# ---- design 1 ----
design_1/layer_met4.png
Supply wires on this layer in grey.
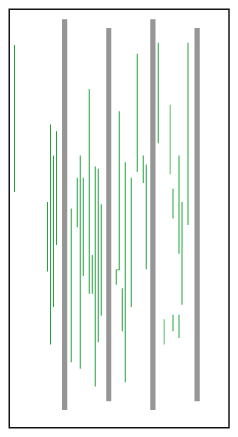

## src/rtl/pwm_fade_pkg.sv

```systemverilog
// Shared types and default widths for the PWM fade sequencer.
// The hold states exist only when PWM_FADE_HOLD_EN is defined.
package pwm_fade_pkg;

  localparam int DEF_BIT_WIDTH = 8;
  localparam int DEF_STEP_W    = 4;
  localparam int DEF_HOLD_W    = 8;

  typedef enum logic [2:0] {
    ST_IDLE      = 3'd0,
    ST_RAMP_UP   = 3'd1,
    ST_RAMP_DOWN = 3'd2
`ifdef PWM_FADE_HOLD_EN
    ,
    ST_HOLD_HIGH = 3'd3,
    ST_HOLD_LOW  = 3'd4
`endif
  } pwm_fade_state_e;

endpackage

```

## src/rtl/pwm_period_timer.sv

```systemverilog
// PWM period counter: counts 0..max_value_i while enabled and flags the last
// clock of each period on tick_o.
module pwm_period_timer #(
  parameter int BIT_WIDTH = 8
) (
  input  logic                 clk,
  input  logic                 rst_n,
  input  logic                 enable_i,
  input  logic                 clear_i,
  input  logic [BIT_WIDTH-1:0] max_value_i,
  output logic                 tick_o
);

  logic [BIT_WIDTH-1:0] cnt_q, cnt_d;
  logic                 at_max;

  assign at_max = (cnt_q == max_value_i);
  assign tick_o = enable_i & at_max;

  always_comb begin
    cnt_d = cnt_q;
    if (clear_i) begin
      cnt_d = '0;
    end else if (enable_i) begin
      cnt_d = at_max ? '0 : cnt_q + BIT_WIDTH'(1);
    end
  end

  always_ff @(posedge clk) begin
    if (!rst_n) begin
      cnt_q <= '0;
    end else begin
      cnt_q <= cnt_d;
    end
  end

endmodule

```

## src/rtl/pwm_fade_sequencer.sv

```systemverilog
// Triangle fade of a PWM duty value between two endpoints, one step per period.
// Define PWM_FADE_HOLD_EN to add a dwell of hold_periods at each endpoint.
module pwm_fade_sequencer
  import pwm_fade_pkg::*;
#(
  parameter int BIT_WIDTH = DEF_BIT_WIDTH,
  parameter int STEP_W    = DEF_STEP_W,
  parameter int HOLD_W    = DEF_HOLD_W
) (
  input  logic                 clk,
  input  logic                 rst_n,
  input  logic                 start,
  input  logic                 stop,
  input  logic                 loop,
  input  logic [BIT_WIDTH-1:0] max_value,
  input  logic [BIT_WIDTH-1:0] duty_min,
  input  logic [BIT_WIDTH-1:0] duty_max,
  input  logic [STEP_W-1:0]    step,
  input  logic [HOLD_W-1:0]    hold_periods,
  output logic [BIT_WIDTH-1:0] duty,
  output logic                 period_tick,
  output logic                 busy,
  output logic                 done,
  output pwm_fade_state_e      state_o
);

  pwm_fade_state_e      state_q, state_d;
  logic [BIT_WIDTH-1:0] duty_q, duty_d;
  logic                 done_q, done_d;
  logic [BIT_WIDTH-1:0] max_q, max_d, min_q, min_d, top_q, top_d;
  logic [STEP_W-1:0]    step_q, step_d;
  logic [BIT_WIDTH:0]   step_ext, up_sum, dn_floor;
  logic                 tick, cnt_clr, finish;

`ifdef PWM_FADE_HOLD_EN
  logic [HOLD_W-1:0]    hold_q, hold_d, hold_cnt_q, hold_cnt_d;
  logic                 hold_last;
  assign hold_last = (hold_cnt_q == hold_q - HOLD_W'(1));
`else
  logic unused_hold;
  assign unused_hold = ^hold_periods;
`endif

  // Endpoint tests are one bit wider so neither direction can wrap.
  assign step_ext = (BIT_WIDTH+1)'(step_q);
  assign up_sum   = {1'b0, duty_q} + step_ext;
  assign dn_floor = {1'b0, min_q} + step_ext;

  assign busy        = (state_q != ST_IDLE);
  assign duty        = duty_q;
  assign done        = done_q;
  assign period_tick = tick;
  assign state_o     = state_q;

  pwm_period_timer #(.BIT_WIDTH(BIT_WIDTH)) u_timer (
    .clk        (clk),
    .rst_n      (rst_n),
    .enable_i   (busy),
    .clear_i    (cnt_clr),
    .max_value_i(max_q),
    .tick_o     (tick)
  );

  always_comb begin
    state_d = state_q;
    duty_d  = duty_q;
    done_d  = 1'b0;
    max_d   = max_q;
    min_d   = min_q;
    top_d   = top_q;
    step_d  = step_q;
`ifdef PWM_FADE_HOLD_EN
    hold_d     = hold_q;
    hold_cnt_d = hold_cnt_q;
`endif
    cnt_clr = 1'b0;
    finish  = 1'b0;
    if (stop) begin
      state_d = ST_IDLE;
      duty_d  = '0;
      cnt_clr = 1'b1;
    end else begin
      case (state_q)
        ST_IDLE: begin
          if (start) begin
            max_d   = max_value;
            min_d   = duty_min;
            top_d   = duty_max;
            step_d  = (step == '0) ? STEP_W'(1) : step;
`ifdef PWM_FADE_HOLD_EN
            hold_d  = hold_periods;
`endif
            duty_d  = duty_min;
            cnt_clr = 1'b1;
            // A degenerate range completes immediately without ramping.
            if (duty_min >= duty_max) done_d = 1'b1;
            else                      state_d = ST_RAMP_UP;
          end
        end
        ST_RAMP_UP: begin
          if (tick) begin
            if (up_sum >= {1'b0, top_q}) begin
              duty_d = top_q;
`ifdef PWM_FADE_HOLD_EN
              hold_cnt_d = '0;
              state_d    = (hold_q == '0) ? ST_RAMP_DOWN : ST_HOLD_HIGH;
`else
              state_d = ST_RAMP_DOWN;
`endif
            end else begin
              duty_d = up_sum[BIT_WIDTH-1:0];
            end
          end
        end
        ST_RAMP_DOWN: begin
          if (tick) begin
            if ({1'b0, duty_q} <= dn_floor) begin
              duty_d = min_q;
`ifdef PWM_FADE_HOLD_EN
              hold_cnt_d = '0;
              if (hold_q == '0) finish  = 1'b1;
              else              state_d = ST_HOLD_LOW;
`else
              finish = 1'b1;
`endif
            end else begin
              duty_d = duty_q - step_ext[BIT_WIDTH-1:0];
            end
          end
        end
`ifdef PWM_FADE_HOLD_EN
        ST_HOLD_HIGH: begin
          if (tick) begin
            if (hold_last) state_d    = ST_RAMP_DOWN;
            else           hold_cnt_d = hold_cnt_q + HOLD_W'(1);
          end
        end
        ST_HOLD_LOW: begin
          if (tick) begin
            if (hold_last) finish     = 1'b1;
            else           hold_cnt_d = hold_cnt_q + HOLD_W'(1);
          end
        end
`endif
        default: state_d = ST_IDLE;
      endcase
      if (finish) begin
        done_d  = 1'b1;
        state_d = loop ? ST_RAMP_UP : ST_IDLE;
      end
    end
  end

  always_ff @(posedge clk) begin
    if (!rst_n) begin
      state_q <= ST_IDLE;
      duty_q  <= '0;
      done_q  <= 1'b0;
      max_q   <= '0;
      min_q   <= '0;
      top_q   <= '0;
      step_q  <= '0;
`ifdef PWM_FADE_HOLD_EN
      hold_q     <= '0;
      hold_cnt_q <= '0;
`endif
    end else begin
      state_q <= state_d;
      duty_q  <= duty_d;
      done_q  <= done_d;
      max_q   <= max_d;
      min_q   <= min_d;
      top_q   <= top_d;
      step_q  <= step_d;
`ifdef PWM_FADE_HOLD_EN
      hold_q     <= hold_d;
      hold_cnt_q <= hold_cnt_d;
`endif
    end
  end

endmodule

```

## config.mk

```make
export PLATFORM = sky130hd
export DESIGN_NAME = pwm_fade_sequencer
export DESIGN_NICKNAME = d
export VERILOG_FILES = /design/src/rtl/pwm_fade_pkg.sv /design/src/rtl/pwm_period_timer.sv /design/src/rtl/pwm_fade_sequencer.sv
export SDC_FILE = /design/constraint.sdc
export NUM_CORES = 1
export LEC_CHECK = 0
export CORE_ASPECT_RATIO = 2
export CORE_MARGIN = 3
export CORE_UTILIZATION = 50
export DETAILED_ROUTE_END_ITERATION = 6
export PLACE_DENSITY_LB_ADDON = 0.25
export SYNTH_ARGS = -nofsm -noshare
export SYNTH_HDL_FRONTEND = slang
export SYNTH_SLANG_ARGS = --single-unit
```

## constraint.sdc

```tcl
create_clock -name clk -period 3.1 [get_ports clk]
set_input_delay 0.62 -clock clk [delete_from_list [all_inputs] [get_ports clk]]
set_output_delay 0.62 -clock clk [all_outputs]
set_load 0.02 [all_outputs]
```

# ---- design 2 ----
--- config.mk ---
export PLATFORM = sky130hd
export DESIGN_NAME = usb_turn_ctrl
export DESIGN_NICKNAME = d
export VERILOG_FILES = /design/src/rtl/usb_turn_ctrl.sv
export SDC_FILE = /design/constraint.sdc
export NUM_CORES = 1
export LEC_CHECK = 0
export CAP_MARGIN = 40
export CORE_ASPECT_RATIO = 0.7
export CORE_MARGIN = 3
export CORE_UTILIZATION = 45
export CTS_BUF_LIST = sky130_fd_sc_hd__clkbuf_16
export CTS_CLUSTER_DIAMETER = 30
export DETAILED_ROUTE_END_ITERATION = 16
export PLACE_DENSITY_LB_ADDON = 0.3
export SLEW_MARGIN = 25
export SYNTH_ARGS = -nofsm -noshare
export SYNTH_HDL_FRONTEND = slang
export SYNTH_SLANG_ARGS = --single-unit
--- constraint.sdc ---
create_clock -name clk -period 2.15 [get_ports clk]
set_input_delay 0.43 -clock clk [delete_from_list [all_inputs] [get_ports clk]]
set_output_delay 0.43 -clock clk [all_outputs]
set_load 0.005 [all_outputs]
--- src/rtl/usb_turn_ctrl.sv ---
`default_nettype none
// +----------------------------------------------------------------------------+
// | usb_turn_ctrl : full-speed proxy bus-turnaround controller (wire ownership)|
// | Revision 1.0                                                               |
// +----------------------------------------------------------------------------+
module usb_turn_ctrl #(
   parameter int TMO_CYCLES = 72,
   parameter int EOP_HOLD   = 8
) (
   input  logic       clk,
   input  logic       rst,
   input  logic       h_k,
   input  logic       h_se0,
   input  logic       d_k,
   input  logic       d_se0,
   input  logic       pid_valid,
   input  logic [7:0] pid,
   output logic       fwd_h2d,
   output logic       fwd_d2h,
   output logic [2:0] state,
   output logic       txn_done,
   output logic       tmo_err
);

   localparam int TMO_W  = $clog2(TMO_CYCLES + 1);
   localparam int HOLD_W = $clog2(EOP_HOLD + 1);
   localparam logic [TMO_W-1:0]  TMO_LAST  = TMO_W'(TMO_CYCLES - 1);
   localparam logic [HOLD_W-1:0] HOLD_LAST = HOLD_W'(EOP_HOLD - 1);

   localparam logic [3:0] PID_OUT   = 4'b0001;
   localparam logic [3:0] PID_IN    = 4'b1001;
   localparam logic [3:0] PID_SOF   = 4'b0101;
   localparam logic [3:0] PID_DATA0 = 4'b0011;
   localparam logic [3:0] PID_DATA1 = 4'b1011;
   localparam logic [3:0] PID_ACK   = 4'b0010;
   localparam logic [3:0] PID_NAK   = 4'b1010;
   localparam logic [3:0] PID_STALL = 4'b1110;
   localparam logic [3:0] PID_NYET  = 4'b0110;

   typedef enum logic [2:0] {
      IDLE_H  = 3'd0,
      H2D     = 3'd1,
      H2D_EOP = 3'd2,
      WAIT_D  = 3'd3,
      D2H     = 3'd4,
      D2H_EOP = 3'd5
   } state_t;

   state_t              cur;
   state_t              nxt;
   logic [HOLD_W-1:0]   hold_cnt;
   logic [HOLD_W-1:0]   hold_nxt;
   logic [TMO_W-1:0]    tmo_cnt;
   logic [TMO_W-1:0]    tmo_nxt;
   logic [7:0]          last_pid;
   logic [7:0]          last_pid_nxt;
   logic                pid_got;
   logic                pid_got_nxt;
   logic                done_nxt;
   logic                err_nxt;
   logic                pid_ok;
   logic [3:0]          code;

   // A PID counts only if one was latched and its check nibble is consistent.
   assign pid_ok = pid_got && (last_pid[7:4] == ~last_pid[3:0]);
   assign code   = last_pid[3:0];
   assign state  = cur;

   function automatic logic needs_response(input logic [3:0] c);
      return (c == PID_IN) || (c == PID_DATA0) || (c == PID_DATA1);
   endfunction

   function automatic logic host_completes(input logic [3:0] c);
      return (c == PID_SOF) || (c == PID_ACK) || (c == PID_NAK) || (c == PID_STALL);
   endfunction

   function automatic logic dev_completes(input logic [3:0] c);
      return (c == PID_ACK) || (c == PID_NAK) || (c == PID_STALL) || (c == PID_NYET);
   endfunction

   always_comb begin
      nxt          = cur;
      hold_nxt     = hold_cnt;
      tmo_nxt      = tmo_cnt;
      last_pid_nxt = last_pid;
      pid_got_nxt  = pid_got;
      done_nxt     = 1'b0;
      err_nxt      = 1'b0;

      case (cur)
         IDLE_H: begin
            if (h_k) begin
               nxt          = H2D;
               last_pid_nxt = 8'd0;
               pid_got_nxt  = 1'b0;
            end
         end

         H2D: begin
            hold_nxt = '0;
            if (pid_valid && !pid_got) begin
               last_pid_nxt = pid;
               pid_got_nxt  = 1'b1;
            end
            if (h_se0) begin
               nxt = H2D_EOP;
            end
         end

         H2D_EOP: begin
            // SE0 reappearing during the trailing-J hold restarts the count.
            if (h_se0) begin
               hold_nxt = '0;
            end else if (hold_cnt == HOLD_LAST) begin
               hold_nxt = '0;
               if (pid_ok && needs_response(code)) begin
                  nxt     = WAIT_D;
                  tmo_nxt = '0;
               end else begin
                  nxt      = IDLE_H;
                  done_nxt = pid_ok && host_completes(code);
               end
            end else begin
               hold_nxt = hold_cnt + HOLD_W'(1);
            end
         end

         WAIT_D: begin
            // Device SOP has priority over a host retry in the same cycle.
            if (d_k) begin
               nxt          = D2H;
               last_pid_nxt = 8'd0;
               pid_got_nxt  = 1'b0;
            end else if (h_k) begin
               nxt          = H2D;
               err_nxt      = 1'b1;
               last_pid_nxt = 8'd0;
               pid_got_nxt  = 1'b0;
            end else if (tmo_cnt == TMO_LAST) begin
               nxt     = IDLE_H;
               err_nxt = 1'b1;
            end else begin
               tmo_nxt = tmo_cnt + TMO_W'(1);
            end
         end

         D2H: begin
            hold_nxt = '0;
            if (pid_valid && !pid_got) begin
               last_pid_nxt = pid;
               pid_got_nxt  = 1'b1;
            end
            if (d_se0) begin
               nxt = D2H_EOP;
            end
         end

         D2H_EOP: begin
            if (d_se0) begin
               hold_nxt = '0;
            end else if (hold_cnt == HOLD_LAST) begin
               hold_nxt = '0;
               nxt      = IDLE_H;
               done_nxt = pid_ok && dev_completes(code);
            end else begin
               hold_nxt = hold_cnt + HOLD_W'(1);
            end
         end

         default: begin
            nxt = IDLE_H;
         end
      endcase
   end

   always_ff @(posedge clk) begin
      if (rst) begin
         cur      <= IDLE_H;
         hold_cnt <= '0;
         tmo_cnt  <= '0;
         last_pid <= 8'd0;
         pid_got  <= 1'b0;
         fwd_h2d  <= 1'b0;
         fwd_d2h  <= 1'b0;
         txn_done <= 1'b0;
         tmo_err  <= 1'b0;
      end else begin
         cur      <= nxt;
         hold_cnt <= hold_nxt;
         tmo_cnt  <= tmo_nxt;
         last_pid <= last_pid_nxt;
         pid_got  <= pid_got_nxt;
         // Forwards follow the next state so they switch on the same edge as it.
         fwd_h2d  <= (nxt == H2D) || (nxt == H2D_EOP);
         fwd_d2h  <= (nxt == D2H) || (nxt == D2H_EOP);
         txn_done <= done_nxt;
         tmo_err  <= err_nxt;
      end
   end

endmodule
`default_nettype wire

design_2/congestion.png
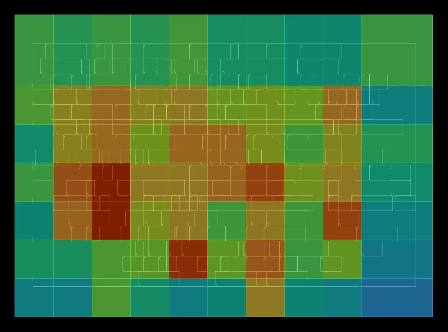
Core Util, Final: 60.5%
met3 usage: 4.29%

==> run_results.csv, design 2 <==
group,metric,value,unit
global_routing,grt_usage,19.3,%
setup_path,reg2reg_to,"last_pid[0]$_SDFFE_PP0P_",
layout,seq_cells,27,
layout,buf_share,13.3,%
clocking,cts_sinks,27,
setup_path,worstPathCellList,"clkdlybuf4s50_1",
synth,synthMuxAreaShare,0.756,%
routing,viasPerCell,5.95,
synth,syn_avg_cell_area,9.20,um2
status,status,"finished, final reports clean",
setup_path,r2r_cells,5,
layout,clk_share,4.37,%
placement,placedCellCount,215,
synth,synth-edff-count,0,
min_path,min_from,"hold_cnt[1]$_SDFFE_PP0P_",
floorplan,core,2980,um2
floorplan,taps,36,
layout,comb_share,49.2,%
layout,final_common_cell,"dfxtp_1",
setup_path,endpoint,"state[2]",
power,internal_power,849,uW
timing,min_period,2.02,ns
min_path,hold_path_end,"hold_cnt[1]$_SDFFE_PP0P_",
layout,fin_area,1800,um2
[design 2: cells in the mapped netlist, types with 2 or more instances]
library cell | count | share of area [%]
a21oi_1 | 8 | 2.7
nand4b_1 | 3 | 1.8
nand3b_1 | 4 | 2.0
a31oi_1 | 7 | 2.9
nor3_1 | 4 | 1.3
nor2_1 | 19 | 4.8
nor4b_1 | 2 | 1.2
nand3_1 | 7 | 2.4
inv_1 | 3 | 0.76
ha_1 | 2 | 1.7
nor4_1 | 2 | 0.84
nor3_2 | 2 | 1.3
buf_2 | 2 | 0.67
a22oi_1 | 8 | 4.0
xnor2_1 | 4 | 2.4
dfxtp_1 | 27 | 36
xor2_1 | 8 | 4.7
clkbuf_1 | 2 | 0.50
o21ai_0 | 2 | 0.67
nand2_1 | 11 | 2.8
a211oi_2 | 2 | 1.7
nand2b_1 | 4 | 1.7
buf_6 | 2 | 1.5
[design 2: state kept, by name, indices dropped and copies added, names as in the netlist]
signal and cells:
hold_cnt 4, tmo_err 1, fwd_d2h 1, fwd_h2d 1, tmo_cnt 7, last_pid 8, state 3, txn_done 1
pid_got 1
[design 2: what timing repair did]
item	4_1_cts	5_1_grt
endpoints found under the setup margin	0	5
gates resized	0	1
buffers inserted	0	0
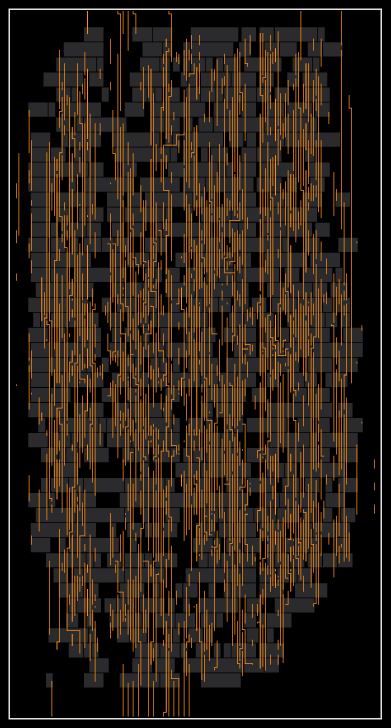
design_1/layer_met2.png
Cells faint in the background.
The layer holds 53% of the routed length. 561 nets have wire on it. The layer carries 6,570 um of wire. The wires run mostly vertical. The longest straight run is 49.7 um.

About design_1/layer_met4.png:
The longest straight run is 67.3 um. The layer holds 8.4% of the routed length.

==> run_results.csv, design 1 <==
group,metric,value,unit
status,status,"finished with violations",
synth,synthAoiAreaFrac,24.1,%
synth,yosysUniqueCellTypes,60,
clocking,post_cts_resized,11,
setup_path,cp_slowest_cell,"a2111oi_4",
placement,io_buffers,45,
power,p_per_area,380,nW/um2
floorplan,taps,92,
routing,viasPerCell,5.96,
clocking,clock_path_buffers,2,
floorplan,io_pins,55,
synth,syn_inst,467,
global_routing,grt_pass1_wl,19000,um
layout,buf_share,19.4,%
status,violations,"negative setup slack",
timing,finalSetupViolCount,11,
timing,worst_slack,-0.390,ns
setup_path,path_max_fanout,4,
synth,yosys_area,3730,um2
[design 1: routing by layer]
| layer | track usage [%] | share of wire (%) | vias to the layer above |
|---|---|---|---|
| met5 | 0 | 0 | - |
| met4 | 22.8 | 8.4 | 0 |
| met2 | 52.3 | 53 | 179 |
| li1 | - | - | 1871 |
| met3 | 4.56 | 4.5 | 68 |
| met1 | 28.8 | 34 | 1831 |
[design 1: flip-flops by register name, indices dropped and copies added (netlist names)]
| name | cells |
|---|---|
| duty | 8 |
| state_o | 2 |
| min_q | 8 |
| top_q | 8 |
| u_timer.cnt_q | 8 |
| step_q | 4 |
| done | 1 |
| max_q | 8 |
[design 1: cell usage after synthesis (all sizes together) (7+ instances only)]
master	n	area share, %
a211oi	8	1.6
a21boi	29	5.8
a21oi	15	2.3
and3	7	1.2
clkbuf	15	1.5
dfxtp	47	25
ha	40	13
inv	30	3.0
nand2	73	7.3
nand3	9	1.3
nand4	12	2.0
nor2	27	2.8
nor2b	11	1.8
o211ai	12	2.4
o21ai	18	2.4
or2	7	1.2
xor2	22	5.2
[design 1: power by group]
group	total (mW)	switching [mW]	internal [mW]
Clock	0.576	0.227	0.349
Sequential	0.657	0.0280	0.629
Combinational	0.713	0.377	0.336

# ---- design 3 ----
design_3/layer_met2.png
Cells faint in the background.
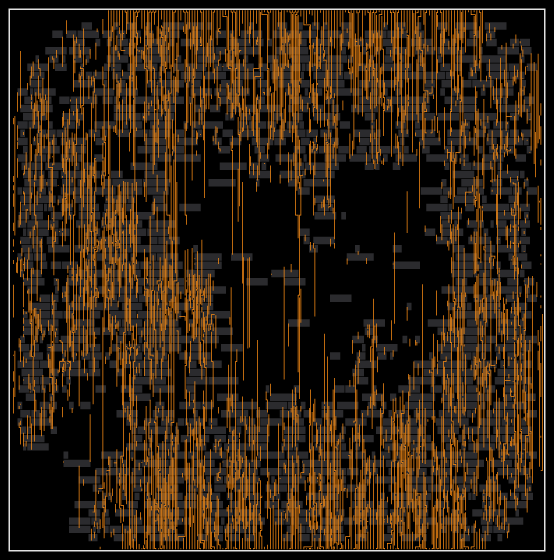

### config.mk
export PLATFORM = sky130hd
export DESIGN_NAME = fp_issue_sequencer
export DESIGN_NICKNAME = d
export VERILOG_FILES = /design/src/rtl/fp_issue_sequencer.sv
export SDC_FILE = /design/constraint.sdc
export NUM_CORES = 1
export LEC_CHECK = 0
export CORE_AREA = 2 2 174 176
export CTS_BUF_LIST = sky130_fd_sc_hd__clkbuf_16
export DETAILED_ROUTE_END_ITERATION = 12
export DIE_AREA = 0 0 176 178
export HOLD_SLACK_MARGIN = 0.03
export PLACE_DENSITY = 0.61
export SLEW_MARGIN = 0
export SYNTH_ARGS = -nofsm -noshare
export SYNTH_HDL_FRONTEND = slang
export SYNTH_SLANG_ARGS = --single-unit
### constraint.sdc
create_clock -name clk -period 1.5 [get_ports clk]
set_input_delay 0.375 -clock clk [delete_from_list [all_inputs] [get_ports clk]]
set_output_delay 0.375 -clock clk [all_outputs]
set_load 0.02 [all_outputs]
### src/rtl/fp_issue_sequencer.sv
// Issue/writeback sequencer around the FP execution unit: registers one op,
// resolves rounding mode, holds the unit enable until done, and guards it with a watchdog.
//
// Handshakes: a transfer happens on a rising clk edge where valid && ready are both 1;
// in_valid/out_valid must hold with stable payload until that edge, and ready may toggle freely.
module fp_issue_sequencer #(
  parameter int FP_WIDTH   = 32,
  parameter int UNIT_WIDTH = 3,
  parameter int CMD_WIDTH  = 8,
  parameter int TIMEOUT    = 64
) (
  input  logic                  clk,
  input  logic                  rst,
  input  logic                  in_valid,
  output logic                  in_ready,
  input  logic [UNIT_WIDTH-1:0] in_unit,
  input  logic [CMD_WIDTH-1:0]  in_command,
  input  logic [2:0]            in_rounding_mode,
  input  logic [31:0]           in_int_src1,
  input  logic [FP_WIDTH-1:0]   in_fp_src1,
  input  logic [FP_WIDTH-1:0]   in_fp_src2,
  input  logic [FP_WIDTH-1:0]   in_fp_src3,
  input  logic [4:0]            in_rd,
  input  logic                  in_rd_is_fp,
  input  logic [2:0]            frm,
  input  logic                  flush,
  input  logic                  fflags_clear,
  output logic [4:0]            fflags_acc,
  output logic                  fpu_enable,
  output logic                  fpu_flush,
  output logic [UNIT_WIDTH-1:0] fpu_unit,
  output logic [CMD_WIDTH-1:0]  fpu_command,
  output logic [2:0]            fpu_rounding_mode,
  output logic [31:0]           fpu_int_src1,
  output logic [FP_WIDTH-1:0]   fpu_fp_src1,
  output logic [FP_WIDTH-1:0]   fpu_fp_src2,
  output logic [FP_WIDTH-1:0]   fpu_fp_src3,
  input  logic [31:0]           fpu_int_result,
  input  logic [FP_WIDTH-1:0]   fpu_fp_result,
  input  logic                  fpu_write_flags,
  input  logic [4:0]            fpu_flags,
  input  logic                  fpu_done,
  output logic                  out_valid,
  input  logic                  out_ready,
  output logic [4:0]            out_rd,
  output logic                  out_rd_is_fp,
  output logic [31:0]           out_int_result,
  output logic [FP_WIDTH-1:0]   out_fp_result,
  output logic                  out_illegal,
  output logic                  out_timeout,
  output logic [1:0]            dbg_state
);

  localparam int CNT_W = $clog2(TIMEOUT) + 1;

  typedef enum logic [1:0] {
    ST_IDLE = 2'd0,
    ST_EXEC = 2'd1,
    ST_HOLD = 2'd2
  } state_e;

  state_e                state_q, state_d;
  logic [CNT_W-1:0]      cnt_q, cnt_d;
  logic [UNIT_WIDTH-1:0] unit_q, unit_d;
  logic [CMD_WIDTH-1:0]  cmd_q, cmd_d;
  logic [2:0]            rm_q, rm_d;
  logic [31:0]           int_src1_q, int_src1_d;
  logic [FP_WIDTH-1:0]   fp_src1_q, fp_src1_d;
  logic [FP_WIDTH-1:0]   fp_src2_q, fp_src2_d;
  logic [FP_WIDTH-1:0]   fp_src3_q, fp_src3_d;
  logic [4:0]            rd_q, rd_d;
  logic                  rd_is_fp_q, rd_is_fp_d;
  logic [31:0]           int_res_q, int_res_d;
  logic [FP_WIDTH-1:0]   fp_res_q, fp_res_d;
  logic                  illegal_q, illegal_d;
  logic                  timeout_q, timeout_d;
  logic [4:0]            fflags_q, fflags_d;

  logic [2:0] rm_resolved;
  logic       rm_bad;
  logic       accept;
  logic       wd_last;

  always_comb begin
    rm_resolved = (in_rounding_mode == 3'b111) ? frm : in_rounding_mode;
    rm_bad      = (rm_resolved >= 3'b101);
    in_ready    = rst && (state_q == ST_IDLE) && !flush;
    accept      = in_valid && in_ready;
    wd_last     = (cnt_q == CNT_W'(TIMEOUT - 1));
    fpu_enable  = (state_q == ST_EXEC);
    fpu_flush   = (state_q == ST_EXEC) && (flush || (wd_last && !fpu_done));
    out_valid   = (state_q == ST_HOLD);
  end

  always_comb begin
    state_d    = state_q;
    cnt_d      = cnt_q;
    unit_d     = unit_q;
    cmd_d      = cmd_q;
    rm_d       = rm_q;
    int_src1_d = int_src1_q;
    fp_src1_d  = fp_src1_q;
    fp_src2_d  = fp_src2_q;
    fp_src3_d  = fp_src3_q;
    rd_d       = rd_q;
    rd_is_fp_d = rd_is_fp_q;
    int_res_d  = int_res_q;
    fp_res_d   = fp_res_q;
    illegal_d  = illegal_q;
    timeout_d  = timeout_q;
    fflags_d   = fflags_clear ? 5'd0 : fflags_q;

    case (state_q)
      ST_IDLE: begin
        if (accept) begin
          unit_d     = in_unit;
          cmd_d      = in_command;
          rm_d       = rm_resolved;
          int_src1_d = in_int_src1;
          fp_src1_d  = in_fp_src1;
          fp_src2_d  = in_fp_src2;
          fp_src3_d  = in_fp_src3;
          rd_d       = in_rd;
          rd_is_fp_d = in_rd_is_fp;
          cnt_d      = '0;
          if (rm_bad) begin
            // Reserved rounding mode: report without ever enabling the unit.
            state_d   = ST_HOLD;
            illegal_d = 1'b1;
            int_res_d = '0;
            fp_res_d  = '0;
          end else begin
            state_d = ST_EXEC;
          end
        end
      end
      ST_EXEC: begin
        cnt_d = cnt_q + 1'b1;
        if (flush) begin
          state_d = ST_IDLE;
        end else if (fpu_done) begin
          state_d   = ST_HOLD;
          int_res_d = fpu_int_result;
          fp_res_d  = fpu_fp_result;
          if (fpu_write_flags) fflags_d = fflags_d | fpu_flags;
        end else if (wd_last) begin
          state_d   = ST_HOLD;
          timeout_d = 1'b1;
          int_res_d = '0;
          fp_res_d  = '0;
        end
      end
      ST_HOLD: begin
        if (flush || out_ready) begin
          state_d   = ST_IDLE;
          illegal_d = 1'b0;
          timeout_d = 1'b0;
        end
      end
      default: state_d = ST_IDLE;
    endcase

    if (flush) state_d = ST_IDLE;
  end

  always_ff @(posedge clk) begin
    if (!rst) begin
      state_q    <= ST_IDLE;
      cnt_q      <= '0;
      unit_q     <= '0;
      cmd_q      <= '0;
      rm_q       <= '0;
      int_src1_q <= '0;
      fp_src1_q  <= '0;
      fp_src2_q  <= '0;
      fp_src3_q  <= '0;
      rd_q       <= '0;
      rd_is_fp_q <= 1'b0;
      int_res_q  <= '0;
      fp_res_q   <= '0;
      illegal_q  <= 1'b0;
      timeout_q  <= 1'b0;
      fflags_q   <= '0;
    end else begin
      state_q    <= state_d;
      cnt_q      <= cnt_d;
      unit_q     <= unit_d;
      cmd_q      <= cmd_d;
      rm_q       <= rm_d;
      int_src1_q <= int_src1_d;
      fp_src1_q  <= fp_src1_d;
      fp_src2_q  <= fp_src2_d;
      fp_src3_q  <= fp_src3_d;
      rd_q       <= rd_d;
      rd_is_fp_q <= rd_is_fp_d;
      int_res_q  <= int_res_d;
      fp_res_q   <= fp_res_d;
      illegal_q  <= illegal_d;
      timeout_q  <= timeout_d;
      fflags_q   <= fflags_d;
    end
  end

  assign fpu_unit          = unit_q;
  assign fpu_command       = cmd_q;
  assign fpu_rounding_mode = rm_q;
  assign fpu_int_src1      = int_src1_q;
  assign fpu_fp_src1       = fp_src1_q;
  assign fpu_fp_src2       = fp_src2_q;
  assign fpu_fp_src3       = fp_src3_q;
  assign out_rd            = rd_q;
  assign out_rd_is_fp      = rd_is_fp_q;
  assign out_int_result    = int_res_q;
  assign out_fp_result     = fp_res_q;
  assign out_illegal       = illegal_q;
  assign out_timeout       = timeout_q;
  assign fflags_acc        = fflags_q;
  assign dbg_state         = state_q;

endmodule

# ---- design 4 ----
**src/rtl/ariscv_async2sync_rx_pkg.sv**
```systemverilog
// Shared types for the async<->sync boundary blocks.
// Receiver FSM states and default synchronizer depth.
package ariscv_async_pkg;

  typedef enum logic [1:0] {
    RESYNC  = 2'd0,
    IDLE    = 2'd1,
    WAIT_LO = 2'd2
  } rx_state_e;

  localparam int SYNC_STAGES_DEF = 2;

endpackage

```
**src/rtl/ariscv_async2sync_rx_if.sv**
```systemverilog
// Receiver bus: 4-phase req/ack side plus valid/ready side.
// master = sender/consumer environment, slave = receiver.
interface ariscv_async2sync_rx_if #(
  parameter int DATA_W     = 32,
  parameter int FIFO_DEPTH = 4
);

  logic                          i_req;
  logic [DATA_W-1:0]             i_data;
  logic                          o_ack;
  logic                          o_valid;
  logic                          i_ready;
  logic [DATA_W-1:0]             o_data;
  logic [$clog2(FIFO_DEPTH):0]   o_count;

  modport master (
    output i_req,
    output i_data,
    output i_ready,
    input  o_ack,
    input  o_valid,
    input  o_data,
    input  o_count
  );

  modport slave (
    input  i_req,
    input  i_data,
    input  i_ready,
    output o_ack,
    output o_valid,
    output o_data,
    output o_count
  );

endinterface

```
**src/rtl/ariscv_async2sync_rx_sync_ff.sv**
```systemverilog
// Multi-flop synchronizer, async active-high reset to 0.
// Output is the last stage only.
module ariscv_sync_ff #(
  parameter int STAGES = 2,
  parameter int W      = 1
) (
  input  logic         clk,
  input  logic         rst,
  input  logic [W-1:0] i_d,
  output logic [W-1:0] o_q
);

  logic [W-1:0] r_ff [STAGES];

  always_ff @(posedge clk or posedge rst) begin
    if (rst) begin
      for (int i = 0; i < STAGES; i++)
        r_ff[i] <= '0;
    end else begin
      r_ff[0] <= i_d;
      for (int i = 1; i < STAGES; i++)
        r_ff[i] <= r_ff[i-1];
    end
  end

  assign o_q = r_ff[STAGES-1];

endmodule

```
**src/rtl/ariscv_async2sync_rx.sv**
```systemverilog
// 4-phase bundled-data receiver: sync req, capture word, ack,
// and present words on a show-ahead valid/ready FIFO.
import ariscv_async_pkg::*;

module ariscv_async2sync_rx #(
  parameter int DATA_W      = 32,
  parameter int SYNC_STAGES = SYNC_STAGES_DEF,
  parameter int FIFO_DEPTH  = 4
) (
  input  logic                   clk,
  input  logic                   rst_async,
  ariscv_async2sync_rx_if.slave  bus
);

  localparam int PW = $clog2(FIFO_DEPTH);
  localparam int CW = PW + 1;
  localparam int FW = $clog2(SYNC_STAGES + 1);

  logic              w_req_s;
  rx_state_e         r_state;
  rx_state_e         w_state_nxt;
  logic              r_ack;
  logic              w_ack_nxt;
  logic              w_push;
  logic              w_pop;
  logic              w_full;
  logic              w_flushed;
  logic [FW-1:0]     r_flush;
  logic [DATA_W-1:0] r_mem [FIFO_DEPTH];
  logic [PW-1:0]     r_wr;
  logic [PW-1:0]     r_rd;
  logic [CW-1:0]     r_count;

  ariscv_sync_ff #(
    .STAGES (SYNC_STAGES),
    .W      (1)
  ) u_req_sync (
    .clk (clk),
    .rst (rst_async),
    .i_d (bus.i_req),
    .o_q (w_req_s)
  );

  // The synchronizer also resets to 0, so req_s=0 right after reset
  // says nothing; wait until it has refilled from the real i_req.
  assign w_flushed = (r_flush == FW'(SYNC_STAGES));

  always_ff @(posedge clk or posedge rst_async) begin
    if (rst_async)
      r_flush <= '0;
    else if (r_state == RESYNC && !w_flushed)
      r_flush <= r_flush + FW'(1);
  end

  assign w_full = (r_count == CW'(FIFO_DEPTH));
  assign w_pop  = (r_count != '0) && bus.i_ready;

  always_comb begin
    w_state_nxt = r_state;
    w_ack_nxt   = r_ack;
    w_push      = 1'b0;
    unique case (r_state)
      RESYNC: begin
        w_ack_nxt = 1'b0;
        if (w_flushed && !w_req_s)
          w_state_nxt = IDLE;
      end
      IDLE: begin
        if (w_req_s && !w_full) begin
          w_push      = 1'b1;
          w_ack_nxt   = 1'b1;
          w_state_nxt = WAIT_LO;
        end
      end
      WAIT_LO: begin
        if (!w_req_s) begin
          w_ack_nxt   = 1'b0;
          w_state_nxt = IDLE;
        end
      end
      default: begin
        w_ack_nxt   = 1'b0;
        w_state_nxt = RESYNC;
      end
    endcase
  end

  always_ff @(posedge clk or posedge rst_async) begin
    if (rst_async) begin
      r_state <= RESYNC;
      r_ack   <= 1'b0;
    end else begin
      r_state <= w_state_nxt;
      r_ack   <= w_ack_nxt;
    end
  end

  always_ff @(posedge clk or posedge rst_async) begin
    if (rst_async) begin
      for (int i = 0; i < FIFO_DEPTH; i++)
        r_mem[i] <= '0;
      r_wr    <= '0;
      r_rd    <= '0;
      r_count <= '0;
    end else begin
      if (w_push) begin
        r_mem[r_wr] <= bus.i_data;
        r_wr        <= r_wr + PW'(1);
      end
      if (w_pop)
        r_rd <= r_rd + PW'(1);
      if (w_push && !w_pop)
        r_count <= r_count + CW'(1);
      else if (!w_push && w_pop)
        r_count <= r_count - CW'(1);
    end
  end

  assign bus.o_ack   = r_ack;
  assign bus.o_valid = (r_count != '0);
  assign bus.o_data  = r_mem[r_rd];
  assign bus.o_count = r_count;

  a_no_push_full: assert property (
    @(posedge clk) disable iff (rst_async) !(w_push && w_full)
  );

endmodule

```
**src/flat_wrapper.sv**
```systemverilog
// flat-port wrapper written by rule: the top's interface ports become plain ports
module ariscv_async2sync_rx_flat 
#(
  parameter int DATA_W      = 32,
  parameter int SYNC_STAGES = SYNC_STAGES_DEF,
  parameter int FIFO_DEPTH  = 4
)
  (clk, rst_async, bus_i_req, bus_i_data, bus_i_ready, bus_o_ack, bus_o_valid, bus_o_data, bus_o_count);
  ariscv_async2sync_rx_if #(.DATA_W(DATA_W), .FIFO_DEPTH(FIFO_DEPTH)) bus_i ();
  input  logic clk;
  input  logic rst_async;
  input wire logic [$bits(bus_i.i_req)-1:0] bus_i_req;
  input wire logic [$bits(bus_i.i_data)-1:0] bus_i_data;
  input wire logic [$bits(bus_i.i_ready)-1:0] bus_i_ready;
  output wire logic [$bits(bus_i.o_ack)-1:0] bus_o_ack;
  output wire logic [$bits(bus_i.o_valid)-1:0] bus_o_valid;
  output wire logic [$bits(bus_i.o_data)-1:0] bus_o_data;
  output wire logic [$bits(bus_i.o_count)-1:0] bus_o_count;
  assign bus_i.i_req = bus_i_req;
  assign bus_i.i_data = bus_i_data;
  assign bus_i.i_ready = bus_i_ready;
  assign bus_o_ack = bus_i.o_ack;
  assign bus_o_valid = bus_i.o_valid;
  assign bus_o_data = bus_i.o_data;
  assign bus_o_count = bus_i.o_count;
  ariscv_async2sync_rx #(.DATA_W(DATA_W), .SYNC_STAGES(SYNC_STAGES), .FIFO_DEPTH(FIFO_DEPTH)) u_core (.clk(clk), .rst_async(rst_async), .bus(bus_i));
endmodule
```
**config.mk**
```make
export PLATFORM = sky130hd
export DESIGN_NAME = ariscv_async2sync_rx_flat
export DESIGN_NICKNAME = d
export VERILOG_FILES = /design/src/rtl/ariscv_async2sync_rx_pkg.sv /design/src/rtl/ariscv_async2sync_rx_if.sv /design/src/rtl/ariscv_async2sync_rx_sync_ff.sv /design/src/rtl/ariscv_async2sync_rx.sv /design/src/flat_wrapper.sv
export SDC_FILE = /design/constraint.sdc
export NUM_CORES = 1
export LEC_CHECK = 0
export ABC_CLOCK_PERIOD_IN_PS = 9800
export CAP_MARGIN = 20
export CELL_PAD_IN_SITES_DETAIL_PLACEMENT = 2
export CELL_PAD_IN_SITES_GLOBAL_PLACEMENT = 2
export CORE_ASPECT_RATIO = 0.8
export CORE_MARGIN = 1
export CORE_UTILIZATION = 48
export CTS_BUF_LIST = sky130_fd_sc_hd__clkbuf_4
export DETAILED_ROUTE_END_ITERATION = 7
export HOLD_SLACK_MARGIN = 0.08
export PLACE_DENSITY_LB_ADDON = 0.1
export SYNTH_ARGS = -nofsm -noshare
export SYNTH_HDL_FRONTEND = slang
export SYNTH_SLANG_ARGS = --single-unit
```
**constraint.sdc**
```tcl
create_clock -name clk -period 9.8 [get_ports clk]
set_input_delay 0.98 -clock clk [delete_from_list [all_inputs] [get_ports clk]]
set_output_delay 0.98 -clock clk [all_outputs]
set_load 0.02 [all_outputs]
```
design_4/layer_met1.png
Scale bar: 50 um. Supply wires on this layer in grey.
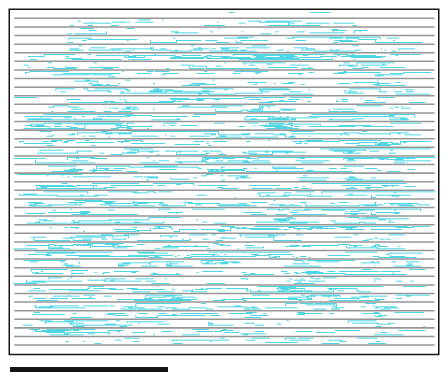
The layer holds 45% of the routed length. The wires run mostly horizontal. The layer carries 6,700 um of wire. 443 nets have wire on it. The longest straight run is 56.1 um.

==> run_results.csv, design 4 <==
group,metric,value,unit
status,status,"finished, final reports clean",
synth,yosys-top-cells-count,"dfrtp_1, mux2_4, mux4_2",
routing,drt-wirelength-per-cell,23.6,um
floorplan,fp_util,49.7,%
power,power.clock.fraction,12.4,%
job,cap_violations,0,
placement,post_dp_cell_area,7480,um2
global_routing,met2_usage,37.5,%
routing,drt_iter0_drc,149,
placement,io_buffers,72,
clocking,postCtsSetupBuffers,0,
layout,fill_cells,1173,
setup_path,crit_path_end_kind,"primary output",
floorplan,core,13700,um2
power,switching_power,924,uW
synth,synthesis.nets,413,
routing,wl_met1,6700,um
power,internal_power,1.82,mW
global_routing,grt_pass1_wl,23700,um
routing,dr.pass1.iters,4,
clocking,h-tree-depth,4,
timing,timing.fmax,0.267,GHz
routing,wl_met3,401,um
synth,synth-edff-count,0,
synth,ys_warn_count,0,
-- design 4: path summary, 6_finish.rpt --
check                                               startpoint                           endpoint  slack [ns]
max                                 u_core.r_rd[0]$_DFFE_PP0P_                     bus_o_data[31]        6.06
min                        u_core.u_req_sync.r_ff[1]$_DFF_PP0_    u_core.u_req_sync.o_q$_DFF_PP0_        0.36
max reg2reg                  u_core.bus.o_count[1]$_DFFE_PP0P_  u_core.bus.o_count[2]$_DFFE_PP0P_        7.51
min reg2reg                u_core.u_req_sync.r_ff[1]$_DFF_PP0_    u_core.u_req_sync.o_q$_DFF_PP0_        0.36
max in group asynchronous                            rst_async       u_core.r_mem[17]$_DFFE_PP0P_        7.51
min in group asynchronous                            rst_async       u_core.r_mem[79]$_DFFE_PP0P_        0.85
-- design 4: cell type report --
type                    instances  area [um2]  area share, %
well taps                     180         225           2.92
clock inverters                11        75.1          0.973
flip-flops and latches        142        3560           46.1
clock buffers                  21         158           2.04
repair buffers                 74         736           9.53
inverters                       6        27.5          0.357
multi-input cells             198        2940           38.1
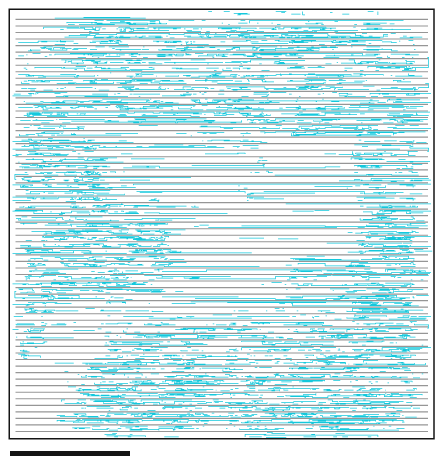
design_3/layer_met1.png
Scale bar: 50 um. Supply wires on this layer in grey.
The wires run mostly horizontal. 1,522 nets have wire on it.

Notes on design_3/layer_met2.png above:
1,509 nets have wire on it. The longest straight run is 68.2 um. The layer carries 19,300 um of wire. The layer holds 50% of the routed length. The wires run mostly vertical.

==> run_results.csv, design 3 <==
group,metric,value,unit
status,status,"finished with violations",
status,violations,"negative setup slack",
global_routing,grt_pass1_vias,7916,
timing,fin_tns_setup,-57.59,ns
setup_path,criticalPathCategory,"flop to primary output",
floorplan,core,29400,um2
synth,ys_warn_count,0,
layout,clock_buffers,27,
synth,synthMuxAreaShare,0,%
layout,layout.nets,1682,
power,power_combinational,2.39,mW
clocking,cts_tree,"yes",
job,cap_violations,0,
timing,finalSetupViolCount,226,
layout,area_growth,106,%
power,p_leak,7.23,nW
routing,dr.pass1.iters,4,
synth,synthesis.nets,1122,
setup_path,cpPeakStageDelay,0.35,ns
floorplan,taps,390,
synth,yosys_area,7830,um2
layout,lay_top_cells,"clkdlybuf4s50_1, dfxtp_1, buf_2",
timing,fin_crit_sh,134,%
floorplan,fp_util,26.6,%
timing,finClkSkew,0.0206,ns
global_routing,grtUsageMet1,25.0,%
global_routing,antenna_found_initial,2,
synth,synthArstFlopShare,0,%
synth,synthAoiAreaFrac,19.6,%
synth,top_cell_area_share,58.3,%
setup_path,cp_data_arrival_time,1.64,ns
timing,final-hold-violation-count,0,
layout,drive_above_1_share,48.3,%
global_routing,grt.busiest_layer,"met2",
synth,synth_area_leader_cell,"dfxtp_1",
timing,maxSlewViolCount,0,
clocking,root_buffer,"clkbuf_16",
timing,worst_slack,-0.516,ns
routing,drt_iter0_drc,447,
design 3: sequential cells by signal, indices dropped and copies added (netlist names):
register / cells
fpu_fp_src1: 32
fpu_fp_src2: 32
fpu_fp_src3: 32
fpu_int_src1: 32
out_fp_result: 32
out_int_result: 32
fpu_command: 8
cnt_q: 7
fflags_acc: 5
out_rd: 5
fpu_rounding_mode: 3
fpu_unit: 3
dbg_state: 2
out_illegal: 1
out_rd_is_fp: 1
out_timeout: 1
design 3: worst paths after layout:
check                                            startpoint                        endpoint  slack (ns)  depth (start not counted)
worst max-delay path                  cnt_q[0]$_SDFFE_PN0P_                       fpu_flush       -0.52                          6
worst min-delay path                        in_int_src1[29]   fpu_int_src1[29]$_SDFFE_PN0P_        0.39                          3
worst max register to register        cnt_q[0]$_SDFFE_PN0P_  out_fp_result[10]$_SDFFE_PN0P_       -0.45                          9
worst min register to register  fpu_fp_src3[8]$_SDFFE_PN0P_     fpu_fp_src3[8]$_SDFFE_PN0P_        0.45                          2

# ---- design 5 ----
design_5/metal_density.png
The die is cut into 9 by 9 equal tiles; dark blue is low, red is high, scaled to the fullest tile. Values are wire area over tile area, all layers added.
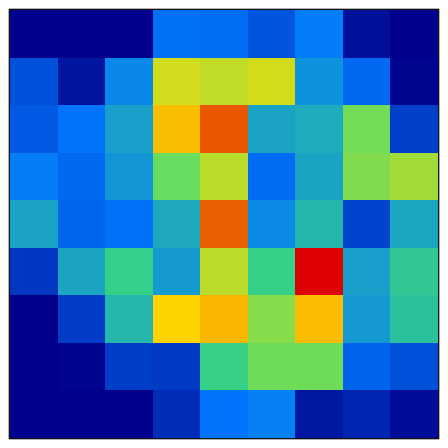

`config.mk`:
```
export PLATFORM = sky130hd
export DESIGN_NAME = alu_ctrl_seq
export DESIGN_NICKNAME = d
export VERILOG_FILES = /design/src/rtl/alu_seq_pkg.sv /design/src/rtl/alu_op_decode.sv /design/src/rtl/alu_ctrl_seq.sv
export SDC_FILE = /design/constraint.sdc
export NUM_CORES = 1
export LEC_CHECK = 0
export CAP_MARGIN = 20
export CORE_MARGIN = 2
export CORE_UTILIZATION = 41
export DETAILED_ROUTE_END_ITERATION = 8
export GPL_TIMING_DRIVEN = 0
export PLACE_DENSITY = 0.9
export SLEW_MARGIN = 30
export SYNTH_ARGS = -nofsm -noshare
export SYNTH_HDL_FRONTEND = slang
export SYNTH_HIERARCHICAL = 1
export SYNTH_SLANG_ARGS = --single-unit
```
`constraint.sdc`:
```
create_clock -name i_clk -period 2.6 [get_ports i_clk]
set_input_delay 0.52 -clock i_clk [delete_from_list [all_inputs] [get_ports i_clk]]
set_output_delay 0.52 -clock i_clk [all_outputs]
set_load 0.05 [all_outputs]
```
`src/rtl/alu_seq_pkg.sv`:
```
// Shared types and constants for the ALU control sequencer and its opcode decoder.
package alu_seq_pkg;

  typedef enum logic [3:0] {
    OP_ADD  = 4'd0,
    OP_SUB  = 4'd1,
    OP_AND  = 4'd2,
    OP_ANDN = 4'd3,
    OP_XOR  = 4'd4,
    OP_XNOR = 4'd5,
    OP_SHR  = 4'd6,
    OP_SHL  = 4'd7,
    OP_CMP  = 4'd8,
    OP_TST  = 4'd9
  } op_t;

  typedef enum logic [1:0] {
    IDLE   = 2'd0,
    EXEC   = 2'd1,
    COMMIT = 2'd2
  } state_t;

  typedef enum logic [2:0] {
    COND_ALWAYS = 3'd0,
    COND_Z      = 3'd1,
    COND_NZ     = 3'd2,
    COND_N      = 3'd3,
    COND_NN     = 3'd4,
    COND_LE     = 3'd5,
    COND_GT     = 3'd6,
    COND_NEVER  = 3'd7
  } cond_t;

  localparam logic [1:0] ALUOP_ADD   = 2'b00;
  localparam logic [1:0] ALUOP_AND   = 2'b01;
  localparam logic [1:0] ALUOP_XOR   = 2'b10;
  localparam logic [1:0] ALUOP_SHIFT = 2'b11;

  typedef struct packed {
    logic [1:0] alu_op;
    logic       sub_shift_dir;
    logic       writeback;
    logic       legal;
  } dec_t;

  function automatic dec_t mk_dec(input logic [1:0] alu_op, input logic dir, input logic wb);
    dec_t d;
    d.alu_op        = alu_op;
    d.sub_shift_dir = dir;
    d.writeback     = wb;
    d.legal         = 1'b1;
    return d;
  endfunction

endpackage

```
`src/rtl/alu_op_decode.sv`:
```
// Combinational opcode decoder: op -> ALU function select, sub/shift direction, writeback, legal.
module alu_op_decode
  import alu_seq_pkg::*;
(
  input  logic [3:0] i_op,
  output dec_t       o_dec
);

  always_comb begin
    o_dec = '0;
    case (i_op)
      OP_ADD:  o_dec = mk_dec(ALUOP_ADD,   1'b0, 1'b1);
      OP_SUB:  o_dec = mk_dec(ALUOP_ADD,   1'b1, 1'b1);
      OP_AND:  o_dec = mk_dec(ALUOP_AND,   1'b0, 1'b1);
      OP_ANDN: o_dec = mk_dec(ALUOP_AND,   1'b1, 1'b1);
      OP_XOR:  o_dec = mk_dec(ALUOP_XOR,   1'b0, 1'b1);
      OP_XNOR: o_dec = mk_dec(ALUOP_XOR,   1'b1, 1'b1);
      OP_SHR:  o_dec = mk_dec(ALUOP_SHIFT, 1'b0, 1'b1);
      OP_SHL:  o_dec = mk_dec(ALUOP_SHIFT, 1'b1, 1'b1);
      // Compare/test only update flags.
      OP_CMP:  o_dec = mk_dec(ALUOP_ADD,   1'b1, 1'b0);
      OP_TST:  o_dec = mk_dec(ALUOP_AND,   1'b0, 1'b0);
      default: o_dec = '0;
    endcase
  end

endmodule

```
`src/rtl/alu_ctrl_seq.sv`:
```
// ALU control sequencer: IDLE -> EXEC -> COMMIT, owns N/Z flags.
// Optional branch-condition evaluation enabled by defining ALU_SEQ_COND_EN.
module alu_ctrl_seq
  import alu_seq_pkg::*;
#(
  parameter int unsigned REG_SEL_W = 2
) (
  input  logic                 i_clk,
  input  logic                 i_reset,
  input  logic                 i_start,
  input  logic [3:0]           i_op,
  input  logic [REG_SEL_W-1:0] i_srcA,
  input  logic [REG_SEL_W-1:0] i_srcB,
  input  logic [REG_SEL_W-1:0] i_dst,
  output logic                 o_ready,
  output logic                 o_done,
  output logic                 o_illegal,
  output logic [REG_SEL_W-1:0] o_rdSelA,
  output logic [REG_SEL_W-1:0] o_rdSelB,
  output logic                 o_regOe,
  output logic                 o_regWr,
  output logic [REG_SEL_W-1:0] o_wrSel,
  output logic [1:0]           o_aluOp,
  output logic                 o_aluSubShiftDir,
  output logic                 o_aluWr,
  output logic                 o_aluNoe,
  input  logic                 i_negative,
  input  logic                 i_zero,
  output logic                 o_flagN,
  output logic                 o_flagZ,
  input  logic [2:0]           i_cond,
  output logic                 o_condTrue
);

  state_t               state_q, state_d;
  dec_t                 dec;
  logic [1:0]           alu_op_q;
  logic                 sub_dir_q;
  logic                 wb_q;
  logic [REG_SEL_W-1:0] sel_a_q, sel_b_q, dst_q;
  logic                 flag_n_q, flag_z_q;
  logic                 illegal_q;
  logic                 accept, reject;

  alu_op_decode u_decode (
    .i_op  (i_op),
    .o_dec (dec)
  );

  // COMMIT can accept the next instruction, giving 2-cycle throughput.
  assign o_ready = (state_q != EXEC);
  assign accept  = o_ready & i_start & dec.legal;
  assign reject  = o_ready & i_start & ~dec.legal;

  always_comb begin
    state_d = state_q;
    case (state_q)
      IDLE:    if (accept) state_d = EXEC;
      EXEC:    state_d = COMMIT;
      COMMIT:  state_d = accept ? EXEC : IDLE;
      default: state_d = IDLE;
    endcase
  end

  always_ff @(posedge i_clk) begin
    if (i_reset) begin
      state_q   <= IDLE;
      alu_op_q  <= '0;
      sub_dir_q <= 1'b0;
      wb_q      <= 1'b0;
      sel_a_q   <= '0;
      sel_b_q   <= '0;
      dst_q     <= '0;
      flag_n_q  <= 1'b0;
      flag_z_q  <= 1'b0;
      illegal_q <= 1'b0;
    end else begin
      state_q   <= state_d;
      illegal_q <= reject;
      if (state_q == COMMIT) begin
        flag_n_q <= i_negative;
        flag_z_q <= i_zero;
      end
      if (accept) begin
        alu_op_q  <= dec.alu_op;
        sub_dir_q <= dec.sub_shift_dir;
        wb_q      <= dec.writeback;
        sel_a_q   <= i_srcA;
        sel_b_q   <= i_srcB;
        dst_q     <= i_dst;
      end
    end
  end

  assign o_done           = (state_q == COMMIT);
  assign o_illegal        = illegal_q;
  assign o_rdSelA         = sel_a_q;
  assign o_rdSelB         = sel_b_q;
  assign o_regOe          = (state_q == EXEC);
  assign o_aluWr          = (state_q == EXEC);
  // ALU drives the bus only while the register file is off it.
  assign o_aluNoe         = (state_q != COMMIT);
  assign o_regWr          = (state_q == COMMIT) & wb_q;
  assign o_wrSel          = dst_q;
  assign o_aluOp          = alu_op_q;
  assign o_aluSubShiftDir = sub_dir_q;
  assign o_flagN          = flag_n_q;
  assign o_flagZ          = flag_z_q;

`ifdef ALU_SEQ_COND_EN
  always_comb begin
    o_condTrue = 1'b0;
    case (cond_t'(i_cond))
      COND_ALWAYS: o_condTrue = 1'b1;
      COND_Z:      o_condTrue = flag_z_q;
      COND_NZ:     o_condTrue = ~flag_z_q;
      COND_N:      o_condTrue = flag_n_q;
      COND_NN:     o_condTrue = ~flag_n_q;
      COND_LE:     o_condTrue = flag_n_q | flag_z_q;
      COND_GT:     o_condTrue = ~(flag_n_q | flag_z_q);
      COND_NEVER:  o_condTrue = 1'b0;
      default:     o_condTrue = 1'b0;
    endcase
  end
`else
  logic unused_cond;
  assign unused_cond = ^i_cond;
  assign o_condTrue  = 1'b0;
`endif

endmodule
```
# ---- design 6 ----
===== config.mk =====
export PLATFORM = sky130hd
export DESIGN_NAME = perf_event_counter_bank
export DESIGN_NICKNAME = d
export VERILOG_FILES = /design/src/rtl/continuous_monitoring_system_pkg.sv /design/src/rtl/perf_counter_channel.sv /design/src/rtl/perf_event_counter_bank.sv
export SDC_FILE = /design/constraint.sdc
export NUM_CORES = 1
export LEC_CHECK = 0
export CAP_MARGIN = 20
export CORE_MARGIN = 1
export CORE_UTILIZATION = 43
export CTS_CLUSTER_DIAMETER = 80
export CTS_CLUSTER_SIZE = 30
export DETAILED_ROUTE_END_ITERATION = 12
export GPL_TIMING_DRIVEN = 0
export PLACE_DENSITY = 0.86
export SLEW_MARGIN = 20
export SYNTH_ARGS = -nofsm -noshare
export SYNTH_HDL_FRONTEND = slang
export SYNTH_SLANG_ARGS = --single-unit

===== constraint.sdc =====
create_clock -name clk -period 1.75 [get_ports clk]
set_input_delay 0.2625 -clock clk [delete_from_list [all_inputs] [get_ports clk]]
set_output_delay 0.2625 -clock clk [all_outputs]
set_load 0.005 [all_outputs]

===== src/rtl/continuous_monitoring_system_pkg.sv =====
`default_nettype none
// ============================================================================
// Module      : continuous_monitoring_system_pkg
// Description : Shared constants and types for the continuous monitoring system.
// Revision    : 1.0 - parametrised performance event counter bank support
// ============================================================================
package continuous_monitoring_system_pkg;

    localparam int NO_OF_PERFORMANCE_EVENTS            = 3;
    localparam int PERFORMANCE_EVENT_MOD_COUNTER_WIDTH = 8;
    localparam int PERFORMANCE_EVENT_INC_WIDTH         = 1;

    typedef logic [PERFORMANCE_EVENT_MOD_COUNTER_WIDTH-1:0] perf_counter_t;

endpackage
`default_nettype wire


===== src/rtl/perf_counter_channel.sv =====
`default_nettype none
// ============================================================================
// Module      : perf_counter_channel
// Description : One event counter: add, wrap/saturate, sticky overflow, load on
//               snapshot. Optional threshold detect via PERF_COUNTER_THRESHOLD_IRQ_EN.
// Revision    : 1.0 - initial release
// ============================================================================
module perf_counter_channel
    import continuous_monitoring_system_pkg::*;
#(
    parameter int COUNTER_WIDTH = PERFORMANCE_EVENT_MOD_COUNTER_WIDTH,
    parameter int INC_WIDTH     = PERFORMANCE_EVENT_INC_WIDTH,
    parameter int SATURATE      = 0
) (
    input  logic                     clk,
    input  logic                     rst,
    input  logic [INC_WIDTH-1:0]     inc,
    input  logic                     clear,
    input  logic                     load,
    output logic [COUNTER_WIDTH-1:0] count,
    output logic                     overflow
`ifdef PERF_COUNTER_THRESHOLD_IRQ_EN
    ,
    input  logic [COUNTER_WIDTH-1:0] threshold,
    output logic                     threshold_hit
`endif
);

    generate
        if (INC_WIDTH > COUNTER_WIDTH) begin : g_width_check
            $error("perf_counter_channel: INC_WIDTH must not exceed COUNTER_WIDTH");
        end
    endgenerate

    logic [COUNTER_WIDTH-1:0] r_count;
    logic                     r_overflow;
    logic [COUNTER_WIDTH-1:0] w_base;
    logic [COUNTER_WIDTH:0]   w_sum;
    logic                     w_carry;
    logic [COUNTER_WIDTH-1:0] w_next;

    // A snapshot restarts the interval from zero but still keeps this cycle's increment.
    always_comb begin
        w_base  = load ? '0 : r_count;
        w_sum   = {1'b0, w_base} + {{(COUNTER_WIDTH + 1 - INC_WIDTH){1'b0}}, inc};
        w_carry = w_sum[COUNTER_WIDTH];
        if (w_carry && (SATURATE != 0)) begin
            w_next = '1;
        end else begin
            w_next = w_sum[COUNTER_WIDTH-1:0];
        end
    end

    always_ff @(posedge clk or posedge rst) begin
        if (rst) begin
            r_count    <= '0;
            r_overflow <= 1'b0;
        end else if (clear) begin
            r_count    <= '0;
            r_overflow <= 1'b0;
        end else begin
            r_count    <= w_next;
            r_overflow <= (r_overflow & ~load) | w_carry;
        end
    end

    assign count    = r_count;
    assign overflow = r_overflow;

`ifdef PERF_COUNTER_THRESHOLD_IRQ_EN
    logic r_hit;

    always_ff @(posedge clk or posedge rst) begin
        if (rst) begin
            r_hit <= 1'b0;
        end else begin
            r_hit <= !clear && !load && (threshold != '0) &&
                     (r_count < threshold) && (w_next >= threshold);
        end
    end

    assign threshold_hit = r_hit;
`endif

endmodule
`default_nettype wire


===== src/rtl/perf_event_counter_bank.sv =====
`default_nettype none
// ============================================================================
// Module      : perf_event_counter_bank
// Description : N event counters with atomic snapshot-and-clear handoff.
//               Optional threshold pulses via PERF_COUNTER_THRESHOLD_IRQ_EN.
// Revision    : 1.0 - initial release
// ============================================================================
module perf_event_counter_bank
    import continuous_monitoring_system_pkg::*;
#(
    parameter int NO_OF_EVENTS  = NO_OF_PERFORMANCE_EVENTS,
    parameter int COUNTER_WIDTH = PERFORMANCE_EVENT_MOD_COUNTER_WIDTH,
    parameter int INC_WIDTH     = PERFORMANCE_EVENT_INC_WIDTH,
    parameter int SATURATE      = 0
) (
    input  logic                              clk,
    input  logic                              rst,
    input  logic [NO_OF_EVENTS*INC_WIDTH-1:0] event_increments,
    input  logic [NO_OF_EVENTS-1:0]           enable_mask,
    input  logic                              clear,
    input  logic                              snapshot_req,
    input  logic                              snapshot_ready,
    output logic                              snapshot_valid,
    output logic                              snapshot_overrun,
    output logic [COUNTER_WIDTH-1:0]          counters [NO_OF_EVENTS],
    output logic [COUNTER_WIDTH-1:0]          snapshot [NO_OF_EVENTS],
    output logic [NO_OF_EVENTS-1:0]           overflow_flags,
    output logic [NO_OF_EVENTS-1:0]           snapshot_overflow
`ifdef PERF_COUNTER_THRESHOLD_IRQ_EN
    ,
    input  logic [COUNTER_WIDTH-1:0]          threshold,
    output logic [NO_OF_EVENTS-1:0]           threshold_hit
`endif
);

    logic                     w_accept;
    logic                     r_valid;
    logic                     r_overrun;
    logic [COUNTER_WIDTH-1:0] r_snapshot [NO_OF_EVENTS];
    logic [NO_OF_EVENTS-1:0]  r_snapshot_overflow;

    // Clear outranks a snapshot request, so a request in a clear cycle is simply dropped.
    assign w_accept = snapshot_req && !clear && (!r_valid || snapshot_ready);

    generate
        for (genvar gi = 0; gi < NO_OF_EVENTS; gi++) begin : g_channel
            logic [INC_WIDTH-1:0] w_inc;

            assign w_inc = enable_mask[gi] ? event_increments[gi*INC_WIDTH +: INC_WIDTH] : '0;

            perf_counter_channel #(
                .COUNTER_WIDTH (COUNTER_WIDTH),
                .INC_WIDTH     (INC_WIDTH),
                .SATURATE      (SATURATE)
            ) u_channel (
                .clk           (clk),
                .rst           (rst),
                .inc           (w_inc),
                .clear         (clear),
                .load          (w_accept),
                .count         (counters[gi]),
                .overflow      (overflow_flags[gi])
`ifdef PERF_COUNTER_THRESHOLD_IRQ_EN
                ,
                .threshold     (threshold),
                .threshold_hit (threshold_hit[gi])
`endif
            );
        end
    endgenerate

    always_ff @(posedge clk or posedge rst) begin
        if (rst) begin
            r_valid             <= 1'b0;
            r_overrun           <= 1'b0;
            r_snapshot_overflow <= '0;
            for (int i = 0; i < NO_OF_EVENTS; i++) begin
                r_snapshot[i] <= '0;
            end
        end else begin
            r_overrun <= snapshot_req && !clear && r_valid && !snapshot_ready;
            if (!clear) begin
                if (w_accept) begin
                    r_snapshot          <= counters;
                    r_snapshot_overflow <= overflow_flags;
                    r_valid             <= 1'b1;
                end else if (snapshot_ready) begin
                    r_valid <= 1'b0;
                end
            end
        end
    end

    assign snapshot_valid    = r_valid;
    assign snapshot_overrun  = r_overrun;
    assign snapshot          = r_snapshot;
    assign snapshot_overflow = r_snapshot_overflow;

endmodule
`default_nettype wire


design_5/congestion.png
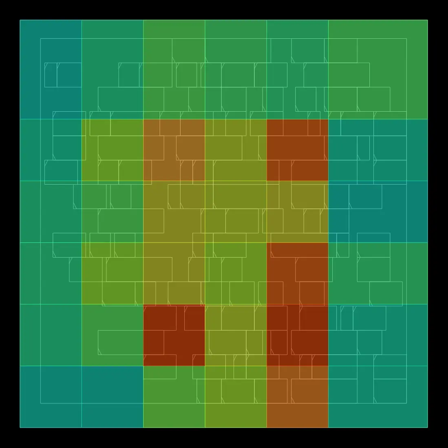
met3 usage: 4.37%
drt wl/cell: 11.4 um
M2 GR Usage: 28.2%
All-Layer GR Usage: 16.1%

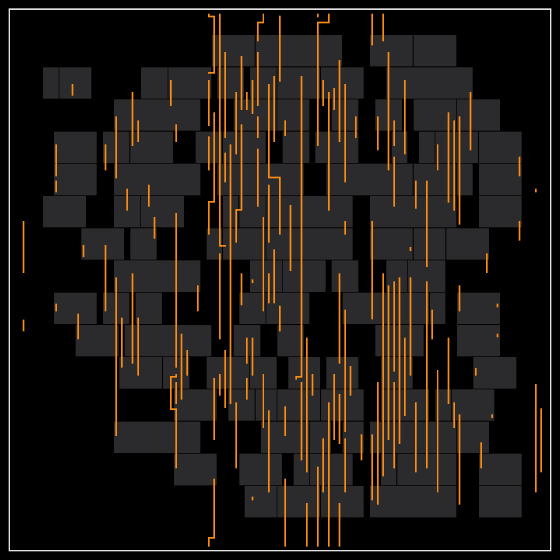
design_5/layer_met2.png
Cells faint in the background.
The wires run mostly vertical. The layer holds 51% of the routed length. The layer carries 721 um of wire. 107 nets have wire on it. The longest straight run is 25.3 um.

Notes on design_5/metal_density.png above:
The fullest tile reaches 0.35. The mean over all tiles is 0.11. 14% of the tiles are nearly empty. The emptiest ninth of the die: bottom left. 24% of the tiles are over half the peak.

==> run_results.csv, design 5 <==
group,metric,value,unit
layout,final_common_cell,"clkdlybuf4s50_1",
setup_path,reg2reg_to,"o_flagN$_SDFFE_PP0N_",
power,p_leak,0.445,nW
placement,io_buffers,32,
clocking,cts_buffers,3,
routing,dr.pass1.iters,4,
layout,logic_gates,49,
routing,wl,1430,um
routing,ant_nets,0,
setup_path,path_max_fanout,3,
power,vdd_ir_drop_max,0.243,mV
clocking,cts_sinks,15,
synth,synthesis.nets,90,
routing,viasPerCell,4.88,
floorplan,die_w,45.6,um
floorplan,fp_util,42.5,%
clocking,clock_path_buffers,2,
synth,synthXorXnorAreaFrac,0,%
status,status,"finished, final reports clean",
placement,gp_congestion,0.733,
timing,final-hold-violation-count,0,
layout,seq_area,300,um2
routing,drt_iter0_drc,4,
setup_path,worstPathCellList,"and2b_2, inv_1, clkdlybuf4s50_1",
min_path,min_from,"o_wrSel[1]$_SDFFE_PP0P_",
clocking,post_cts_resized,0,
setup_path,rrSetupSlack,1.47,ns
global_routing,grt_pass1_wl,2340,um
setup_path,crit_path_end_kind,"primary output",
[design 5: power by group]
part,switching [mW],internal (mW)
logic,0.0787,0.0657
clock network,0.0749,0.0572
registers,0.00625,0.241
total,0.160,0.364
[design 5: cells in the mapped netlist]
cell,count
and2b_1,1
buf_4,2
and2_2,1
nand2_1,1
nand2b_1,20
nand2b_4,1
o21ai_0,1
and3_4,1
nor3_1,2
nor2_1,3
nor4bb_1,1
nor3b_1,1
buf_6,1
mux2i_1,12
inv_1,3
clkbuf_1,2
dfxtp_1,15
conb_1,1
and2b_2,1
a21o_1,1
mux2_2,1
[design 5: critical path, delay by kind of cell (launching register included)]
kind          cells  cell delay [ns]
buf+inv           2             0.93
flops             1             0.40
simple gates      1             0.25
[design 5: state kept, by name (all words and copies together) (netlist names)]
register / flops
o_flagN: 1
o_illegal: 1
state_q: 2
o_rdSelA: 2
o_wrSel: 2
o_aluSubShiftDir: 1
o_rdSelB: 2
o_aluOp: 2
o_flagZ: 1
wb_q: 1
[design 5: layer usage]
| layer | share of wire, % | global-route usage [%] |
|---|---|---|
| met5 | 0 | 0 |
| met4 | 2.1 | 10.6 |
| met3 | 8.1 | 4.37 |
| met2 | 50 | 28.2 |
| met1 | 39 | 16.5 |
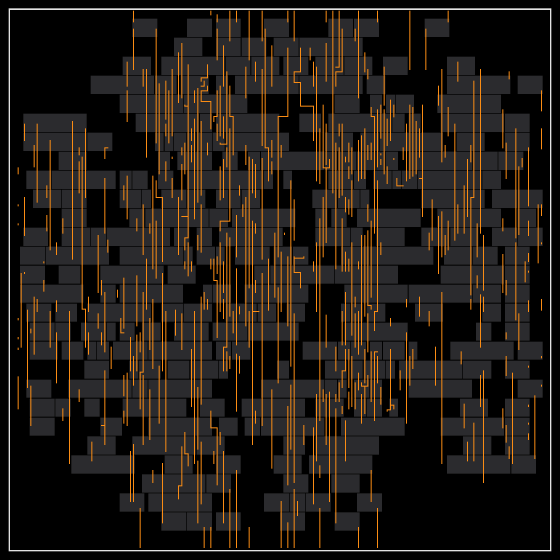
design_6/layer_met2.png
Cells faint in the background.
The layer holds 51% of the routed length. 268 nets have wire on it. The longest straight run is 32.0 um. The wires run mostly vertical. The layer carries 2,550 um of wire.

==> run_results.csv, design 6 <==
group,metric,value,unit
synth,synth_top_cell_by_count,"dfrtp_1",
timing,maxSlewViolCount,0,
min_path,whs_path_depth,4,
setup_path,critPathMostFrequentCell,"ha_4",
min_path,hold_path.class,"input port to flop",
power,finalPower,2.41,mW
synth,yosysSeqAreaShare,57.4,%
global_routing,antenna_found_initial,0,
power,power_combinational,229,uW
layout,post-route-util,63.2,%
power,vdd_ir_drop_max,0.403,mV
power,power.clock.fraction,35.2,%
placement,gp_congestion,0.797,
setup_path,path_max_fanout,6,
timing,worst_slack,0.0483,ns
layout,area_growth,42.5,%
setup_path,critPathBufInv,0,
setup_path,critPathRequiredTime,1.99,ns
clocking,hold_buffers,0,
synth,synth_area_leader_cell,"dfrtp_1",
routing,route.met2.wl,2550,um
routing,drt-wirelength-per-cell,14.3,um
global_routing,grt.busiest_layer,"met2",
synth,ys_cells,202,
global_routing,grt_usage,18.4,%
timing,slew_headroom,54.8,%
timing,timing.fmax,0.588,GHz
timing,min_period,1.70,ns
timing,final-hold-violation-count,0,
synth,ys.flops,56,
status,status,"finished, final reports clean",
power,internal_power,1.87,mW
routing,wl,5050,um
floorplan,die_height,77.4,um
setup_path,criticalPathCategory,"flop to flop",
placement,hpwl,3570,um
global_routing,grt_pass1_wl,8540,um
routing,drt_iter0_drc,72,
setup_path,cpPeakStageDelay,0.42,ns
[design 6: layout by cell type (no fill, tap or decap), types with 2 or more instances in the layout]
master            n
or3_1             7
xor2_1            5
clkinv_4          2
nand3_2           3
dfrtp_1          56
nand4_1           3
clkbuf_8          5
o21ai_0           9
ha_4              6
and2_1            5
nand2_1           5
o21a_1            3
inv_1             4
clkdlybuf4s50_1  63
nor2b_1           9
a21oi_1          10
nor2_1           12
a21boi_0          3
buf_4            12
mux2_2           30
and2_4            4
nand3_1           8
dlygate4sd2_1     3
[design 6: cell type report]
| type | instances | area [um2] |
|---|---|---|
| plain buffers | 7 | 46.3 |
| inverters | 5 | 21.3 |
| well taps | 72 | 90.1 |
| fillers | 422 | 2030 |
| multi-input cells | 133 | 1090 |
| clock buffers | 5 | 68.8 |
| repair buffers | 73 | 709 |
| flip-flops and latches | 56 | 1400 |
| clock inverters | 3 | 47.5 |
[design 6: metrics by stage]
stage / cells / hold slack, ns / setup TNS (ns)
6_report: 354 / 0.408 / 0
5_1_grt: 354 / 0.408 / -0.0254
4_1_cts: 353 / 0.398 / 0
3_5_place_dp: 340 / 0.493 / -17.81
3_3_place_gp: 340 / 0.486 / -66.27
2_1_floorplan: 202 / 0.395 / -0.00868

==> layout pictures side by side <==
Metal 1.
picture 1
Scale bar: 20 um. Supply wires on this layer in grey.
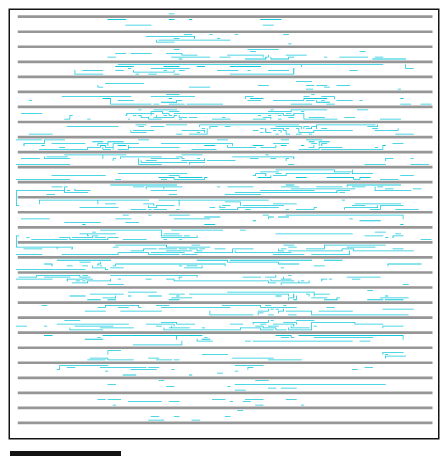
picture 2
Scale bar: 10 um. Supply wires on this layer in grey.
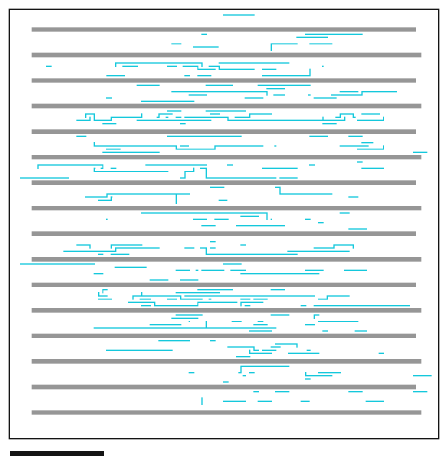
picture 1 -> design 6
picture 2 -> design 5
Of these, largest die: picture 1

Key to picture 2:
The layer carries 560 um of wire. 101 nets have wire on it. The layer holds 39% of the routed length.


# ---- design 7 ----
<file path="src/rtl/wca_mp.sv">
// wca_mp: multi-port weight cache. Fully associative, FIFO replacement; misses from
// all ports are merged into a single outstanding Weight Buffer read.

module wca_mp_port #(
  parameter int ADDR_W = 8,
  parameter int DATA_W = 8,
  parameter int NE     = 16
) (
  input  logic                        clk,
  input  logic                        rst_n,
  input  logic                        i_clr,
  input  logic                        i_work,
  input  logic                        i_byp,
  input  logic                        i_adr_vld,
  input  logic [ADDR_W-1:0]           i_adr,
  output logic                        o_adr_rdy,
  output logic                        o_dat_vld,
  output logic [DATA_W-1:0]           o_dat,
  input  logic                        i_dat_rdy,
  input  logic [NE-1:0]               i_tvld,
  input  logic [NE-1:0][ADDR_W-1:0]   i_tag,
  input  logic [NE-1:0][DATA_W-1:0]   i_tdat,
  input  logic                        i_fill,
  input  logic [ADDR_W-1:0]           i_madr,
  input  logic [DATA_W-1:0]           i_wdat,
  output logic                        o_hit,
  output logic                        o_pend,
  output logic [ADDR_W-1:0]           o_padr
);
  logic              r_pend, r_vld;
  logic [ADDR_W-1:0] r_padr;
  logic [DATA_W-1:0] r_dat;
  logic              w_acc, w_hit, w_done;
  logic [DATA_W-1:0] w_hdat;

  assign o_adr_rdy = i_work & ~r_pend & (~r_vld | i_dat_rdy);
  assign w_acc     = i_adr_vld & o_adr_rdy;
  assign w_done    = i_fill & r_pend & (r_padr == i_madr);
  assign o_hit     = w_acc & w_hit;
  assign o_pend    = r_pend;
  assign o_padr    = r_padr;
  assign o_dat_vld = r_vld;
  assign o_dat     = r_dat;

  // Lookup sees the table as it was before this cycle's fill
  always_comb begin
    w_hit  = 1'b0;
    w_hdat = '0;
    if (!i_byp) begin
      for (int e = 0; e < NE; e++)
        if (i_tvld[e] && i_tag[e] == i_adr) begin
          w_hit  = 1'b1;
          w_hdat = i_tdat[e];
        end
      if (!w_hit && i_fill && i_madr == i_adr) begin
        w_hit  = 1'b1;
        w_hdat = i_wdat;
      end
    end
  end

  always_ff @(posedge clk or negedge rst_n) begin
    if (!rst_n) begin
      r_pend <= 1'b0;
      r_vld  <= 1'b0;
      r_padr <= '0;
      r_dat  <= '0;
    end else if (i_clr) begin
      r_pend <= 1'b0;
      r_vld  <= 1'b0;
      r_padr <= '0;
      r_dat  <= '0;
    end else begin
      if (w_acc && w_hit) begin
        r_vld <= 1'b1;
        r_dat <= w_hdat;
      end else if (w_done) begin
        r_vld <= 1'b1;
        r_dat <= i_wdat;
      end else if (i_dat_rdy) begin
        r_vld <= 1'b0;
      end
      if (w_acc && !w_hit) begin
        r_pend <= 1'b1;
        r_padr <= i_adr;
      end else if (w_done) begin
        r_pend <= 1'b0;
      end
    end
  end
endmodule

module wca_mp #(
  parameter int NUM_PORT = 4,
  parameter int ADDR_W   = 8,
  parameter int DATA_W   = 8,
  parameter int DEPTH_W  = 4,
  parameter int CNT_W    = 16
) (
  input  logic                         clk,
  input  logic                         rst_n,
  input  logic                         cfg_vld,
  input  logic                         cfg_byp,
  output logic                         cfg_rdy,
  input  logic [NUM_PORT-1:0]          per_adr_vld,
  input  logic [NUM_PORT*ADDR_W-1:0]   per_adr,
  output logic [NUM_PORT-1:0]          per_adr_rdy,
  output logic [NUM_PORT-1:0]          per_dat_vld,
  output logic [NUM_PORT*DATA_W-1:0]   per_dat,
  input  logic [NUM_PORT-1:0]          per_dat_rdy,
  output logic                         wbf_adr_vld,
  output logic [ADDR_W-1:0]            wbf_adr,
  input  logic                         wbf_adr_rdy,
  input  logic                         wbf_dat_vld,
  input  logic [DATA_W-1:0]            wbf_dat,
  output logic                         wbf_dat_rdy,
  output logic [CNT_W-1:0]             hit_cnt,
  output logic [CNT_W-1:0]             miss_cnt
);
  localparam int NE = 2**DEPTH_W;
  localparam int PW = $clog2(NUM_PORT);
  localparam int HW = $clog2(NUM_PORT+1);

  typedef enum logic [1:0] {S_IDLE, S_CFG, S_WORK, S_DRAIN} st_t;
  typedef enum logic [1:0] {M_IDLE, M_REQ, M_WAIT} mst_t;

  st_t                          r_st, w_st_nxt;
  mst_t                         r_mst, w_mst_nxt;
  logic                         r_byp;
  logic [NE-1:0]                r_tvld;
  logic [NE-1:0][ADDR_W-1:0]    r_tag;
  logic [NE-1:0][DATA_W-1:0]    r_tdat;
  logic [DEPTH_W-1:0]           r_fptr;
  logic [ADDR_W-1:0]            r_madr;
  logic [PW-1:0]                r_gptr;
  logic [CNT_W-1:0]             r_hit_cnt, r_miss_cnt;
  logic                         w_clr, w_work, w_fill, w_any;
  logic [PW-1:0]                w_win, w_idx;
  logic [NUM_PORT-1:0]          w_hit, w_pend;
  logic [NUM_PORT-1:0][ADDR_W-1:0] w_padr;
  logic [HW-1:0]                w_nhit;
  logic [CNT_W:0]               w_hsum;

  assign w_fill   = (r_mst == M_WAIT) & wbf_dat_vld;
  assign wbf_adr  = r_madr;
  assign hit_cnt  = r_hit_cnt;
  assign miss_cnt = r_miss_cnt;

  // Top FSM
  always_ff @(posedge clk or negedge rst_n) begin
    if (!rst_n) r_st <= S_IDLE;
    else        r_st <= w_st_nxt;
  end

  always_comb begin
    w_st_nxt = r_st;
    case (r_st)
      S_IDLE:  if (cfg_vld) w_st_nxt = S_CFG;
      S_CFG:   w_st_nxt = S_WORK;
      S_WORK:  if (cfg_vld) w_st_nxt = S_DRAIN;
      S_DRAIN: if (r_mst == M_IDLE && w_pend == '0 && per_dat_vld == '0) w_st_nxt = S_IDLE;
      default: w_st_nxt = S_IDLE;
    endcase
  end

  always_comb begin
    cfg_rdy = (r_st == S_IDLE);
    w_clr   = (r_st == S_IDLE);
    w_work  = (r_st == S_WORK);
  end

  // Miss FSM
  always_ff @(posedge clk or negedge rst_n) begin
    if (!rst_n) r_mst <= M_IDLE;
    else        r_mst <= w_mst_nxt;
  end

  always_comb begin
    w_mst_nxt = r_mst;
    case (r_mst)
      M_IDLE:  if (w_any) w_mst_nxt = M_REQ;
      M_REQ:   if (wbf_adr_rdy) w_mst_nxt = M_WAIT;
      M_WAIT:  if (wbf_dat_vld) w_mst_nxt = M_IDLE;
      default: w_mst_nxt = M_IDLE;
    endcase
  end

  always_comb begin
    wbf_adr_vld = (r_mst == M_REQ);
    wbf_dat_rdy = (r_mst == M_WAIT);
  end

  // Round-robin pick among pending ports, starting at the grant pointer
  always_comb begin
    w_any = 1'b0;
    w_win = '0;
    w_idx = '0;
    for (int i = 0; i < NUM_PORT; i++) begin
      w_idx = PW'((int'(r_gptr) + i) % NUM_PORT);
      if (!w_any && w_pend[w_idx]) begin
        w_any = 1'b1;
        w_win = w_idx;
      end
    end
  end

  // Grant pointer restarts at port 0 each session so service order is reproducible
  always_ff @(posedge clk or negedge rst_n) begin
    if (!rst_n) begin
      r_madr <= '0;
      r_gptr <= '0;
    end else if (r_st == S_IDLE) begin
      r_gptr <= '0;
    end else if (r_mst == M_IDLE && w_any) begin
      r_madr <= w_padr[w_win];
      r_gptr <= PW'((int'(w_win) + 1) % NUM_PORT);
    end
  end

  for (genvar p = 0; p < NUM_PORT; p++) begin : g_port
    wca_mp_port #(.ADDR_W(ADDR_W), .DATA_W(DATA_W), .NE(NE)) u_port (
      .clk       (clk),
      .rst_n     (rst_n),
      .i_clr     (w_clr),
      .i_work    (w_work),
      .i_byp     (r_byp),
      .i_adr_vld (per_adr_vld[p]),
      .i_adr     (per_adr[p*ADDR_W +: ADDR_W]),
      .o_adr_rdy (per_adr_rdy[p]),
      .o_dat_vld (per_dat_vld[p]),
      .o_dat     (per_dat[p*DATA_W +: DATA_W]),
      .i_dat_rdy (per_dat_rdy[p]),
      .i_tvld    (r_tvld),
      .i_tag     (r_tag),
      .i_tdat    (r_tdat),
      .i_fill    (w_fill),
      .i_madr    (r_madr),
      .i_wdat    (wbf_dat),
      .o_hit     (w_hit[p]),
      .o_pend    (w_pend[p]),
      .o_padr    (w_padr[p])
    );
  end

  // Cache table: FIFO fill pointer, overwrites the oldest entry once full
  always_ff @(posedge clk or negedge rst_n) begin
    if (!rst_n) begin
      r_tvld <= '0;
      r_tag  <= '0;
      r_tdat <= '0;
      r_fptr <= '0;
    end else if (r_st == S_IDLE) begin
      r_tvld <= '0;
      r_fptr <= '0;
    end else if (w_fill && !r_byp) begin
      r_tvld[r_fptr] <= 1'b1;
      r_tag[r_fptr]  <= r_madr;
      r_tdat[r_fptr] <= wbf_dat;
      r_fptr         <= r_fptr + DEPTH_W'(1);
    end
  end

  always_comb begin
    w_nhit = '0;
    for (int p = 0; p < NUM_PORT; p++) w_nhit = w_nhit + HW'(w_hit[p]);
    w_hsum = {1'b0, r_hit_cnt} + (CNT_W+1)'(w_nhit);
  end

  always_ff @(posedge clk or negedge rst_n) begin
    if (!rst_n) begin
      r_byp      <= 1'b0;
      r_hit_cnt  <= '0;
      r_miss_cnt <= '0;
    end else if (r_st == S_CFG) begin
      r_byp      <= cfg_byp;
      r_hit_cnt  <= '0;
      r_miss_cnt <= '0;
    end else begin
      r_hit_cnt <= w_hsum[CNT_W] ? '1 : w_hsum[CNT_W-1:0];
      if (wbf_adr_vld && wbf_adr_rdy && r_miss_cnt != '1)
        r_miss_cnt <= r_miss_cnt + CNT_W'(1);
    end
  end
endmodule
</file>
<file path="config.mk">
export PLATFORM = sky130hd
export DESIGN_NAME = wca_mp
export DESIGN_NICKNAME = d
export VERILOG_FILES = /design/src/rtl/wca_mp.sv
export SDC_FILE = /design/constraint.sdc
export NUM_CORES = 2
export LEC_CHECK = 0
export ABC_AREA = 1
export CAP_MARGIN = 20
export CORE_AREA = 2 2 253 255
export CTS_BUF_LIST = sky130_fd_sc_hd__clkbuf_4
export DETAILED_ROUTE_END_ITERATION = 6
export DIE_AREA = 0 0 255 257
export PLACE_DENSITY = 0.67
export SLEW_MARGIN = 30
export SYNTH_ARGS = -nofsm -noshare
export SYNTH_HDL_FRONTEND = slang
export SYNTH_SLANG_ARGS = --single-unit
</file>
<file path="constraint.sdc">
create_clock -name clk -period 5.4 [get_ports clk]
set_input_delay 0.54 -clock clk [delete_from_list [all_inputs] [get_ports clk]]
set_output_delay 0.54 -clock clk [all_outputs]
set_load 0.02 [all_outputs]
</file>
# ---- design 8 ----
File: src/rtl/cache_line_buffer_if.sv
// Controller-side bundle for the cache line buffer: strobes, data sources, miss addresses
// and the index/data/address outputs returned to L1 and main memory.
interface cache_line_buffer_if #(
  parameter int unsigned WORDS  = 4,
  parameter int unsigned DATA_W = 32,
  parameter int unsigned ADDR_W = 32
);
  localparam int unsigned IDX_W = $clog2(WORDS);

  logic              clr;
  logic              we_cl;
  logic              next_cl;
  logic [1:0]        sel_cl;
  logic [DATA_W-1:0] mm_rdata;
  logic [DATA_W-1:0] dmem_rdata;
  logic [ADDR_W-1:0] imem_miss_addr;
  logic [ADDR_W-1:0] dmem_miss_addr;
  logic [ADDR_W-1:0] dmem_victim_addr;
  logic              full_cl;
  logic [IDX_W-1:0]  cl_idx;
  logic [DATA_W-1:0] cl_rdata;
  logic [ADDR_W-1:0] mm_addr;

  modport master (
    output clr, we_cl, next_cl, sel_cl, mm_rdata, dmem_rdata,
           imem_miss_addr, dmem_miss_addr, dmem_victim_addr,
    input  full_cl, cl_idx, cl_rdata, mm_addr
  );

  modport slave (
    input  clr, we_cl, next_cl, sel_cl, mm_rdata, dmem_rdata,
           imem_miss_addr, dmem_miss_addr, dmem_victim_addr,
    output full_cl, cl_idx, cl_rdata, mm_addr
  );
endinterface

File: src/rtl/cache_line_buffer.sv
// Single cache-line staging buffer between L1 and main memory: word index counter,
// line registers, source mux and per-word main-memory address generation.
module cache_line_buffer #(
  parameter int unsigned WORDS  = 4,
  parameter int unsigned DATA_W = 32,
  parameter int unsigned ADDR_W = 32
) (
  input logic               clk,
  input logic               reset,
  cache_line_buffer_if.slave bus
);
  localparam int unsigned IDX_W = $clog2(WORDS);
  localparam int unsigned HI_W  = ADDR_W - IDX_W - 2;

  typedef enum logic [1:0] {
    SEL_IMEM = 2'b00,
    SEL_DMEM = 2'b01,
    SEL_WB   = 2'b10,
    SEL_RSVD = 2'b11
  } sel_e;

  sel_e              sel;
  logic [IDX_W-1:0]  idx;
  logic [DATA_W-1:0] line [WORDS];
  logic              wr_en;
  logic [DATA_W-1:0] wr_data;
  logic [HI_W-1:0]   base_hi;

  assign sel = sel_e'(bus.sel_cl);

  always_comb begin
    wr_en   = bus.we_cl;
    wr_data = bus.mm_rdata;
    base_hi = '0;
    case (sel)
      SEL_IMEM: base_hi = bus.imem_miss_addr[ADDR_W-1:IDX_W+2];
      SEL_DMEM: base_hi = bus.dmem_miss_addr[ADDR_W-1:IDX_W+2];
      SEL_WB: begin
        base_hi = bus.dmem_victim_addr[ADDR_W-1:IDX_W+2];
        wr_data = bus.dmem_rdata;
      end
      default: wr_en = 1'b0;
    endcase
  end

  // Write uses the pre-increment index; idx wraps naturally since WORDS is a power of two.
  always_ff @(posedge clk) begin
    if (reset || bus.clr) begin
      idx <= '0;
      for (int unsigned i = 0; i < WORDS; i++) line[i] <= '0;
    end else begin
      if (wr_en) line[idx] <= wr_data;
      if (bus.next_cl) idx <= idx + 1'b1;
    end
  end

  assign bus.full_cl  = (idx == IDX_W'(WORDS - 1));
  assign bus.cl_idx   = idx;
  assign bus.cl_rdata = line[idx];
  assign bus.mm_addr  = (sel == SEL_RSVD) ? '0 : {base_hi, idx, 2'b00};
endmodule

File: src/flat_wrapper.sv
// flat-port wrapper written by rule: the top's interface ports become plain ports
module cache_line_buffer_flat 
#(
  parameter int unsigned WORDS  = 4,
  parameter int unsigned DATA_W = 32,
  parameter int unsigned ADDR_W = 32
)
  (clk, reset, bus_clr, bus_we_cl, bus_next_cl, bus_sel_cl, bus_mm_rdata, bus_dmem_rdata, bus_imem_miss_addr, bus_dmem_miss_addr, bus_dmem_victim_addr, bus_full_cl, bus_cl_idx, bus_cl_rdata, bus_mm_addr);
  cache_line_buffer_if #(.WORDS(WORDS), .DATA_W(DATA_W), .ADDR_W(ADDR_W)) bus_i ();
  input logic clk;
  input logic reset;
  input wire logic [$bits(bus_i.clr)-1:0] bus_clr;
  input wire logic [$bits(bus_i.we_cl)-1:0] bus_we_cl;
  input wire logic [$bits(bus_i.next_cl)-1:0] bus_next_cl;
  input wire logic [$bits(bus_i.sel_cl)-1:0] bus_sel_cl;
  input wire logic [$bits(bus_i.mm_rdata)-1:0] bus_mm_rdata;
  input wire logic [$bits(bus_i.dmem_rdata)-1:0] bus_dmem_rdata;
  input wire logic [$bits(bus_i.imem_miss_addr)-1:0] bus_imem_miss_addr;
  input wire logic [$bits(bus_i.dmem_miss_addr)-1:0] bus_dmem_miss_addr;
  input wire logic [$bits(bus_i.dmem_victim_addr)-1:0] bus_dmem_victim_addr;
  output wire logic [$bits(bus_i.full_cl)-1:0] bus_full_cl;
  output wire logic [$bits(bus_i.cl_idx)-1:0] bus_cl_idx;
  output wire logic [$bits(bus_i.cl_rdata)-1:0] bus_cl_rdata;
  output wire logic [$bits(bus_i.mm_addr)-1:0] bus_mm_addr;
  assign bus_i.clr = bus_clr;
  assign bus_i.we_cl = bus_we_cl;
  assign bus_i.next_cl = bus_next_cl;
  assign bus_i.sel_cl = bus_sel_cl;
  assign bus_i.mm_rdata = bus_mm_rdata;
  assign bus_i.dmem_rdata = bus_dmem_rdata;
  assign bus_i.imem_miss_addr = bus_imem_miss_addr;
  assign bus_i.dmem_miss_addr = bus_dmem_miss_addr;
  assign bus_i.dmem_victim_addr = bus_dmem_victim_addr;
  assign bus_full_cl = bus_i.full_cl;
  assign bus_cl_idx = bus_i.cl_idx;
  assign bus_cl_rdata = bus_i.cl_rdata;
  assign bus_mm_addr = bus_i.mm_addr;
  cache_line_buffer #(.WORDS(WORDS), .DATA_W(DATA_W), .ADDR_W(ADDR_W)) u_core (.clk(clk), .reset(reset), .bus(bus_i));
endmodule
File: config.mk
export PLATFORM = sky130hd
export DESIGN_NAME = cache_line_buffer_flat
export DESIGN_NICKNAME = d
export VERILOG_FILES = /design/src/rtl/cache_line_buffer_if.sv /design/src/rtl/cache_line_buffer.sv /design/src/flat_wrapper.sv
export SDC_FILE = /design/constraint.sdc
export NUM_CORES = 1
export LEC_CHECK = 0
export ABC_AREA = 0
export CORE_MARGIN = 5
export CORE_UTILIZATION = 25
export DETAILED_ROUTE_END_ITERATION = 7
export SLEW_MARGIN = 30
export SYNTH_ARGS = -nofsm -noshare
export SYNTH_HDL_FRONTEND = slang
export SYNTH_SLANG_ARGS = --single-unit
File: constraint.sdc
create_clock -name clk -period 2.55 [get_ports clk]
set_input_delay 0.51 -clock clk [delete_from_list [all_inputs] [get_ports clk]]
set_output_delay 0.51 -clock clk [all_outputs]
set_load 0.1 [all_outputs]
# ---- design 9 ----
<file path="src/rtl/imem_loader_if.sv">
// Byte-stream handshake and instruction-memory write bus for the boot loader.
// master is the stream source / memory side; slave is the loader.
interface imem_loader_if #(
  parameter int ADDR_W  = 10,
  parameter int INSTR_W = 37
) ();
  logic               byte_valid;
  logic [7:0]         byte_data;
  logic               byte_ready;
  logic               imem_we;
  logic [ADDR_W-1:0]  imem_addr;
  logic [INSTR_W-1:0] imem_wdata;

  modport master (
    output byte_valid, byte_data,
    input  byte_ready, imem_we, imem_addr, imem_wdata
  );

  modport slave (
    input  byte_valid, byte_data,
    output byte_ready, imem_we, imem_addr, imem_wdata
  );
endinterface

</file>
<file path="src/rtl/imem_loader.sv">
// Boot-time loader: parses a framed byte stream into 37-bit instruction words,
// writes them from address 0, verifies an XOR checksum, then releases the CPU.
module imem_loader #(
  parameter int ADDR_W  = 10,
  parameter int INSTR_W = 37
) (
  input  logic         clk,
  input  logic         reset,
  input  logic         start,
  imem_loader_if.slave bus,
  output logic         cpu_reset,
  output logic         busy,
  output logic         done,
  output logic [1:0]   error
);

  typedef enum logic [2:0] {IDLE, HDR0, HDR1, DATA, CSUM, DONE, ERR} state_t;

  state_t              state, state_n;
  logic [7:0]          cnt_lo;
  logic [7:0]          xsum;
  logic [10:0]         total;
  logic [10:0]         word_cnt;
  logic [2:0]          idx;
  logic [31:0]         word_buf;
  logic [15:0]         hdr_n;
  logic [INSTR_W-1:0]  word_n;
  logic                xfer, load, wr, err_set;
  logic [1:0]          err_n;

  assign bus.byte_ready = (state == HDR0) || (state == HDR1) ||
                          (state == DATA) || (state == CSUM);

  always_comb begin
    xfer    = bus.byte_valid && bus.byte_ready;
    hdr_n   = {bus.byte_data, cnt_lo};
    word_n  = {bus.byte_data[4:0], word_buf};
    load    = 1'b0;
    wr      = 1'b0;
    err_set = 1'b0;
    err_n   = 2'b00;
    state_n = state;
    case (state)
      IDLE, DONE, ERR: begin
        if (start) begin
          state_n = HDR0;
          load    = 1'b1;
        end
      end
      HDR0: if (xfer) state_n = HDR1;
      HDR1: begin
        if (xfer) begin
          if (hdr_n > 16'd1024) begin
            state_n = ERR;
            err_set = 1'b1;
            err_n   = 2'b01;
          end else if (hdr_n == 16'd0) begin
            state_n = CSUM;
          end else begin
            state_n = DATA;
          end
        end
      end
      DATA: begin
        if (xfer && idx == 3'd4) begin
          if (bus.byte_data[7:5] != '0) begin
            state_n = ERR;
            err_set = 1'b1;
            err_n   = 2'b10;
          end else begin
            wr = 1'b1;
            if (word_cnt + 11'd1 == total) state_n = CSUM;
          end
        end
      end
      CSUM: begin
        if (xfer) begin
          if (bus.byte_data == xsum) begin
            state_n = DONE;
          end else begin
            state_n = ERR;
            err_set = 1'b1;
            err_n   = 2'b11;
          end
        end
      end
      default: state_n = IDLE;
    endcase
  end

  // Status outputs are registered from the next state so they line up with state.
  always_ff @(posedge clk or posedge reset) begin
    if (reset) begin
      state          <= IDLE;
      cpu_reset      <= 1'b1;
      busy           <= 1'b0;
      done           <= 1'b0;
      error          <= '0;
      bus.imem_we    <= 1'b0;
      bus.imem_addr  <= '0;
      bus.imem_wdata <= '0;
      cnt_lo         <= '0;
      xsum           <= '0;
      total          <= '0;
      word_cnt       <= '0;
      idx            <= '0;
      word_buf       <= '0;
    end else begin
      state       <= state_n;
      busy        <= (state_n == HDR0) || (state_n == HDR1) ||
                     (state_n == DATA) || (state_n == CSUM);
      done        <= (state_n == DONE);
      cpu_reset   <= (state_n != DONE);
      bus.imem_we <= wr;
      if (load) begin
        xsum          <= '0;
        idx           <= '0;
        word_cnt      <= '0;
        error         <= '0;
        bus.imem_addr <= '0;
      end else begin
        if (bus.imem_we) bus.imem_addr <= bus.imem_addr + ADDR_W'(1);
        if (err_set) error <= err_n;
        if (xfer && state != CSUM) xsum <= xsum ^ bus.byte_data;
        if (xfer && state == HDR0) cnt_lo <= bus.byte_data;
        if (xfer && state == HDR1) total <= hdr_n[10:0];
        if (xfer && state == DATA) begin
          if (idx == 3'd4) begin
            idx <= '0;
          end else begin
            idx      <= idx + 3'd1;
            word_buf <= {bus.byte_data, word_buf[31:8]};
          end
        end
        if (wr) begin
          bus.imem_wdata <= word_n;
          word_cnt       <= word_cnt + 11'd1;
        end
      end
    end
  end

endmodule

</file>
<file path="src/flat_wrapper.sv">
// flat-port wrapper written by rule: the top's interface ports become plain ports
module imem_loader_flat 
#(
  parameter int ADDR_W  = 10,
  parameter int INSTR_W = 37
)
  (clk, reset, start, cpu_reset, busy, done, error, bus_byte_valid, bus_byte_data, bus_byte_ready, bus_imem_we, bus_imem_addr, bus_imem_wdata);
  imem_loader_if #(.ADDR_W(ADDR_W), .INSTR_W(INSTR_W)) bus_i ();
  input  logic clk;
  input  logic reset;
  input  logic start;
  output logic cpu_reset;
  output logic busy;
  output logic done;
  output logic [1:0] error;
  input wire logic [$bits(bus_i.byte_valid)-1:0] bus_byte_valid;
  input wire logic [$bits(bus_i.byte_data)-1:0] bus_byte_data;
  output wire logic [$bits(bus_i.byte_ready)-1:0] bus_byte_ready;
  output wire logic [$bits(bus_i.imem_we)-1:0] bus_imem_we;
  output wire logic [$bits(bus_i.imem_addr)-1:0] bus_imem_addr;
  output wire logic [$bits(bus_i.imem_wdata)-1:0] bus_imem_wdata;
  assign bus_i.byte_valid = bus_byte_valid;
  assign bus_i.byte_data = bus_byte_data;
  assign bus_byte_ready = bus_i.byte_ready;
  assign bus_imem_we = bus_i.imem_we;
  assign bus_imem_addr = bus_i.imem_addr;
  assign bus_imem_wdata = bus_i.imem_wdata;
  imem_loader #(.ADDR_W(ADDR_W), .INSTR_W(INSTR_W)) u_core (.clk(clk), .reset(reset), .start(start), .bus(bus_i), .cpu_reset(cpu_reset), .busy(busy), .done(done), .error(error));
endmodule
</file>
<file path="config.mk">
export PLATFORM = sky130hd
export DESIGN_NAME = imem_loader_flat
export DESIGN_NICKNAME = d
export VERILOG_FILES = /design/src/rtl/imem_loader_if.sv /design/src/rtl/imem_loader.sv /design/src/flat_wrapper.sv
export SDC_FILE = /design/constraint.sdc
export NUM_CORES = 1
export LEC_CHECK = 0
export CORE_AREA = 4 4 110 112
export CTS_CLUSTER_DIAMETER = 80
export DETAILED_ROUTE_END_ITERATION = 8
export DIE_AREA = 0 0 114 116
export GPL_TIMING_DRIVEN = 0
export PLACE_DENSITY_LB_ADDON = 0.1
export SLEW_MARGIN = 20
export SYNTH_ARGS = -nofsm -noshare
export SYNTH_HDL_FRONTEND = slang
export SYNTH_SLANG_ARGS = --single-unit
</file>
<file path="constraint.sdc">
create_clock -name clk -period 6.35 [get_ports clk]
set_input_delay 1.905 -clock clk [delete_from_list [all_inputs] [get_ports clk]]
set_output_delay 1.905 -clock clk [all_outputs]
set_load 0.005 [all_outputs]
</file>

==> gallery <==
Congestion heat map.
Plate I
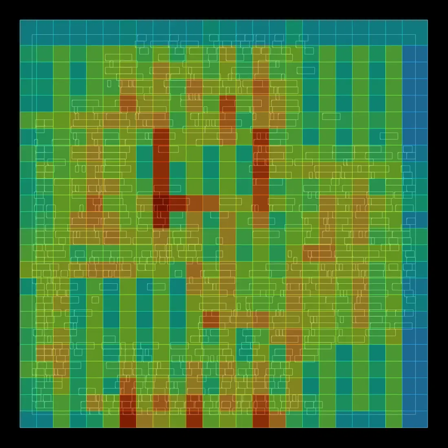
Plate II
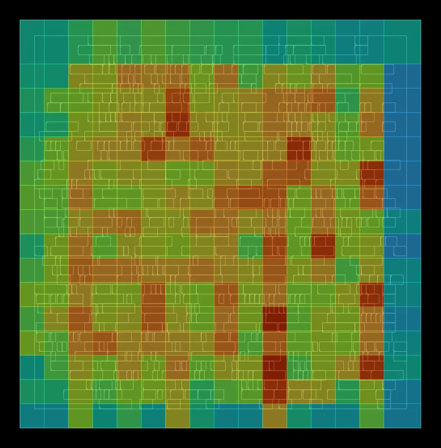
Plate III
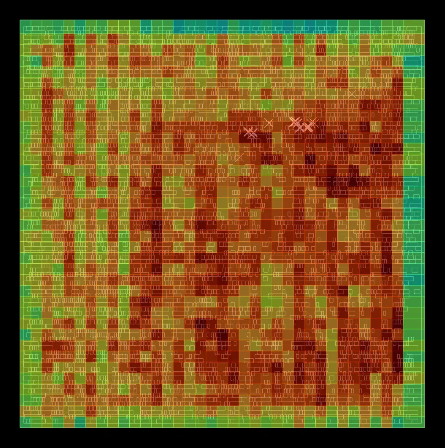
Plate II -> design 9
Plate III -> design 7
Plate I -> design 8
The one with the most wire per cell is Plate III.
The one with the lowest utilization is Plate I.

design_8/layer_met4.png
Supply wires on this layer in grey.
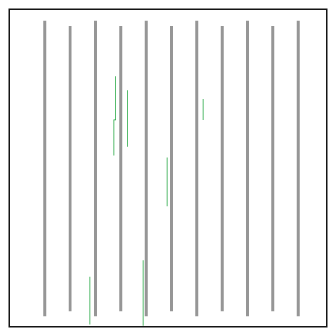
The wires run mostly vertical. The layer holds 0.93% of the routed length.

==> run_results.csv, design 8 <==
group,metric,value,unit
setup_path,path_max_fanout,12,
power,seq_power,2.52,mW
floorplan,io_pins,234,
synth,synth_area_leader_cell,"edfxtp_1",
routing,drt-wirelength-per-cell,17.5,um
job,cap_violations,0,
layout,top_area_cell_class,"flip-flops and latches",
power,power_combinational,1.69,mW
power,p_seq_share,37.8,%
timing,final-hold-violation-count,0,
layout,top_register,"u_core.line",
layout,lay_top_cells,"clkdlybuf4s50_1, nor2_1, edfxtp_1",
synth,synthArstFlopShare,0,%
timing,finalSetupViolCount,0,
setup_path,startpoint_type,"flop",
layout,logic_gates,299,
layout,clock_buffers,18,
job,warnings,38,
synth,syn_inst,464,
power,power_leader,"registers",
routing,drc,0,
synth,ys.flops,132,
status,status,"finished, final reports clean",
==> design 8: critical path, stage by stage (launching register included) <==
cell and delay (ns):
dfxtp_2 0.35, buf_4 0.28, mux4_2 0.60, buf_12 0.19
==> design 8: cells by family after synthesis <==
group                    count (synthesis)
XOR/XNOR                                 1
AND-OR/OR-AND                           29
flip-flops                             132
AND/OR/NAND/NOR                        173
adder cells (fa/ha/maj)                  1
buffers and inverters                   34
other                                    1
multiplexers                            93
==> design 8: worst max path at each step <==
stage / end / slack, ns / from / cells past startpoint
after global routing: bus_cl_rdata[24] / 0.11 / flop / 3
after global placement: u_core.line[0][17]$_SDFFCE_PN0P_ / 0.29 / bus_clr / 5
after CTS: bus_cl_rdata[26] / 0.15 / flop / 3
after detailed placement: u_core.line[0][17]$_SDFFCE_PN0P_ / 0.28 / bus_clr / 5
final: bus_cl_rdata[27] / 0.20 / flop / 3
after floorplan: u_core.line[2][0]$_SDFFCE_PN0P_ / 0.08 / bus_sel_cl[1] / 5
==> design 8: metrics by stage <==
stage / total power [mW] / worst slack [ns]
global placement: 4.27 / 0.294
CTS: 6.74 / 0.148
floorplan: 3.52 / 0.0828
detailed placement: 4.28 / 0.275
global route: 6.91 / 0.110
finish: 6.67 / 0.200
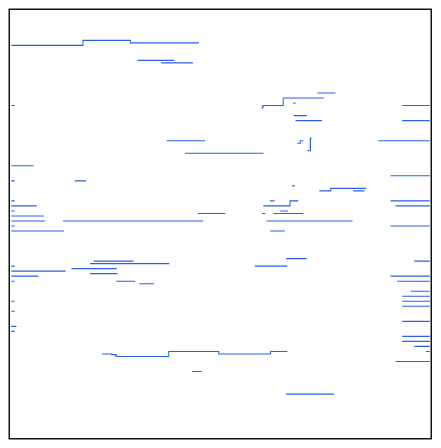
design_9/layer_met3.png
The layer holds 4.7% of the routed length. 61 nets have wire on it. The wires run mostly horizontal. The layer carries 621 um of wire.

==> run_results.csv, design 9 <==
group,metric,value,unit
placement,place_ws,2.00,ns
power,power_combinational,633,uW
clocking,postCtsSetupBuffers,0,
power,vdd_ir_drop_max,0.219,mV
routing,drt_iter0_drc,324,
floorplan,fp_util,51.8,%
floorplan,io_pins,66,
timing,maxSlewViolCount,0,
setup_path,critPathRequiredTime,4.45,ns
timing,finClkSkew,0.00602,ns
global_routing,grt.busiest_layer,"met2",
status,status,"finished, final reports clean",
power,switching_power,805,uW
setup_path,path_delay_family,"buffers and inverters",
global_routing,grt_overflow,0,
clocking,root_buffer,"clkbuf_16",
synth,synth_top_cell_by_count,"nand2_1",
setup_path,r2r_cells,7,
placement,io_buffers,64,
power,clock_power,993,uW
placement,gp_congestion,0.868,
timing,worst_slack,2.35,ns
setup_path,crit_cells,4,
floorplan,core,11200,um2
min_path,whs_path_depth,2,
placement,post_dp_cell_area,6670,um2
timing,finalSetupViolCount,0,
min_path,min_from,"u_core.word_buf[1]$_DFFE_PP0P_",
routing,ant_nets,0,
clocking,h-tree-depth,4,
min_path,hold_path.class,"flop to flop",
setup_path,crit_start,"u_core.state[2]$_DFF_PP0_",
power,power.clock.fraction,35.6,%
setup_path,cp_slowest_cell,"clkdlybuf4s50_1",
timing,rsz0062_at_grt,"false",
layout,seq_cells,129,
timing,tightestPinTransition,1.00,ns
setup_path,rrSetupSlack,3.98,ns
job,cap_violations,0,
synth,synth_area_leader_cell,"dfrtp_1",
routing,viasPerCell,5.35,
layout,layout.cells.non_filler,802,
synth,yosys-top-cells-count,"nand2_1, dfrtp_1, mux2_2",
setup_path,cp_data_arrival_time,2.10,ns
clocking,cts_sinks,129,
==> design 9: logic make-up (layout without fill, tap and decap cells) <==
kind of cell	after synthesis	after routing
buffers and inverters	32	129
AOI/OAI and AO/OA	50	50
muxes	55	55
and+or+nand+nor	249	249
DFF	129	129
xor gates and xnor gates	43	43
adders and majority gates	4	4
==> design 9: cells in the final DEF, fill, tap and decap left out, drive strengths merged, types with 4 or more instances in the layout <==
cell	synthesis	final
a21oi	5	5
mux2	51	51
nand2	146	146
nor2	41	41
xnor2	11	11
inv	6	6
clkbuf	20	44
mux2i	4	4
and2	7	7
nand3	7	7
ha	4	4
xor2	32	32
and3	5	5
clkdlybuf4s50	0	64
nand4	8	8
o21ai	24	24
o31ai	4	4
nor3b	4	4
or3	5	5
dfrtp	128	128
nor4	6	6
or2	4	4
buf	6	7
nand2b	8	8
==> design 9: metal layers <==
metal,vias to the layer above,part of all wire (%),wire [um]
li1,2050,-,-
met1,2121,48,6250
met2,103,46,6070
met3,14,4.7,620
met4,0,1.2,158
met5,-,0,0
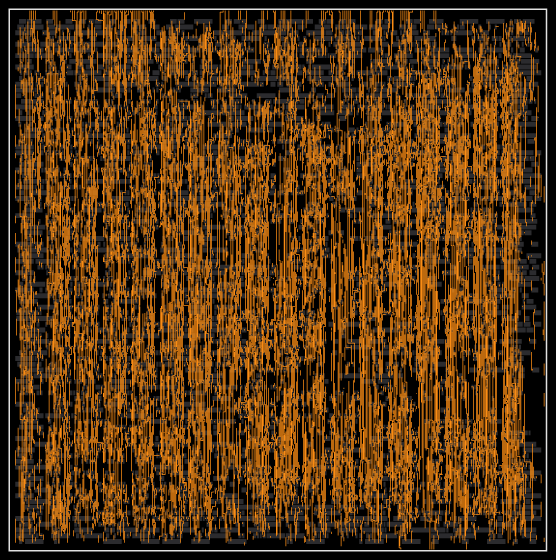
design_7/layer_met2.png
Cells faint in the background.
The longest straight run is 86.4 um. The layer carries 59.2 mm of wire. The wires run mostly vertical.

==> run_results.csv, design 7 <==
group,metric,value,unit
job,warnings,38,
synth,syn_area,31100,um2
global_routing,antenna_found_initial,4,
clocking,root_buffer,"clkbuf_4",
layout,layout.nets,5092,
setup_path,reg2reg_to,"hit_cnt[11]$_DFF_PN0_",
layout,layout.cells.non_filler,5959,
synth,ys_warn_count,0,
setup_path,endpoint,"hit_cnt[11]$_DFF_PN0_",
power,finalPower,10.4,mW
timing,fin_tns_setup,0,ns
power,seq_power,3.70,mW
routing,drt-wirelength-per-cell,24.0,um
clocking,clkTransAtPathRegs,0.06,ns
floorplan,fp_util,49.6,%
setup_path,cpPeakStageDelay,0.48,ns
synth,ff_type,"dfrtp_1",
status,violations,"design-rule violations",
layout,fill_cells,6277,
setup_path,crit_path_end_kind,"flop",
timing,min_period,5.07,ns
status,status,"finished with violations",
setup_path,startpoint_type,"flop",
clocking,cts_tree,"yes",
timing,fin_crit_sh,93.9,%
clocking,post_cts_resized,0,
power,clock_power,3.01,mW
clocking,postCtsSetupBuffers,0,
layout,drive_above_1_share,10.6,%
timing,worst_slack,0.328,ns
layout,logic_area,17600,um2
layout,clock_buffers,152,
routing,drc,86,
placement,hpwl,103000,um
[design 7: metal layers]
metal  part of all wire (%)  global-route usage (%)  wire [um]
met4                    6.1                    23.0       8800
met2                     41                    62.5      59200
met3                     13                    11.7      18500
met1                     40                    58.7      56600
met5                      0                       0          0
[design 7: logic make-up after synthesis]
family          after synthesis  synth area share, %
flops                       395                 31.8
fa+ha+maj                    13                0.595
buf+inv                     814                 11.6
compound gates             1058                 18.6
simple gates               2378                 32.6
xor+xnor                    168                 4.75
[design 7: registers in the layout, indices dropped and copies added (netlist names)]
register,flops
g_port.u_port.o_dat,32
g_port.u_port.o_dat_vld,4
g_port.u_port.o_padr,32
g_port.u_port.o_pend,4
hit_cnt,16
miss_cnt,16
r_byp,1
r_fptr,4
r_gptr,2
r_mst,2
r_st,2
r_tag,128
r_tdat,128
r_tvld,16
wbf_adr,8
[design 7: critical path, delay by kind of cell (launching register included)]
family	cells	cell delay, ns
simple gates	15	1.87
compound gates	3	0.73
fa+ha+maj	3	1.37
buf+inv	6	0.53
flops	1	0.43

# ---- design 10 ----
design_10/layer_met4.png
Supply wires on this layer in grey.
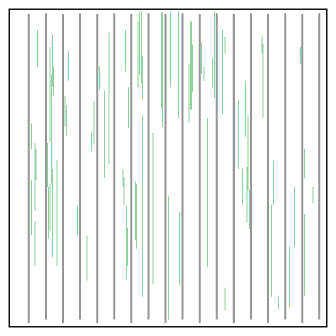

[src/rtl/cdb_pkg.sv]
// Shared definitions for the common-data-bus arbiter: default
// configuration values, the broadcast packet/lane types and small index
// helpers used by the round-robin grant logic.
package cdb_pkg;

    localparam int DEF_FU_NUM    = 8;
    localparam int DEF_CDB_WIDTH = 2;
    localparam int DEF_PREG_NUM  = 64;
    localparam int DEF_ROB_NUM   = 32;
    localparam int DEF_DATA_W    = 32;

    localparam int PKT_TAG_W = $clog2(DEF_PREG_NUM);
    localparam int PKT_ROB_W = $clog2(DEF_ROB_NUM);

    typedef struct packed {
        logic [PKT_TAG_W-1:0]  tag;
        logic [PKT_ROB_W-1:0]  rob;
        logic [DEF_DATA_W-1:0] data;
    } cdb_pkt_t;

    typedef struct packed {
        logic     valid;
        cdb_pkt_t pkt;
    } cdb_lane_t;

    // Index width for a ring of n entries; a one-entry ring still needs a bit.
    function automatic int idxWidth(input int n);
        return (n > 1) ? $clog2(n) : 1;
    endfunction

    // Successor of idx on a ring of n entries.
    function automatic int ringNext(input int idx, input int n);
        return (idx + 1 >= n) ? 0 : idx + 1;
    endfunction

endpackage

[src/rtl/cdb_rr_arbiter_rr_multi_grant.sv]
// Combinational multi-grant round-robin selector. Walks the request
// vector starting at ptr_i and grants the first CDB_WIDTH requesters,
// reporting which source feeds each lane and where the pointer moves.
module rr_multi_grant
    import cdb_pkg::*;
#(
    parameter int FU_NUM    = DEF_FU_NUM,
    parameter int CDB_WIDTH = DEF_CDB_WIDTH,
    localparam int IW       = idxWidth(FU_NUM)
) (
    input  logic [FU_NUM-1:0]       req_i,
    input  logic [IW-1:0]           ptr_i,
    output logic [FU_NUM-1:0]       gnt_o,
    output logic [CDB_WIDTH*IW-1:0] laneIdx_o,
    output logic [CDB_WIDTH-1:0]    laneValid_o,
    output logic [IW-1:0]           nextPtr_o
);

    int            idx;
    int            count;
    logic [IW-1:0] idxSel;

    // Scan the ring from the pointer; each hit takes the next free lane and
    // drags the pointer to just past itself, so the last grant sets it.
    always_comb begin
        gnt_o       = '0;
        laneIdx_o   = '0;
        laneValid_o = '0;
        nextPtr_o   = ptr_i;
        count       = 0;
        idx         = 0;
        idxSel      = '0;
        for (int off = 0; off < FU_NUM; off++) begin
            idx = int'(ptr_i) + off;
            if (idx >= FU_NUM) begin
                idx = idx - FU_NUM;
            end
            idxSel = IW'(idx);
            if (req_i[idxSel] && (count < CDB_WIDTH)) begin
                gnt_o[idxSel] = 1'b1;
                for (int k = 0; k < CDB_WIDTH; k++) begin
                    if (count == k) begin
                        laneIdx_o[k*IW +: IW] = idxSel;
                        laneValid_o[k]        = 1'b1;
                    end
                end
                nextPtr_o = IW'(ringNext(idx, FU_NUM));
                count     = count + 1;
            end
        end
    end

endmodule

[src/rtl/cdb_rr_arbiter.sv]
// Common-data-bus arbiter. Each functional unit hands its completion
// into a one-deep hold slot; up to CDB_WIDTH held completions per cycle
// are chosen round-robin and driven onto registered broadcast lanes.
// A branch flush empties every slot and silences the next bus cycle.
module cdb_rr_arbiter
    import cdb_pkg::*;
#(
    parameter int FU_NUM    = DEF_FU_NUM,
    parameter int CDB_WIDTH = DEF_CDB_WIDTH,
    parameter int PREG_NUM  = DEF_PREG_NUM,
    parameter int ROB_NUM   = DEF_ROB_NUM,
    parameter int DATA_W    = DEF_DATA_W,
    localparam int PT       = $clog2(PREG_NUM),
    localparam int RT       = $clog2(ROB_NUM),
    localparam int IW       = idxWidth(FU_NUM)
) (
    input  logic                        clk,
    input  logic                        reset,
    input  logic                        flush_i,
    input  logic [FU_NUM-1:0]           fu_valid_i,
    input  logic [FU_NUM*PT-1:0]        fu_tag_i,
    input  logic [FU_NUM*RT-1:0]        fu_rob_i,
    input  logic [FU_NUM*DATA_W-1:0]    fu_data_i,
    output logic [FU_NUM-1:0]           fu_ready_o,
    output logic [CDB_WIDTH-1:0]        cdb_valid_o,
    output logic [CDB_WIDTH*PT-1:0]     cdb_tag_o,
    output logic [CDB_WIDTH*RT-1:0]     cdb_rob_o,
    output logic [CDB_WIDTH*DATA_W-1:0] cdb_data_o
);

    typedef struct packed {
        logic [PT-1:0]     tag;
        logic [RT-1:0]     rob;
        logic [DATA_W-1:0] data;
    } pkt_t;

    logic [FU_NUM-1:0]       holdValid_q;
    logic [FU_NUM-1:0]       holdValid_d;
    pkt_t                    hold_q [FU_NUM];
    pkt_t                    hold_d [FU_NUM];
    logic [IW-1:0]           ptr_q;
    logic [IW-1:0]           ptr_d;
    logic [CDB_WIDTH-1:0]    laneValid_q;
    logic [CDB_WIDTH-1:0]    laneValid_d;
    pkt_t                    lanePkt_q [CDB_WIDTH];
    pkt_t                    lanePkt_d [CDB_WIDTH];

    logic [FU_NUM-1:0]       gnt;
    logic [CDB_WIDTH*IW-1:0] laneIdx;
    logic [CDB_WIDTH-1:0]    laneSel;
    logic [IW-1:0]           nextPtr;
    logic [FU_NUM-1:0]       handshake;
    logic [IW-1:0]           laneSrc;

    // Grant looks only at the hold slots, so the ready path never loops
    // back through fu_valid_i.
    rr_multi_grant #(
        .FU_NUM    (FU_NUM),
        .CDB_WIDTH (CDB_WIDTH)
    ) u_grant (
        .req_i       (holdValid_q),
        .ptr_i       (ptr_q),
        .gnt_o       (gnt),
        .laneIdx_o   (laneIdx),
        .laneValid_o (laneSel),
        .nextPtr_o   (nextPtr)
    );

    // A slot can take a new completion when empty or when it is being
    // drained this cycle; nothing is accepted while a flush is squashing.
    always_comb begin
        fu_ready_o = '0;
        for (int i = 0; i < FU_NUM; i++) begin
            fu_ready_o[i] = ~flush_i & (~holdValid_q[i] | gnt[i]);
        end
    end

    // Hold slot next state: a fresh handshake wins over a same-cycle drain,
    // a drain or flush empties the slot, and the payload stays put otherwise.
    always_comb begin
        holdValid_d = holdValid_q;
        handshake   = '0;
        for (int i = 0; i < FU_NUM; i++) begin
            hold_d[i]    = hold_q[i];
            handshake[i] = fu_valid_i[i] & fu_ready_o[i];
            if (handshake[i]) begin
                holdValid_d[i]  = 1'b1;
                hold_d[i].tag   = fu_tag_i[i*PT +: PT];
                hold_d[i].rob   = fu_rob_i[i*RT +: RT];
                hold_d[i].data  = fu_data_i[i*DATA_W +: DATA_W];
            end else if (flush_i || gnt[i]) begin
                holdValid_d[i] = 1'b0;
            end
        end
    end

    // Lane and pointer next state: granted slots feed lanes in scan order,
    // idle lanes carry zeros, and a flush blanks the bus without moving
    // the pointer.
    always_comb begin
        laneSrc = '0;
        for (int k = 0; k < CDB_WIDTH; k++) begin
            laneValid_d[k] = laneSel[k] & ~flush_i;
            lanePkt_d[k]   = '0;
            laneSrc        = laneIdx[k*IW +: IW];
            if (laneValid_d[k]) begin
                lanePkt_d[k] = hold_q[laneSrc];
            end
        end
        ptr_d = flush_i ? ptr_q : nextPtr;
    end

    // State registers; reset clears everything and overrides flush and
    // any handshake in the same cycle.
    always_ff @(posedge clk) begin
        if (!reset) begin
            holdValid_q <= '0;
            ptr_q       <= '0;
            laneValid_q <= '0;
            for (int i = 0; i < FU_NUM; i++) begin
                hold_q[i] <= '0;
            end
            for (int k = 0; k < CDB_WIDTH; k++) begin
                lanePkt_q[k] <= '0;
            end
        end else begin
            holdValid_q <= holdValid_d;
            ptr_q       <= ptr_d;
            laneValid_q <= laneValid_d;
            for (int i = 0; i < FU_NUM; i++) begin
                hold_q[i] <= hold_d[i];
            end
            for (int k = 0; k < CDB_WIDTH; k++) begin
                lanePkt_q[k] <= lanePkt_d[k];
            end
        end
    end

    // Flatten the registered lanes onto the broadcast ports.
    always_comb begin
        cdb_valid_o = laneValid_q;
        cdb_tag_o   = '0;
        cdb_rob_o   = '0;
        cdb_data_o  = '0;
        for (int k = 0; k < CDB_WIDTH; k++) begin
            cdb_tag_o[k*PT +: PT]          = lanePkt_q[k].tag;
            cdb_rob_o[k*RT +: RT]          = lanePkt_q[k].rob;
            cdb_data_o[k*DATA_W +: DATA_W] = lanePkt_q[k].data;
        end
    end

endmodule
[config.mk]
export PLATFORM = sky130hd
export DESIGN_NAME = cdb_rr_arbiter
export DESIGN_NICKNAME = d
export VERILOG_FILES = /design/src/rtl/cdb_pkg.sv /design/src/rtl/cdb_rr_arbiter_rr_multi_grant.sv /design/src/rtl/cdb_rr_arbiter.sv
export SDC_FILE = /design/constraint.sdc
export NUM_CORES = 1
export LEC_CHECK = 0
export CAP_MARGIN = 25
export CORE_UTILIZATION = 40
export DETAILED_ROUTE_END_ITERATION = 12
export MAX_ROUTING_LAYER = met4
export SLEW_MARGIN = 40
export SYNTH_ARGS = -nofsm -noshare
export SYNTH_HDL_FRONTEND = slang
export SYNTH_SLANG_ARGS = --single-unit
[constraint.sdc]
create_clock -name clk -period 23.2 [get_ports clk]
set_input_delay 2.32 -clock clk [delete_from_list [all_inputs] [get_ports clk]]
set_output_delay 2.32 -clock clk [all_outputs]
set_load 0.05 [all_outputs]
# ---- design 11 ----
==> src/rtl/fir_pkg.sv <==
// Shared definitions for the sequential FIR MAC: controller state encoding,
// default geometry and the sample/coefficient/product widths.
package fir_pkg;

    localparam int unsigned NUM_TAPS_DEF  = 1021;
    localparam int unsigned FRAC_BITS_DEF = 15;
    localparam int unsigned ACC_W_DEF     = 42;

    localparam int unsigned SMPL_W = 16;
    localparam int unsigned COEF_W = 16;
    localparam int unsigned PROD_W = SMPL_W + COEF_W;

    typedef enum logic [1:0] {
        ST_IDLE  = 2'd0,
        ST_ACCUM = 2'd1,
        ST_DONE  = 2'd2,
        ST_DRAIN = 2'd3
    } fir_state_e;

endpackage

==> src/rtl/fir_coeff_rom.sv <==
// Coefficient ROM: NUM_TAPS x 16-bit Q1.15 coefficients, synchronous read,
// one cycle of read latency.
// Contents come from the COEFFS parameter (coeff[i] at bits [16*i +: 16]);
// the integration flow builds that vector from the coefficient hex file.
// Addresses at or beyond NUM_TAPS read as zero.
// Ports:
//   clk      rising-edge clock
//   addr     tap index
//   rd_data  coefficient for the address presented on the previous edge
module fir_coeff_rom
    import fir_pkg::*;
#(
    parameter int unsigned                NUM_TAPS = NUM_TAPS_DEF,
    parameter int unsigned                ADDR_W   = $clog2(NUM_TAPS + 1),
    parameter logic [NUM_TAPS*COEF_W-1:0] COEFFS   = '0
) (
    input  logic              clk,
    input  logic [ADDR_W-1:0] addr,
    output logic [COEF_W-1:0] rd_data
);

    localparam int unsigned IDX_W = $clog2(NUM_TAPS * COEF_W);

    logic [COEF_W-1:0] rd_data_d;
    logic [COEF_W-1:0] rd_data_q;

    // Table lookup with an out-of-range guard
    always_comb begin
        rd_data_d = '0;
        if (addr < ADDR_W'(NUM_TAPS)) begin
            rd_data_d = COEFFS[IDX_W'(addr) * IDX_W'(COEF_W) +: COEF_W];
        end
    end

    // Registered read port
    always_ff @(posedge clk) begin
        rd_data_q <= rd_data_d;
    end

    assign rd_data = rd_data_q;

endmodule

==> src/rtl/fir_seq_mac.sv <==
// Sequential single-MAC FIR filter. Each burst of NUM_TAPS samples read from
// an external queue is multiplied against the coefficient ROM and accumulated;
// the scaled sum is published on smpl_out with a one-cycle smpl_vld pulse.
// A burst that ends early raises a one-cycle abort pulse instead.
// Output reduction: define FIR_SAT_EN to saturate the scaled sum to 16 bits;
// by default the low 16 bits are kept (wrap).
// Ports:
//   clk         rising-edge clock
//   rst         synchronous active-high reset
//   sequencing  queue read burst active (NUM_TAPS cycles per burst)
//   smpl_in     queue read data, one cycle after each sequencing-high cycle
//   smpl_out    filtered sample, held until the next update
//   smpl_vld    one-cycle pulse when smpl_out updates
//   busy        burst in progress (accumulating or publishing)
//   abort       one-cycle pulse when a burst ends short
module fir_seq_mac
    import fir_pkg::*;
#(
    parameter int unsigned                NUM_TAPS  = NUM_TAPS_DEF,
    parameter int unsigned                FRAC_BITS = FRAC_BITS_DEF,
    parameter int unsigned                ACC_W     = ACC_W_DEF,
    parameter logic [NUM_TAPS*COEF_W-1:0] COEFFS    =
        {{((NUM_TAPS - 1) * COEF_W){1'b0}}, 16'h4000}
) (
    input  logic                     clk,
    input  logic                     rst,
    input  logic                     sequencing,
    input  logic signed [SMPL_W-1:0] smpl_in,
    output logic signed [SMPL_W-1:0] smpl_out,
    output logic                     smpl_vld,
    output logic                     busy,
    output logic                     abort
);

    localparam int unsigned CNT_W = $clog2(NUM_TAPS + 1);
    localparam logic [CNT_W-1:0] LAST_TAP = CNT_W'(NUM_TAPS - 1);

`ifdef FIR_SAT_EN
    localparam logic signed [ACC_W-1:0] SAT_MAX = ACC_W'((2 ** (SMPL_W - 1)) - 1);
    localparam logic signed [ACC_W-1:0] SAT_MIN = -SAT_MAX - ACC_W'(1);
`endif

    fir_state_e                state_q, state_d;
    logic signed [ACC_W-1:0]   acc_q, acc_d;
    logic [CNT_W-1:0]          tap_cnt_q, tap_cnt_d;
    logic signed [SMPL_W-1:0]  smpl_out_q, smpl_out_d;
    logic                      smpl_vld_q, smpl_vld_d;
    logic                      busy_q, busy_d;
    logic                      abort_q, abort_d;
    logic                      seq_d1_q, seq_d1_d;

    logic signed [COEF_W-1:0]  coeff;
    logic signed [PROD_W-1:0]  prod_c;
    logic                      seq_rise_c;

    // Scale the accumulator back to Q1.15 and reduce it to the output width
    function automatic logic signed [SMPL_W-1:0] scale_out(
        input logic signed [ACC_W-1:0] acc
    );
`ifdef FIR_SAT_EN
        logic signed [ACC_W-1:0] sh;
        sh = acc >>> FRAC_BITS;
        if (sh > SAT_MAX) begin
            scale_out = {1'b0, {(SMPL_W - 1){1'b1}}};
        end else if (sh < SAT_MIN) begin
            scale_out = {1'b1, {(SMPL_W - 1){1'b0}}};
        end else begin
            scale_out = sh[SMPL_W-1:0];
        end
`else
        scale_out = SMPL_W'(acc >>> FRAC_BITS);
`endif
    endfunction

    // Address is the tap count after this cycle's MAC, so the coefficient
    // issued in a sequencing-high cycle lines up with that cycle's sample.
    fir_coeff_rom #(
        .NUM_TAPS (NUM_TAPS),
        .ADDR_W   (CNT_W),
        .COEFFS   (COEFFS)
    ) u_coeff_rom (
        .clk      (clk),
        .addr     (tap_cnt_d),
        .rd_data  (coeff)
    );

    assign prod_c     = PROD_W'(smpl_in) * PROD_W'(coeff);
    assign seq_rise_c = sequencing & ~seq_d1_q;

    // Burst controller and datapath next-state
    always_comb begin
        state_d    = state_q;
        acc_d      = acc_q;
        tap_cnt_d  = tap_cnt_q;
        smpl_out_d = smpl_out_q;
        smpl_vld_d = 1'b0;
        abort_d    = 1'b0;
        seq_d1_d   = sequencing;

        case (state_q)
            ST_IDLE: begin
                acc_d     = '0;
                tap_cnt_d = '0;
                if (seq_rise_c) begin
                    state_d = ST_ACCUM;
                end
            end

            ST_ACCUM: begin
                if (seq_d1_q) begin
                    acc_d     = acc_q + ACC_W'(prod_c);
                    tap_cnt_d = tap_cnt_q + CNT_W'(1);
                    if (tap_cnt_q == LAST_TAP) begin
                        state_d = ST_DONE;
                    end
                end else begin
                    // Data stopped before the last tap: drop the partial sum
                    abort_d   = 1'b1;
                    acc_d     = '0;
                    tap_cnt_d = '0;
                    state_d   = seq_rise_c ? ST_ACCUM : ST_IDLE;
                end
            end

            ST_DONE: begin
                smpl_out_d = scale_out(acc_q);
                smpl_vld_d = 1'b1;
                acc_d      = '0;
                tap_cnt_d  = '0;
                // A new burst may start right here after a single low cycle
                if (seq_rise_c) begin
                    state_d = ST_ACCUM;
                end else if (sequencing) begin
                    state_d = ST_DRAIN;
                end else begin
                    state_d = ST_IDLE;
                end
            end

            ST_DRAIN: begin
                acc_d     = '0;
                tap_cnt_d = '0;
                if (!sequencing) begin
                    state_d = ST_IDLE;
                end
            end

            default: begin
                acc_d     = '0;
                tap_cnt_d = '0;
                state_d   = ST_IDLE;
            end
        endcase

        busy_d = (state_d == ST_ACCUM) || (state_d == ST_DONE);
    end

    // State and output registers. seq_d1 resets high so that a sequencing
    // level already present when reset lifts is not taken as a new burst.
    always_ff @(posedge clk) begin
        if (rst) begin
            state_q    <= ST_IDLE;
            acc_q      <= '0;
            tap_cnt_q  <= '0;
            smpl_out_q <= '0;
            smpl_vld_q <= 1'b0;
            busy_q     <= 1'b0;
            abort_q    <= 1'b0;
            seq_d1_q   <= 1'b1;
        end else begin
            state_q    <= state_d;
            acc_q      <= acc_d;
            tap_cnt_q  <= tap_cnt_d;
            smpl_out_q <= smpl_out_d;
            smpl_vld_q <= smpl_vld_d;
            busy_q     <= busy_d;
            abort_q    <= abort_d;
            seq_d1_q   <= seq_d1_d;
        end
    end

    assign smpl_out = smpl_out_q;
    assign smpl_vld = smpl_vld_q;
    assign busy     = busy_q;
    assign abort    = abort_q;

endmodule

==> config.mk <==
export PLATFORM = sky130hd
export DESIGN_NAME = fir_seq_mac
export DESIGN_NICKNAME = d
export VERILOG_FILES = /design/src/rtl/fir_pkg.sv /design/src/rtl/fir_coeff_rom.sv /design/src/rtl/fir_seq_mac.sv
export SDC_FILE = /design/constraint.sdc
export NUM_CORES = 1
export LEC_CHECK = 0
export ABC_AREA = 1
export CORE_ASPECT_RATIO = 0.5
export CORE_MARGIN = 2
export CORE_UTILIZATION = 57
export CTS_CLUSTER_DIAMETER = 80
export CTS_CLUSTER_SIZE = 30
export DETAILED_ROUTE_END_ITERATION = 7
export GPL_TIMING_DRIVEN = 0
export PLACE_DENSITY = 0.79
export REMOVE_ABC_BUFFERS = 1
export SYNTH_ARGS = -nofsm -noshare
export SYNTH_HDL_FRONTEND = slang
export SYNTH_SLANG_ARGS = --single-unit
export TNS_END_PERCENT = 100
==> constraint.sdc <==
create_clock -name clk -period 4.1 [get_ports clk]
set_input_delay 0.41 -clock clk [delete_from_list [all_inputs] [get_ports clk]]
set_output_delay 0.41 -clock clk [all_outputs]
set_load 0.02 [all_outputs]
design_10/layer_met1.png
Scale bar: 100 um. Supply wires on this layer in grey.
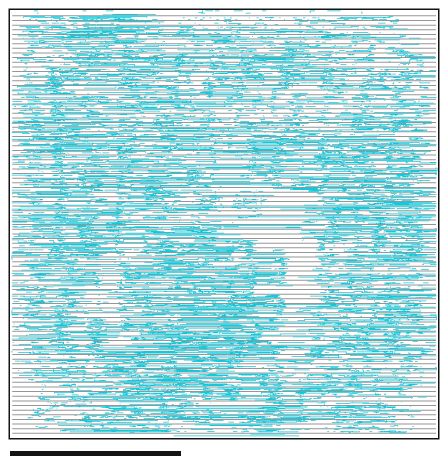
The layer holds 42% of the routed length. The wires run mostly horizontal.

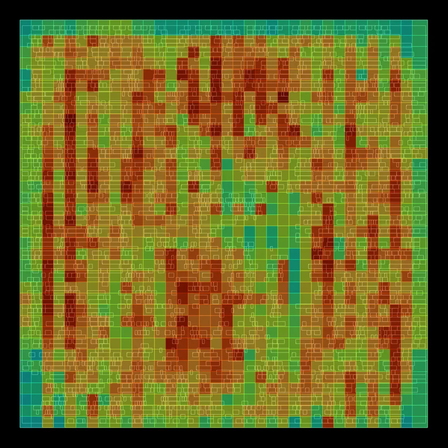
design_10/congestion.png
GR peak layer: met2
drt wl/cell: 27.4 um

Notes on design_10/layer_met4.png above:
46 nets have wire on it. The layer carries 3,500 um of wire. The wires run mostly vertical. The longest straight run is 144 um.

==> run_results.csv, design 10 <==
group,metric,value,unit
synth,synth_area_leader_cell,"edfxtp_1",
synth,yosysSeqAreaShare,49.7,%
clocking,h-tree-depth,2,
setup_path,critPathMostFrequentCell,"ha_1",
timing,tightestPinTransition,0.911,ns
placement,place_ws,11.05,ns
timing,slew_headroom,39.2,%
layout,seq_share,38.3,%
routing,ant_nets,0,
layout,num-nonclk-buffers,495,
setup_path,crit_path_end_kind,"primary output",
timing,fin_crit_sh,55.5,%
layout,seq_area,12300,um2
layout,layout.cells.non_filler,3505,
global_routing,grt_usage,30.8,%
clocking,postCtsSetupBuffers,0,
status,status,"finished, final reports clean",
global_routing,grtUsageMet1,38.7,%
routing,viasPerCell,5.70,
layout,top_register,"hold_q",
global_routing,grt_pass1_vias,20400,
layout,fin_area,32100,um2
==> design 10: cells in the mapped netlist (7+ instances only) <==
master and n:
and2_1 345, edfxtp_1 344, nand2_1 274, mux2i_1 231, dfxtp_1 99, ha_1 87, clkbuf_1 81, a21oi_1 67
nor2_1 63, mux2_2 53, a22o_1 48, o22ai_1 48, or3_1 48, buf_2 45, a21oi_2 41, a221oi_2 39
inv_1 27, o21ai_0 19, buf_4 18, nor3_1 18, nand3_1 16, a211oi_1 12, buf_6 8, mux4_2 8
a221oi_1 7, nand2b_1 7, nand4b_1 7, nor4_1 7
==> design 10: kinds of logic (layout without fill, tap and decap cells) <==
logic type,after synthesis,in the layout,share of synthesized area (%)
buf+inv,187,618,3.59
fa+ha+maj,88,88,4.47
xor+xnor,12,12,0.515
flops,443,443,49.7
compound gates,357,357,11.8
simple gates,821,821,17.5
mux,293,293,12.5
other cells,2,91,0.0303
==> design 10: worst max-delay path, delay by kind of cell, from the launching register on <==
kind / cells / cell delay [ns]
adders and majority gates: 7 / 2.61
and+or+nand+nor: 9 / 2.44
buffers and inverters: 7 / 2.09
AOI/OAI and AO/OA: 6 / 1.43
muxes: 2 / 1.04
DFF: 1 / 0.31
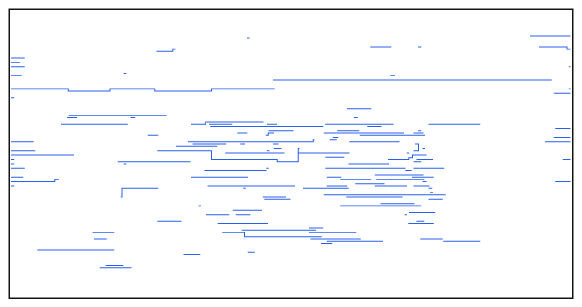
design_11/layer_met3.png
103 nets have wire on it. The wires run mostly horizontal. The layer holds 6.6% of the routed length. The layer carries 1,340 um of wire. The longest straight run is 85.6 um.

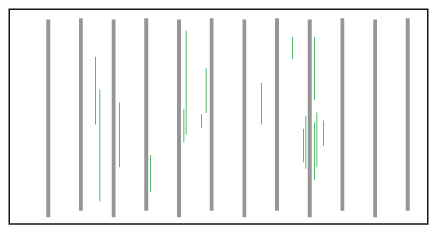
design_11/layer_met4.png
Supply wires on this layer in grey.
The layer holds 1.7% of the routed length. The wires run mostly vertical. The layer carries 339 um of wire.

==> run_results.csv, design 11 <==
group,metric,value,unit
floorplan,die_w,173,um
synth,synth_area_leader_cell,"fa_1",
floorplan,core,13700,um2
timing,finalSetupViolCount,5,
floorplan,row_count,30,
synth,yosys-top-cells-count,"inv_1, nand2_1, fa_1, ha_1, nor2_1",
status,status,"finished with violations",
layout,seq_cells,62,
placement,gp_congestion,0.965,
synth,yosysUniqueCellTypes,34,
layout,logic_gates,815,
clocking,clock_path_buffers,2,
status,violations,"negative setup slack",
timing,timing.fmax,0.235,GHz
setup_path,path_delay_family,"adder cells",
floorplan,die_height,88.6,um
synth,ys_warn_count,0,
global_routing,antenna_found_initial,0,
global_routing,grt.busiest_layer,"met2",
clocking,clkTransAtPathRegs,0.06,ns
layout,buf_share,5.66,%
synth,synthMuxAreaShare,0,%
timing,hold_slack,0.490,ns
timing,worst_slack,-0.150,ns
timing,final-hold-violation-count,0,
design 11: per-stage QoR:
step                setup TNS (ns)  instance area (um2)  setup WS [ns]  instances
global placement             -8.86                 9170         -0.960       1415
finish                      -0.406                10600         -0.150       1457
CTS                         -0.109                10100        -0.0455       1451
detailed placement           -9.40                 9170         -0.942       1415
global route                 -1.67                10600         -0.270       1457
floorplan                   -0.470                 8550         -0.116       1186
design 11: kinds of logic after synthesis:
group                      count (synthesis)
and+or+nand+nor                          368
buffers and inverters                    322
adders and majority gates                214
AOI/OAI and AO/OA                        102
DFF                                       62
xor gates and xnor gates                   4
other                                      2
design 11: path summary, 6_finish.rpt:
kind / cells after the start / startpoint / to
worst max-delay path: 20 / u_coeff_rom.rd_data[14]$_SDFF_PP0_ / acc_q[29]$_SDFF_PP0_
worst min-delay path: 2 / acc_q[30]$_SDFF_PP0_ / smpl_out[15]$_SDFFE_PP0P_
worst min register to register: 2 / acc_q[30]$_SDFF_PP0_ / smpl_out[15]$_SDFFE_PP0P_
worst max register to register: 20 / u_coeff_rom.rd_data[14]$_SDFF_PP0_ / acc_q[29]$_SDFF_PP0_

# ---- design 12 ----
design_12/layer_met2.png
Cells faint in the background.
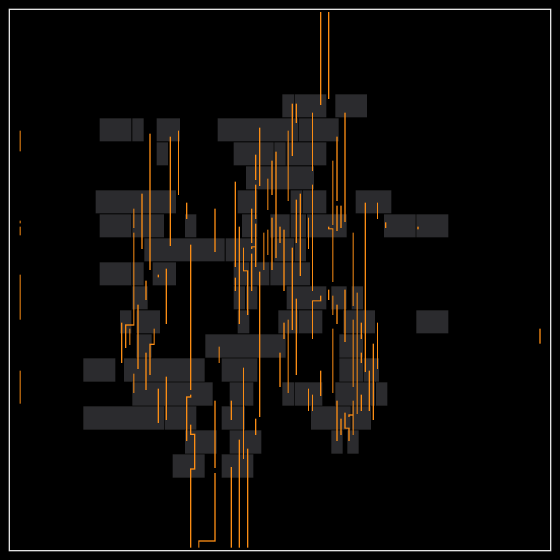

$ cat src/rtl/down_counter.sv
// Loadable, pausable down-counter/timer with a one-cycle done pulse.
// Ports: clk, rst (async high), load/load_val, start, pause, stop -> count, busy, done.
// Option: define DOWN_COUNTER_AUTO_RELOAD_EN for periodic reload from reload_reg.
module down_counter #(
  parameter int WIDTH = 4
) (
  input  logic             clk,
  input  logic             rst,
  input  logic             load,
  input  logic [WIDTH-1:0] load_val,
  input  logic             start,
  input  logic             pause,
  input  logic             stop,
  output logic [WIDTH-1:0] count,
  output logic             busy,
  output logic             done
);

  typedef enum logic [1:0] {
    IDLE = 2'd0,
    RUN  = 2'd1,
    HOLD = 2'd2,
    FIN  = 2'd3
  } state_t;

  state_t           state;
  state_t           state_n;
  logic [WIDTH-1:0] count_q;
  logic [WIDTH-1:0] count_n;
  logic [WIDTH-1:0] reload_q;
  logic [WIDTH-1:0] reload_n;
  logic             done_q;
  logic             done_n;

  always_ff @(posedge clk or posedge rst) begin
    if (rst) begin
      state    <= IDLE;
      count_q  <= '0;
      reload_q <= '0;
      done_q   <= 1'b0;
    end else begin
      state    <= state_n;
      count_q  <= count_n;
      reload_q <= reload_n;
      done_q   <= done_n;
    end
  end

  // Priority: load > stop > start > pause. done is a pulse, so it
  // defaults low and is only raised on the terminal edge.
  always_comb begin
    state_n  = state;
    count_n  = count_q;
    reload_n = reload_q;
    done_n   = 1'b0;
    if (load) begin
      count_n  = load_val;
      reload_n = load_val;
      state_n  = IDLE;
    end else begin
      case (state)
        IDLE: begin
          if (!stop && start) begin
            // A zero-length run completes immediately without going busy.
            if (count_q != '0) state_n = RUN;
            else               done_n  = 1'b1;
          end
        end
        RUN: begin
          if (stop) begin
            state_n = IDLE;
          end else if (pause) begin
            state_n = HOLD;
          end else if (count_q > WIDTH'(1)) begin
            count_n = count_q - WIDTH'(1);
          end else begin
            done_n = 1'b1;
`ifdef DOWN_COUNTER_AUTO_RELOAD_EN
            count_n = reload_q;
`else
            count_n = '0;
            state_n = FIN;
`endif
          end
        end
        HOLD: begin
          if (stop)        state_n = IDLE;
          else if (!pause) state_n = RUN;
        end
        FIN: begin
          state_n = IDLE;
        end
        default: begin
          state_n = IDLE;
        end
      endcase
    end
  end

  assign count = count_q;
  assign done  = done_q;
  assign busy  = (state == RUN) || (state == HOLD);

endmodule

$ cat config.mk
export PLATFORM = sky130hd
export DESIGN_NAME = down_counter
export DESIGN_NICKNAME = d
export VERILOG_FILES = /design/src/rtl/down_counter.sv
export SDC_FILE = /design/constraint.sdc
export NUM_CORES = 1
export LEC_CHECK = 0
export CAP_MARGIN = 0
export CELL_PAD_IN_SITES_DETAIL_PLACEMENT = 0
export CELL_PAD_IN_SITES_GLOBAL_PLACEMENT = 1
export CORE_MARGIN = 8
export CORE_UTILIZATION = 26
export DETAILED_ROUTE_END_ITERATION = 8
export MAX_ROUTING_LAYER = met4
export PLACE_DENSITY_LB_ADDON = 0.1
export SETUP_SLACK_MARGIN = 0.3
export SYNTH_ARGS = -nofsm -noshare
export SYNTH_HDL_FRONTEND = slang
export SYNTH_SLANG_ARGS = --single-unit
$ cat constraint.sdc
create_clock -name clk -period 4.91 [get_ports clk]
set_input_delay 0.982 -clock clk [delete_from_list [all_inputs] [get_ports clk]]
set_output_delay 0.982 -clock clk [all_outputs]
set_load 0.005 [all_outputs]
# ---- design 13 ----
## config.mk

```make
export PLATFORM = sky130hd
export DESIGN_NAME = float_division_iter
export DESIGN_NICKNAME = d
export VERILOG_FILES = /design/src/rtl/float_pkg.sv /design/src/rtl/float_unpack.sv /design/src/rtl/float_division_iter.sv
export SDC_FILE = /design/constraint.sdc
export NUM_CORES = 1
export LEC_CHECK = 0
export CAP_MARGIN = 20
export CORE_MARGIN = 10
export CORE_UTILIZATION = 55
export DETAILED_ROUTE_END_ITERATION = 8
export GPL_ROUTABILITY_DRIVEN = 0
export PLACE_DENSITY = 0.78
export SLEW_MARGIN = 10
export SYNTH_ARGS = -nofsm -noshare
export SYNTH_HDL_FRONTEND = slang
export SYNTH_SLANG_ARGS = --single-unit
```

## constraint.sdc

```tcl
create_clock -name clk -period 9.4 [get_ports clk]
set_input_delay 1.88 -clock clk [delete_from_list [all_inputs] [get_ports clk]]
set_output_delay 1.88 -clock clk [all_outputs]
set_load 0.05 [all_outputs]
```

## src/rtl/float_pkg.sv

```systemverilog
`default_nettype none
// ============================================================================
//  Module      : float_pkg
//  Description : Shared format helpers for the iterative float divider:
//                derived widths, bias, state encoding, flag bit positions and
//                canonical special-value bit patterns.
//  Revision    : 1.0 - initial release
// ============================================================================
package float_pkg;

    localparam int EXP_W_DEF = 8;
    localparam int MAN_W_DEF = 23;

    // Flag vector bit positions: {invalid, div_by_zero, overflow, underflow}
    localparam int FLG_INVALID = 3;
    localparam int FLG_DBZ     = 2;
    localparam int FLG_OVF     = 1;
    localparam int FLG_UNF     = 0;

    typedef enum logic [1:0] {
        ST_IDLE   = 2'd0,
        ST_DIVIDE = 2'd1,
        ST_NORM   = 2'd2,
        ST_DONE   = 2'd3
    } state_t;

    // Full word width {sign, exp, frac}
    function automatic int fmt_w(input int exp_w, input int man_w);
        return 1 + exp_w + man_w;
    endfunction

    // Quotient bits produced: integer, fraction, guard, round and one spare
    function automatic int fmt_qw(input int man_w);
        return man_w + 4;
    endfunction

    function automatic int fmt_bias(input int exp_w);
        return (1 << (exp_w - 1)) - 1;
    endfunction

    // Canonical quiet NaN: sign 0, exponent all ones, fraction MSB set
    function automatic logic [63:0] qnan_bits(input int exp_w, input int man_w);
        return (((64'd1 << exp_w) - 64'd1) << man_w) | (64'd1 << (man_w - 1));
    endfunction

    // Infinity magnitude (no sign bit): exponent all ones, fraction zero
    function automatic logic [63:0] inf_bits(input int exp_w, input int man_w);
        return ((64'd1 << exp_w) - 64'd1) << man_w;
    endfunction

endpackage
`default_nettype wire

```

## src/rtl/float_unpack.sv

```systemverilog
`default_nettype none
// ============================================================================
//  Module      : float_unpack
//  Description : Combinational classifier for one IEEE-754-style operand.
//                Subnormals are treated as zero; mantissa carries the
//                hidden one.
//  Revision    : 1.0 - initial release
// ============================================================================
module float_unpack #(
    parameter int EXP_W = 8,
    parameter int MAN_W = 23
) (
    input  logic [EXP_W+MAN_W:0] x,
    output logic                 sign,
    output logic [EXP_W-1:0]     expo,
    output logic [MAN_W:0]       mant,
    output logic                 is_zero,
    output logic                 is_inf,
    output logic                 is_nan
);

    logic [MAN_W-1:0] w_frac;
    logic             w_exp_ones;

    // Field split and class decode
    always_comb begin
        sign       = x[EXP_W+MAN_W];
        expo       = x[EXP_W+MAN_W-1:MAN_W];
        w_frac     = x[MAN_W-1:0];
        w_exp_ones = &expo;
        mant       = {1'b1, w_frac};
        is_zero    = (expo == '0);
        is_inf     = w_exp_ones && (w_frac == '0);
        is_nan     = w_exp_ones && (w_frac != '0);
    end

endmodule
`default_nettype wire

```

## src/rtl/float_division_iter.sv

```systemverilog
`default_nettype none
// ============================================================================
//  Module      : float_division_iter
//  Description : Sequential floating-point divider. Radix-2 restoring
//                mantissa division (one quotient bit per cycle), RNE
//                rounding, FTZ/DAZ, exception flags, valid/ready handshakes.
//  Revision    : 1.0 - initial release
// ============================================================================
module float_division_iter
    import float_pkg::*;
#(
    parameter int EXP_W = EXP_W_DEF,
    parameter int MAN_W = MAN_W_DEF
) (
    input  logic                       clk,
    input  logic                       rst_n,
    input  logic                       in_valid,
    output logic                       in_ready,
    input  logic [EXP_W+MAN_W:0]       a,
    input  logic [EXP_W+MAN_W:0]       b,
    output logic                       out_valid,
    input  logic                       out_ready,
    output logic [EXP_W+MAN_W:0]       result,
    output logic [3:0]                 flags
);

    localparam int W  = fmt_w(EXP_W, MAN_W);
    localparam int QW = fmt_qw(MAN_W);
    localparam int XW = EXP_W + 2;          // signed working exponent
    localparam int RW = MAN_W + 2;          // remainder stays below 2*divisor
    localparam int CW = $clog2(QW + 1);

    localparam logic [W-1:0]          c_qnan     = W'(qnan_bits(EXP_W, MAN_W));
    localparam logic [W-2:0]          c_inf_mag  = (W-1)'(inf_bits(EXP_W, MAN_W));
    localparam logic signed [XW-1:0]  c_bias     = XW'(fmt_bias(EXP_W));
    localparam logic signed [XW-1:0]  c_exp_max  = XW'((1 << EXP_W) - 1);
    localparam logic signed [XW-1:0]  c_one      = XW'(1);
    localparam logic signed [XW-1:0]  c_ezero    = '0;
    localparam logic [CW-1:0]         c_last_it  = CW'(QW - 1);

    state_t r_state, w_next_state;

    logic                   r_sign;
    logic signed [XW-1:0]   r_exp;
    logic [RW-1:0]          r_rem;
    logic [MAN_W:0]         r_div;
    logic [QW-1:0]          r_quo;
    logic [CW-1:0]          r_cnt;
    logic [W-1:0]           r_result;
    logic [3:0]             r_flags;

    logic                   w_sa, w_sb, w_za, w_zb, w_ia, w_ib, w_na, w_nb;
    logic [EXP_W-1:0]       w_ea, w_eb;
    logic [MAN_W:0]         w_ma, w_mb;

    float_unpack #(.EXP_W(EXP_W), .MAN_W(MAN_W)) u_unpack_a (
        .x(a), .sign(w_sa), .expo(w_ea), .mant(w_ma),
        .is_zero(w_za), .is_inf(w_ia), .is_nan(w_na)
    );

    float_unpack #(.EXP_W(EXP_W), .MAN_W(MAN_W)) u_unpack_b (
        .x(b), .sign(w_sb), .expo(w_eb), .mant(w_mb),
        .is_zero(w_zb), .is_inf(w_ib), .is_nan(w_nb)
    );

    logic                   w_sign_in;
    logic signed [XW-1:0]   w_exp_in;
    logic                   w_spec;
    logic [W-1:0]           w_spec_result;
    logic [3:0]             w_spec_flags;

    // Special-operand detection and their direct results
    always_comb begin
        w_sign_in     = w_sa ^ w_sb;
        w_exp_in      = $signed({2'b00, w_ea}) - $signed({2'b00, w_eb}) + c_bias;
        w_spec        = 1'b1;
        w_spec_result = '0;
        w_spec_flags  = '0;
        if (w_na || w_nb || (w_za && w_zb) || (w_ia && w_ib)) begin
            w_spec_result              = c_qnan;
            w_spec_flags[FLG_INVALID]  = 1'b1;
        end else if (w_ia) begin
            w_spec_result = {w_sign_in, c_inf_mag};
        end else if (w_zb) begin
            w_spec_result          = {w_sign_in, c_inf_mag};
            w_spec_flags[FLG_DBZ]  = 1'b1;
        end else if (w_za || w_ib) begin
            w_spec_result = {w_sign_in, {(W-1){1'b0}}};
        end else begin
            w_spec = 1'b0;
        end
    end

    logic                   w_q_bit;
    logic [RW-1:0]          w_rem_sub;
    logic [RW-1:0]          w_rem_next;

    // One restoring-division step: trial subtract, keep if non-negative
    always_comb begin
        w_q_bit    = (r_rem >= {1'b0, r_div});
        w_rem_sub  = w_q_bit ? (r_rem - {1'b0, r_div}) : r_rem;
        w_rem_next = w_rem_sub << 1;
    end

    logic [QW-1:0]          w_nq;
    logic signed [XW-1:0]   w_nexp;
    logic signed [XW-1:0]   w_rexp;
    logic [MAN_W:0]         w_mant;
    logic [MAN_W:0]         w_mant_r;
    logic                   w_guard, w_rnd, w_sticky, w_up, w_carry;
    logic [W-1:0]           w_norm_result;
    logic [3:0]             w_norm_flags;

    // Normalise, round to nearest even, and range-check the exponent
    always_comb begin
        w_nq          = r_quo[QW-1] ? r_quo : {r_quo[QW-2:0], 1'b0};
        w_nexp        = r_quo[QW-1] ? r_exp : (r_exp - c_one);
        w_mant        = w_nq[QW-1:3];
        w_guard       = w_nq[2];
        w_rnd         = w_nq[1];
        w_sticky      = w_nq[0] | (r_rem != '0);
        w_up          = w_guard & (w_rnd | w_sticky | w_mant[0]);
        w_mant_r      = w_mant + {{MAN_W{1'b0}}, w_up};
        // Mantissa starts with its MSB set, so a cleared MSB after the
        // increment can only mean it wrapped: value is exactly 2.0
        w_carry       = ~w_mant_r[MAN_W];
        w_rexp        = w_carry ? (w_nexp + c_one) : w_nexp;
        w_norm_flags  = '0;
        w_norm_result = {r_sign, w_rexp[EXP_W-1:0], w_mant_r[MAN_W-1:0]};
        if (w_rexp >= c_exp_max) begin
            w_norm_result          = {r_sign, c_inf_mag};
            w_norm_flags[FLG_OVF]  = 1'b1;
        end else if (w_rexp <= c_ezero) begin
            w_norm_result          = {r_sign, {(W-1){1'b0}}};
            w_norm_flags[FLG_UNF]  = 1'b1;
        end
    end

    // State register
    always_ff @(posedge clk or negedge rst_n) begin
        if (!rst_n) begin
            r_state <= ST_IDLE;
        end else begin
            r_state <= w_next_state;
        end
    end

    // Next-state and handshake outputs
    always_comb begin
        w_next_state = r_state;
        in_ready     = 1'b0;
        out_valid    = 1'b0;
        case (r_state)
            ST_IDLE: begin
                in_ready = 1'b1;
                if (in_valid) begin
                    w_next_state = w_spec ? ST_DONE : ST_DIVIDE;
                end
            end
            ST_DIVIDE: begin
                if (r_cnt == c_last_it) begin
                    w_next_state = ST_NORM;
                end
            end
            ST_NORM: begin
                w_next_state = ST_DONE;
            end
            ST_DONE: begin
                out_valid = 1'b1;
                if (out_ready) begin
                    w_next_state = ST_IDLE;
                end
            end
            default: w_next_state = ST_IDLE;
        endcase
    end

    // Datapath: operand capture, iteration, and result registration
    always_ff @(posedge clk or negedge rst_n) begin
        if (!rst_n) begin
            r_sign   <= 1'b0;
            r_exp    <= '0;
            r_rem    <= '0;
            r_div    <= '0;
            r_quo    <= '0;
            r_cnt    <= '0;
            r_result <= '0;
            r_flags  <= '0;
        end else begin
            case (r_state)
                ST_IDLE: begin
                    if (in_valid) begin
                        r_sign <= w_sign_in;
                        if (w_spec) begin
                            r_result <= w_spec_result;
                            r_flags  <= w_spec_flags;
                        end else begin
                            r_exp <= w_exp_in;
                            r_rem <= {1'b0, w_ma};
                            r_div <= w_mb;
                            r_quo <= '0;
                            r_cnt <= '0;
                        end
                    end
                end
                ST_DIVIDE: begin
                    r_rem <= w_rem_next;
                    r_quo <= {r_quo[QW-2:0], w_q_bit};
                    r_cnt <= r_cnt + 1'b1;
                end
                ST_NORM: begin
                    r_result <= w_norm_result;
                    r_flags  <= w_norm_flags;
                end
                default: ;
            endcase
        end
    end

    assign result = r_result;
    assign flags  = r_flags;

endmodule
`default_nettype wire

```

# ---- design 14 ----
===== src/rtl/startpulse_gen_if.sv =====
// -----------------------------------------------------------------------------
// startpulse_gen_if
//   Bundles the start/acknowledge handshake and the status outputs of
//   startpulse_gen so producer and consumer share one port.
//
//   Signals
//     start_o      producer -> consumer  registered start pulse
//     ack_i        consumer -> producer  acknowledge of a start pulse
//     busy_o       producer -> consumer  sequence in progress
//     done_o       producer -> consumer  sticky, all pulses acknowledged
//     timeout_o    producer -> consumer  sticky, acknowledge never arrived
//     spurious_o   producer -> consumer  sticky, acknowledge outside a pulse
//     pulse_cnt_o  producer -> consumer  number of acknowledged pulses
//
//   Modports
//     master  the pulse generator (startpulse_gen)
//     slave   the consumer of the start pulses
// -----------------------------------------------------------------------------
interface startpulse_gen_if #(
  parameter int NUM_PULSES = 2
);
  localparam int CNT_W = (NUM_PULSES < 1) ? 1 : $clog2(NUM_PULSES + 1);

  logic             start_o;
  logic             ack_i;
  logic             busy_o;
  logic             done_o;
  logic             timeout_o;
  logic             spurious_o;
  logic [CNT_W-1:0] pulse_cnt_o;

  modport master (
    output start_o,
    output busy_o,
    output done_o,
    output timeout_o,
    output spurious_o,
    output pulse_cnt_o,
    input  ack_i
  );

  modport slave (
    input  start_o,
    input  busy_o,
    input  done_o,
    input  timeout_o,
    input  spurious_o,
    input  pulse_cnt_o,
    output ack_i
  );
endinterface


===== src/rtl/startpulse_gen.sv =====
// -----------------------------------------------------------------------------
// startpulse_gen
//   Issues NUM_PULSES start pulses to a consumer. The first pulse appears
//   DELAY cycles after reset release, each pulse lasts PULSE_W cycles (or
//   less if acknowledged early), and after each accepted acknowledge the
//   block idles GAP cycles before the next pulse. An acknowledge that does
//   not arrive within TIMEOUT cycles after the pulse ends is a failure.
//   DONE and FAIL are terminal until reset.
//
//   Ports
//     clk      single clock, rising edge
//     reset_l  synchronous, active-low reset
//     bus      startpulse_gen_if.master (start_o, ack_i, busy_o, done_o,
//              timeout_o, spurious_o, pulse_cnt_o); all outputs registered
//
//   The interface instance must be built with the same NUM_PULSES.
// -----------------------------------------------------------------------------
module startpulse_gen #(
  parameter int DELAY      = 4,
  parameter int PULSE_W    = 1,
  parameter int GAP        = 3,
  parameter int NUM_PULSES = 2,
  parameter int TIMEOUT    = 8
) (
  input  logic                clk,
  input  logic                reset_l,
  startpulse_gen_if.master    bus
);

  // ---------------------------------------------------------------------------
  // Parameter checks
  // ---------------------------------------------------------------------------
  if (PULSE_W < 1) begin : g_bad_pulse_w
    $error("startpulse_gen: PULSE_W must be >= 1 (got %0d)", PULSE_W);
  end
  if (NUM_PULSES < 1) begin : g_bad_num_pulses
    $error("startpulse_gen: NUM_PULSES must be >= 1 (got %0d)", NUM_PULSES);
  end
  if (TIMEOUT < 1) begin : g_bad_timeout
    $error("startpulse_gen: TIMEOUT must be >= 1 (got %0d)", TIMEOUT);
  end

  // ---------------------------------------------------------------------------
  // Sizing
  // ---------------------------------------------------------------------------
  localparam int MAX_DG = (DELAY > GAP) ? DELAY : GAP;
  localparam int MAX_PT = (PULSE_W > TIMEOUT) ? PULSE_W : TIMEOUT;
  localparam int MAX_V  = (MAX_DG > MAX_PT) ? MAX_DG : MAX_PT;
  localparam int CW     = (MAX_V < 1) ? 1 : $clog2(MAX_V + 1);
  localparam int CNT_W  = (NUM_PULSES < 1) ? 1 : $clog2(NUM_PULSES + 1);

  localparam logic [CW-1:0]    DELAY_C = CW'(DELAY);
  localparam logic [CW-1:0]    GAP_C   = CW'(GAP);
  // PULSE and WAIT_ACK count from 0, so the last counted cycle is N-1.
  localparam logic [CW-1:0]    PW_LAST = CW'(PULSE_W - 1);
  localparam logic [CW-1:0]    TO_LAST = CW'(TIMEOUT - 1);
  localparam logic [CNT_W-1:0] NP_LAST = CNT_W'(NUM_PULSES - 1);

  typedef enum logic [2:0] {
    WAIT_DLY,
    PULSE,
    WAIT_ACK,
    DONE,
    FAIL
  } state_t;

  state_t        state;
  logic [CW-1:0] cnt;        // cycles spent in the current state
  logic          first;      // still waiting for the very first pulse
  logic [CW-1:0] dly_target;

  // The first idle period uses DELAY, every later one uses GAP.
  assign dly_target = first ? DELAY_C : GAP_C;

  // ---------------------------------------------------------------------------
  // Sequencer: state, counters and every output in one registered block
  // ---------------------------------------------------------------------------
  // NOTE: reset is sampled synchronously here, so reset_l sits inside the
  // clocked branch and is not in the sensitivity list.
  always_ff @(posedge clk) begin
    if (!reset_l) begin
      state           <= WAIT_DLY;
      cnt             <= '0;
      first           <= 1'b1;
      bus.start_o     <= 1'b0;
      bus.busy_o      <= 1'b1;
      bus.done_o      <= 1'b0;
      bus.timeout_o   <= 1'b0;
      bus.spurious_o  <= 1'b0;
      bus.pulse_cnt_o <= '0;
    end else begin
      // NOTE: every assignment here is non-blocking so each register sees the
      // pre-edge value of the others, regardless of statement order.
      case (state)
        WAIT_DLY: begin
          // An acknowledge here is flagged but does not disturb the countdown.
          if (bus.ack_i) bus.spurious_o <= 1'b1;
          if (cnt >= dly_target) begin
            state       <= PULSE;
            cnt         <= '0;
            first       <= 1'b0;
            bus.start_o <= 1'b1;
          end else begin
            cnt <= cnt + 1'b1;
          end
        end

        PULSE, WAIT_ACK: begin
          if (bus.ack_i) begin
            // Acceptance ends the pulse early if it is still high.
            bus.start_o     <= 1'b0;
            cnt             <= '0;
            bus.pulse_cnt_o <= bus.pulse_cnt_o + 1'b1;
            if (bus.pulse_cnt_o == NP_LAST) begin
              state       <= DONE;
              bus.done_o  <= 1'b1;
              bus.busy_o  <= 1'b0;
            end else begin
              state <= WAIT_DLY;
            end
          end else if (state == PULSE) begin
            if (cnt == PW_LAST) begin
              state       <= WAIT_ACK;
              cnt         <= '0;
              bus.start_o <= 1'b0;
            end else begin
              cnt <= cnt + 1'b1;
            end
          end else begin
            // Acknowledge on the last counted cycle was handled above, so it
            // takes priority over the timeout.
            if (cnt == TO_LAST) begin
              state         <= FAIL;
              bus.timeout_o <= 1'b1;
              bus.busy_o    <= 1'b0;
            end else begin
              cnt <= cnt + 1'b1;
            end
          end
        end

        DONE, FAIL: begin
          if (bus.ack_i) bus.spurious_o <= 1'b1;
        end

        default: begin
          // Unreachable encodings park in FAIL with outputs quiet.
          state       <= FAIL;
          bus.start_o <= 1'b0;
          bus.busy_o  <= 1'b0;
        end
      endcase
    end
  end

endmodule


===== src/flat_wrapper.sv =====
// flat-port wrapper written by rule: the top's interface ports become plain ports
module startpulse_gen_flat 
#(
  parameter int DELAY      = 4,
  parameter int PULSE_W    = 1,
  parameter int GAP        = 3,
  parameter int NUM_PULSES = 2,
  parameter int TIMEOUT    = 8
)
  (clk, reset_l, bus_start_o, bus_busy_o, bus_done_o, bus_timeout_o, bus_spurious_o, bus_pulse_cnt_o, bus_ack_i);
  startpulse_gen_if #(.NUM_PULSES(NUM_PULSES)) bus_i ();
  input  logic clk;
  input  logic reset_l;
  output wire logic [$bits(bus_i.start_o)-1:0] bus_start_o;
  output wire logic [$bits(bus_i.busy_o)-1:0] bus_busy_o;
  output wire logic [$bits(bus_i.done_o)-1:0] bus_done_o;
  output wire logic [$bits(bus_i.timeout_o)-1:0] bus_timeout_o;
  output wire logic [$bits(bus_i.spurious_o)-1:0] bus_spurious_o;
  output wire logic [$bits(bus_i.pulse_cnt_o)-1:0] bus_pulse_cnt_o;
  input wire logic [$bits(bus_i.ack_i)-1:0] bus_ack_i;
  assign bus_start_o = bus_i.start_o;
  assign bus_busy_o = bus_i.busy_o;
  assign bus_done_o = bus_i.done_o;
  assign bus_timeout_o = bus_i.timeout_o;
  assign bus_spurious_o = bus_i.spurious_o;
  assign bus_pulse_cnt_o = bus_i.pulse_cnt_o;
  assign bus_i.ack_i = bus_ack_i;
  startpulse_gen #(.DELAY(DELAY), .PULSE_W(PULSE_W), .GAP(GAP), .NUM_PULSES(NUM_PULSES), .TIMEOUT(TIMEOUT)) u_core (.clk(clk), .reset_l(reset_l), .bus(bus_i));
endmodule

===== config.mk =====
export PLATFORM = sky130hd
export DESIGN_NAME = startpulse_gen_flat
export DESIGN_NICKNAME = d
export VERILOG_FILES = /design/src/rtl/startpulse_gen_if.sv /design/src/rtl/startpulse_gen.sv /design/src/flat_wrapper.sv
export SDC_FILE = /design/constraint.sdc
export NUM_CORES = 1
export LEC_CHECK = 0
export ABC_AREA = 1
export CORE_UTILIZATION = 62
export CTS_BUF_LIST = sky130_fd_sc_hd__clkbuf_2
export DETAILED_ROUTE_END_ITERATION = 7
export PLACE_DENSITY = 0.86
export SLEW_MARGIN = 20
export SYNTH_ARGS = -nofsm -noshare
export SYNTH_HDL_FRONTEND = slang
export SYNTH_SLANG_ARGS = --single-unit

===== constraint.sdc =====
create_clock -name clk -period 4.3 [get_ports clk]
set_clock_uncertainty 0.1 [all_clocks]
set_input_delay 0.86 -clock clk [delete_from_list [all_inputs] [get_ports clk]]
set_output_delay 0.86 -clock clk [all_outputs]
set_load 0.05 [all_outputs]

# ---- design 15 ----
## config.mk

```make
export PLATFORM = sky130hd
export DESIGN_NAME = shared_counter_arb
export DESIGN_NICKNAME = d
export VERILOG_FILES = /design/src/rtl/shared_counter_arb.sv
export SDC_FILE = /design/constraint.sdc
export NUM_CORES = 1
export LEC_CHECK = 0
export CORE_MARGIN = 3
export CORE_UTILIZATION = 35
export DETAILED_ROUTE_END_ITERATION = 16
export PLACE_DENSITY = 0.6
export SETUP_SLACK_MARGIN = 0.1
export SLEW_MARGIN = 20
export SYNTH_ARGS = -nofsm -noshare
export SYNTH_HDL_FRONTEND = slang
export SYNTH_SLANG_ARGS = --single-unit
```

## constraint.sdc

```tcl
create_clock -name clk -period 1.6 [get_ports clk]
set_clock_uncertainty 0.2 [all_clocks]
set_input_delay 0.32 -clock clk [delete_from_list [all_inputs] [get_ports clk]]
set_output_delay 0.32 -clock clk [all_outputs]
set_load 0.02 [all_outputs]
```

## src/rtl/shared_counter_arb.sv

```systemverilog
// Two-requester round-robin arbiter sharing one interval counter (IDLE -> RUN -> DONE).
// Optional build macro SHARED_COUNTER_ARB_ABORT_EN: dropping req during RUN aborts the interval.
module shared_counter_arb #(
    parameter int WIDTH = 4
) (
    input  logic             clk,
    input  logic             reset,
    input  logic [1:0]       req,
    input  logic [WIDTH-1:0] len0,
    input  logic [WIDTH-1:0] len1,
    output logic [1:0]       gnt,
    output logic [1:0]       done,
    output logic [WIDTH-1:0] count,
    output logic             busy,
    output logic             aborted
);

    localparam logic [1:0] IDLE = 2'd0;
    localparam logic [1:0] RUN  = 2'd1;
    localparam logic [1:0] DONE = 2'd2;

    logic [1:0]       state;
    logic             owner;
    logic             ptr;
    logic             pick;
    logic [WIDTH-1:0] len_q;
    logic [WIDTH-1:0] count_q;

`ifdef SHARED_COUNTER_ARB_ABORT_EN
    logic abort_q;
`endif

    // Only a tie is settled by the pointer; a lone requester always wins.
    always_comb begin
        pick = 1'b0;
        if (req == 2'b11) begin
            pick = ptr;
        end else begin
            pick = req[1];
        end
    end

    always_ff @(posedge clk or posedge reset) begin
        if (reset) begin
            state   <= IDLE;
            owner   <= 1'b0;
            ptr     <= 1'b0;
            len_q   <= '0;
            count_q <= '0;
`ifdef SHARED_COUNTER_ARB_ABORT_EN
            abort_q <= 1'b0;
`endif
        end else begin
`ifdef SHARED_COUNTER_ARB_ABORT_EN
            abort_q <= 1'b0;
`endif
            case (state)
                IDLE: begin
                    if (|req) begin
                        state   <= RUN;
                        owner   <= pick;
                        count_q <= '0;
                        len_q   <= pick ? len1 : len0;
                    end
                end
                RUN: begin
`ifdef SHARED_COUNTER_ARB_ABORT_EN
                    if (!req[owner]) begin
                        state   <= IDLE;
                        count_q <= '0;
                        abort_q <= 1'b1;
                        ptr     <= ~owner;
                    end else
`endif
                    // Stop at len_q rather than wrapping, so the maximum length completes.
                    if (count_q == len_q) begin
                        state <= DONE;
                    end else begin
                        count_q <= count_q + WIDTH'(1);
                    end
                end
                DONE: begin
                    state   <= IDLE;
                    count_q <= '0;
                    ptr     <= ~owner;
                end
                default: begin
                    state   <= IDLE;
                    count_q <= '0;
                end
            endcase
        end
    end

    assign gnt   = (state != IDLE) ? (owner ? 2'b10 : 2'b01) : 2'b00;
    assign done  = (state == DONE) ? gnt : 2'b00;
    assign busy  = (state != IDLE);
    assign count = count_q;

`ifdef SHARED_COUNTER_ARB_ABORT_EN
    assign aborted = abort_q;
`else
    assign aborted = 1'b0;
`endif

endmodule

```


==> layout pictures side by side <==
Wiring heat map.
(a)
The die is cut into 12 by 12 equal tiles; dark blue is low, red is high, scaled to the fullest tile. Values are wire area over tile area, all layers added.
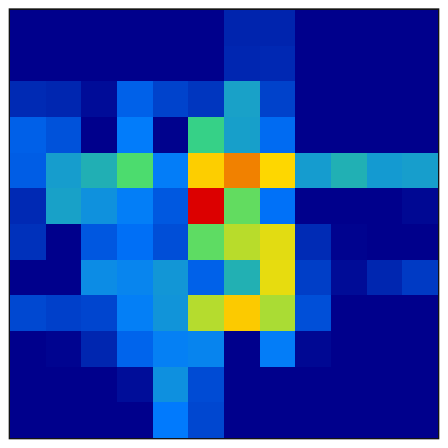
(b)
The die is cut into 10 by 10 equal tiles; dark blue is low, red is high, scaled to the fullest tile. Values are wire area over tile area, all layers added.
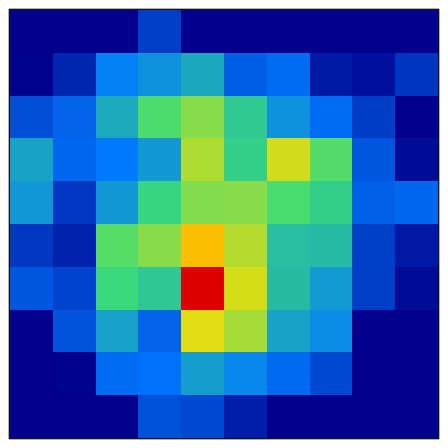
(c)
The die is cut into 8 by 8 equal tiles; dark blue is low, red is high, scaled to the fullest tile. Values are wire area over tile area, all layers added.
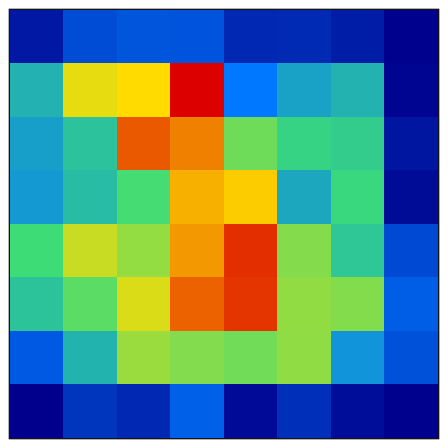
| picture | from |
|---|---|
| (a) | design 12 |
| (c) | design 14 |
| (b) | design 15 |

design_15/layer_met3.png
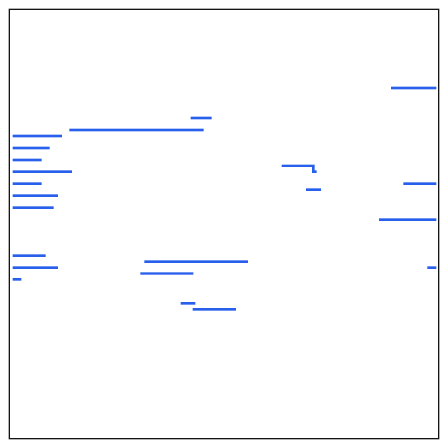
The longest straight run is 14.9 um. The layer holds 5.1% of the routed length. The layer carries 101 um of wire. The wires run mostly horizontal. 20 nets have wire on it.

==> run_results.csv, design 15 <==
group,metric,value,unit
status,status,"finished with violations",
status,violations,"negative setup slack",
synth,yosys-top-cells-count,"dfrtp_1, nand2_1, o21ai_0, xnor2_1",
power,p_per_area,2170,nW/um2
synth,yosys_area,637,um2
synth,top_logic_kind,"simple AND/OR/NAND/NOR gates",
routing,ant_nets,0,
layout,fill_cells,120,
synth,synthAoiAreaFrac,12.0,%
routing,drt_iter0_drc,15,
synth,ff_type,"dfrtp_1",
layout,num-nonclk-buffers,46,
setup_path,cp_slowest_cell,"dfrtp_1",
timing,hold_slack,0.117,ns
layout,logic_area,385,um2
floorplan,core,1610,um2
layout,seq_cells,12,
power,finalPower,2.53,mW
clocking,root_buffer,"clkbuf_4",
synth,ys_warn_count,0,
timing,rsz0062_at_grt,"true",
timing,worst_slack,-0.121,ns
clocking,postCtsSetupBuffers,5,
floorplan,die_w,48.7,um
timing,finalSetupViolCount,5,
layout,post-route-util,72.4,%
setup_path,crit_path_end_kind,"primary output",
synth,topCellsByArea,"dfrtp_1, xnor2_1, mux2i_1",
layout,num-nonclk-inverters,4,
synth,ys_sh_adder,1.96,%
layout,seq_area,302,um2
synth,synthArstFlopShare,100,%
[design 15: worst min-delay path, stage by stage]
cell	delay, ns
clkdlybuf4s50_1	0.39
inv_1	0.05
buf_4	0.19
[design 15: report_power, final]
part	internal (mW)	switching, mW	leakage (nW)
Sequential	0.450	0.164	0.148
Combinational	0.898	0.767	0.388
Clock	0.138	0.112	0.0210
[design 15: final timing paths]
path,end,slack (ns),depth (start not counted)
worst max register to register,count[1]$_DFFE_PP0P_,0.02,4
worst min register to register,len_q[2]$_DFFE_PP0P_,0.35,2
worst min-delay path,state[0]$_DFFE_PP0P_,0.12,3
worst max-delay path,done[0],-0.12,3
max in group asynchronous,count[0]$_DFFE_PP0P_,0.92,3
min in group clk,len_q[2]$_DFFE_PP0P_,0.35,2
[design 15: routing by layer]
| metal | routed length (um) | up-vias | share of wire [%] | global-route usage [%] |
|---|---|---|---|---|
| li1 | - | 328 | - | - |
| met1 | 895 | 317 | 45 | 18.0 |
| met2 | 956 | 26 | 48 | 21.9 |
| met3 | 100 | 4 | 5.1 | 3.99 |
| met4 | 22 | 0 | 1.1 | 5.69 |
| met5 | 0 | - | 0 | 0 |
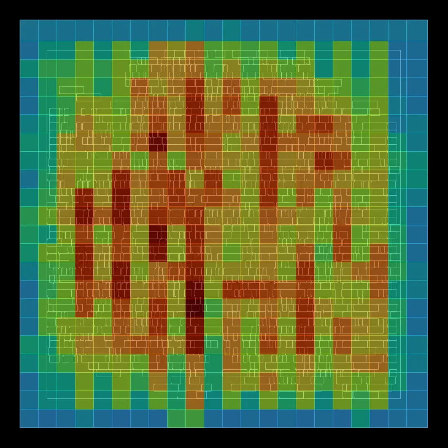
design_13/congestion.png
met3 usage: 4.80%
GR peak layer: met2
M2 GR Usage: 34.5%
Core Util, Final: 65.7%

==> run_results.csv, design 13 <==
group,metric,value,unit
status,status,"finished, final reports clean",
synth,synth_area_leader_cell,"dfrtp_1",
layout,seq_area,3250,um2
power,p_per_area,333,nW/um2
clocking,hold_buffers,0,
clocking,postCtsSetupBuffers,0,
floorplan,row_count,48,
layout,logic_area,5890,um2
layout,clk_share,5.17,%
clocking,root_buffer,"clkbuf_16",
setup_path,worst_r2r_startpoint,"r_quo[26]$_DFFE_PN0P_",
synth,synth-edff-count,0,
setup_path,cpPeakStageDelay,0.66,ns
routing,viasPerCell,6.07,
routing,drt-wirelength-per-cell,17.6,um
synth,ys_sh_simple,21.5,%
min_path,whs_path_depth,2,
global_routing,grt_usage,21.3,%
setup_path,rrSetupSlack,4.39,ns
layout,num-nonclk-buffers,115,
timing,fin_crit_sh,55.1,%
layout,layout.nets,1329,
synth,synthMuxAreaShare,3.38,%
floorplan,core,17300,um2
setup_path,critPathRequiredTime,9.71,ns
placement,io_buffers,105,
layout,lay_top_cells,"nand2_1, dfrtp_1, o21ai_0, clkdlybuf4s50_1, nor2_1",
setup_path,cp_slowest_cell,"nand2_1",
synth,synthArstFlopShare,100,%
placement,place_ws,3.82,ns
timing,finalSetupViolCount,0,
clocking,clkTransAtPathRegs,0.06,ns
floorplan,die-area,23300,um2
routing,drt_iter0_drc,616,
global_routing,antenna_found_initial,0,
timing,finClkSkew,0.0117,ns
## design 13: metal layers
layer  wire, um  track usage (%)  vias up  share of wire (%)
li1           -                -     4302                  -
met4        547             7.36        0                2.1
met3       1640             4.80       55                6.4
met1      11300             27.4     4166                 44
met2      12100             34.5      307                 47
met5          0                0        -                  0
## design 13: stage by stage
step / area (um2) / power (mW) / cells / util (%)
after global routing: 11400 / 4.07 / 1455 / 65.7
after global placement: 10800 / 3.04 / 1422 / 62.2
after CTS: 11300 / 3.76 / 1454 / 65.6
final: 11400 / 3.79 / 1455 / 65.7
after detailed placement: 10800 / 3.08 / 1422 / 62.2
after floorplan: 9700 / 2.55 / 1160 / -
## design 13: worst max-delay path, delay by kind of cell
kind | cells | cell delay (ns)
buf+inv | 1 | 0.51
compound gates | 3 | 1.10
simple gates | 5 | 1.99
## design 13: report_power, final
group | total, mW | switching, mW | internal (mW) | leakage (nW)
combinational | 2.23 | 1.38 | 0.848 | 2.64
clock | 0.670 | 0.293 | 0.377 | 0.282
sequential | 0.884 | 0.160 | 0.724 | 1.68
total | 3.79 | 1.84 | 1.95 | 4.61
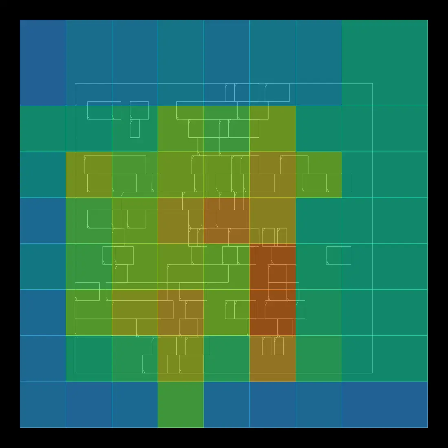
design_12/congestion.png
M2 GR Usage: 11.3%
GR Util met1: 10.4%
drt wl/cell: 12.6 um
All-Layer GR Usage: 8.13%
met3 usage: 1.67%

## Picture notes: design_12/layer_met2.png
75 nets have wire on it. The layer carries 591 um of wire. The longest straight run is 19.0 um. The layer holds 45% of the routed length.

==> run_results.csv, design 12 <==
group,metric,value,unit
layout,fin_area,736,um2
floorplan,core,1940,um2
synth,synthArstFlopShare,100,%
placement,io_buffers,15,
status,status,"finished, final reports clean",
floorplan,die-area,3740,um2
setup_path,endpoint,"busy",
setup_path,crit_path_end_kind,"primary output",
layout,num-nonclk-inverters,7,
routing,dr.pass1.iters,4,
layout,layout.nets,93,
floorplan,die_height,61.2,um
min_path,hold_path.class,"flop to flop",
power,power_switching_share,33.3,%
layout,logic_area,324,um2
clocking,h-tree-depth,1,
layout,buf_share,20.4,%
min_path,whs_path_depth,1,
global_routing,antenna_found_initial,0,
job,warnings,30,
timing,hold_slack,0.524,ns
synth,top_cell_area_share,33.0,%
synth,synth_area_leader_cell,"dfrtp_1",
routing,wl,1300,um
synth,yosys_area,531,um2
layout,num-nonclk-buffers,15,
synth,topCellsByArea,"dfrtp_1, ha_1, inv_1",
global_routing,grt_max_degree,11,
power,switching_power,77.0,uW
power,power_combinational,103,uW
power,finalPower,232,uW
clocking,clkTransAtPathRegs,0.05,ns
layout,seq_cells,7,
design 12: critical path, delay by kind of cell, from the launching register on:
family / cells / cell delay [ns]
fa+ha+maj: 1 / 0.28
buf+inv: 2 / 0.58
flops: 1 / 0.36
design 12: kinds of logic after synthesis:
family,Yosys count,synth area share [%]
AND/OR/NAND/NOR,18,21.9
AND-OR/OR-AND,18,22.9
adder cells (fa/ha/maj),6,14.2
flip-flops,7,33.0
buffers and inverters,8,5.90
multiplexers,1,2.12
design 12: cell usage in the layout (no fill, tap or decap), types with 2 or more instances in the layout:
| master | netlist | routed |
|---|---|---|
| o21ai_0 | 3 | 3 |
| a21oi_1 | 2 | 2 |
| nand2_1 | 6 | 6 |
| clkbuf_4 | 0 | 3 |
| nor2_1 | 3 | 3 |
| clkdlybuf4s50_1 | 0 | 15 |
| dfrtp_1 | 7 | 7 |
| ha_1 | 6 | 6 |
| inv_1 | 7 | 7 |
| o31ai_1 | 2 | 2 |
| a31oi_1 | 2 | 2 |
design 12: metal layers:
metal / vias up / share of wire (%) / GRT usage (%)
li1: 246 / - / -
met1: 230 / 49 / 10.4
met2: 9 / 45 / 11.3
met3: 2 / 4.1 / 1.67
met4: 0 / 0.92 / 4.98
met5: - / 0 / -
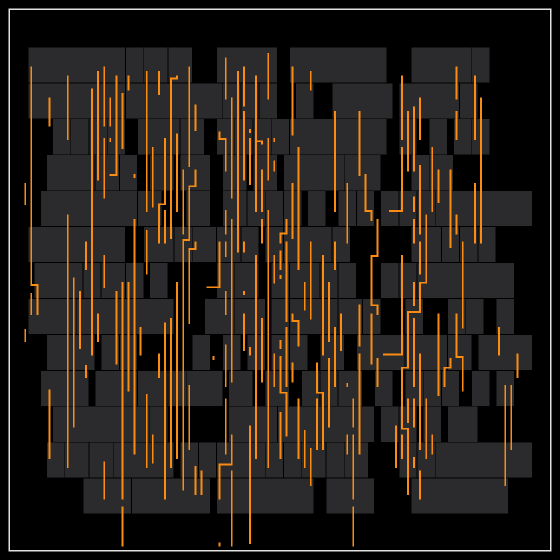
design_14/layer_met2.png
Cells faint in the background.
The layer carries 824 um of wire. The longest straight run is 20.1 um. 121 nets have wire on it. The layer holds 45% of the routed length.

==> run_results.csv, design 14 <==
group,metric,value,unit
synth,ys_warn_count,0,
job,cap_violations,0,
placement,io_buffers,9,
power,power_switching_share,51.4,%
setup_path,reg2reg_to,"u_core.cnt[0]$_SDFFE_PN0P_",
setup_path,crit_cells,1,
power,p_leak,0.550,nW
placement,place_ws,1.88,ns
floorplan,fp_util,69.4,%
routing,wl,1840,um
min_path,hold_path.class,"flop to flop",
setup_path,r2r_cells,11,
setup_path,cp_slowest_cell,"clkdlybuf4s50_1",
synth,syn_area,937,um2
clocking,cts_buffers,3,
global_routing,grt_pass1_vias,685,
timing,worst_slack,1.83,ns
power,p_per_area,714,nW/um2
status,status,"finished, final reports clean",
routing,viasPerCell,5.07,
global_routing,grt.busiest_layer,"met2",
synth,yosysSeqAreaShare,32.0,%
clocking,clkTransAtPathRegs,0.14,ns
power,combPwrFrac,62.8,%
clocking,clock.latency.late_pin,0.29,ns
floorplan,die-area,1670,um2
timing,finalSetupViolCount,0,
min_path,hold_path_end,"u_core.bus.start_o$_SDFFE_PN0P_",
layout,layout.nets,163,
setup_path,path_max_fanout,3,
synth,syn_inst,141,
clocking,cts_tree,"yes",
routing,wl_met3,83,um
placement,gp_congestion,0.841,
synth,synth_top_cell_by_count,"nand2_1",
power,p_seq_share,27.8,%
global_routing,antenna_found_initial,0,
timing,fin_crit_sh,57.5,%
design 14: cell usage in the layout, fill, tap and decap left out, drive strengths merged:
master	count
a21oi	7
nand2	38
inv	28
dfxtp	15
xor2	2
nor3	2
nor2	22
o21ai	4
nand4	1
o211ai	1
clkdlybuf4s50	9
nand3	13
nor3b	1
clkbuf	4
ha	6
design 14: area by class of cell:
type                       count  share of cell area, %
multi-input combinational     97                   49.5
sequential                    15                   28.4
inverter                      28                   9.93
timing repair buffer           9                   8.51
clock buffer                   4                   1.89
tap                           15                   1.77
design 14: through the flow:
step                cell area [um2]  cells  power (mW)  hold WS (ns)
finish                         1060    168       0.756         0.358
detailed placement             1040    164       0.681         0.337
floorplan                       937    141       0.582         0.343
CTS                            1060    168       0.756         0.357
global placement               1040    164       0.671         0.329
global route                   1060    168       0.829         0.397
design 14: flip-flops by register name (all words and copies together), names as in the netlist:
register / count
u_core.state: 3
u_core.bus.done_o: 1
u_core.first: 1
u_core.bus.busy_o: 1
u_core.bus.spurious_o: 1
u_core.bus.timeout_o: 1
u_core.bus.start_o: 1
u_core.cnt: 4
u_core.bus.pulse_cnt_o: 2

# ---- design 16 ----
design_16/layer_met1.png
Scale bar: 50 um. Supply wires on this layer in grey.
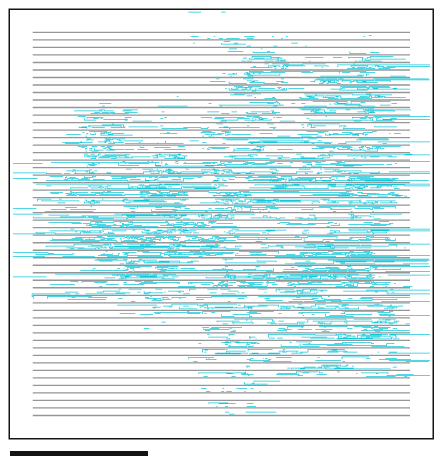

[src/rtl/calc_ctrl_if.sv]
// Keypad, ALU handshake and display signals of the calculator controller.
// The controller connects through the slave modport, its environment through master.
interface calc_ctrl_if #(
    parameter int DIGIT_NUM = 8,
    parameter int BRIGHT_W  = 4
);
    logic                     key_valid;
    logic                     key_type;
    logic [3:0]               key;
    logic                     alu_start;
    logic [2:0]               alu_op;
    logic [4*DIGIT_NUM-1:0]   alu_a;
    logic [4*DIGIT_NUM-1:0]   alu_b;
    logic                     alu_a_sign;
    logic                     alu_b_sign;
    logic                     alu_done;
    logic [4*DIGIT_NUM-1:0]   alu_result;
    logic                     alu_result_sign;
    logic                     alu_error;
    logic [4*DIGIT_NUM-1:0]   disp_value;
    logic                     disp_sign;
    logic                     disp_error;
    logic [BRIGHT_W-1:0]      brightness;
    logic [2:0]               state;

    modport slave (
        input  key_valid, key_type, key,
        input  alu_done, alu_result, alu_result_sign, alu_error,
        output alu_start, alu_op, alu_a, alu_b, alu_a_sign, alu_b_sign,
        output disp_value, disp_sign, disp_error, brightness, state
    );

    modport master (
        output key_valid, key_type, key,
        output alu_done, alu_result, alu_result_sign, alu_error,
        input  alu_start, alu_op, alu_a, alu_b, alu_a_sign, alu_b_sign,
        input  disp_value, disp_sign, disp_error, brightness, state
    );
endinterface

[src/rtl/calc_ctrl.sv]
// Calculator front-end: keypad entry of two BCD operands, op selection, ALU
// request/response handshake with timeout, error state and display brightness.
module calc_ctrl #(
    parameter int DIGIT_NUM    = 8,
    parameter int BRIGHT_W     = 4,
    parameter int BRIGHT_RESET = 8,
    parameter int ALU_TIMEOUT  = 1024
) (
    input  logic       clk,
    input  logic       rst_n,
    calc_ctrl_if.slave bus
);
    localparam int OW = 4 * DIGIT_NUM;
    localparam int TW = $clog2(ALU_TIMEOUT) + 1;
    localparam logic [TW-1:0] TIMER_LAST = TW'(ALU_TIMEOUT - 1);

    localparam logic [2:0] OP_ADD = 3'b000;
    localparam logic [2:0] OP_SUB = 3'b001;
    localparam logic [2:0] OP_MUL = 3'b010;
    localparam logic [2:0] OP_DIV = 3'b011;
    localparam logic [2:0] OP_EXP = 3'b100;

    typedef enum logic [2:0] {
        LOAD_A   = 3'd0,
        LOAD_B   = 3'd1,
        ALT_A    = 3'd2,
        ALT_B    = 3'd3,
        WAIT_ALU = 3'd4,
        ERROR    = 3'd5
    } state_t;

    state_t              state_q;
    state_t              tgt_q;
    logic [OW-1:0]       a_q;
    logic [OW-1:0]       b_q;
    logic                a_sign_q;
    logic                b_sign_q;
    logic [2:0]          op_q;
    logic [2:0]          pend_q;
    logic                b_ent_q;
    logic                fresh_q;
    logic                err_q;
    logic                alu_start_q;
    logic                key_prev_q;
    logic [TW-1:0]       timer_q;
    logic [BRIGHT_W-1:0] bright_q;

    logic                key_hit;
    logic                is_digit;
    logic                is_sym;
    logic                k_add;
    logic                k_sub;
    logic                k_clr;
    logic                k_eq;
    logic                k_cyc;
    logic                k_alt;
    logic                a_full;
    logic                b_full;
    logic                a_zero;
    logic                b_zero;
    logic                issue_req;
    logic [2:0]          issue_pend;
    state_t              issue_tgt;
    logic [2:0]          cyc_op;
    logic [OW-1:0]       a_shift;
    logic [OW-1:0]       b_shift;
    logic [OW-1:0]       digit_only;
    logic [BRIGHT_W-1:0] bright_val;

    // A key counts only on its rising edge of key_valid, so held keys never repeat.
    assign key_hit  = bus.key_valid & ~key_prev_q;
    assign is_digit = key_hit & ~bus.key_type & (bus.key <= 4'd9);
    assign is_sym   = key_hit & bus.key_type & (bus.key >= 4'hA);
    assign k_add    = is_sym & (bus.key == 4'hA);
    assign k_sub    = is_sym & (bus.key == 4'hB);
    assign k_clr    = is_sym & (bus.key == 4'hC);
    assign k_eq     = is_sym & (bus.key == 4'hD);
    assign k_cyc    = is_sym & (bus.key == 4'hE);
    assign k_alt    = is_sym & (bus.key == 4'hF);

    assign a_full     = (a_q[OW-1 -: 4] != 4'd0);
    assign b_full     = (b_q[OW-1 -: 4] != 4'd0);
    assign a_zero     = (a_q == '0);
    assign b_zero     = (b_q == '0);
    assign a_shift    = {a_q[OW-5:0], bus.key};
    assign b_shift    = {b_q[OW-5:0], bus.key};
    assign digit_only = {{(OW-4){1'b0}}, bus.key};
    assign bright_val = BRIGHT_W'({bus.key, 1'b0});

    always_comb begin
        cyc_op = OP_MUL;
        if (op_q == OP_MUL) begin
            cyc_op = OP_DIV;
        end else if (op_q == OP_DIV) begin
            cyc_op = OP_EXP;
        end
    end

    // An op key with a nonzero B chains: it issues now and becomes the op applied afterwards.
    assign issue_req = (state_q == LOAD_B) && !b_zero && (k_add || k_sub || k_cyc || k_eq);

    always_comb begin
        issue_pend = op_q;
        issue_tgt  = LOAD_B;
        if (k_add) begin
            issue_pend = OP_ADD;
        end else if (k_sub) begin
            issue_pend = OP_SUB;
        end else if (k_cyc) begin
            issue_pend = OP_MUL;
        end else if (k_eq) begin
            issue_tgt = LOAD_A;
        end
    end

    always_ff @(posedge clk or negedge rst_n) begin
        if (!rst_n) begin
            state_q     <= LOAD_A;
            tgt_q       <= LOAD_A;
            a_q         <= '0;
            b_q         <= '0;
            a_sign_q    <= 1'b0;
            b_sign_q    <= 1'b0;
            op_q        <= OP_ADD;
            pend_q      <= OP_ADD;
            b_ent_q     <= 1'b0;
            fresh_q     <= 1'b0;
            err_q       <= 1'b0;
            alu_start_q <= 1'b0;
            key_prev_q  <= 1'b1;
            timer_q     <= '0;
            bright_q    <= BRIGHT_W'(BRIGHT_RESET);
        end else begin
            key_prev_q  <= bus.key_valid;
            alu_start_q <= 1'b0;
            // A returning result wins over any key arriving on the same cycle.
            if (state_q == WAIT_ALU && bus.alu_done) begin
                if (bus.alu_error) begin
                    state_q <= ERROR;
                    err_q   <= 1'b1;
                end else begin
                    a_q      <= bus.alu_result;
                    a_sign_q <= bus.alu_result_sign;
                    b_q      <= '0;
                    b_sign_q <= 1'b0;
                    b_ent_q  <= 1'b0;
                    op_q     <= pend_q;
                    fresh_q  <= (tgt_q == LOAD_A);
                    state_q  <= tgt_q;
                end
            end else if (k_clr) begin
                state_q  <= LOAD_A;
                a_q      <= '0;
                b_q      <= '0;
                a_sign_q <= 1'b0;
                b_sign_q <= 1'b0;
                op_q     <= OP_ADD;
                pend_q   <= OP_ADD;
                b_ent_q  <= 1'b0;
                fresh_q  <= 1'b0;
                err_q    <= 1'b0;
                timer_q  <= '0;
            end else begin
                case (state_q)
                    LOAD_A: begin
                        if (is_digit) begin
                            fresh_q <= 1'b0;
                            if (fresh_q) begin
                                a_q      <= digit_only;
                                a_sign_q <= 1'b0;
                            end else if (!a_full) begin
                                a_q <= a_shift;
                            end
                        end else if (k_add || k_sub) begin
                            fresh_q <= 1'b0;
                            if (a_zero) begin
                                a_sign_q <= ~a_sign_q;
                            end else begin
                                op_q     <= k_sub ? OP_SUB : OP_ADD;
                                b_q      <= '0;
                                b_sign_q <= 1'b0;
                                b_ent_q  <= 1'b0;
                                state_q  <= LOAD_B;
                            end
                        end else if (k_cyc) begin
                            fresh_q <= 1'b0;
                            if (!a_zero) begin
                                op_q     <= OP_MUL;
                                b_q      <= '0;
                                b_sign_q <= 1'b0;
                                b_ent_q  <= 1'b0;
                                state_q  <= LOAD_B;
                            end
                        end else if (k_alt) begin
                            state_q <= ALT_A;
                        end
                    end
                    LOAD_B: begin
                        if (issue_req) begin
                            alu_start_q <= 1'b1;
                            pend_q      <= issue_pend;
                            tgt_q       <= issue_tgt;
                            timer_q     <= '0;
                            state_q     <= WAIT_ALU;
                        end else if (is_digit) begin
                            b_ent_q <= 1'b1;
                            if (!b_full) begin
                                b_q <= b_shift;
                            end
                        end else if (k_add || k_sub) begin
                            b_sign_q <= ~b_sign_q;
                            b_ent_q  <= 1'b1;
                        end else if (k_cyc) begin
                            op_q <= cyc_op;
                        end else if (k_alt) begin
                            state_q <= ALT_B;
                        end
                    end
                    ALT_A, ALT_B: begin
                        if (is_digit && bus.key <= 4'd7) begin
                            bright_q <= bright_val;
                        end else if (k_alt) begin
                            state_q <= (state_q == ALT_A) ? LOAD_A : LOAD_B;
                        end
                    end
                    WAIT_ALU: begin
                        if (timer_q == TIMER_LAST) begin
                            state_q <= ERROR;
                            err_q   <= 1'b1;
                        end else begin
                            timer_q <= timer_q + 1'b1;
                        end
                    end
                    ERROR: begin
                    end
                    default: begin
                        state_q <= LOAD_A;
                    end
                endcase
            end
        end
    end

    // B is only shown once the user has started typing it or changed its sign.
    always_comb begin
        bus.disp_value = a_q;
        bus.disp_sign  = a_sign_q;
        if (state_q == ERROR) begin
            bus.disp_value = '0;
            bus.disp_sign  = 1'b0;
        end else if ((state_q == LOAD_B || state_q == ALT_B) && b_ent_q) begin
            bus.disp_value = b_q;
            bus.disp_sign  = b_sign_q;
        end
    end

    assign bus.disp_error = err_q;
    assign bus.brightness = bright_q;
    assign bus.state      = state_q;
    assign bus.alu_start  = alu_start_q;
    assign bus.alu_op     = op_q;
    assign bus.alu_a      = a_q;
    assign bus.alu_b      = b_q;
    assign bus.alu_a_sign = a_sign_q;
    assign bus.alu_b_sign = b_sign_q;
endmodule

[src/flat_wrapper.sv]
// flat-port wrapper written by rule: the top's interface ports become plain ports
module calc_ctrl_flat 
#(
    parameter int DIGIT_NUM    = 8,
    parameter int BRIGHT_W     = 4,
    parameter int BRIGHT_RESET = 8,
    parameter int ALU_TIMEOUT  = 1024
)
  (clk, rst_n, bus_key_valid, bus_key_type, bus_key, bus_alu_done, bus_alu_result, bus_alu_result_sign, bus_alu_error, bus_alu_start, bus_alu_op, bus_alu_a, bus_alu_b, bus_alu_a_sign, bus_alu_b_sign, bus_disp_value, bus_disp_sign, bus_disp_error, bus_brightness, bus_state);
  calc_ctrl_if #(.DIGIT_NUM(DIGIT_NUM), .BRIGHT_W(BRIGHT_W)) bus_i ();
  input  logic clk;
  input  logic rst_n;
  input wire logic [$bits(bus_i.key_valid)-1:0] bus_key_valid;
  input wire logic [$bits(bus_i.key_type)-1:0] bus_key_type;
  input wire logic [$bits(bus_i.key)-1:0] bus_key;
  input wire logic [$bits(bus_i.alu_done)-1:0] bus_alu_done;
  input wire logic [$bits(bus_i.alu_result)-1:0] bus_alu_result;
  input wire logic [$bits(bus_i.alu_result_sign)-1:0] bus_alu_result_sign;
  input wire logic [$bits(bus_i.alu_error)-1:0] bus_alu_error;
  output wire logic [$bits(bus_i.alu_start)-1:0] bus_alu_start;
  output wire logic [$bits(bus_i.alu_op)-1:0] bus_alu_op;
  output wire logic [$bits(bus_i.alu_a)-1:0] bus_alu_a;
  output wire logic [$bits(bus_i.alu_b)-1:0] bus_alu_b;
  output wire logic [$bits(bus_i.alu_a_sign)-1:0] bus_alu_a_sign;
  output wire logic [$bits(bus_i.alu_b_sign)-1:0] bus_alu_b_sign;
  output wire logic [$bits(bus_i.disp_value)-1:0] bus_disp_value;
  output wire logic [$bits(bus_i.disp_sign)-1:0] bus_disp_sign;
  output wire logic [$bits(bus_i.disp_error)-1:0] bus_disp_error;
  output wire logic [$bits(bus_i.brightness)-1:0] bus_brightness;
  output wire logic [$bits(bus_i.state)-1:0] bus_state;
  assign bus_i.key_valid = bus_key_valid;
  assign bus_i.key_type = bus_key_type;
  assign bus_i.key = bus_key;
  assign bus_i.alu_done = bus_alu_done;
  assign bus_i.alu_result = bus_alu_result;
  assign bus_i.alu_result_sign = bus_alu_result_sign;
  assign bus_i.alu_error = bus_alu_error;
  assign bus_alu_start = bus_i.alu_start;
  assign bus_alu_op = bus_i.alu_op;
  assign bus_alu_a = bus_i.alu_a;
  assign bus_alu_b = bus_i.alu_b;
  assign bus_alu_a_sign = bus_i.alu_a_sign;
  assign bus_alu_b_sign = bus_i.alu_b_sign;
  assign bus_disp_value = bus_i.disp_value;
  assign bus_disp_sign = bus_i.disp_sign;
  assign bus_disp_error = bus_i.disp_error;
  assign bus_brightness = bus_i.brightness;
  assign bus_state = bus_i.state;
  calc_ctrl #(.DIGIT_NUM(DIGIT_NUM), .BRIGHT_W(BRIGHT_W), .BRIGHT_RESET(BRIGHT_RESET), .ALU_TIMEOUT(ALU_TIMEOUT)) u_core (.clk(clk), .rst_n(rst_n), .bus(bus_i));
endmodule
[config.mk]
export PLATFORM = sky130hd
export DESIGN_NAME = calc_ctrl_flat
export DESIGN_NICKNAME = d
export VERILOG_FILES = /design/src/rtl/calc_ctrl_if.sv /design/src/rtl/calc_ctrl.sv /design/src/flat_wrapper.sv
export SDC_FILE = /design/constraint.sdc
export NUM_CORES = 1
export LEC_CHECK = 0
export CORE_AREA = 8 8 145 147
export CTS_CLUSTER_DIAMETER = 30
export DETAILED_ROUTE_END_ITERATION = 8
export DIE_AREA = 0 0 153 155
export GPL_TIMING_DRIVEN = 0
export SLEW_MARGIN = 20
export SYNTH_ARGS = -nofsm -noshare
export SYNTH_HDL_FRONTEND = slang
export SYNTH_SLANG_ARGS = --single-unit
export TNS_END_PERCENT = 5
[constraint.sdc]
create_clock -name clk -period 4.2 [get_ports clk]
set_input_delay 1.26 -clock clk [delete_from_list [all_inputs] [get_ports clk]]
set_output_delay 1.26 -clock clk [all_outputs]
set_load 0.005 [all_outputs]
# ---- design 17 ----
===== config.mk =====
export PLATFORM = sky130hd
export DESIGN_NAME = csr_bus_arbiter
export DESIGN_NICKNAME = d
export VERILOG_FILES = /design/src/rtl/csr_bus_arbiter.sv
export SDC_FILE = /design/constraint.sdc
export NUM_CORES = 1
export LEC_CHECK = 0
export ABC_AREA = 1
export ABC_CLOCK_PERIOD_IN_PS = 1960
export CORE_MARGIN = 2
export CORE_UTILIZATION = 35
export CTS_CLUSTER_SIZE = 25
export DETAILED_ROUTE_END_ITERATION = 7
export GPL_ROUTABILITY_DRIVEN = 0
export PLACE_DENSITY = 0.75
export SLEW_MARGIN = 20
export SYNTH_ARGS = -nofsm -noshare
export SYNTH_HDL_FRONTEND = slang
export SYNTH_SLANG_ARGS = --single-unit

===== constraint.sdc =====
create_clock -name clk -period 1.96 [get_ports clk]
set_input_delay 0.196 -clock clk [delete_from_list [all_inputs] [get_ports clk]]
set_output_delay 0.196 -clock clk [all_outputs]
set_load 0.02 [all_outputs]

===== src/rtl/csr_bus_arbiter.sv =====
// csr_bus_arbiter
//
// Round-robin arbiter sharing one register-map request bus between NUM_REQ
// requesters. One request is latched at a time, issued as a single-cycle strobe
// and held until the register map completes or a timeout forces an error.
// The completion is routed back to the requester that holds the grant.
//
// Ports:
//   clk, rst         clock, synchronous active-high reset
//   req_valid        per-requester request (held with payload until req_ready)
//   req_is_wr        per-requester write flag
//   req_addr         packed addresses, requester i at [i*ADDR_WIDTH +: ADDR_WIDTH]
//   req_wr_data      packed write data
//   req_wr_biten     packed per-bit write enables
//   req_ready        one-hot single-cycle completion
//   req_err          error qualifier, valid with req_ready
//   req_rd_data      shared read data, valid with req_ready, held until next capture
//   bus_req          single-cycle strobe to the register map
//   bus_req_is_wr, bus_addr, bus_wr_data, bus_wr_biten
//                    latched payload of the granted request
//   bus_ready        completion from the register map
//   bus_err          error, qualified by bus_ready
//   bus_rd_data      read data, qualified by bus_ready
//   busy             arbiter is not idle
//   grant_id         index of the current or most recent owner
//   timeout_pulse    one-cycle pulse coincident with a timeout completion

module csr_bus_arbiter #(
    parameter int unsigned NUM_REQ        = 2,
    parameter int unsigned DATA_WIDTH     = 32,
    parameter int unsigned ADDR_WIDTH     = 11,
    parameter int unsigned TIMEOUT_CYCLES = 64,
    localparam int unsigned ID_WIDTH      = (NUM_REQ > 1) ? $clog2(NUM_REQ) : 1
) (
    input  logic                          clk,
    input  logic                          rst,

    input  logic [NUM_REQ-1:0]            req_valid,
    input  logic [NUM_REQ-1:0]            req_is_wr,
    input  logic [NUM_REQ*ADDR_WIDTH-1:0] req_addr,
    input  logic [NUM_REQ*DATA_WIDTH-1:0] req_wr_data,
    input  logic [NUM_REQ*DATA_WIDTH-1:0] req_wr_biten,
    output logic [NUM_REQ-1:0]            req_ready,
    output logic [NUM_REQ-1:0]            req_err,
    output logic [DATA_WIDTH-1:0]         req_rd_data,

    output logic                          bus_req,
    output logic                          bus_req_is_wr,
    output logic [ADDR_WIDTH-1:0]         bus_addr,
    output logic [DATA_WIDTH-1:0]         bus_wr_data,
    output logic [DATA_WIDTH-1:0]         bus_wr_biten,
    input  logic                          bus_ready,
    input  logic                          bus_err,
    input  logic [DATA_WIDTH-1:0]         bus_rd_data,

    output logic                          busy,
    output logic [ID_WIDTH-1:0]           grant_id,
    output logic                          timeout_pulse
);

    localparam int unsigned CNT_WIDTH = (TIMEOUT_CYCLES > 2) ? $clog2(TIMEOUT_CYCLES) : 1;
    localparam logic [CNT_WIDTH-1:0] CNT_LAST = CNT_WIDTH'(TIMEOUT_CYCLES - 1);
    localparam logic [ID_WIDTH-1:0] LAST_INIT = ID_WIDTH'(NUM_REQ - 1);

    typedef enum logic [1:0] {
        StIdle,
        StIssue,
        StWait,
        StResp
    } state_e;

    state_e                state_q;
    logic [CNT_WIDTH-1:0]  wait_cnt_q;
    logic [ID_WIDTH-1:0]   last_grant_q;

    logic                  any_valid;
    logic [ID_WIDTH-1:0]   winner;
    logic [ID_WIDTH-1:0]   cand;
    int unsigned           rr_idx;

    // Round-robin search starting one past the previous owner; first hit wins.
    always_comb begin
        any_valid = 1'b0;
        winner    = '0;
        cand      = '0;
        rr_idx    = 0;
        for (int unsigned k = 0; k < NUM_REQ; k++) begin
            rr_idx = (32'(last_grant_q) + 32'd1 + k) % NUM_REQ;
            cand   = ID_WIDTH'(rr_idx);
            if (!any_valid && req_valid[cand]) begin
                any_valid = 1'b1;
                winner    = cand;
            end
        end
    end

    assign busy = (state_q != StIdle);

    always_ff @(posedge clk) begin
        if (rst) begin
            state_q       <= StIdle;
            wait_cnt_q    <= '0;
            last_grant_q  <= LAST_INIT;
            grant_id      <= '0;
            bus_req       <= 1'b0;
            bus_req_is_wr <= 1'b0;
            bus_addr      <= '0;
            bus_wr_data   <= '0;
            bus_wr_biten  <= '0;
            req_ready     <= '0;
            req_err       <= '0;
            req_rd_data   <= '0;
            timeout_pulse <= 1'b0;
        end else begin
            // Single-cycle outputs default low and are raised on the transition.
            bus_req       <= 1'b0;
            req_ready     <= '0;
            req_err       <= '0;
            timeout_pulse <= 1'b0;

            unique case (state_q)
                StIdle: begin
                    if (any_valid) begin
                        grant_id      <= winner;
                        bus_req_is_wr <= req_is_wr[winner];
                        bus_addr      <= req_addr[winner*ADDR_WIDTH +: ADDR_WIDTH];
                        bus_wr_data   <= req_wr_data[winner*DATA_WIDTH +: DATA_WIDTH];
                        bus_wr_biten  <= req_wr_biten[winner*DATA_WIDTH +: DATA_WIDTH];
                        bus_req       <= 1'b1;
                        state_q       <= StIssue;
                    end
                end
                StIssue: begin
                    wait_cnt_q <= '0;
                    if (bus_ready) begin
                        req_ready[grant_id] <= 1'b1;
                        req_err[grant_id]   <= bus_err;
                        req_rd_data         <= bus_req_is_wr ? '0 : bus_rd_data;
                        state_q             <= StResp;
                    end else begin
                        state_q <= StWait;
                    end
                end
                StWait: begin
                    // A real completion beats a coincident timeout.
                    if (bus_ready) begin
                        req_ready[grant_id] <= 1'b1;
                        req_err[grant_id]   <= bus_err;
                        req_rd_data         <= bus_req_is_wr ? '0 : bus_rd_data;
                        state_q             <= StResp;
                    end else if (wait_cnt_q == CNT_LAST) begin
                        req_ready[grant_id] <= 1'b1;
                        req_err[grant_id]   <= 1'b1;
                        req_rd_data         <= '0;
                        timeout_pulse       <= 1'b1;
                        state_q             <= StResp;
                    end else begin
                        wait_cnt_q <= wait_cnt_q + 1'b1;
                    end
                end
                StResp: begin
                    last_grant_q <= grant_id;
                    state_q      <= StIdle;
                end
                default: state_q <= StIdle;
            endcase
        end
    end

endmodule


# ---- design 18 ----
[config.mk]
export PLATFORM = sky130hd
export DESIGN_NAME = core_run_sequencer
export DESIGN_NICKNAME = d
export VERILOG_FILES = /design/src/rtl/rv32_ctrl_pkg.sv /design/src/rtl/imem_loader.sv /design/src/rtl/core_run_sequencer.sv
export SDC_FILE = /design/constraint.sdc
export NUM_CORES = 1
export LEC_CHECK = 0
export ABC_CLOCK_PERIOD_IN_PS = 2800
export CORE_MARGIN = 4
export CORE_UTILIZATION = 44
export DETAILED_ROUTE_END_ITERATION = 8
export MAX_ROUTING_LAYER = met4
export PLACE_DENSITY = 0.79
export SYNTH_ARGS = -nofsm -noshare
export SYNTH_HDL_FRONTEND = slang
export SYNTH_HIERARCHICAL = 1
export SYNTH_SLANG_ARGS = --single-unit
[constraint.sdc]
create_clock -name clk -period 2.8 [get_ports clk]
set_input_delay 0.56 -clock clk [delete_from_list [all_inputs] [get_ports clk]]
set_output_delay 0.56 -clock clk [all_outputs]
set_load 0.05 [all_outputs]
[src/rtl/rv32_ctrl_pkg.sv]
// Shared control definitions for the RV32I buffer-internal core: run-sequencer
// states, system-instruction encodings and a saturating counter helper.
package rv32_ctrl_pkg;

  typedef enum logic [2:0] {
    IDLE  = 3'd0,
    LOAD  = 3'd1,
    RUN   = 3'd2,
    DRAIN = 3'd3,
    DONE  = 3'd4
  } run_state_e;

  localparam logic [31:0] ECALL_CODE  = 32'h0000_0073;
  localparam logic [31:0] EBREAK_CODE = 32'h0010_0073;

  function automatic logic [31:0] sat_inc32(input logic [31:0] v);
    return (v == 32'hFFFF_FFFF) ? v : v + 32'd1;
  endfunction

endpackage

[src/rtl/imem_loader.sv]
// Host-to-instruction-BRAM loader: valid/ready handshake, write index and the
// registered BRAM write port. Pulses finish during the final write cycle.
module imem_loader #(
  parameter int ADDR_W = 10,
  parameter int DATA_W = 32
) (
  input  logic              clk,
  input  logic              rst,
  input  logic              start,
  input  logic [ADDR_W:0]   len,
  output logic              finish,
  input  logic              ld_valid,
  input  logic [DATA_W-1:0] ld_data,
  output logic              ld_ready,
  output logic              imem_we,
  output logic [ADDR_W-1:0] imem_addr,
  output logic [DATA_W-1:0] imem_wdata
);

  logic [ADDR_W:0] len_r;
  logic [ADDR_W:0] idx_r;
  logic            xfer_s;
  logic            last_s;

  // Transfer detect; the index is one bit wider than the address so a full
  // 2^ADDR_W load compares cleanly against len.
  always_comb begin
    xfer_s = ld_valid & ld_ready;
    last_s = ((idx_r + (ADDR_W+1)'(1)) == len_r);
  end

  // Accepted word is written to BRAM on the following cycle.
  always_ff @(posedge clk) begin
    if (rst) begin
      len_r      <= (ADDR_W+1)'(0);
      idx_r      <= (ADDR_W+1)'(0);
      ld_ready   <= 1'b0;
      finish     <= 1'b0;
      imem_we    <= 1'b0;
      imem_addr  <= ADDR_W'(0);
      imem_wdata <= DATA_W'(0);
    end else begin
      imem_we <= 1'b0;
      finish  <= 1'b0;
      if (start) begin
        len_r    <= len;
        idx_r    <= (ADDR_W+1)'(0);
        ld_ready <= 1'b1;
      end else if (xfer_s) begin
        imem_we    <= 1'b1;
        imem_addr  <= idx_r[ADDR_W-1:0];
        imem_wdata <= ld_data;
        idx_r      <= idx_r + (ADDR_W+1)'(1);
        if (last_s) begin
          ld_ready <= 1'b0;
          finish   <= 1'b1;
        end
      end
    end
  end

endmodule

[src/rtl/core_run_sequencer.sv]
// Run controller: loads a program into instruction BRAM, runs the core until
// ecall or timeout, drains in-flight ops and reports done with a cycle count.
module core_run_sequencer #(
  parameter int                ADDR_W     = 10,
  parameter int                DATA_W     = 32,
  parameter int                DRAIN_CYC  = 4,
  parameter logic [DATA_W-1:0] ECALL_CODE = DATA_W'(rv32_ctrl_pkg::ECALL_CODE)
) (
  input  logic              clk,
  input  logic              rst,
  input  logic              start_in,
  input  logic [ADDR_W:0]   load_len,
  input  logic [31:0]       timeout_lim,
  input  logic              ld_valid,
  input  logic [DATA_W-1:0] ld_data,
  output logic              ld_ready,
  output logic              imem_sel,
  output logic              imem_we,
  output logic [ADDR_W-1:0] imem_addr,
  output logic [DATA_W-1:0] imem_wdata,
  output logic              core_rst,
  output logic              core_en,
  input  logic [DATA_W-1:0] core_instr,
  input  logic              core_instr_vld,
  output logic              busy,
  output logic              done,
  output logic              timeout_err,
  output logic [31:0]       cycle_cnt
);
  import rv32_ctrl_pkg::*;

  localparam int DRAIN_W = (DRAIN_CYC > 1) ? $clog2(DRAIN_CYC) : 1;

  run_state_e         state_r;
  run_state_e         state_nxt_s;
  logic [31:0]        timeout_lim_r;
  logic [DRAIN_W-1:0] drain_cnt_r;
  logic               ecall_s;
  logic               tmo_hit_s;
  logic               ld_start_s;
  logic               ld_finish_s;
  logic               nx_core_rst_s;
  logic               nx_core_en_s;
  logic               nx_imem_sel_s;
  logic               nx_busy_s;
  logic               nx_done_s;

  imem_loader #(
    .ADDR_W (ADDR_W),
    .DATA_W (DATA_W)
  ) u_loader (
    .clk        (clk),
    .rst        (rst),
    .start      (ld_start_s),
    .len        (load_len),
    .finish     (ld_finish_s),
    .ld_valid   (ld_valid),
    .ld_data    (ld_data),
    .ld_ready   (ld_ready),
    .imem_we    (imem_we),
    .imem_addr  (imem_addr),
    .imem_wdata (imem_wdata)
  );

  // Run-end conditions and loader kick-off.
  always_comb begin
    ecall_s    = core_instr_vld & (core_instr == ECALL_CODE);
    tmo_hit_s  = (timeout_lim_r != 32'd0) && (cycle_cnt == (timeout_lim_r - 32'd1));
    ld_start_s = (state_r == IDLE) && start_in && (load_len != {(ADDR_W+1){1'b0}});
  end

  // Next-state logic; ecall takes priority over a coincident timeout.
  always_comb begin
    state_nxt_s = state_r;
    case (state_r)
      IDLE: begin
        if (start_in) begin
          state_nxt_s = (load_len != {(ADDR_W+1){1'b0}}) ? LOAD : RUN;
        end else begin
          state_nxt_s = IDLE;
        end
      end
      LOAD: begin
        if (ld_finish_s) state_nxt_s = RUN;
        else             state_nxt_s = LOAD;
      end
      RUN: begin
        if (ecall_s)        state_nxt_s = DRAIN;
        else if (tmo_hit_s) state_nxt_s = DONE;
        else                state_nxt_s = RUN;
      end
      DRAIN: begin
        if (drain_cnt_r == DRAIN_W'(0)) state_nxt_s = DONE;
        else                            state_nxt_s = DRAIN;
      end
      DONE: begin
        if (!start_in) state_nxt_s = IDLE;
        else           state_nxt_s = DONE;
      end
      default: state_nxt_s = IDLE;
    endcase
  end

  // Output decode from the next state so the registered outputs line up with state_r.
  always_comb begin
    nx_core_rst_s = 1'b1;
    nx_core_en_s  = 1'b0;
    nx_imem_sel_s = 1'b0;
    nx_busy_s     = 1'b0;
    nx_done_s     = 1'b0;
    case (state_nxt_s)
      IDLE: begin
        nx_core_rst_s = 1'b1;
      end
      LOAD: begin
        nx_imem_sel_s = 1'b1;
        nx_busy_s     = 1'b1;
      end
      RUN, DRAIN: begin
        nx_core_rst_s = 1'b0;
        nx_core_en_s  = 1'b1;
        nx_busy_s     = 1'b1;
      end
      DONE: begin
        nx_core_rst_s = 1'b0;
        nx_done_s     = 1'b1;
      end
      default: begin
        nx_core_rst_s = 1'b1;
      end
    endcase
  end

  // State and control-output registers.
  always_ff @(posedge clk) begin
    if (rst) begin
      state_r  <= IDLE;
      core_rst <= 1'b1;
      core_en  <= 1'b0;
      imem_sel <= 1'b0;
      busy     <= 1'b0;
      done     <= 1'b0;
    end else begin
      state_r  <= state_nxt_s;
      core_rst <= nx_core_rst_s;
      core_en  <= nx_core_en_s;
      imem_sel <= nx_imem_sel_s;
      busy     <= nx_busy_s;
      done     <= nx_done_s;
    end
  end

  // Run bookkeeping: timeout latch, cycle counter, drain counter, timeout flag.
  always_ff @(posedge clk) begin
    if (rst) begin
      timeout_lim_r <= 32'd0;
      cycle_cnt     <= 32'd0;
      timeout_err   <= 1'b0;
      drain_cnt_r   <= DRAIN_W'(0);
    end else begin
      case (state_r)
        IDLE: begin
          if (start_in) begin
            timeout_lim_r <= timeout_lim;
            cycle_cnt     <= 32'd0;
            timeout_err   <= 1'b0;
          end
        end
        RUN: begin
          cycle_cnt <= sat_inc32(cycle_cnt);
          if (ecall_s) begin
            drain_cnt_r <= DRAIN_W'(DRAIN_CYC - 1);
          end else if (tmo_hit_s) begin
            timeout_err <= 1'b1;
          end
        end
        DRAIN: begin
          cycle_cnt   <= sat_inc32(cycle_cnt);
          drain_cnt_r <= drain_cnt_r - DRAIN_W'(1);
        end
        default: begin
        end
      endcase
    end
  end

endmodule

design_16/congestion.png
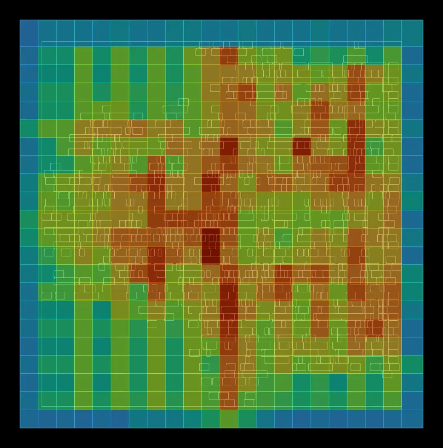
met3 usage: 5.38%
All-Layer GR Usage: 17.6%

## Picture notes: design_16/layer_met1.png
729 nets have wire on it. The wires run mostly horizontal.

==> run_results.csv, design 16 <==
group,metric,value,unit
layout,top_area_cell_class,"multi-input combinational cells",
layout,fin_area,7470,um2
synth,top_logic_kind,"simple AND/OR/NAND/NOR gates",
global_routing,grt_max_degree,63,
job,warnings,26,
power,vdd_ir_drop_max,0.298,mV
clocking,clock_path_buffers,2,
status,status,"finished, final reports clean",
clocking,cts_sinks,95,
placement,hpwl,16300,um
clocking,cts_buffers,9,
setup_path,path_max_fanout,12,
synth,synthAoiAreaFrac,18.8,%
routing,drt-wirelength-per-cell,20.7,um
placement,gp_congestion,0.903,
floorplan,row_count,51,
placement,place_ws,-0.0293,ns
timing,timing.fmax,0.250,GHz
layout,post-route-util,39.4,%
synth,yosys_area,5320,um2
synth,top_cell_area_share,43.8,%
routing,vias,5427,
synth,syn_inst,624,
timing,slew_headroom,47.6,%
setup_path,r2r_cells,7,
==> design 16: worst max path at each step <==
stage | startpoint | endpoint | slack, ns | cells after the start
6_report | u_core.bus.state[2]$_DFFE_PN0P_ | bus_disp_value[2] | 0.20 | 6
5_1_grt | u_core.bus.state[2]$_DFFE_PN0P_ | bus_disp_value[18] | 0.03 | 6
4_1_cts | u_core.bus.state[2]$_DFFE_PN0P_ | bus_disp_value[27] | 0.002 | 8
3_5_place_dp | bus_key[3] | u_core.bus.alu_a[29]$_DFFE_PN0P_ | -0.03 | 7
3_3_place_gp | rst_n | u_core.timer_q[8]$_DFFE_PN0P_ | -1.94 | 1
2_1_floorplan | bus_key[0] | u_core.bus.alu_op[0]$_DFFE_PN0P_ | 1.31 | 7
==> design 16: tightest hold or removal path: cells and delay by family, from the launching register on <==
kind | cells | cell delay (ns)
flops | 1 | 0.37
compound gates | 1 | 0.06
simple gates | 1 | 0.04
==> design 16: timing repair <==
item / 4_1_cts / 5_1_grt
endpoints found under the setup margin: 9 / 30
hold endpoints to repair: 0 / 0
resized: 2 / 4
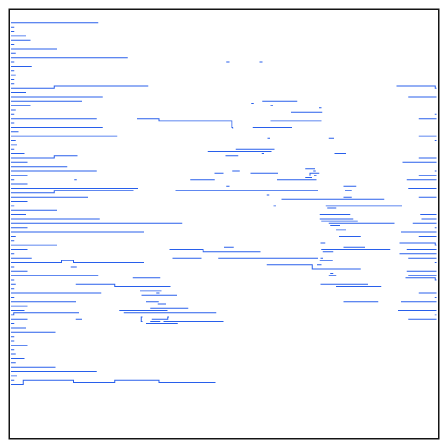
design_18/layer_met3.png
The wires run mostly horizontal. 168 nets have wire on it. The longest straight run is 53.1 um. The layer holds 9.0% of the routed length. The layer carries 1,850 um of wire.

==> run_results.csv, design 18 <==
group,metric,value,unit
timing,finalSetupViolCount,3,
synth,ys.flops,142,
status,violations,"negative setup slack",
synth,top_cell_area_share,41.0,%
routing,vias,6942,
job,cap_violations,0,
setup_path,critPathRequiredTime,3.07,ns
setup_path,path_delay_family,"simple AND/OR/NAND/NOR gates",
timing,worst_slack,-0.0529,ns
setup_path,reg2reg_to,"busy$_SDFF_PP0_",
global_routing,grt_overflow,0,
timing,slew_headroom,48.7,%
layout,insertedDiodeCount,0,
clocking,h-tree-depth,4,
min_path,hold_path_end,"u_loader/imem_wdata[30]$_SDFFE_PP0P_",
power,power_switching_share,25.9,%
status,status,"finished with violations",
power,power.clock.fraction,44.5,%
layout,fin_area,10000,um2
floorplan,die-area,17800,um2
## design 18: sequential cells by signal, indices dropped and copies added, names as in the netlist
register	count
state_r	3
core_rst	1
drain_cnt_r	2
u_loader/finish	1
timeout_err	1
cycle_cnt	32
u_loader/imem_we	1
u_loader/imem_wdata	32
u_loader/imem_addr	10
imem_sel	1
u_loader/idx_r	11
u_loader/len_r	11
busy	1
done	1
u_loader/ld_ready	1
timeout_lim_r	32
core_en	1
## design 18: cells in the mapped netlist, types with 4 or more instances
library cell,count
nor2b_1,5
nand2_1,184
clkbuf_1,41
inv_1,11
or4_1,5
mux2i_1,16
nor2_1,70
nor4b_1,4
nor3_1,19
and3_1,8
and2_1,4
nand2b_1,8
xor2_1,44
nand3_1,30
and4_1,9
nand4_1,14
o21ai_0,12
buf_4,4
a21oi_1,87
dfxtp_1,142
ha_1,4
xnor2_1,46
or3_1,7
a21o_1,4
nand3b_1,5
nor4_1,17
## design 18: metrics by stage
step	TNS [ns]	util (%)	instances	power, mW
CTS	-0.0194	65.4	1298	5.41
finish	-0.0909	65.5	1299	5.39
detailed placement	-0.531	60.9	1265	2.99
global route	-0.689	65.5	1299	5.58
floorplan	0	-	862	2.63
global placement	-0.161	60.9	1265	2.98
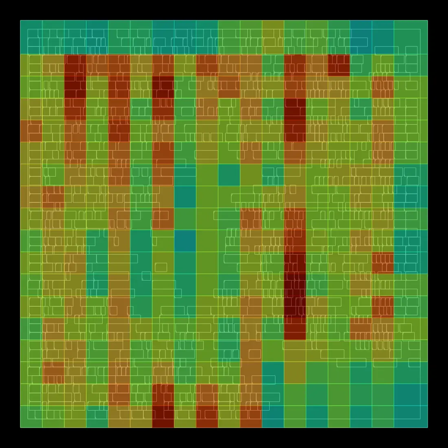
design_17/congestion.png
Core Util, Final: 60.9%
M2 GR Usage: 35.3%
All-Layer GR Usage: 21.2%

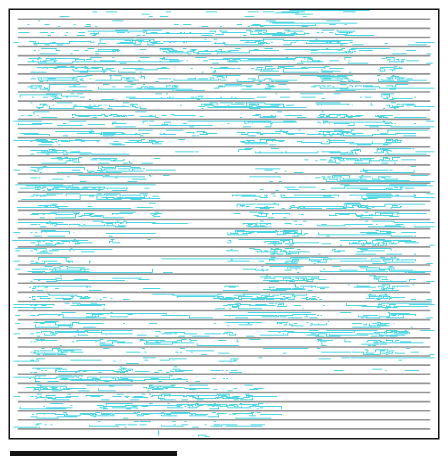
design_17/layer_met1.png
Scale bar: 50 um. Supply wires on this layer in grey.
The longest straight run is 38.6 um. 1,082 nets have wire on it. The wires run mostly horizontal. The layer carries 7,220 um of wire. The layer holds 41% of the routed length.

==> run_results.csv, design 17 <==
group,metric,value,unit
routing,ant_nets,0,
layout,layout.nets,1235,
placement,hpwl,12800,um
synth,ys.flops,124,
power,vdd_ir_drop_max,0.685,mV
setup_path,worst_r2r_startpoint,"state_q[0]$_SDFFE_PP0P_",
synth,synth_top_cell_by_count,"nand2_1",
clocking,cts_buffers,17,
routing,wl,17700,um
setup_path,worstPathCellList,"inv_1, ha_1, inv_2, dlygate4sd2_1",
setup_path,criticalPathCategory,"flop to primary output",
timing,tightestPinTransition,0.346,ns
floorplan,fp_util,35.6,%
timing,slew_headroom,76.8,%
global_routing,grt_pass1_wl,27200,um
synth,yosys-top-cells-count,"nand2_1, dfxtp_1, nor2_1",
setup_path,startpoint_type,"flop",
clocking,clock.latency.late_pin,0.42,ns
setup_path,cpPeakStageDelay,0.40,ns
timing,hold_slack,0.346,ns
floorplan,die_w,128,um
timing,fin_tns_setup,0,ns
layout,seq_share,27.0,%
clocking,clock_path_buffers,2,
power,finalPower,13.7,mW
synth,ys_warn_count,0,
routing,drt_iter0_drc,268,
job,cap_violations,0,
floorplan,die_height,128,um
setup_path,rrSetupSlack,0.27,ns
min_path,whs_path_depth,3,
min_path,min_from,"req_addr[6]",
layout,comb_share,27.1,%
layout,area_growth,71.0,%
timing,min_period,1.79,ns
routing,viasPerCell,4.75,
layout,num-nonclk-buffers,321,
status,status,"finished, final reports clean",
setup_path,crit_path_end_kind,"primary output",
design 17: timing repair:
item / CTS / global route
endpoints found under the setup margin: 1 / 0
hold endpoints to repair: 0 / 0
resized: 1 / 0
design 17: registers in the layout, indices dropped and copies added, names as in the netlist, 2 cells and up:
register	cells
bus_wr_biten	32
bus_wr_data	32
req_rd_data	32
bus_addr	11
wait_cnt_q	6
req_err	2
req_ready	2
state_q	2
design 17: cells by family after synthesis:
group / synth area share [%]
AOI/OAI and AO/OA: 16.8
buffers and inverters: 7.50
DFF: 46.2
adders and majority gates: 1.16
and+or+nand+nor: 28.3
design 17: routing by layer:
metal / wire [um] / up-vias / track usage [%]
met5: 0 / - / 0
met4: 535 / 0 / 9.24
met3: 1500 / 33 / 8.26
met2: 8440 / 221 / 35.3
met1: 7220 / 2592 / 24.0
li1: - / 3042 / -
design 17: worst max-delay path: cells and delay by family, from the launching register on:
family	cells	cell delay (ns)
buf+inv	3	0.53
fa+ha+maj	1	0.24
flops	1	0.40
design 17: report_power, final:
part / switching (mW) / internal [mW] / total (mW)
clock: 1.10 / 1.99 / 3.09
sequential: 0.479 / 3.49 / 3.97
combinational: 3.66 / 2.99 / 6.65

==> gallery <==
Metal 2.
Cells faint in the background.
image #1
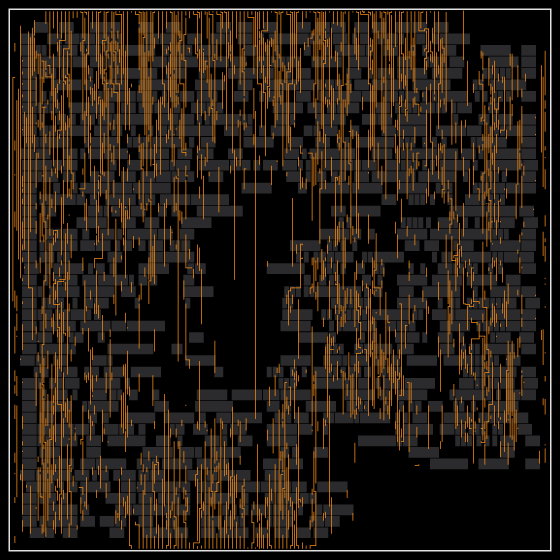
image #2
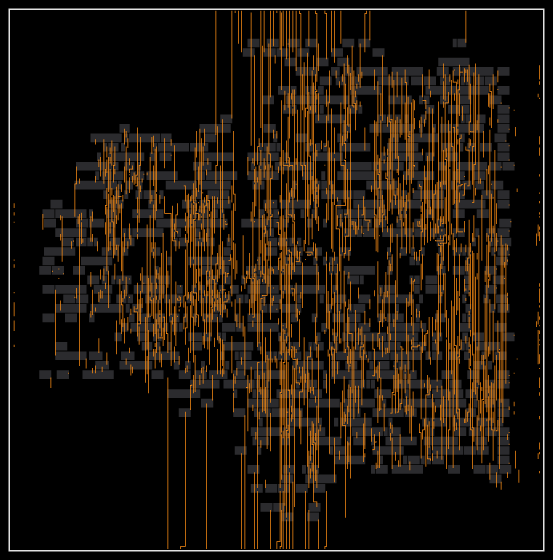
image #3
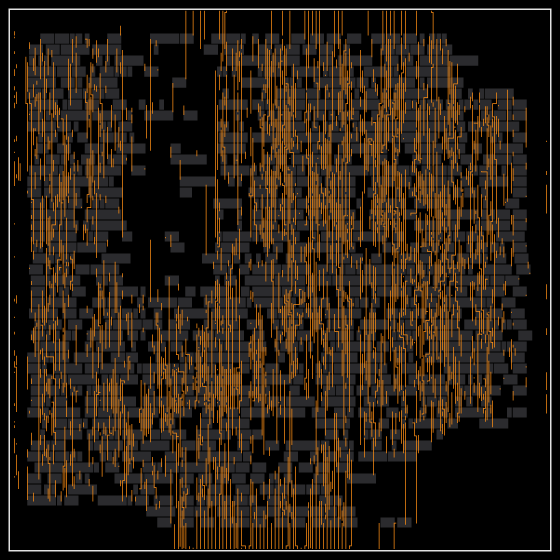
- image #2 = design 16
- image #3 = design 18
- image #1 = design 17

Key to image #3:
992 nets have wire on it. The layer holds 49% of the routed length.



==> notes/layouts.md <==
Pictures saved along the way, in no particular order.

Metal 2.
Cells faint in the background.
shot_01.png
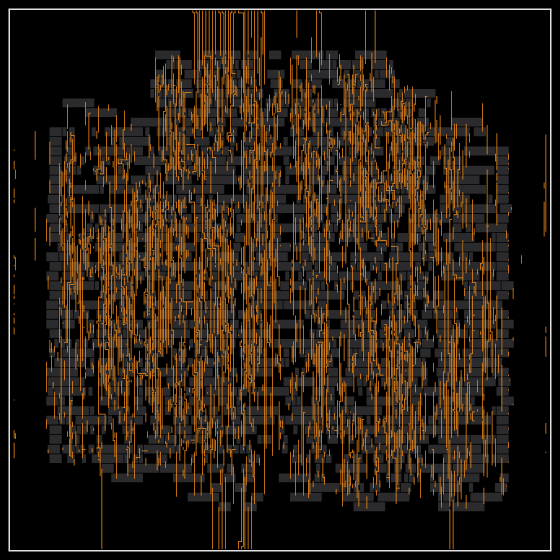
shot_02.png
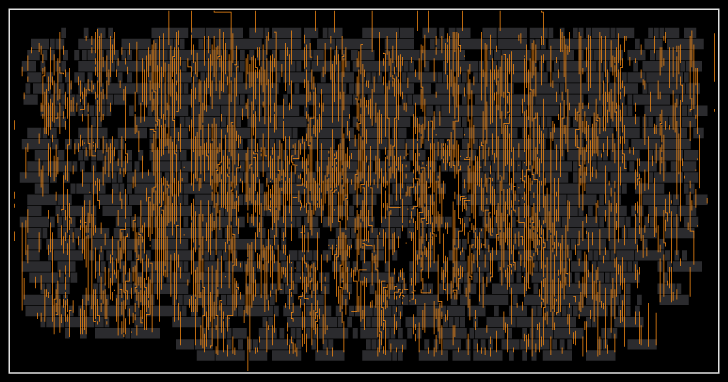
shot_03.png
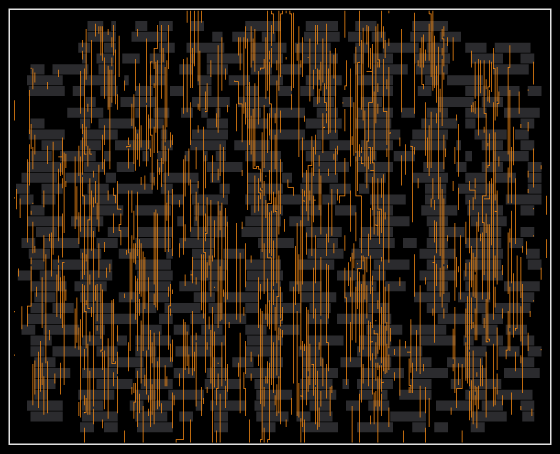
shot_04.png
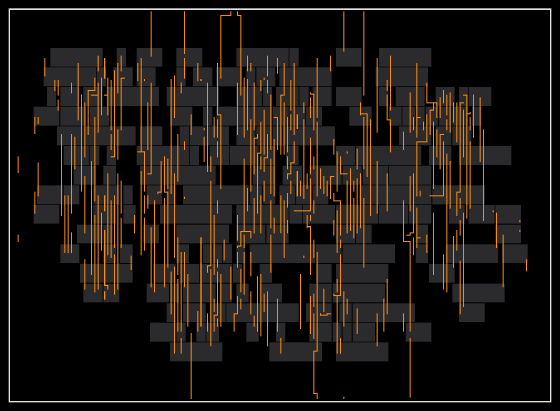
shot_05.png
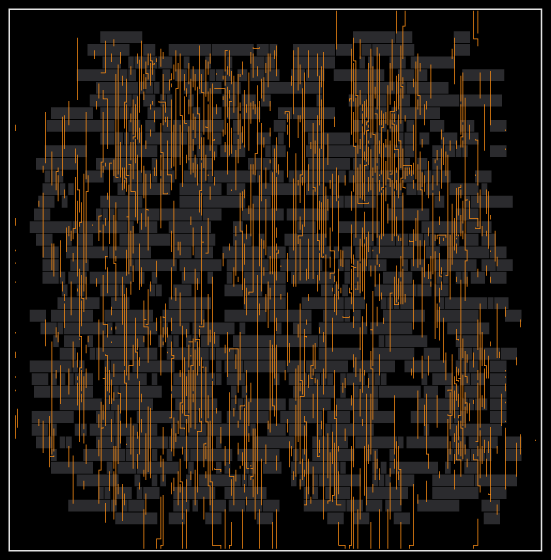
shot_06.png
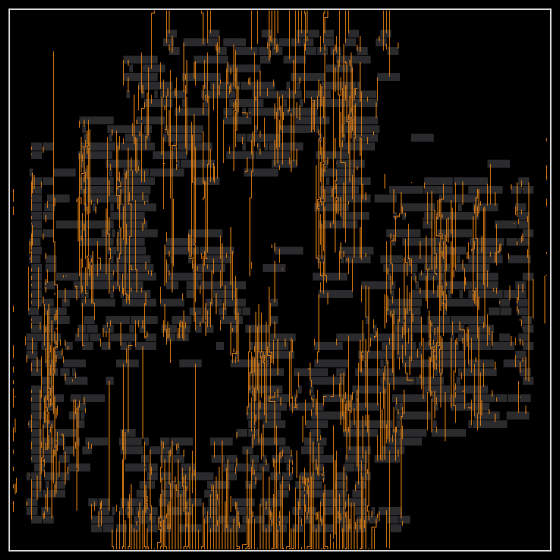
- design 4 = shot_03.png
- design 11 = shot_02.png
- design 9 = shot_05.png
- design 8 = shot_06.png
- design 13 = shot_01.png
- design 2 = shot_04.png

Key to shot_01.png:
The wires run mostly vertical. 1,055 nets have wire on it. The layer carries 12,100 um of wire.


==> screenshots <==
Congestion heat map.
panel A
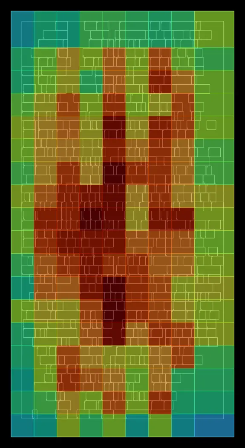
panel B
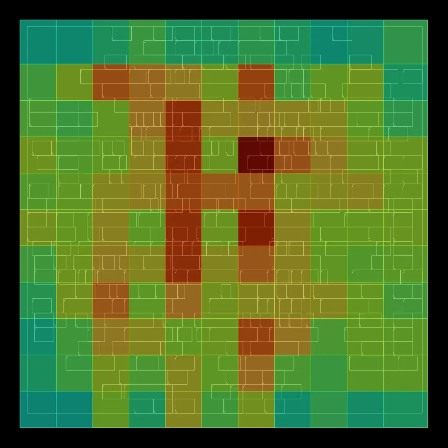
panel C
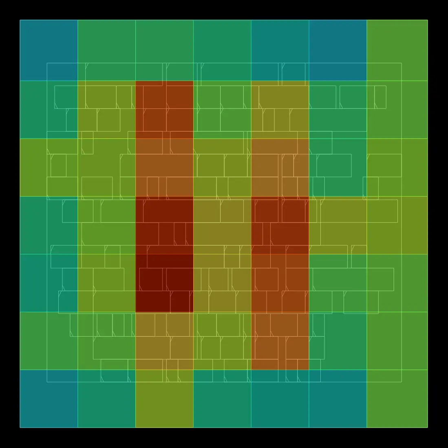
panel D
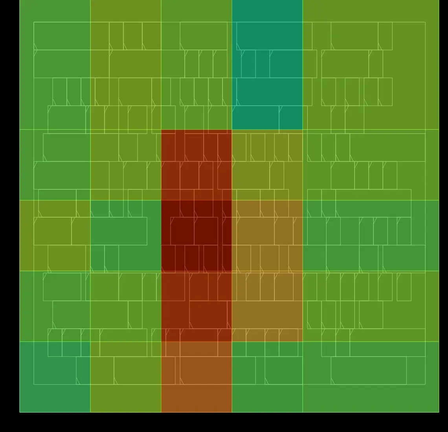
panel E
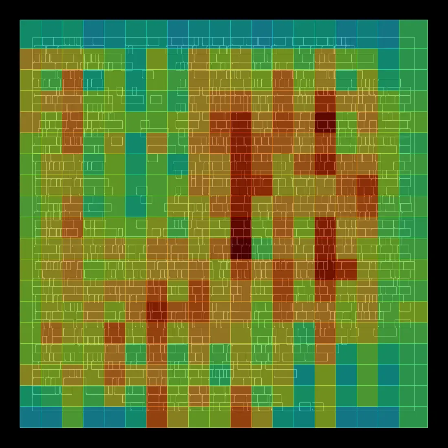
panel F
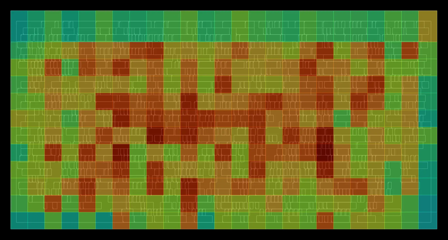
- design 11 = panel F
- design 15 = panel C
- design 14 = panel D
- design 6 = panel B
- design 18 = panel E
- design 1 = panel A
- most wire per cell: panel A

Power is estimated from default activity; no workload was simulated.
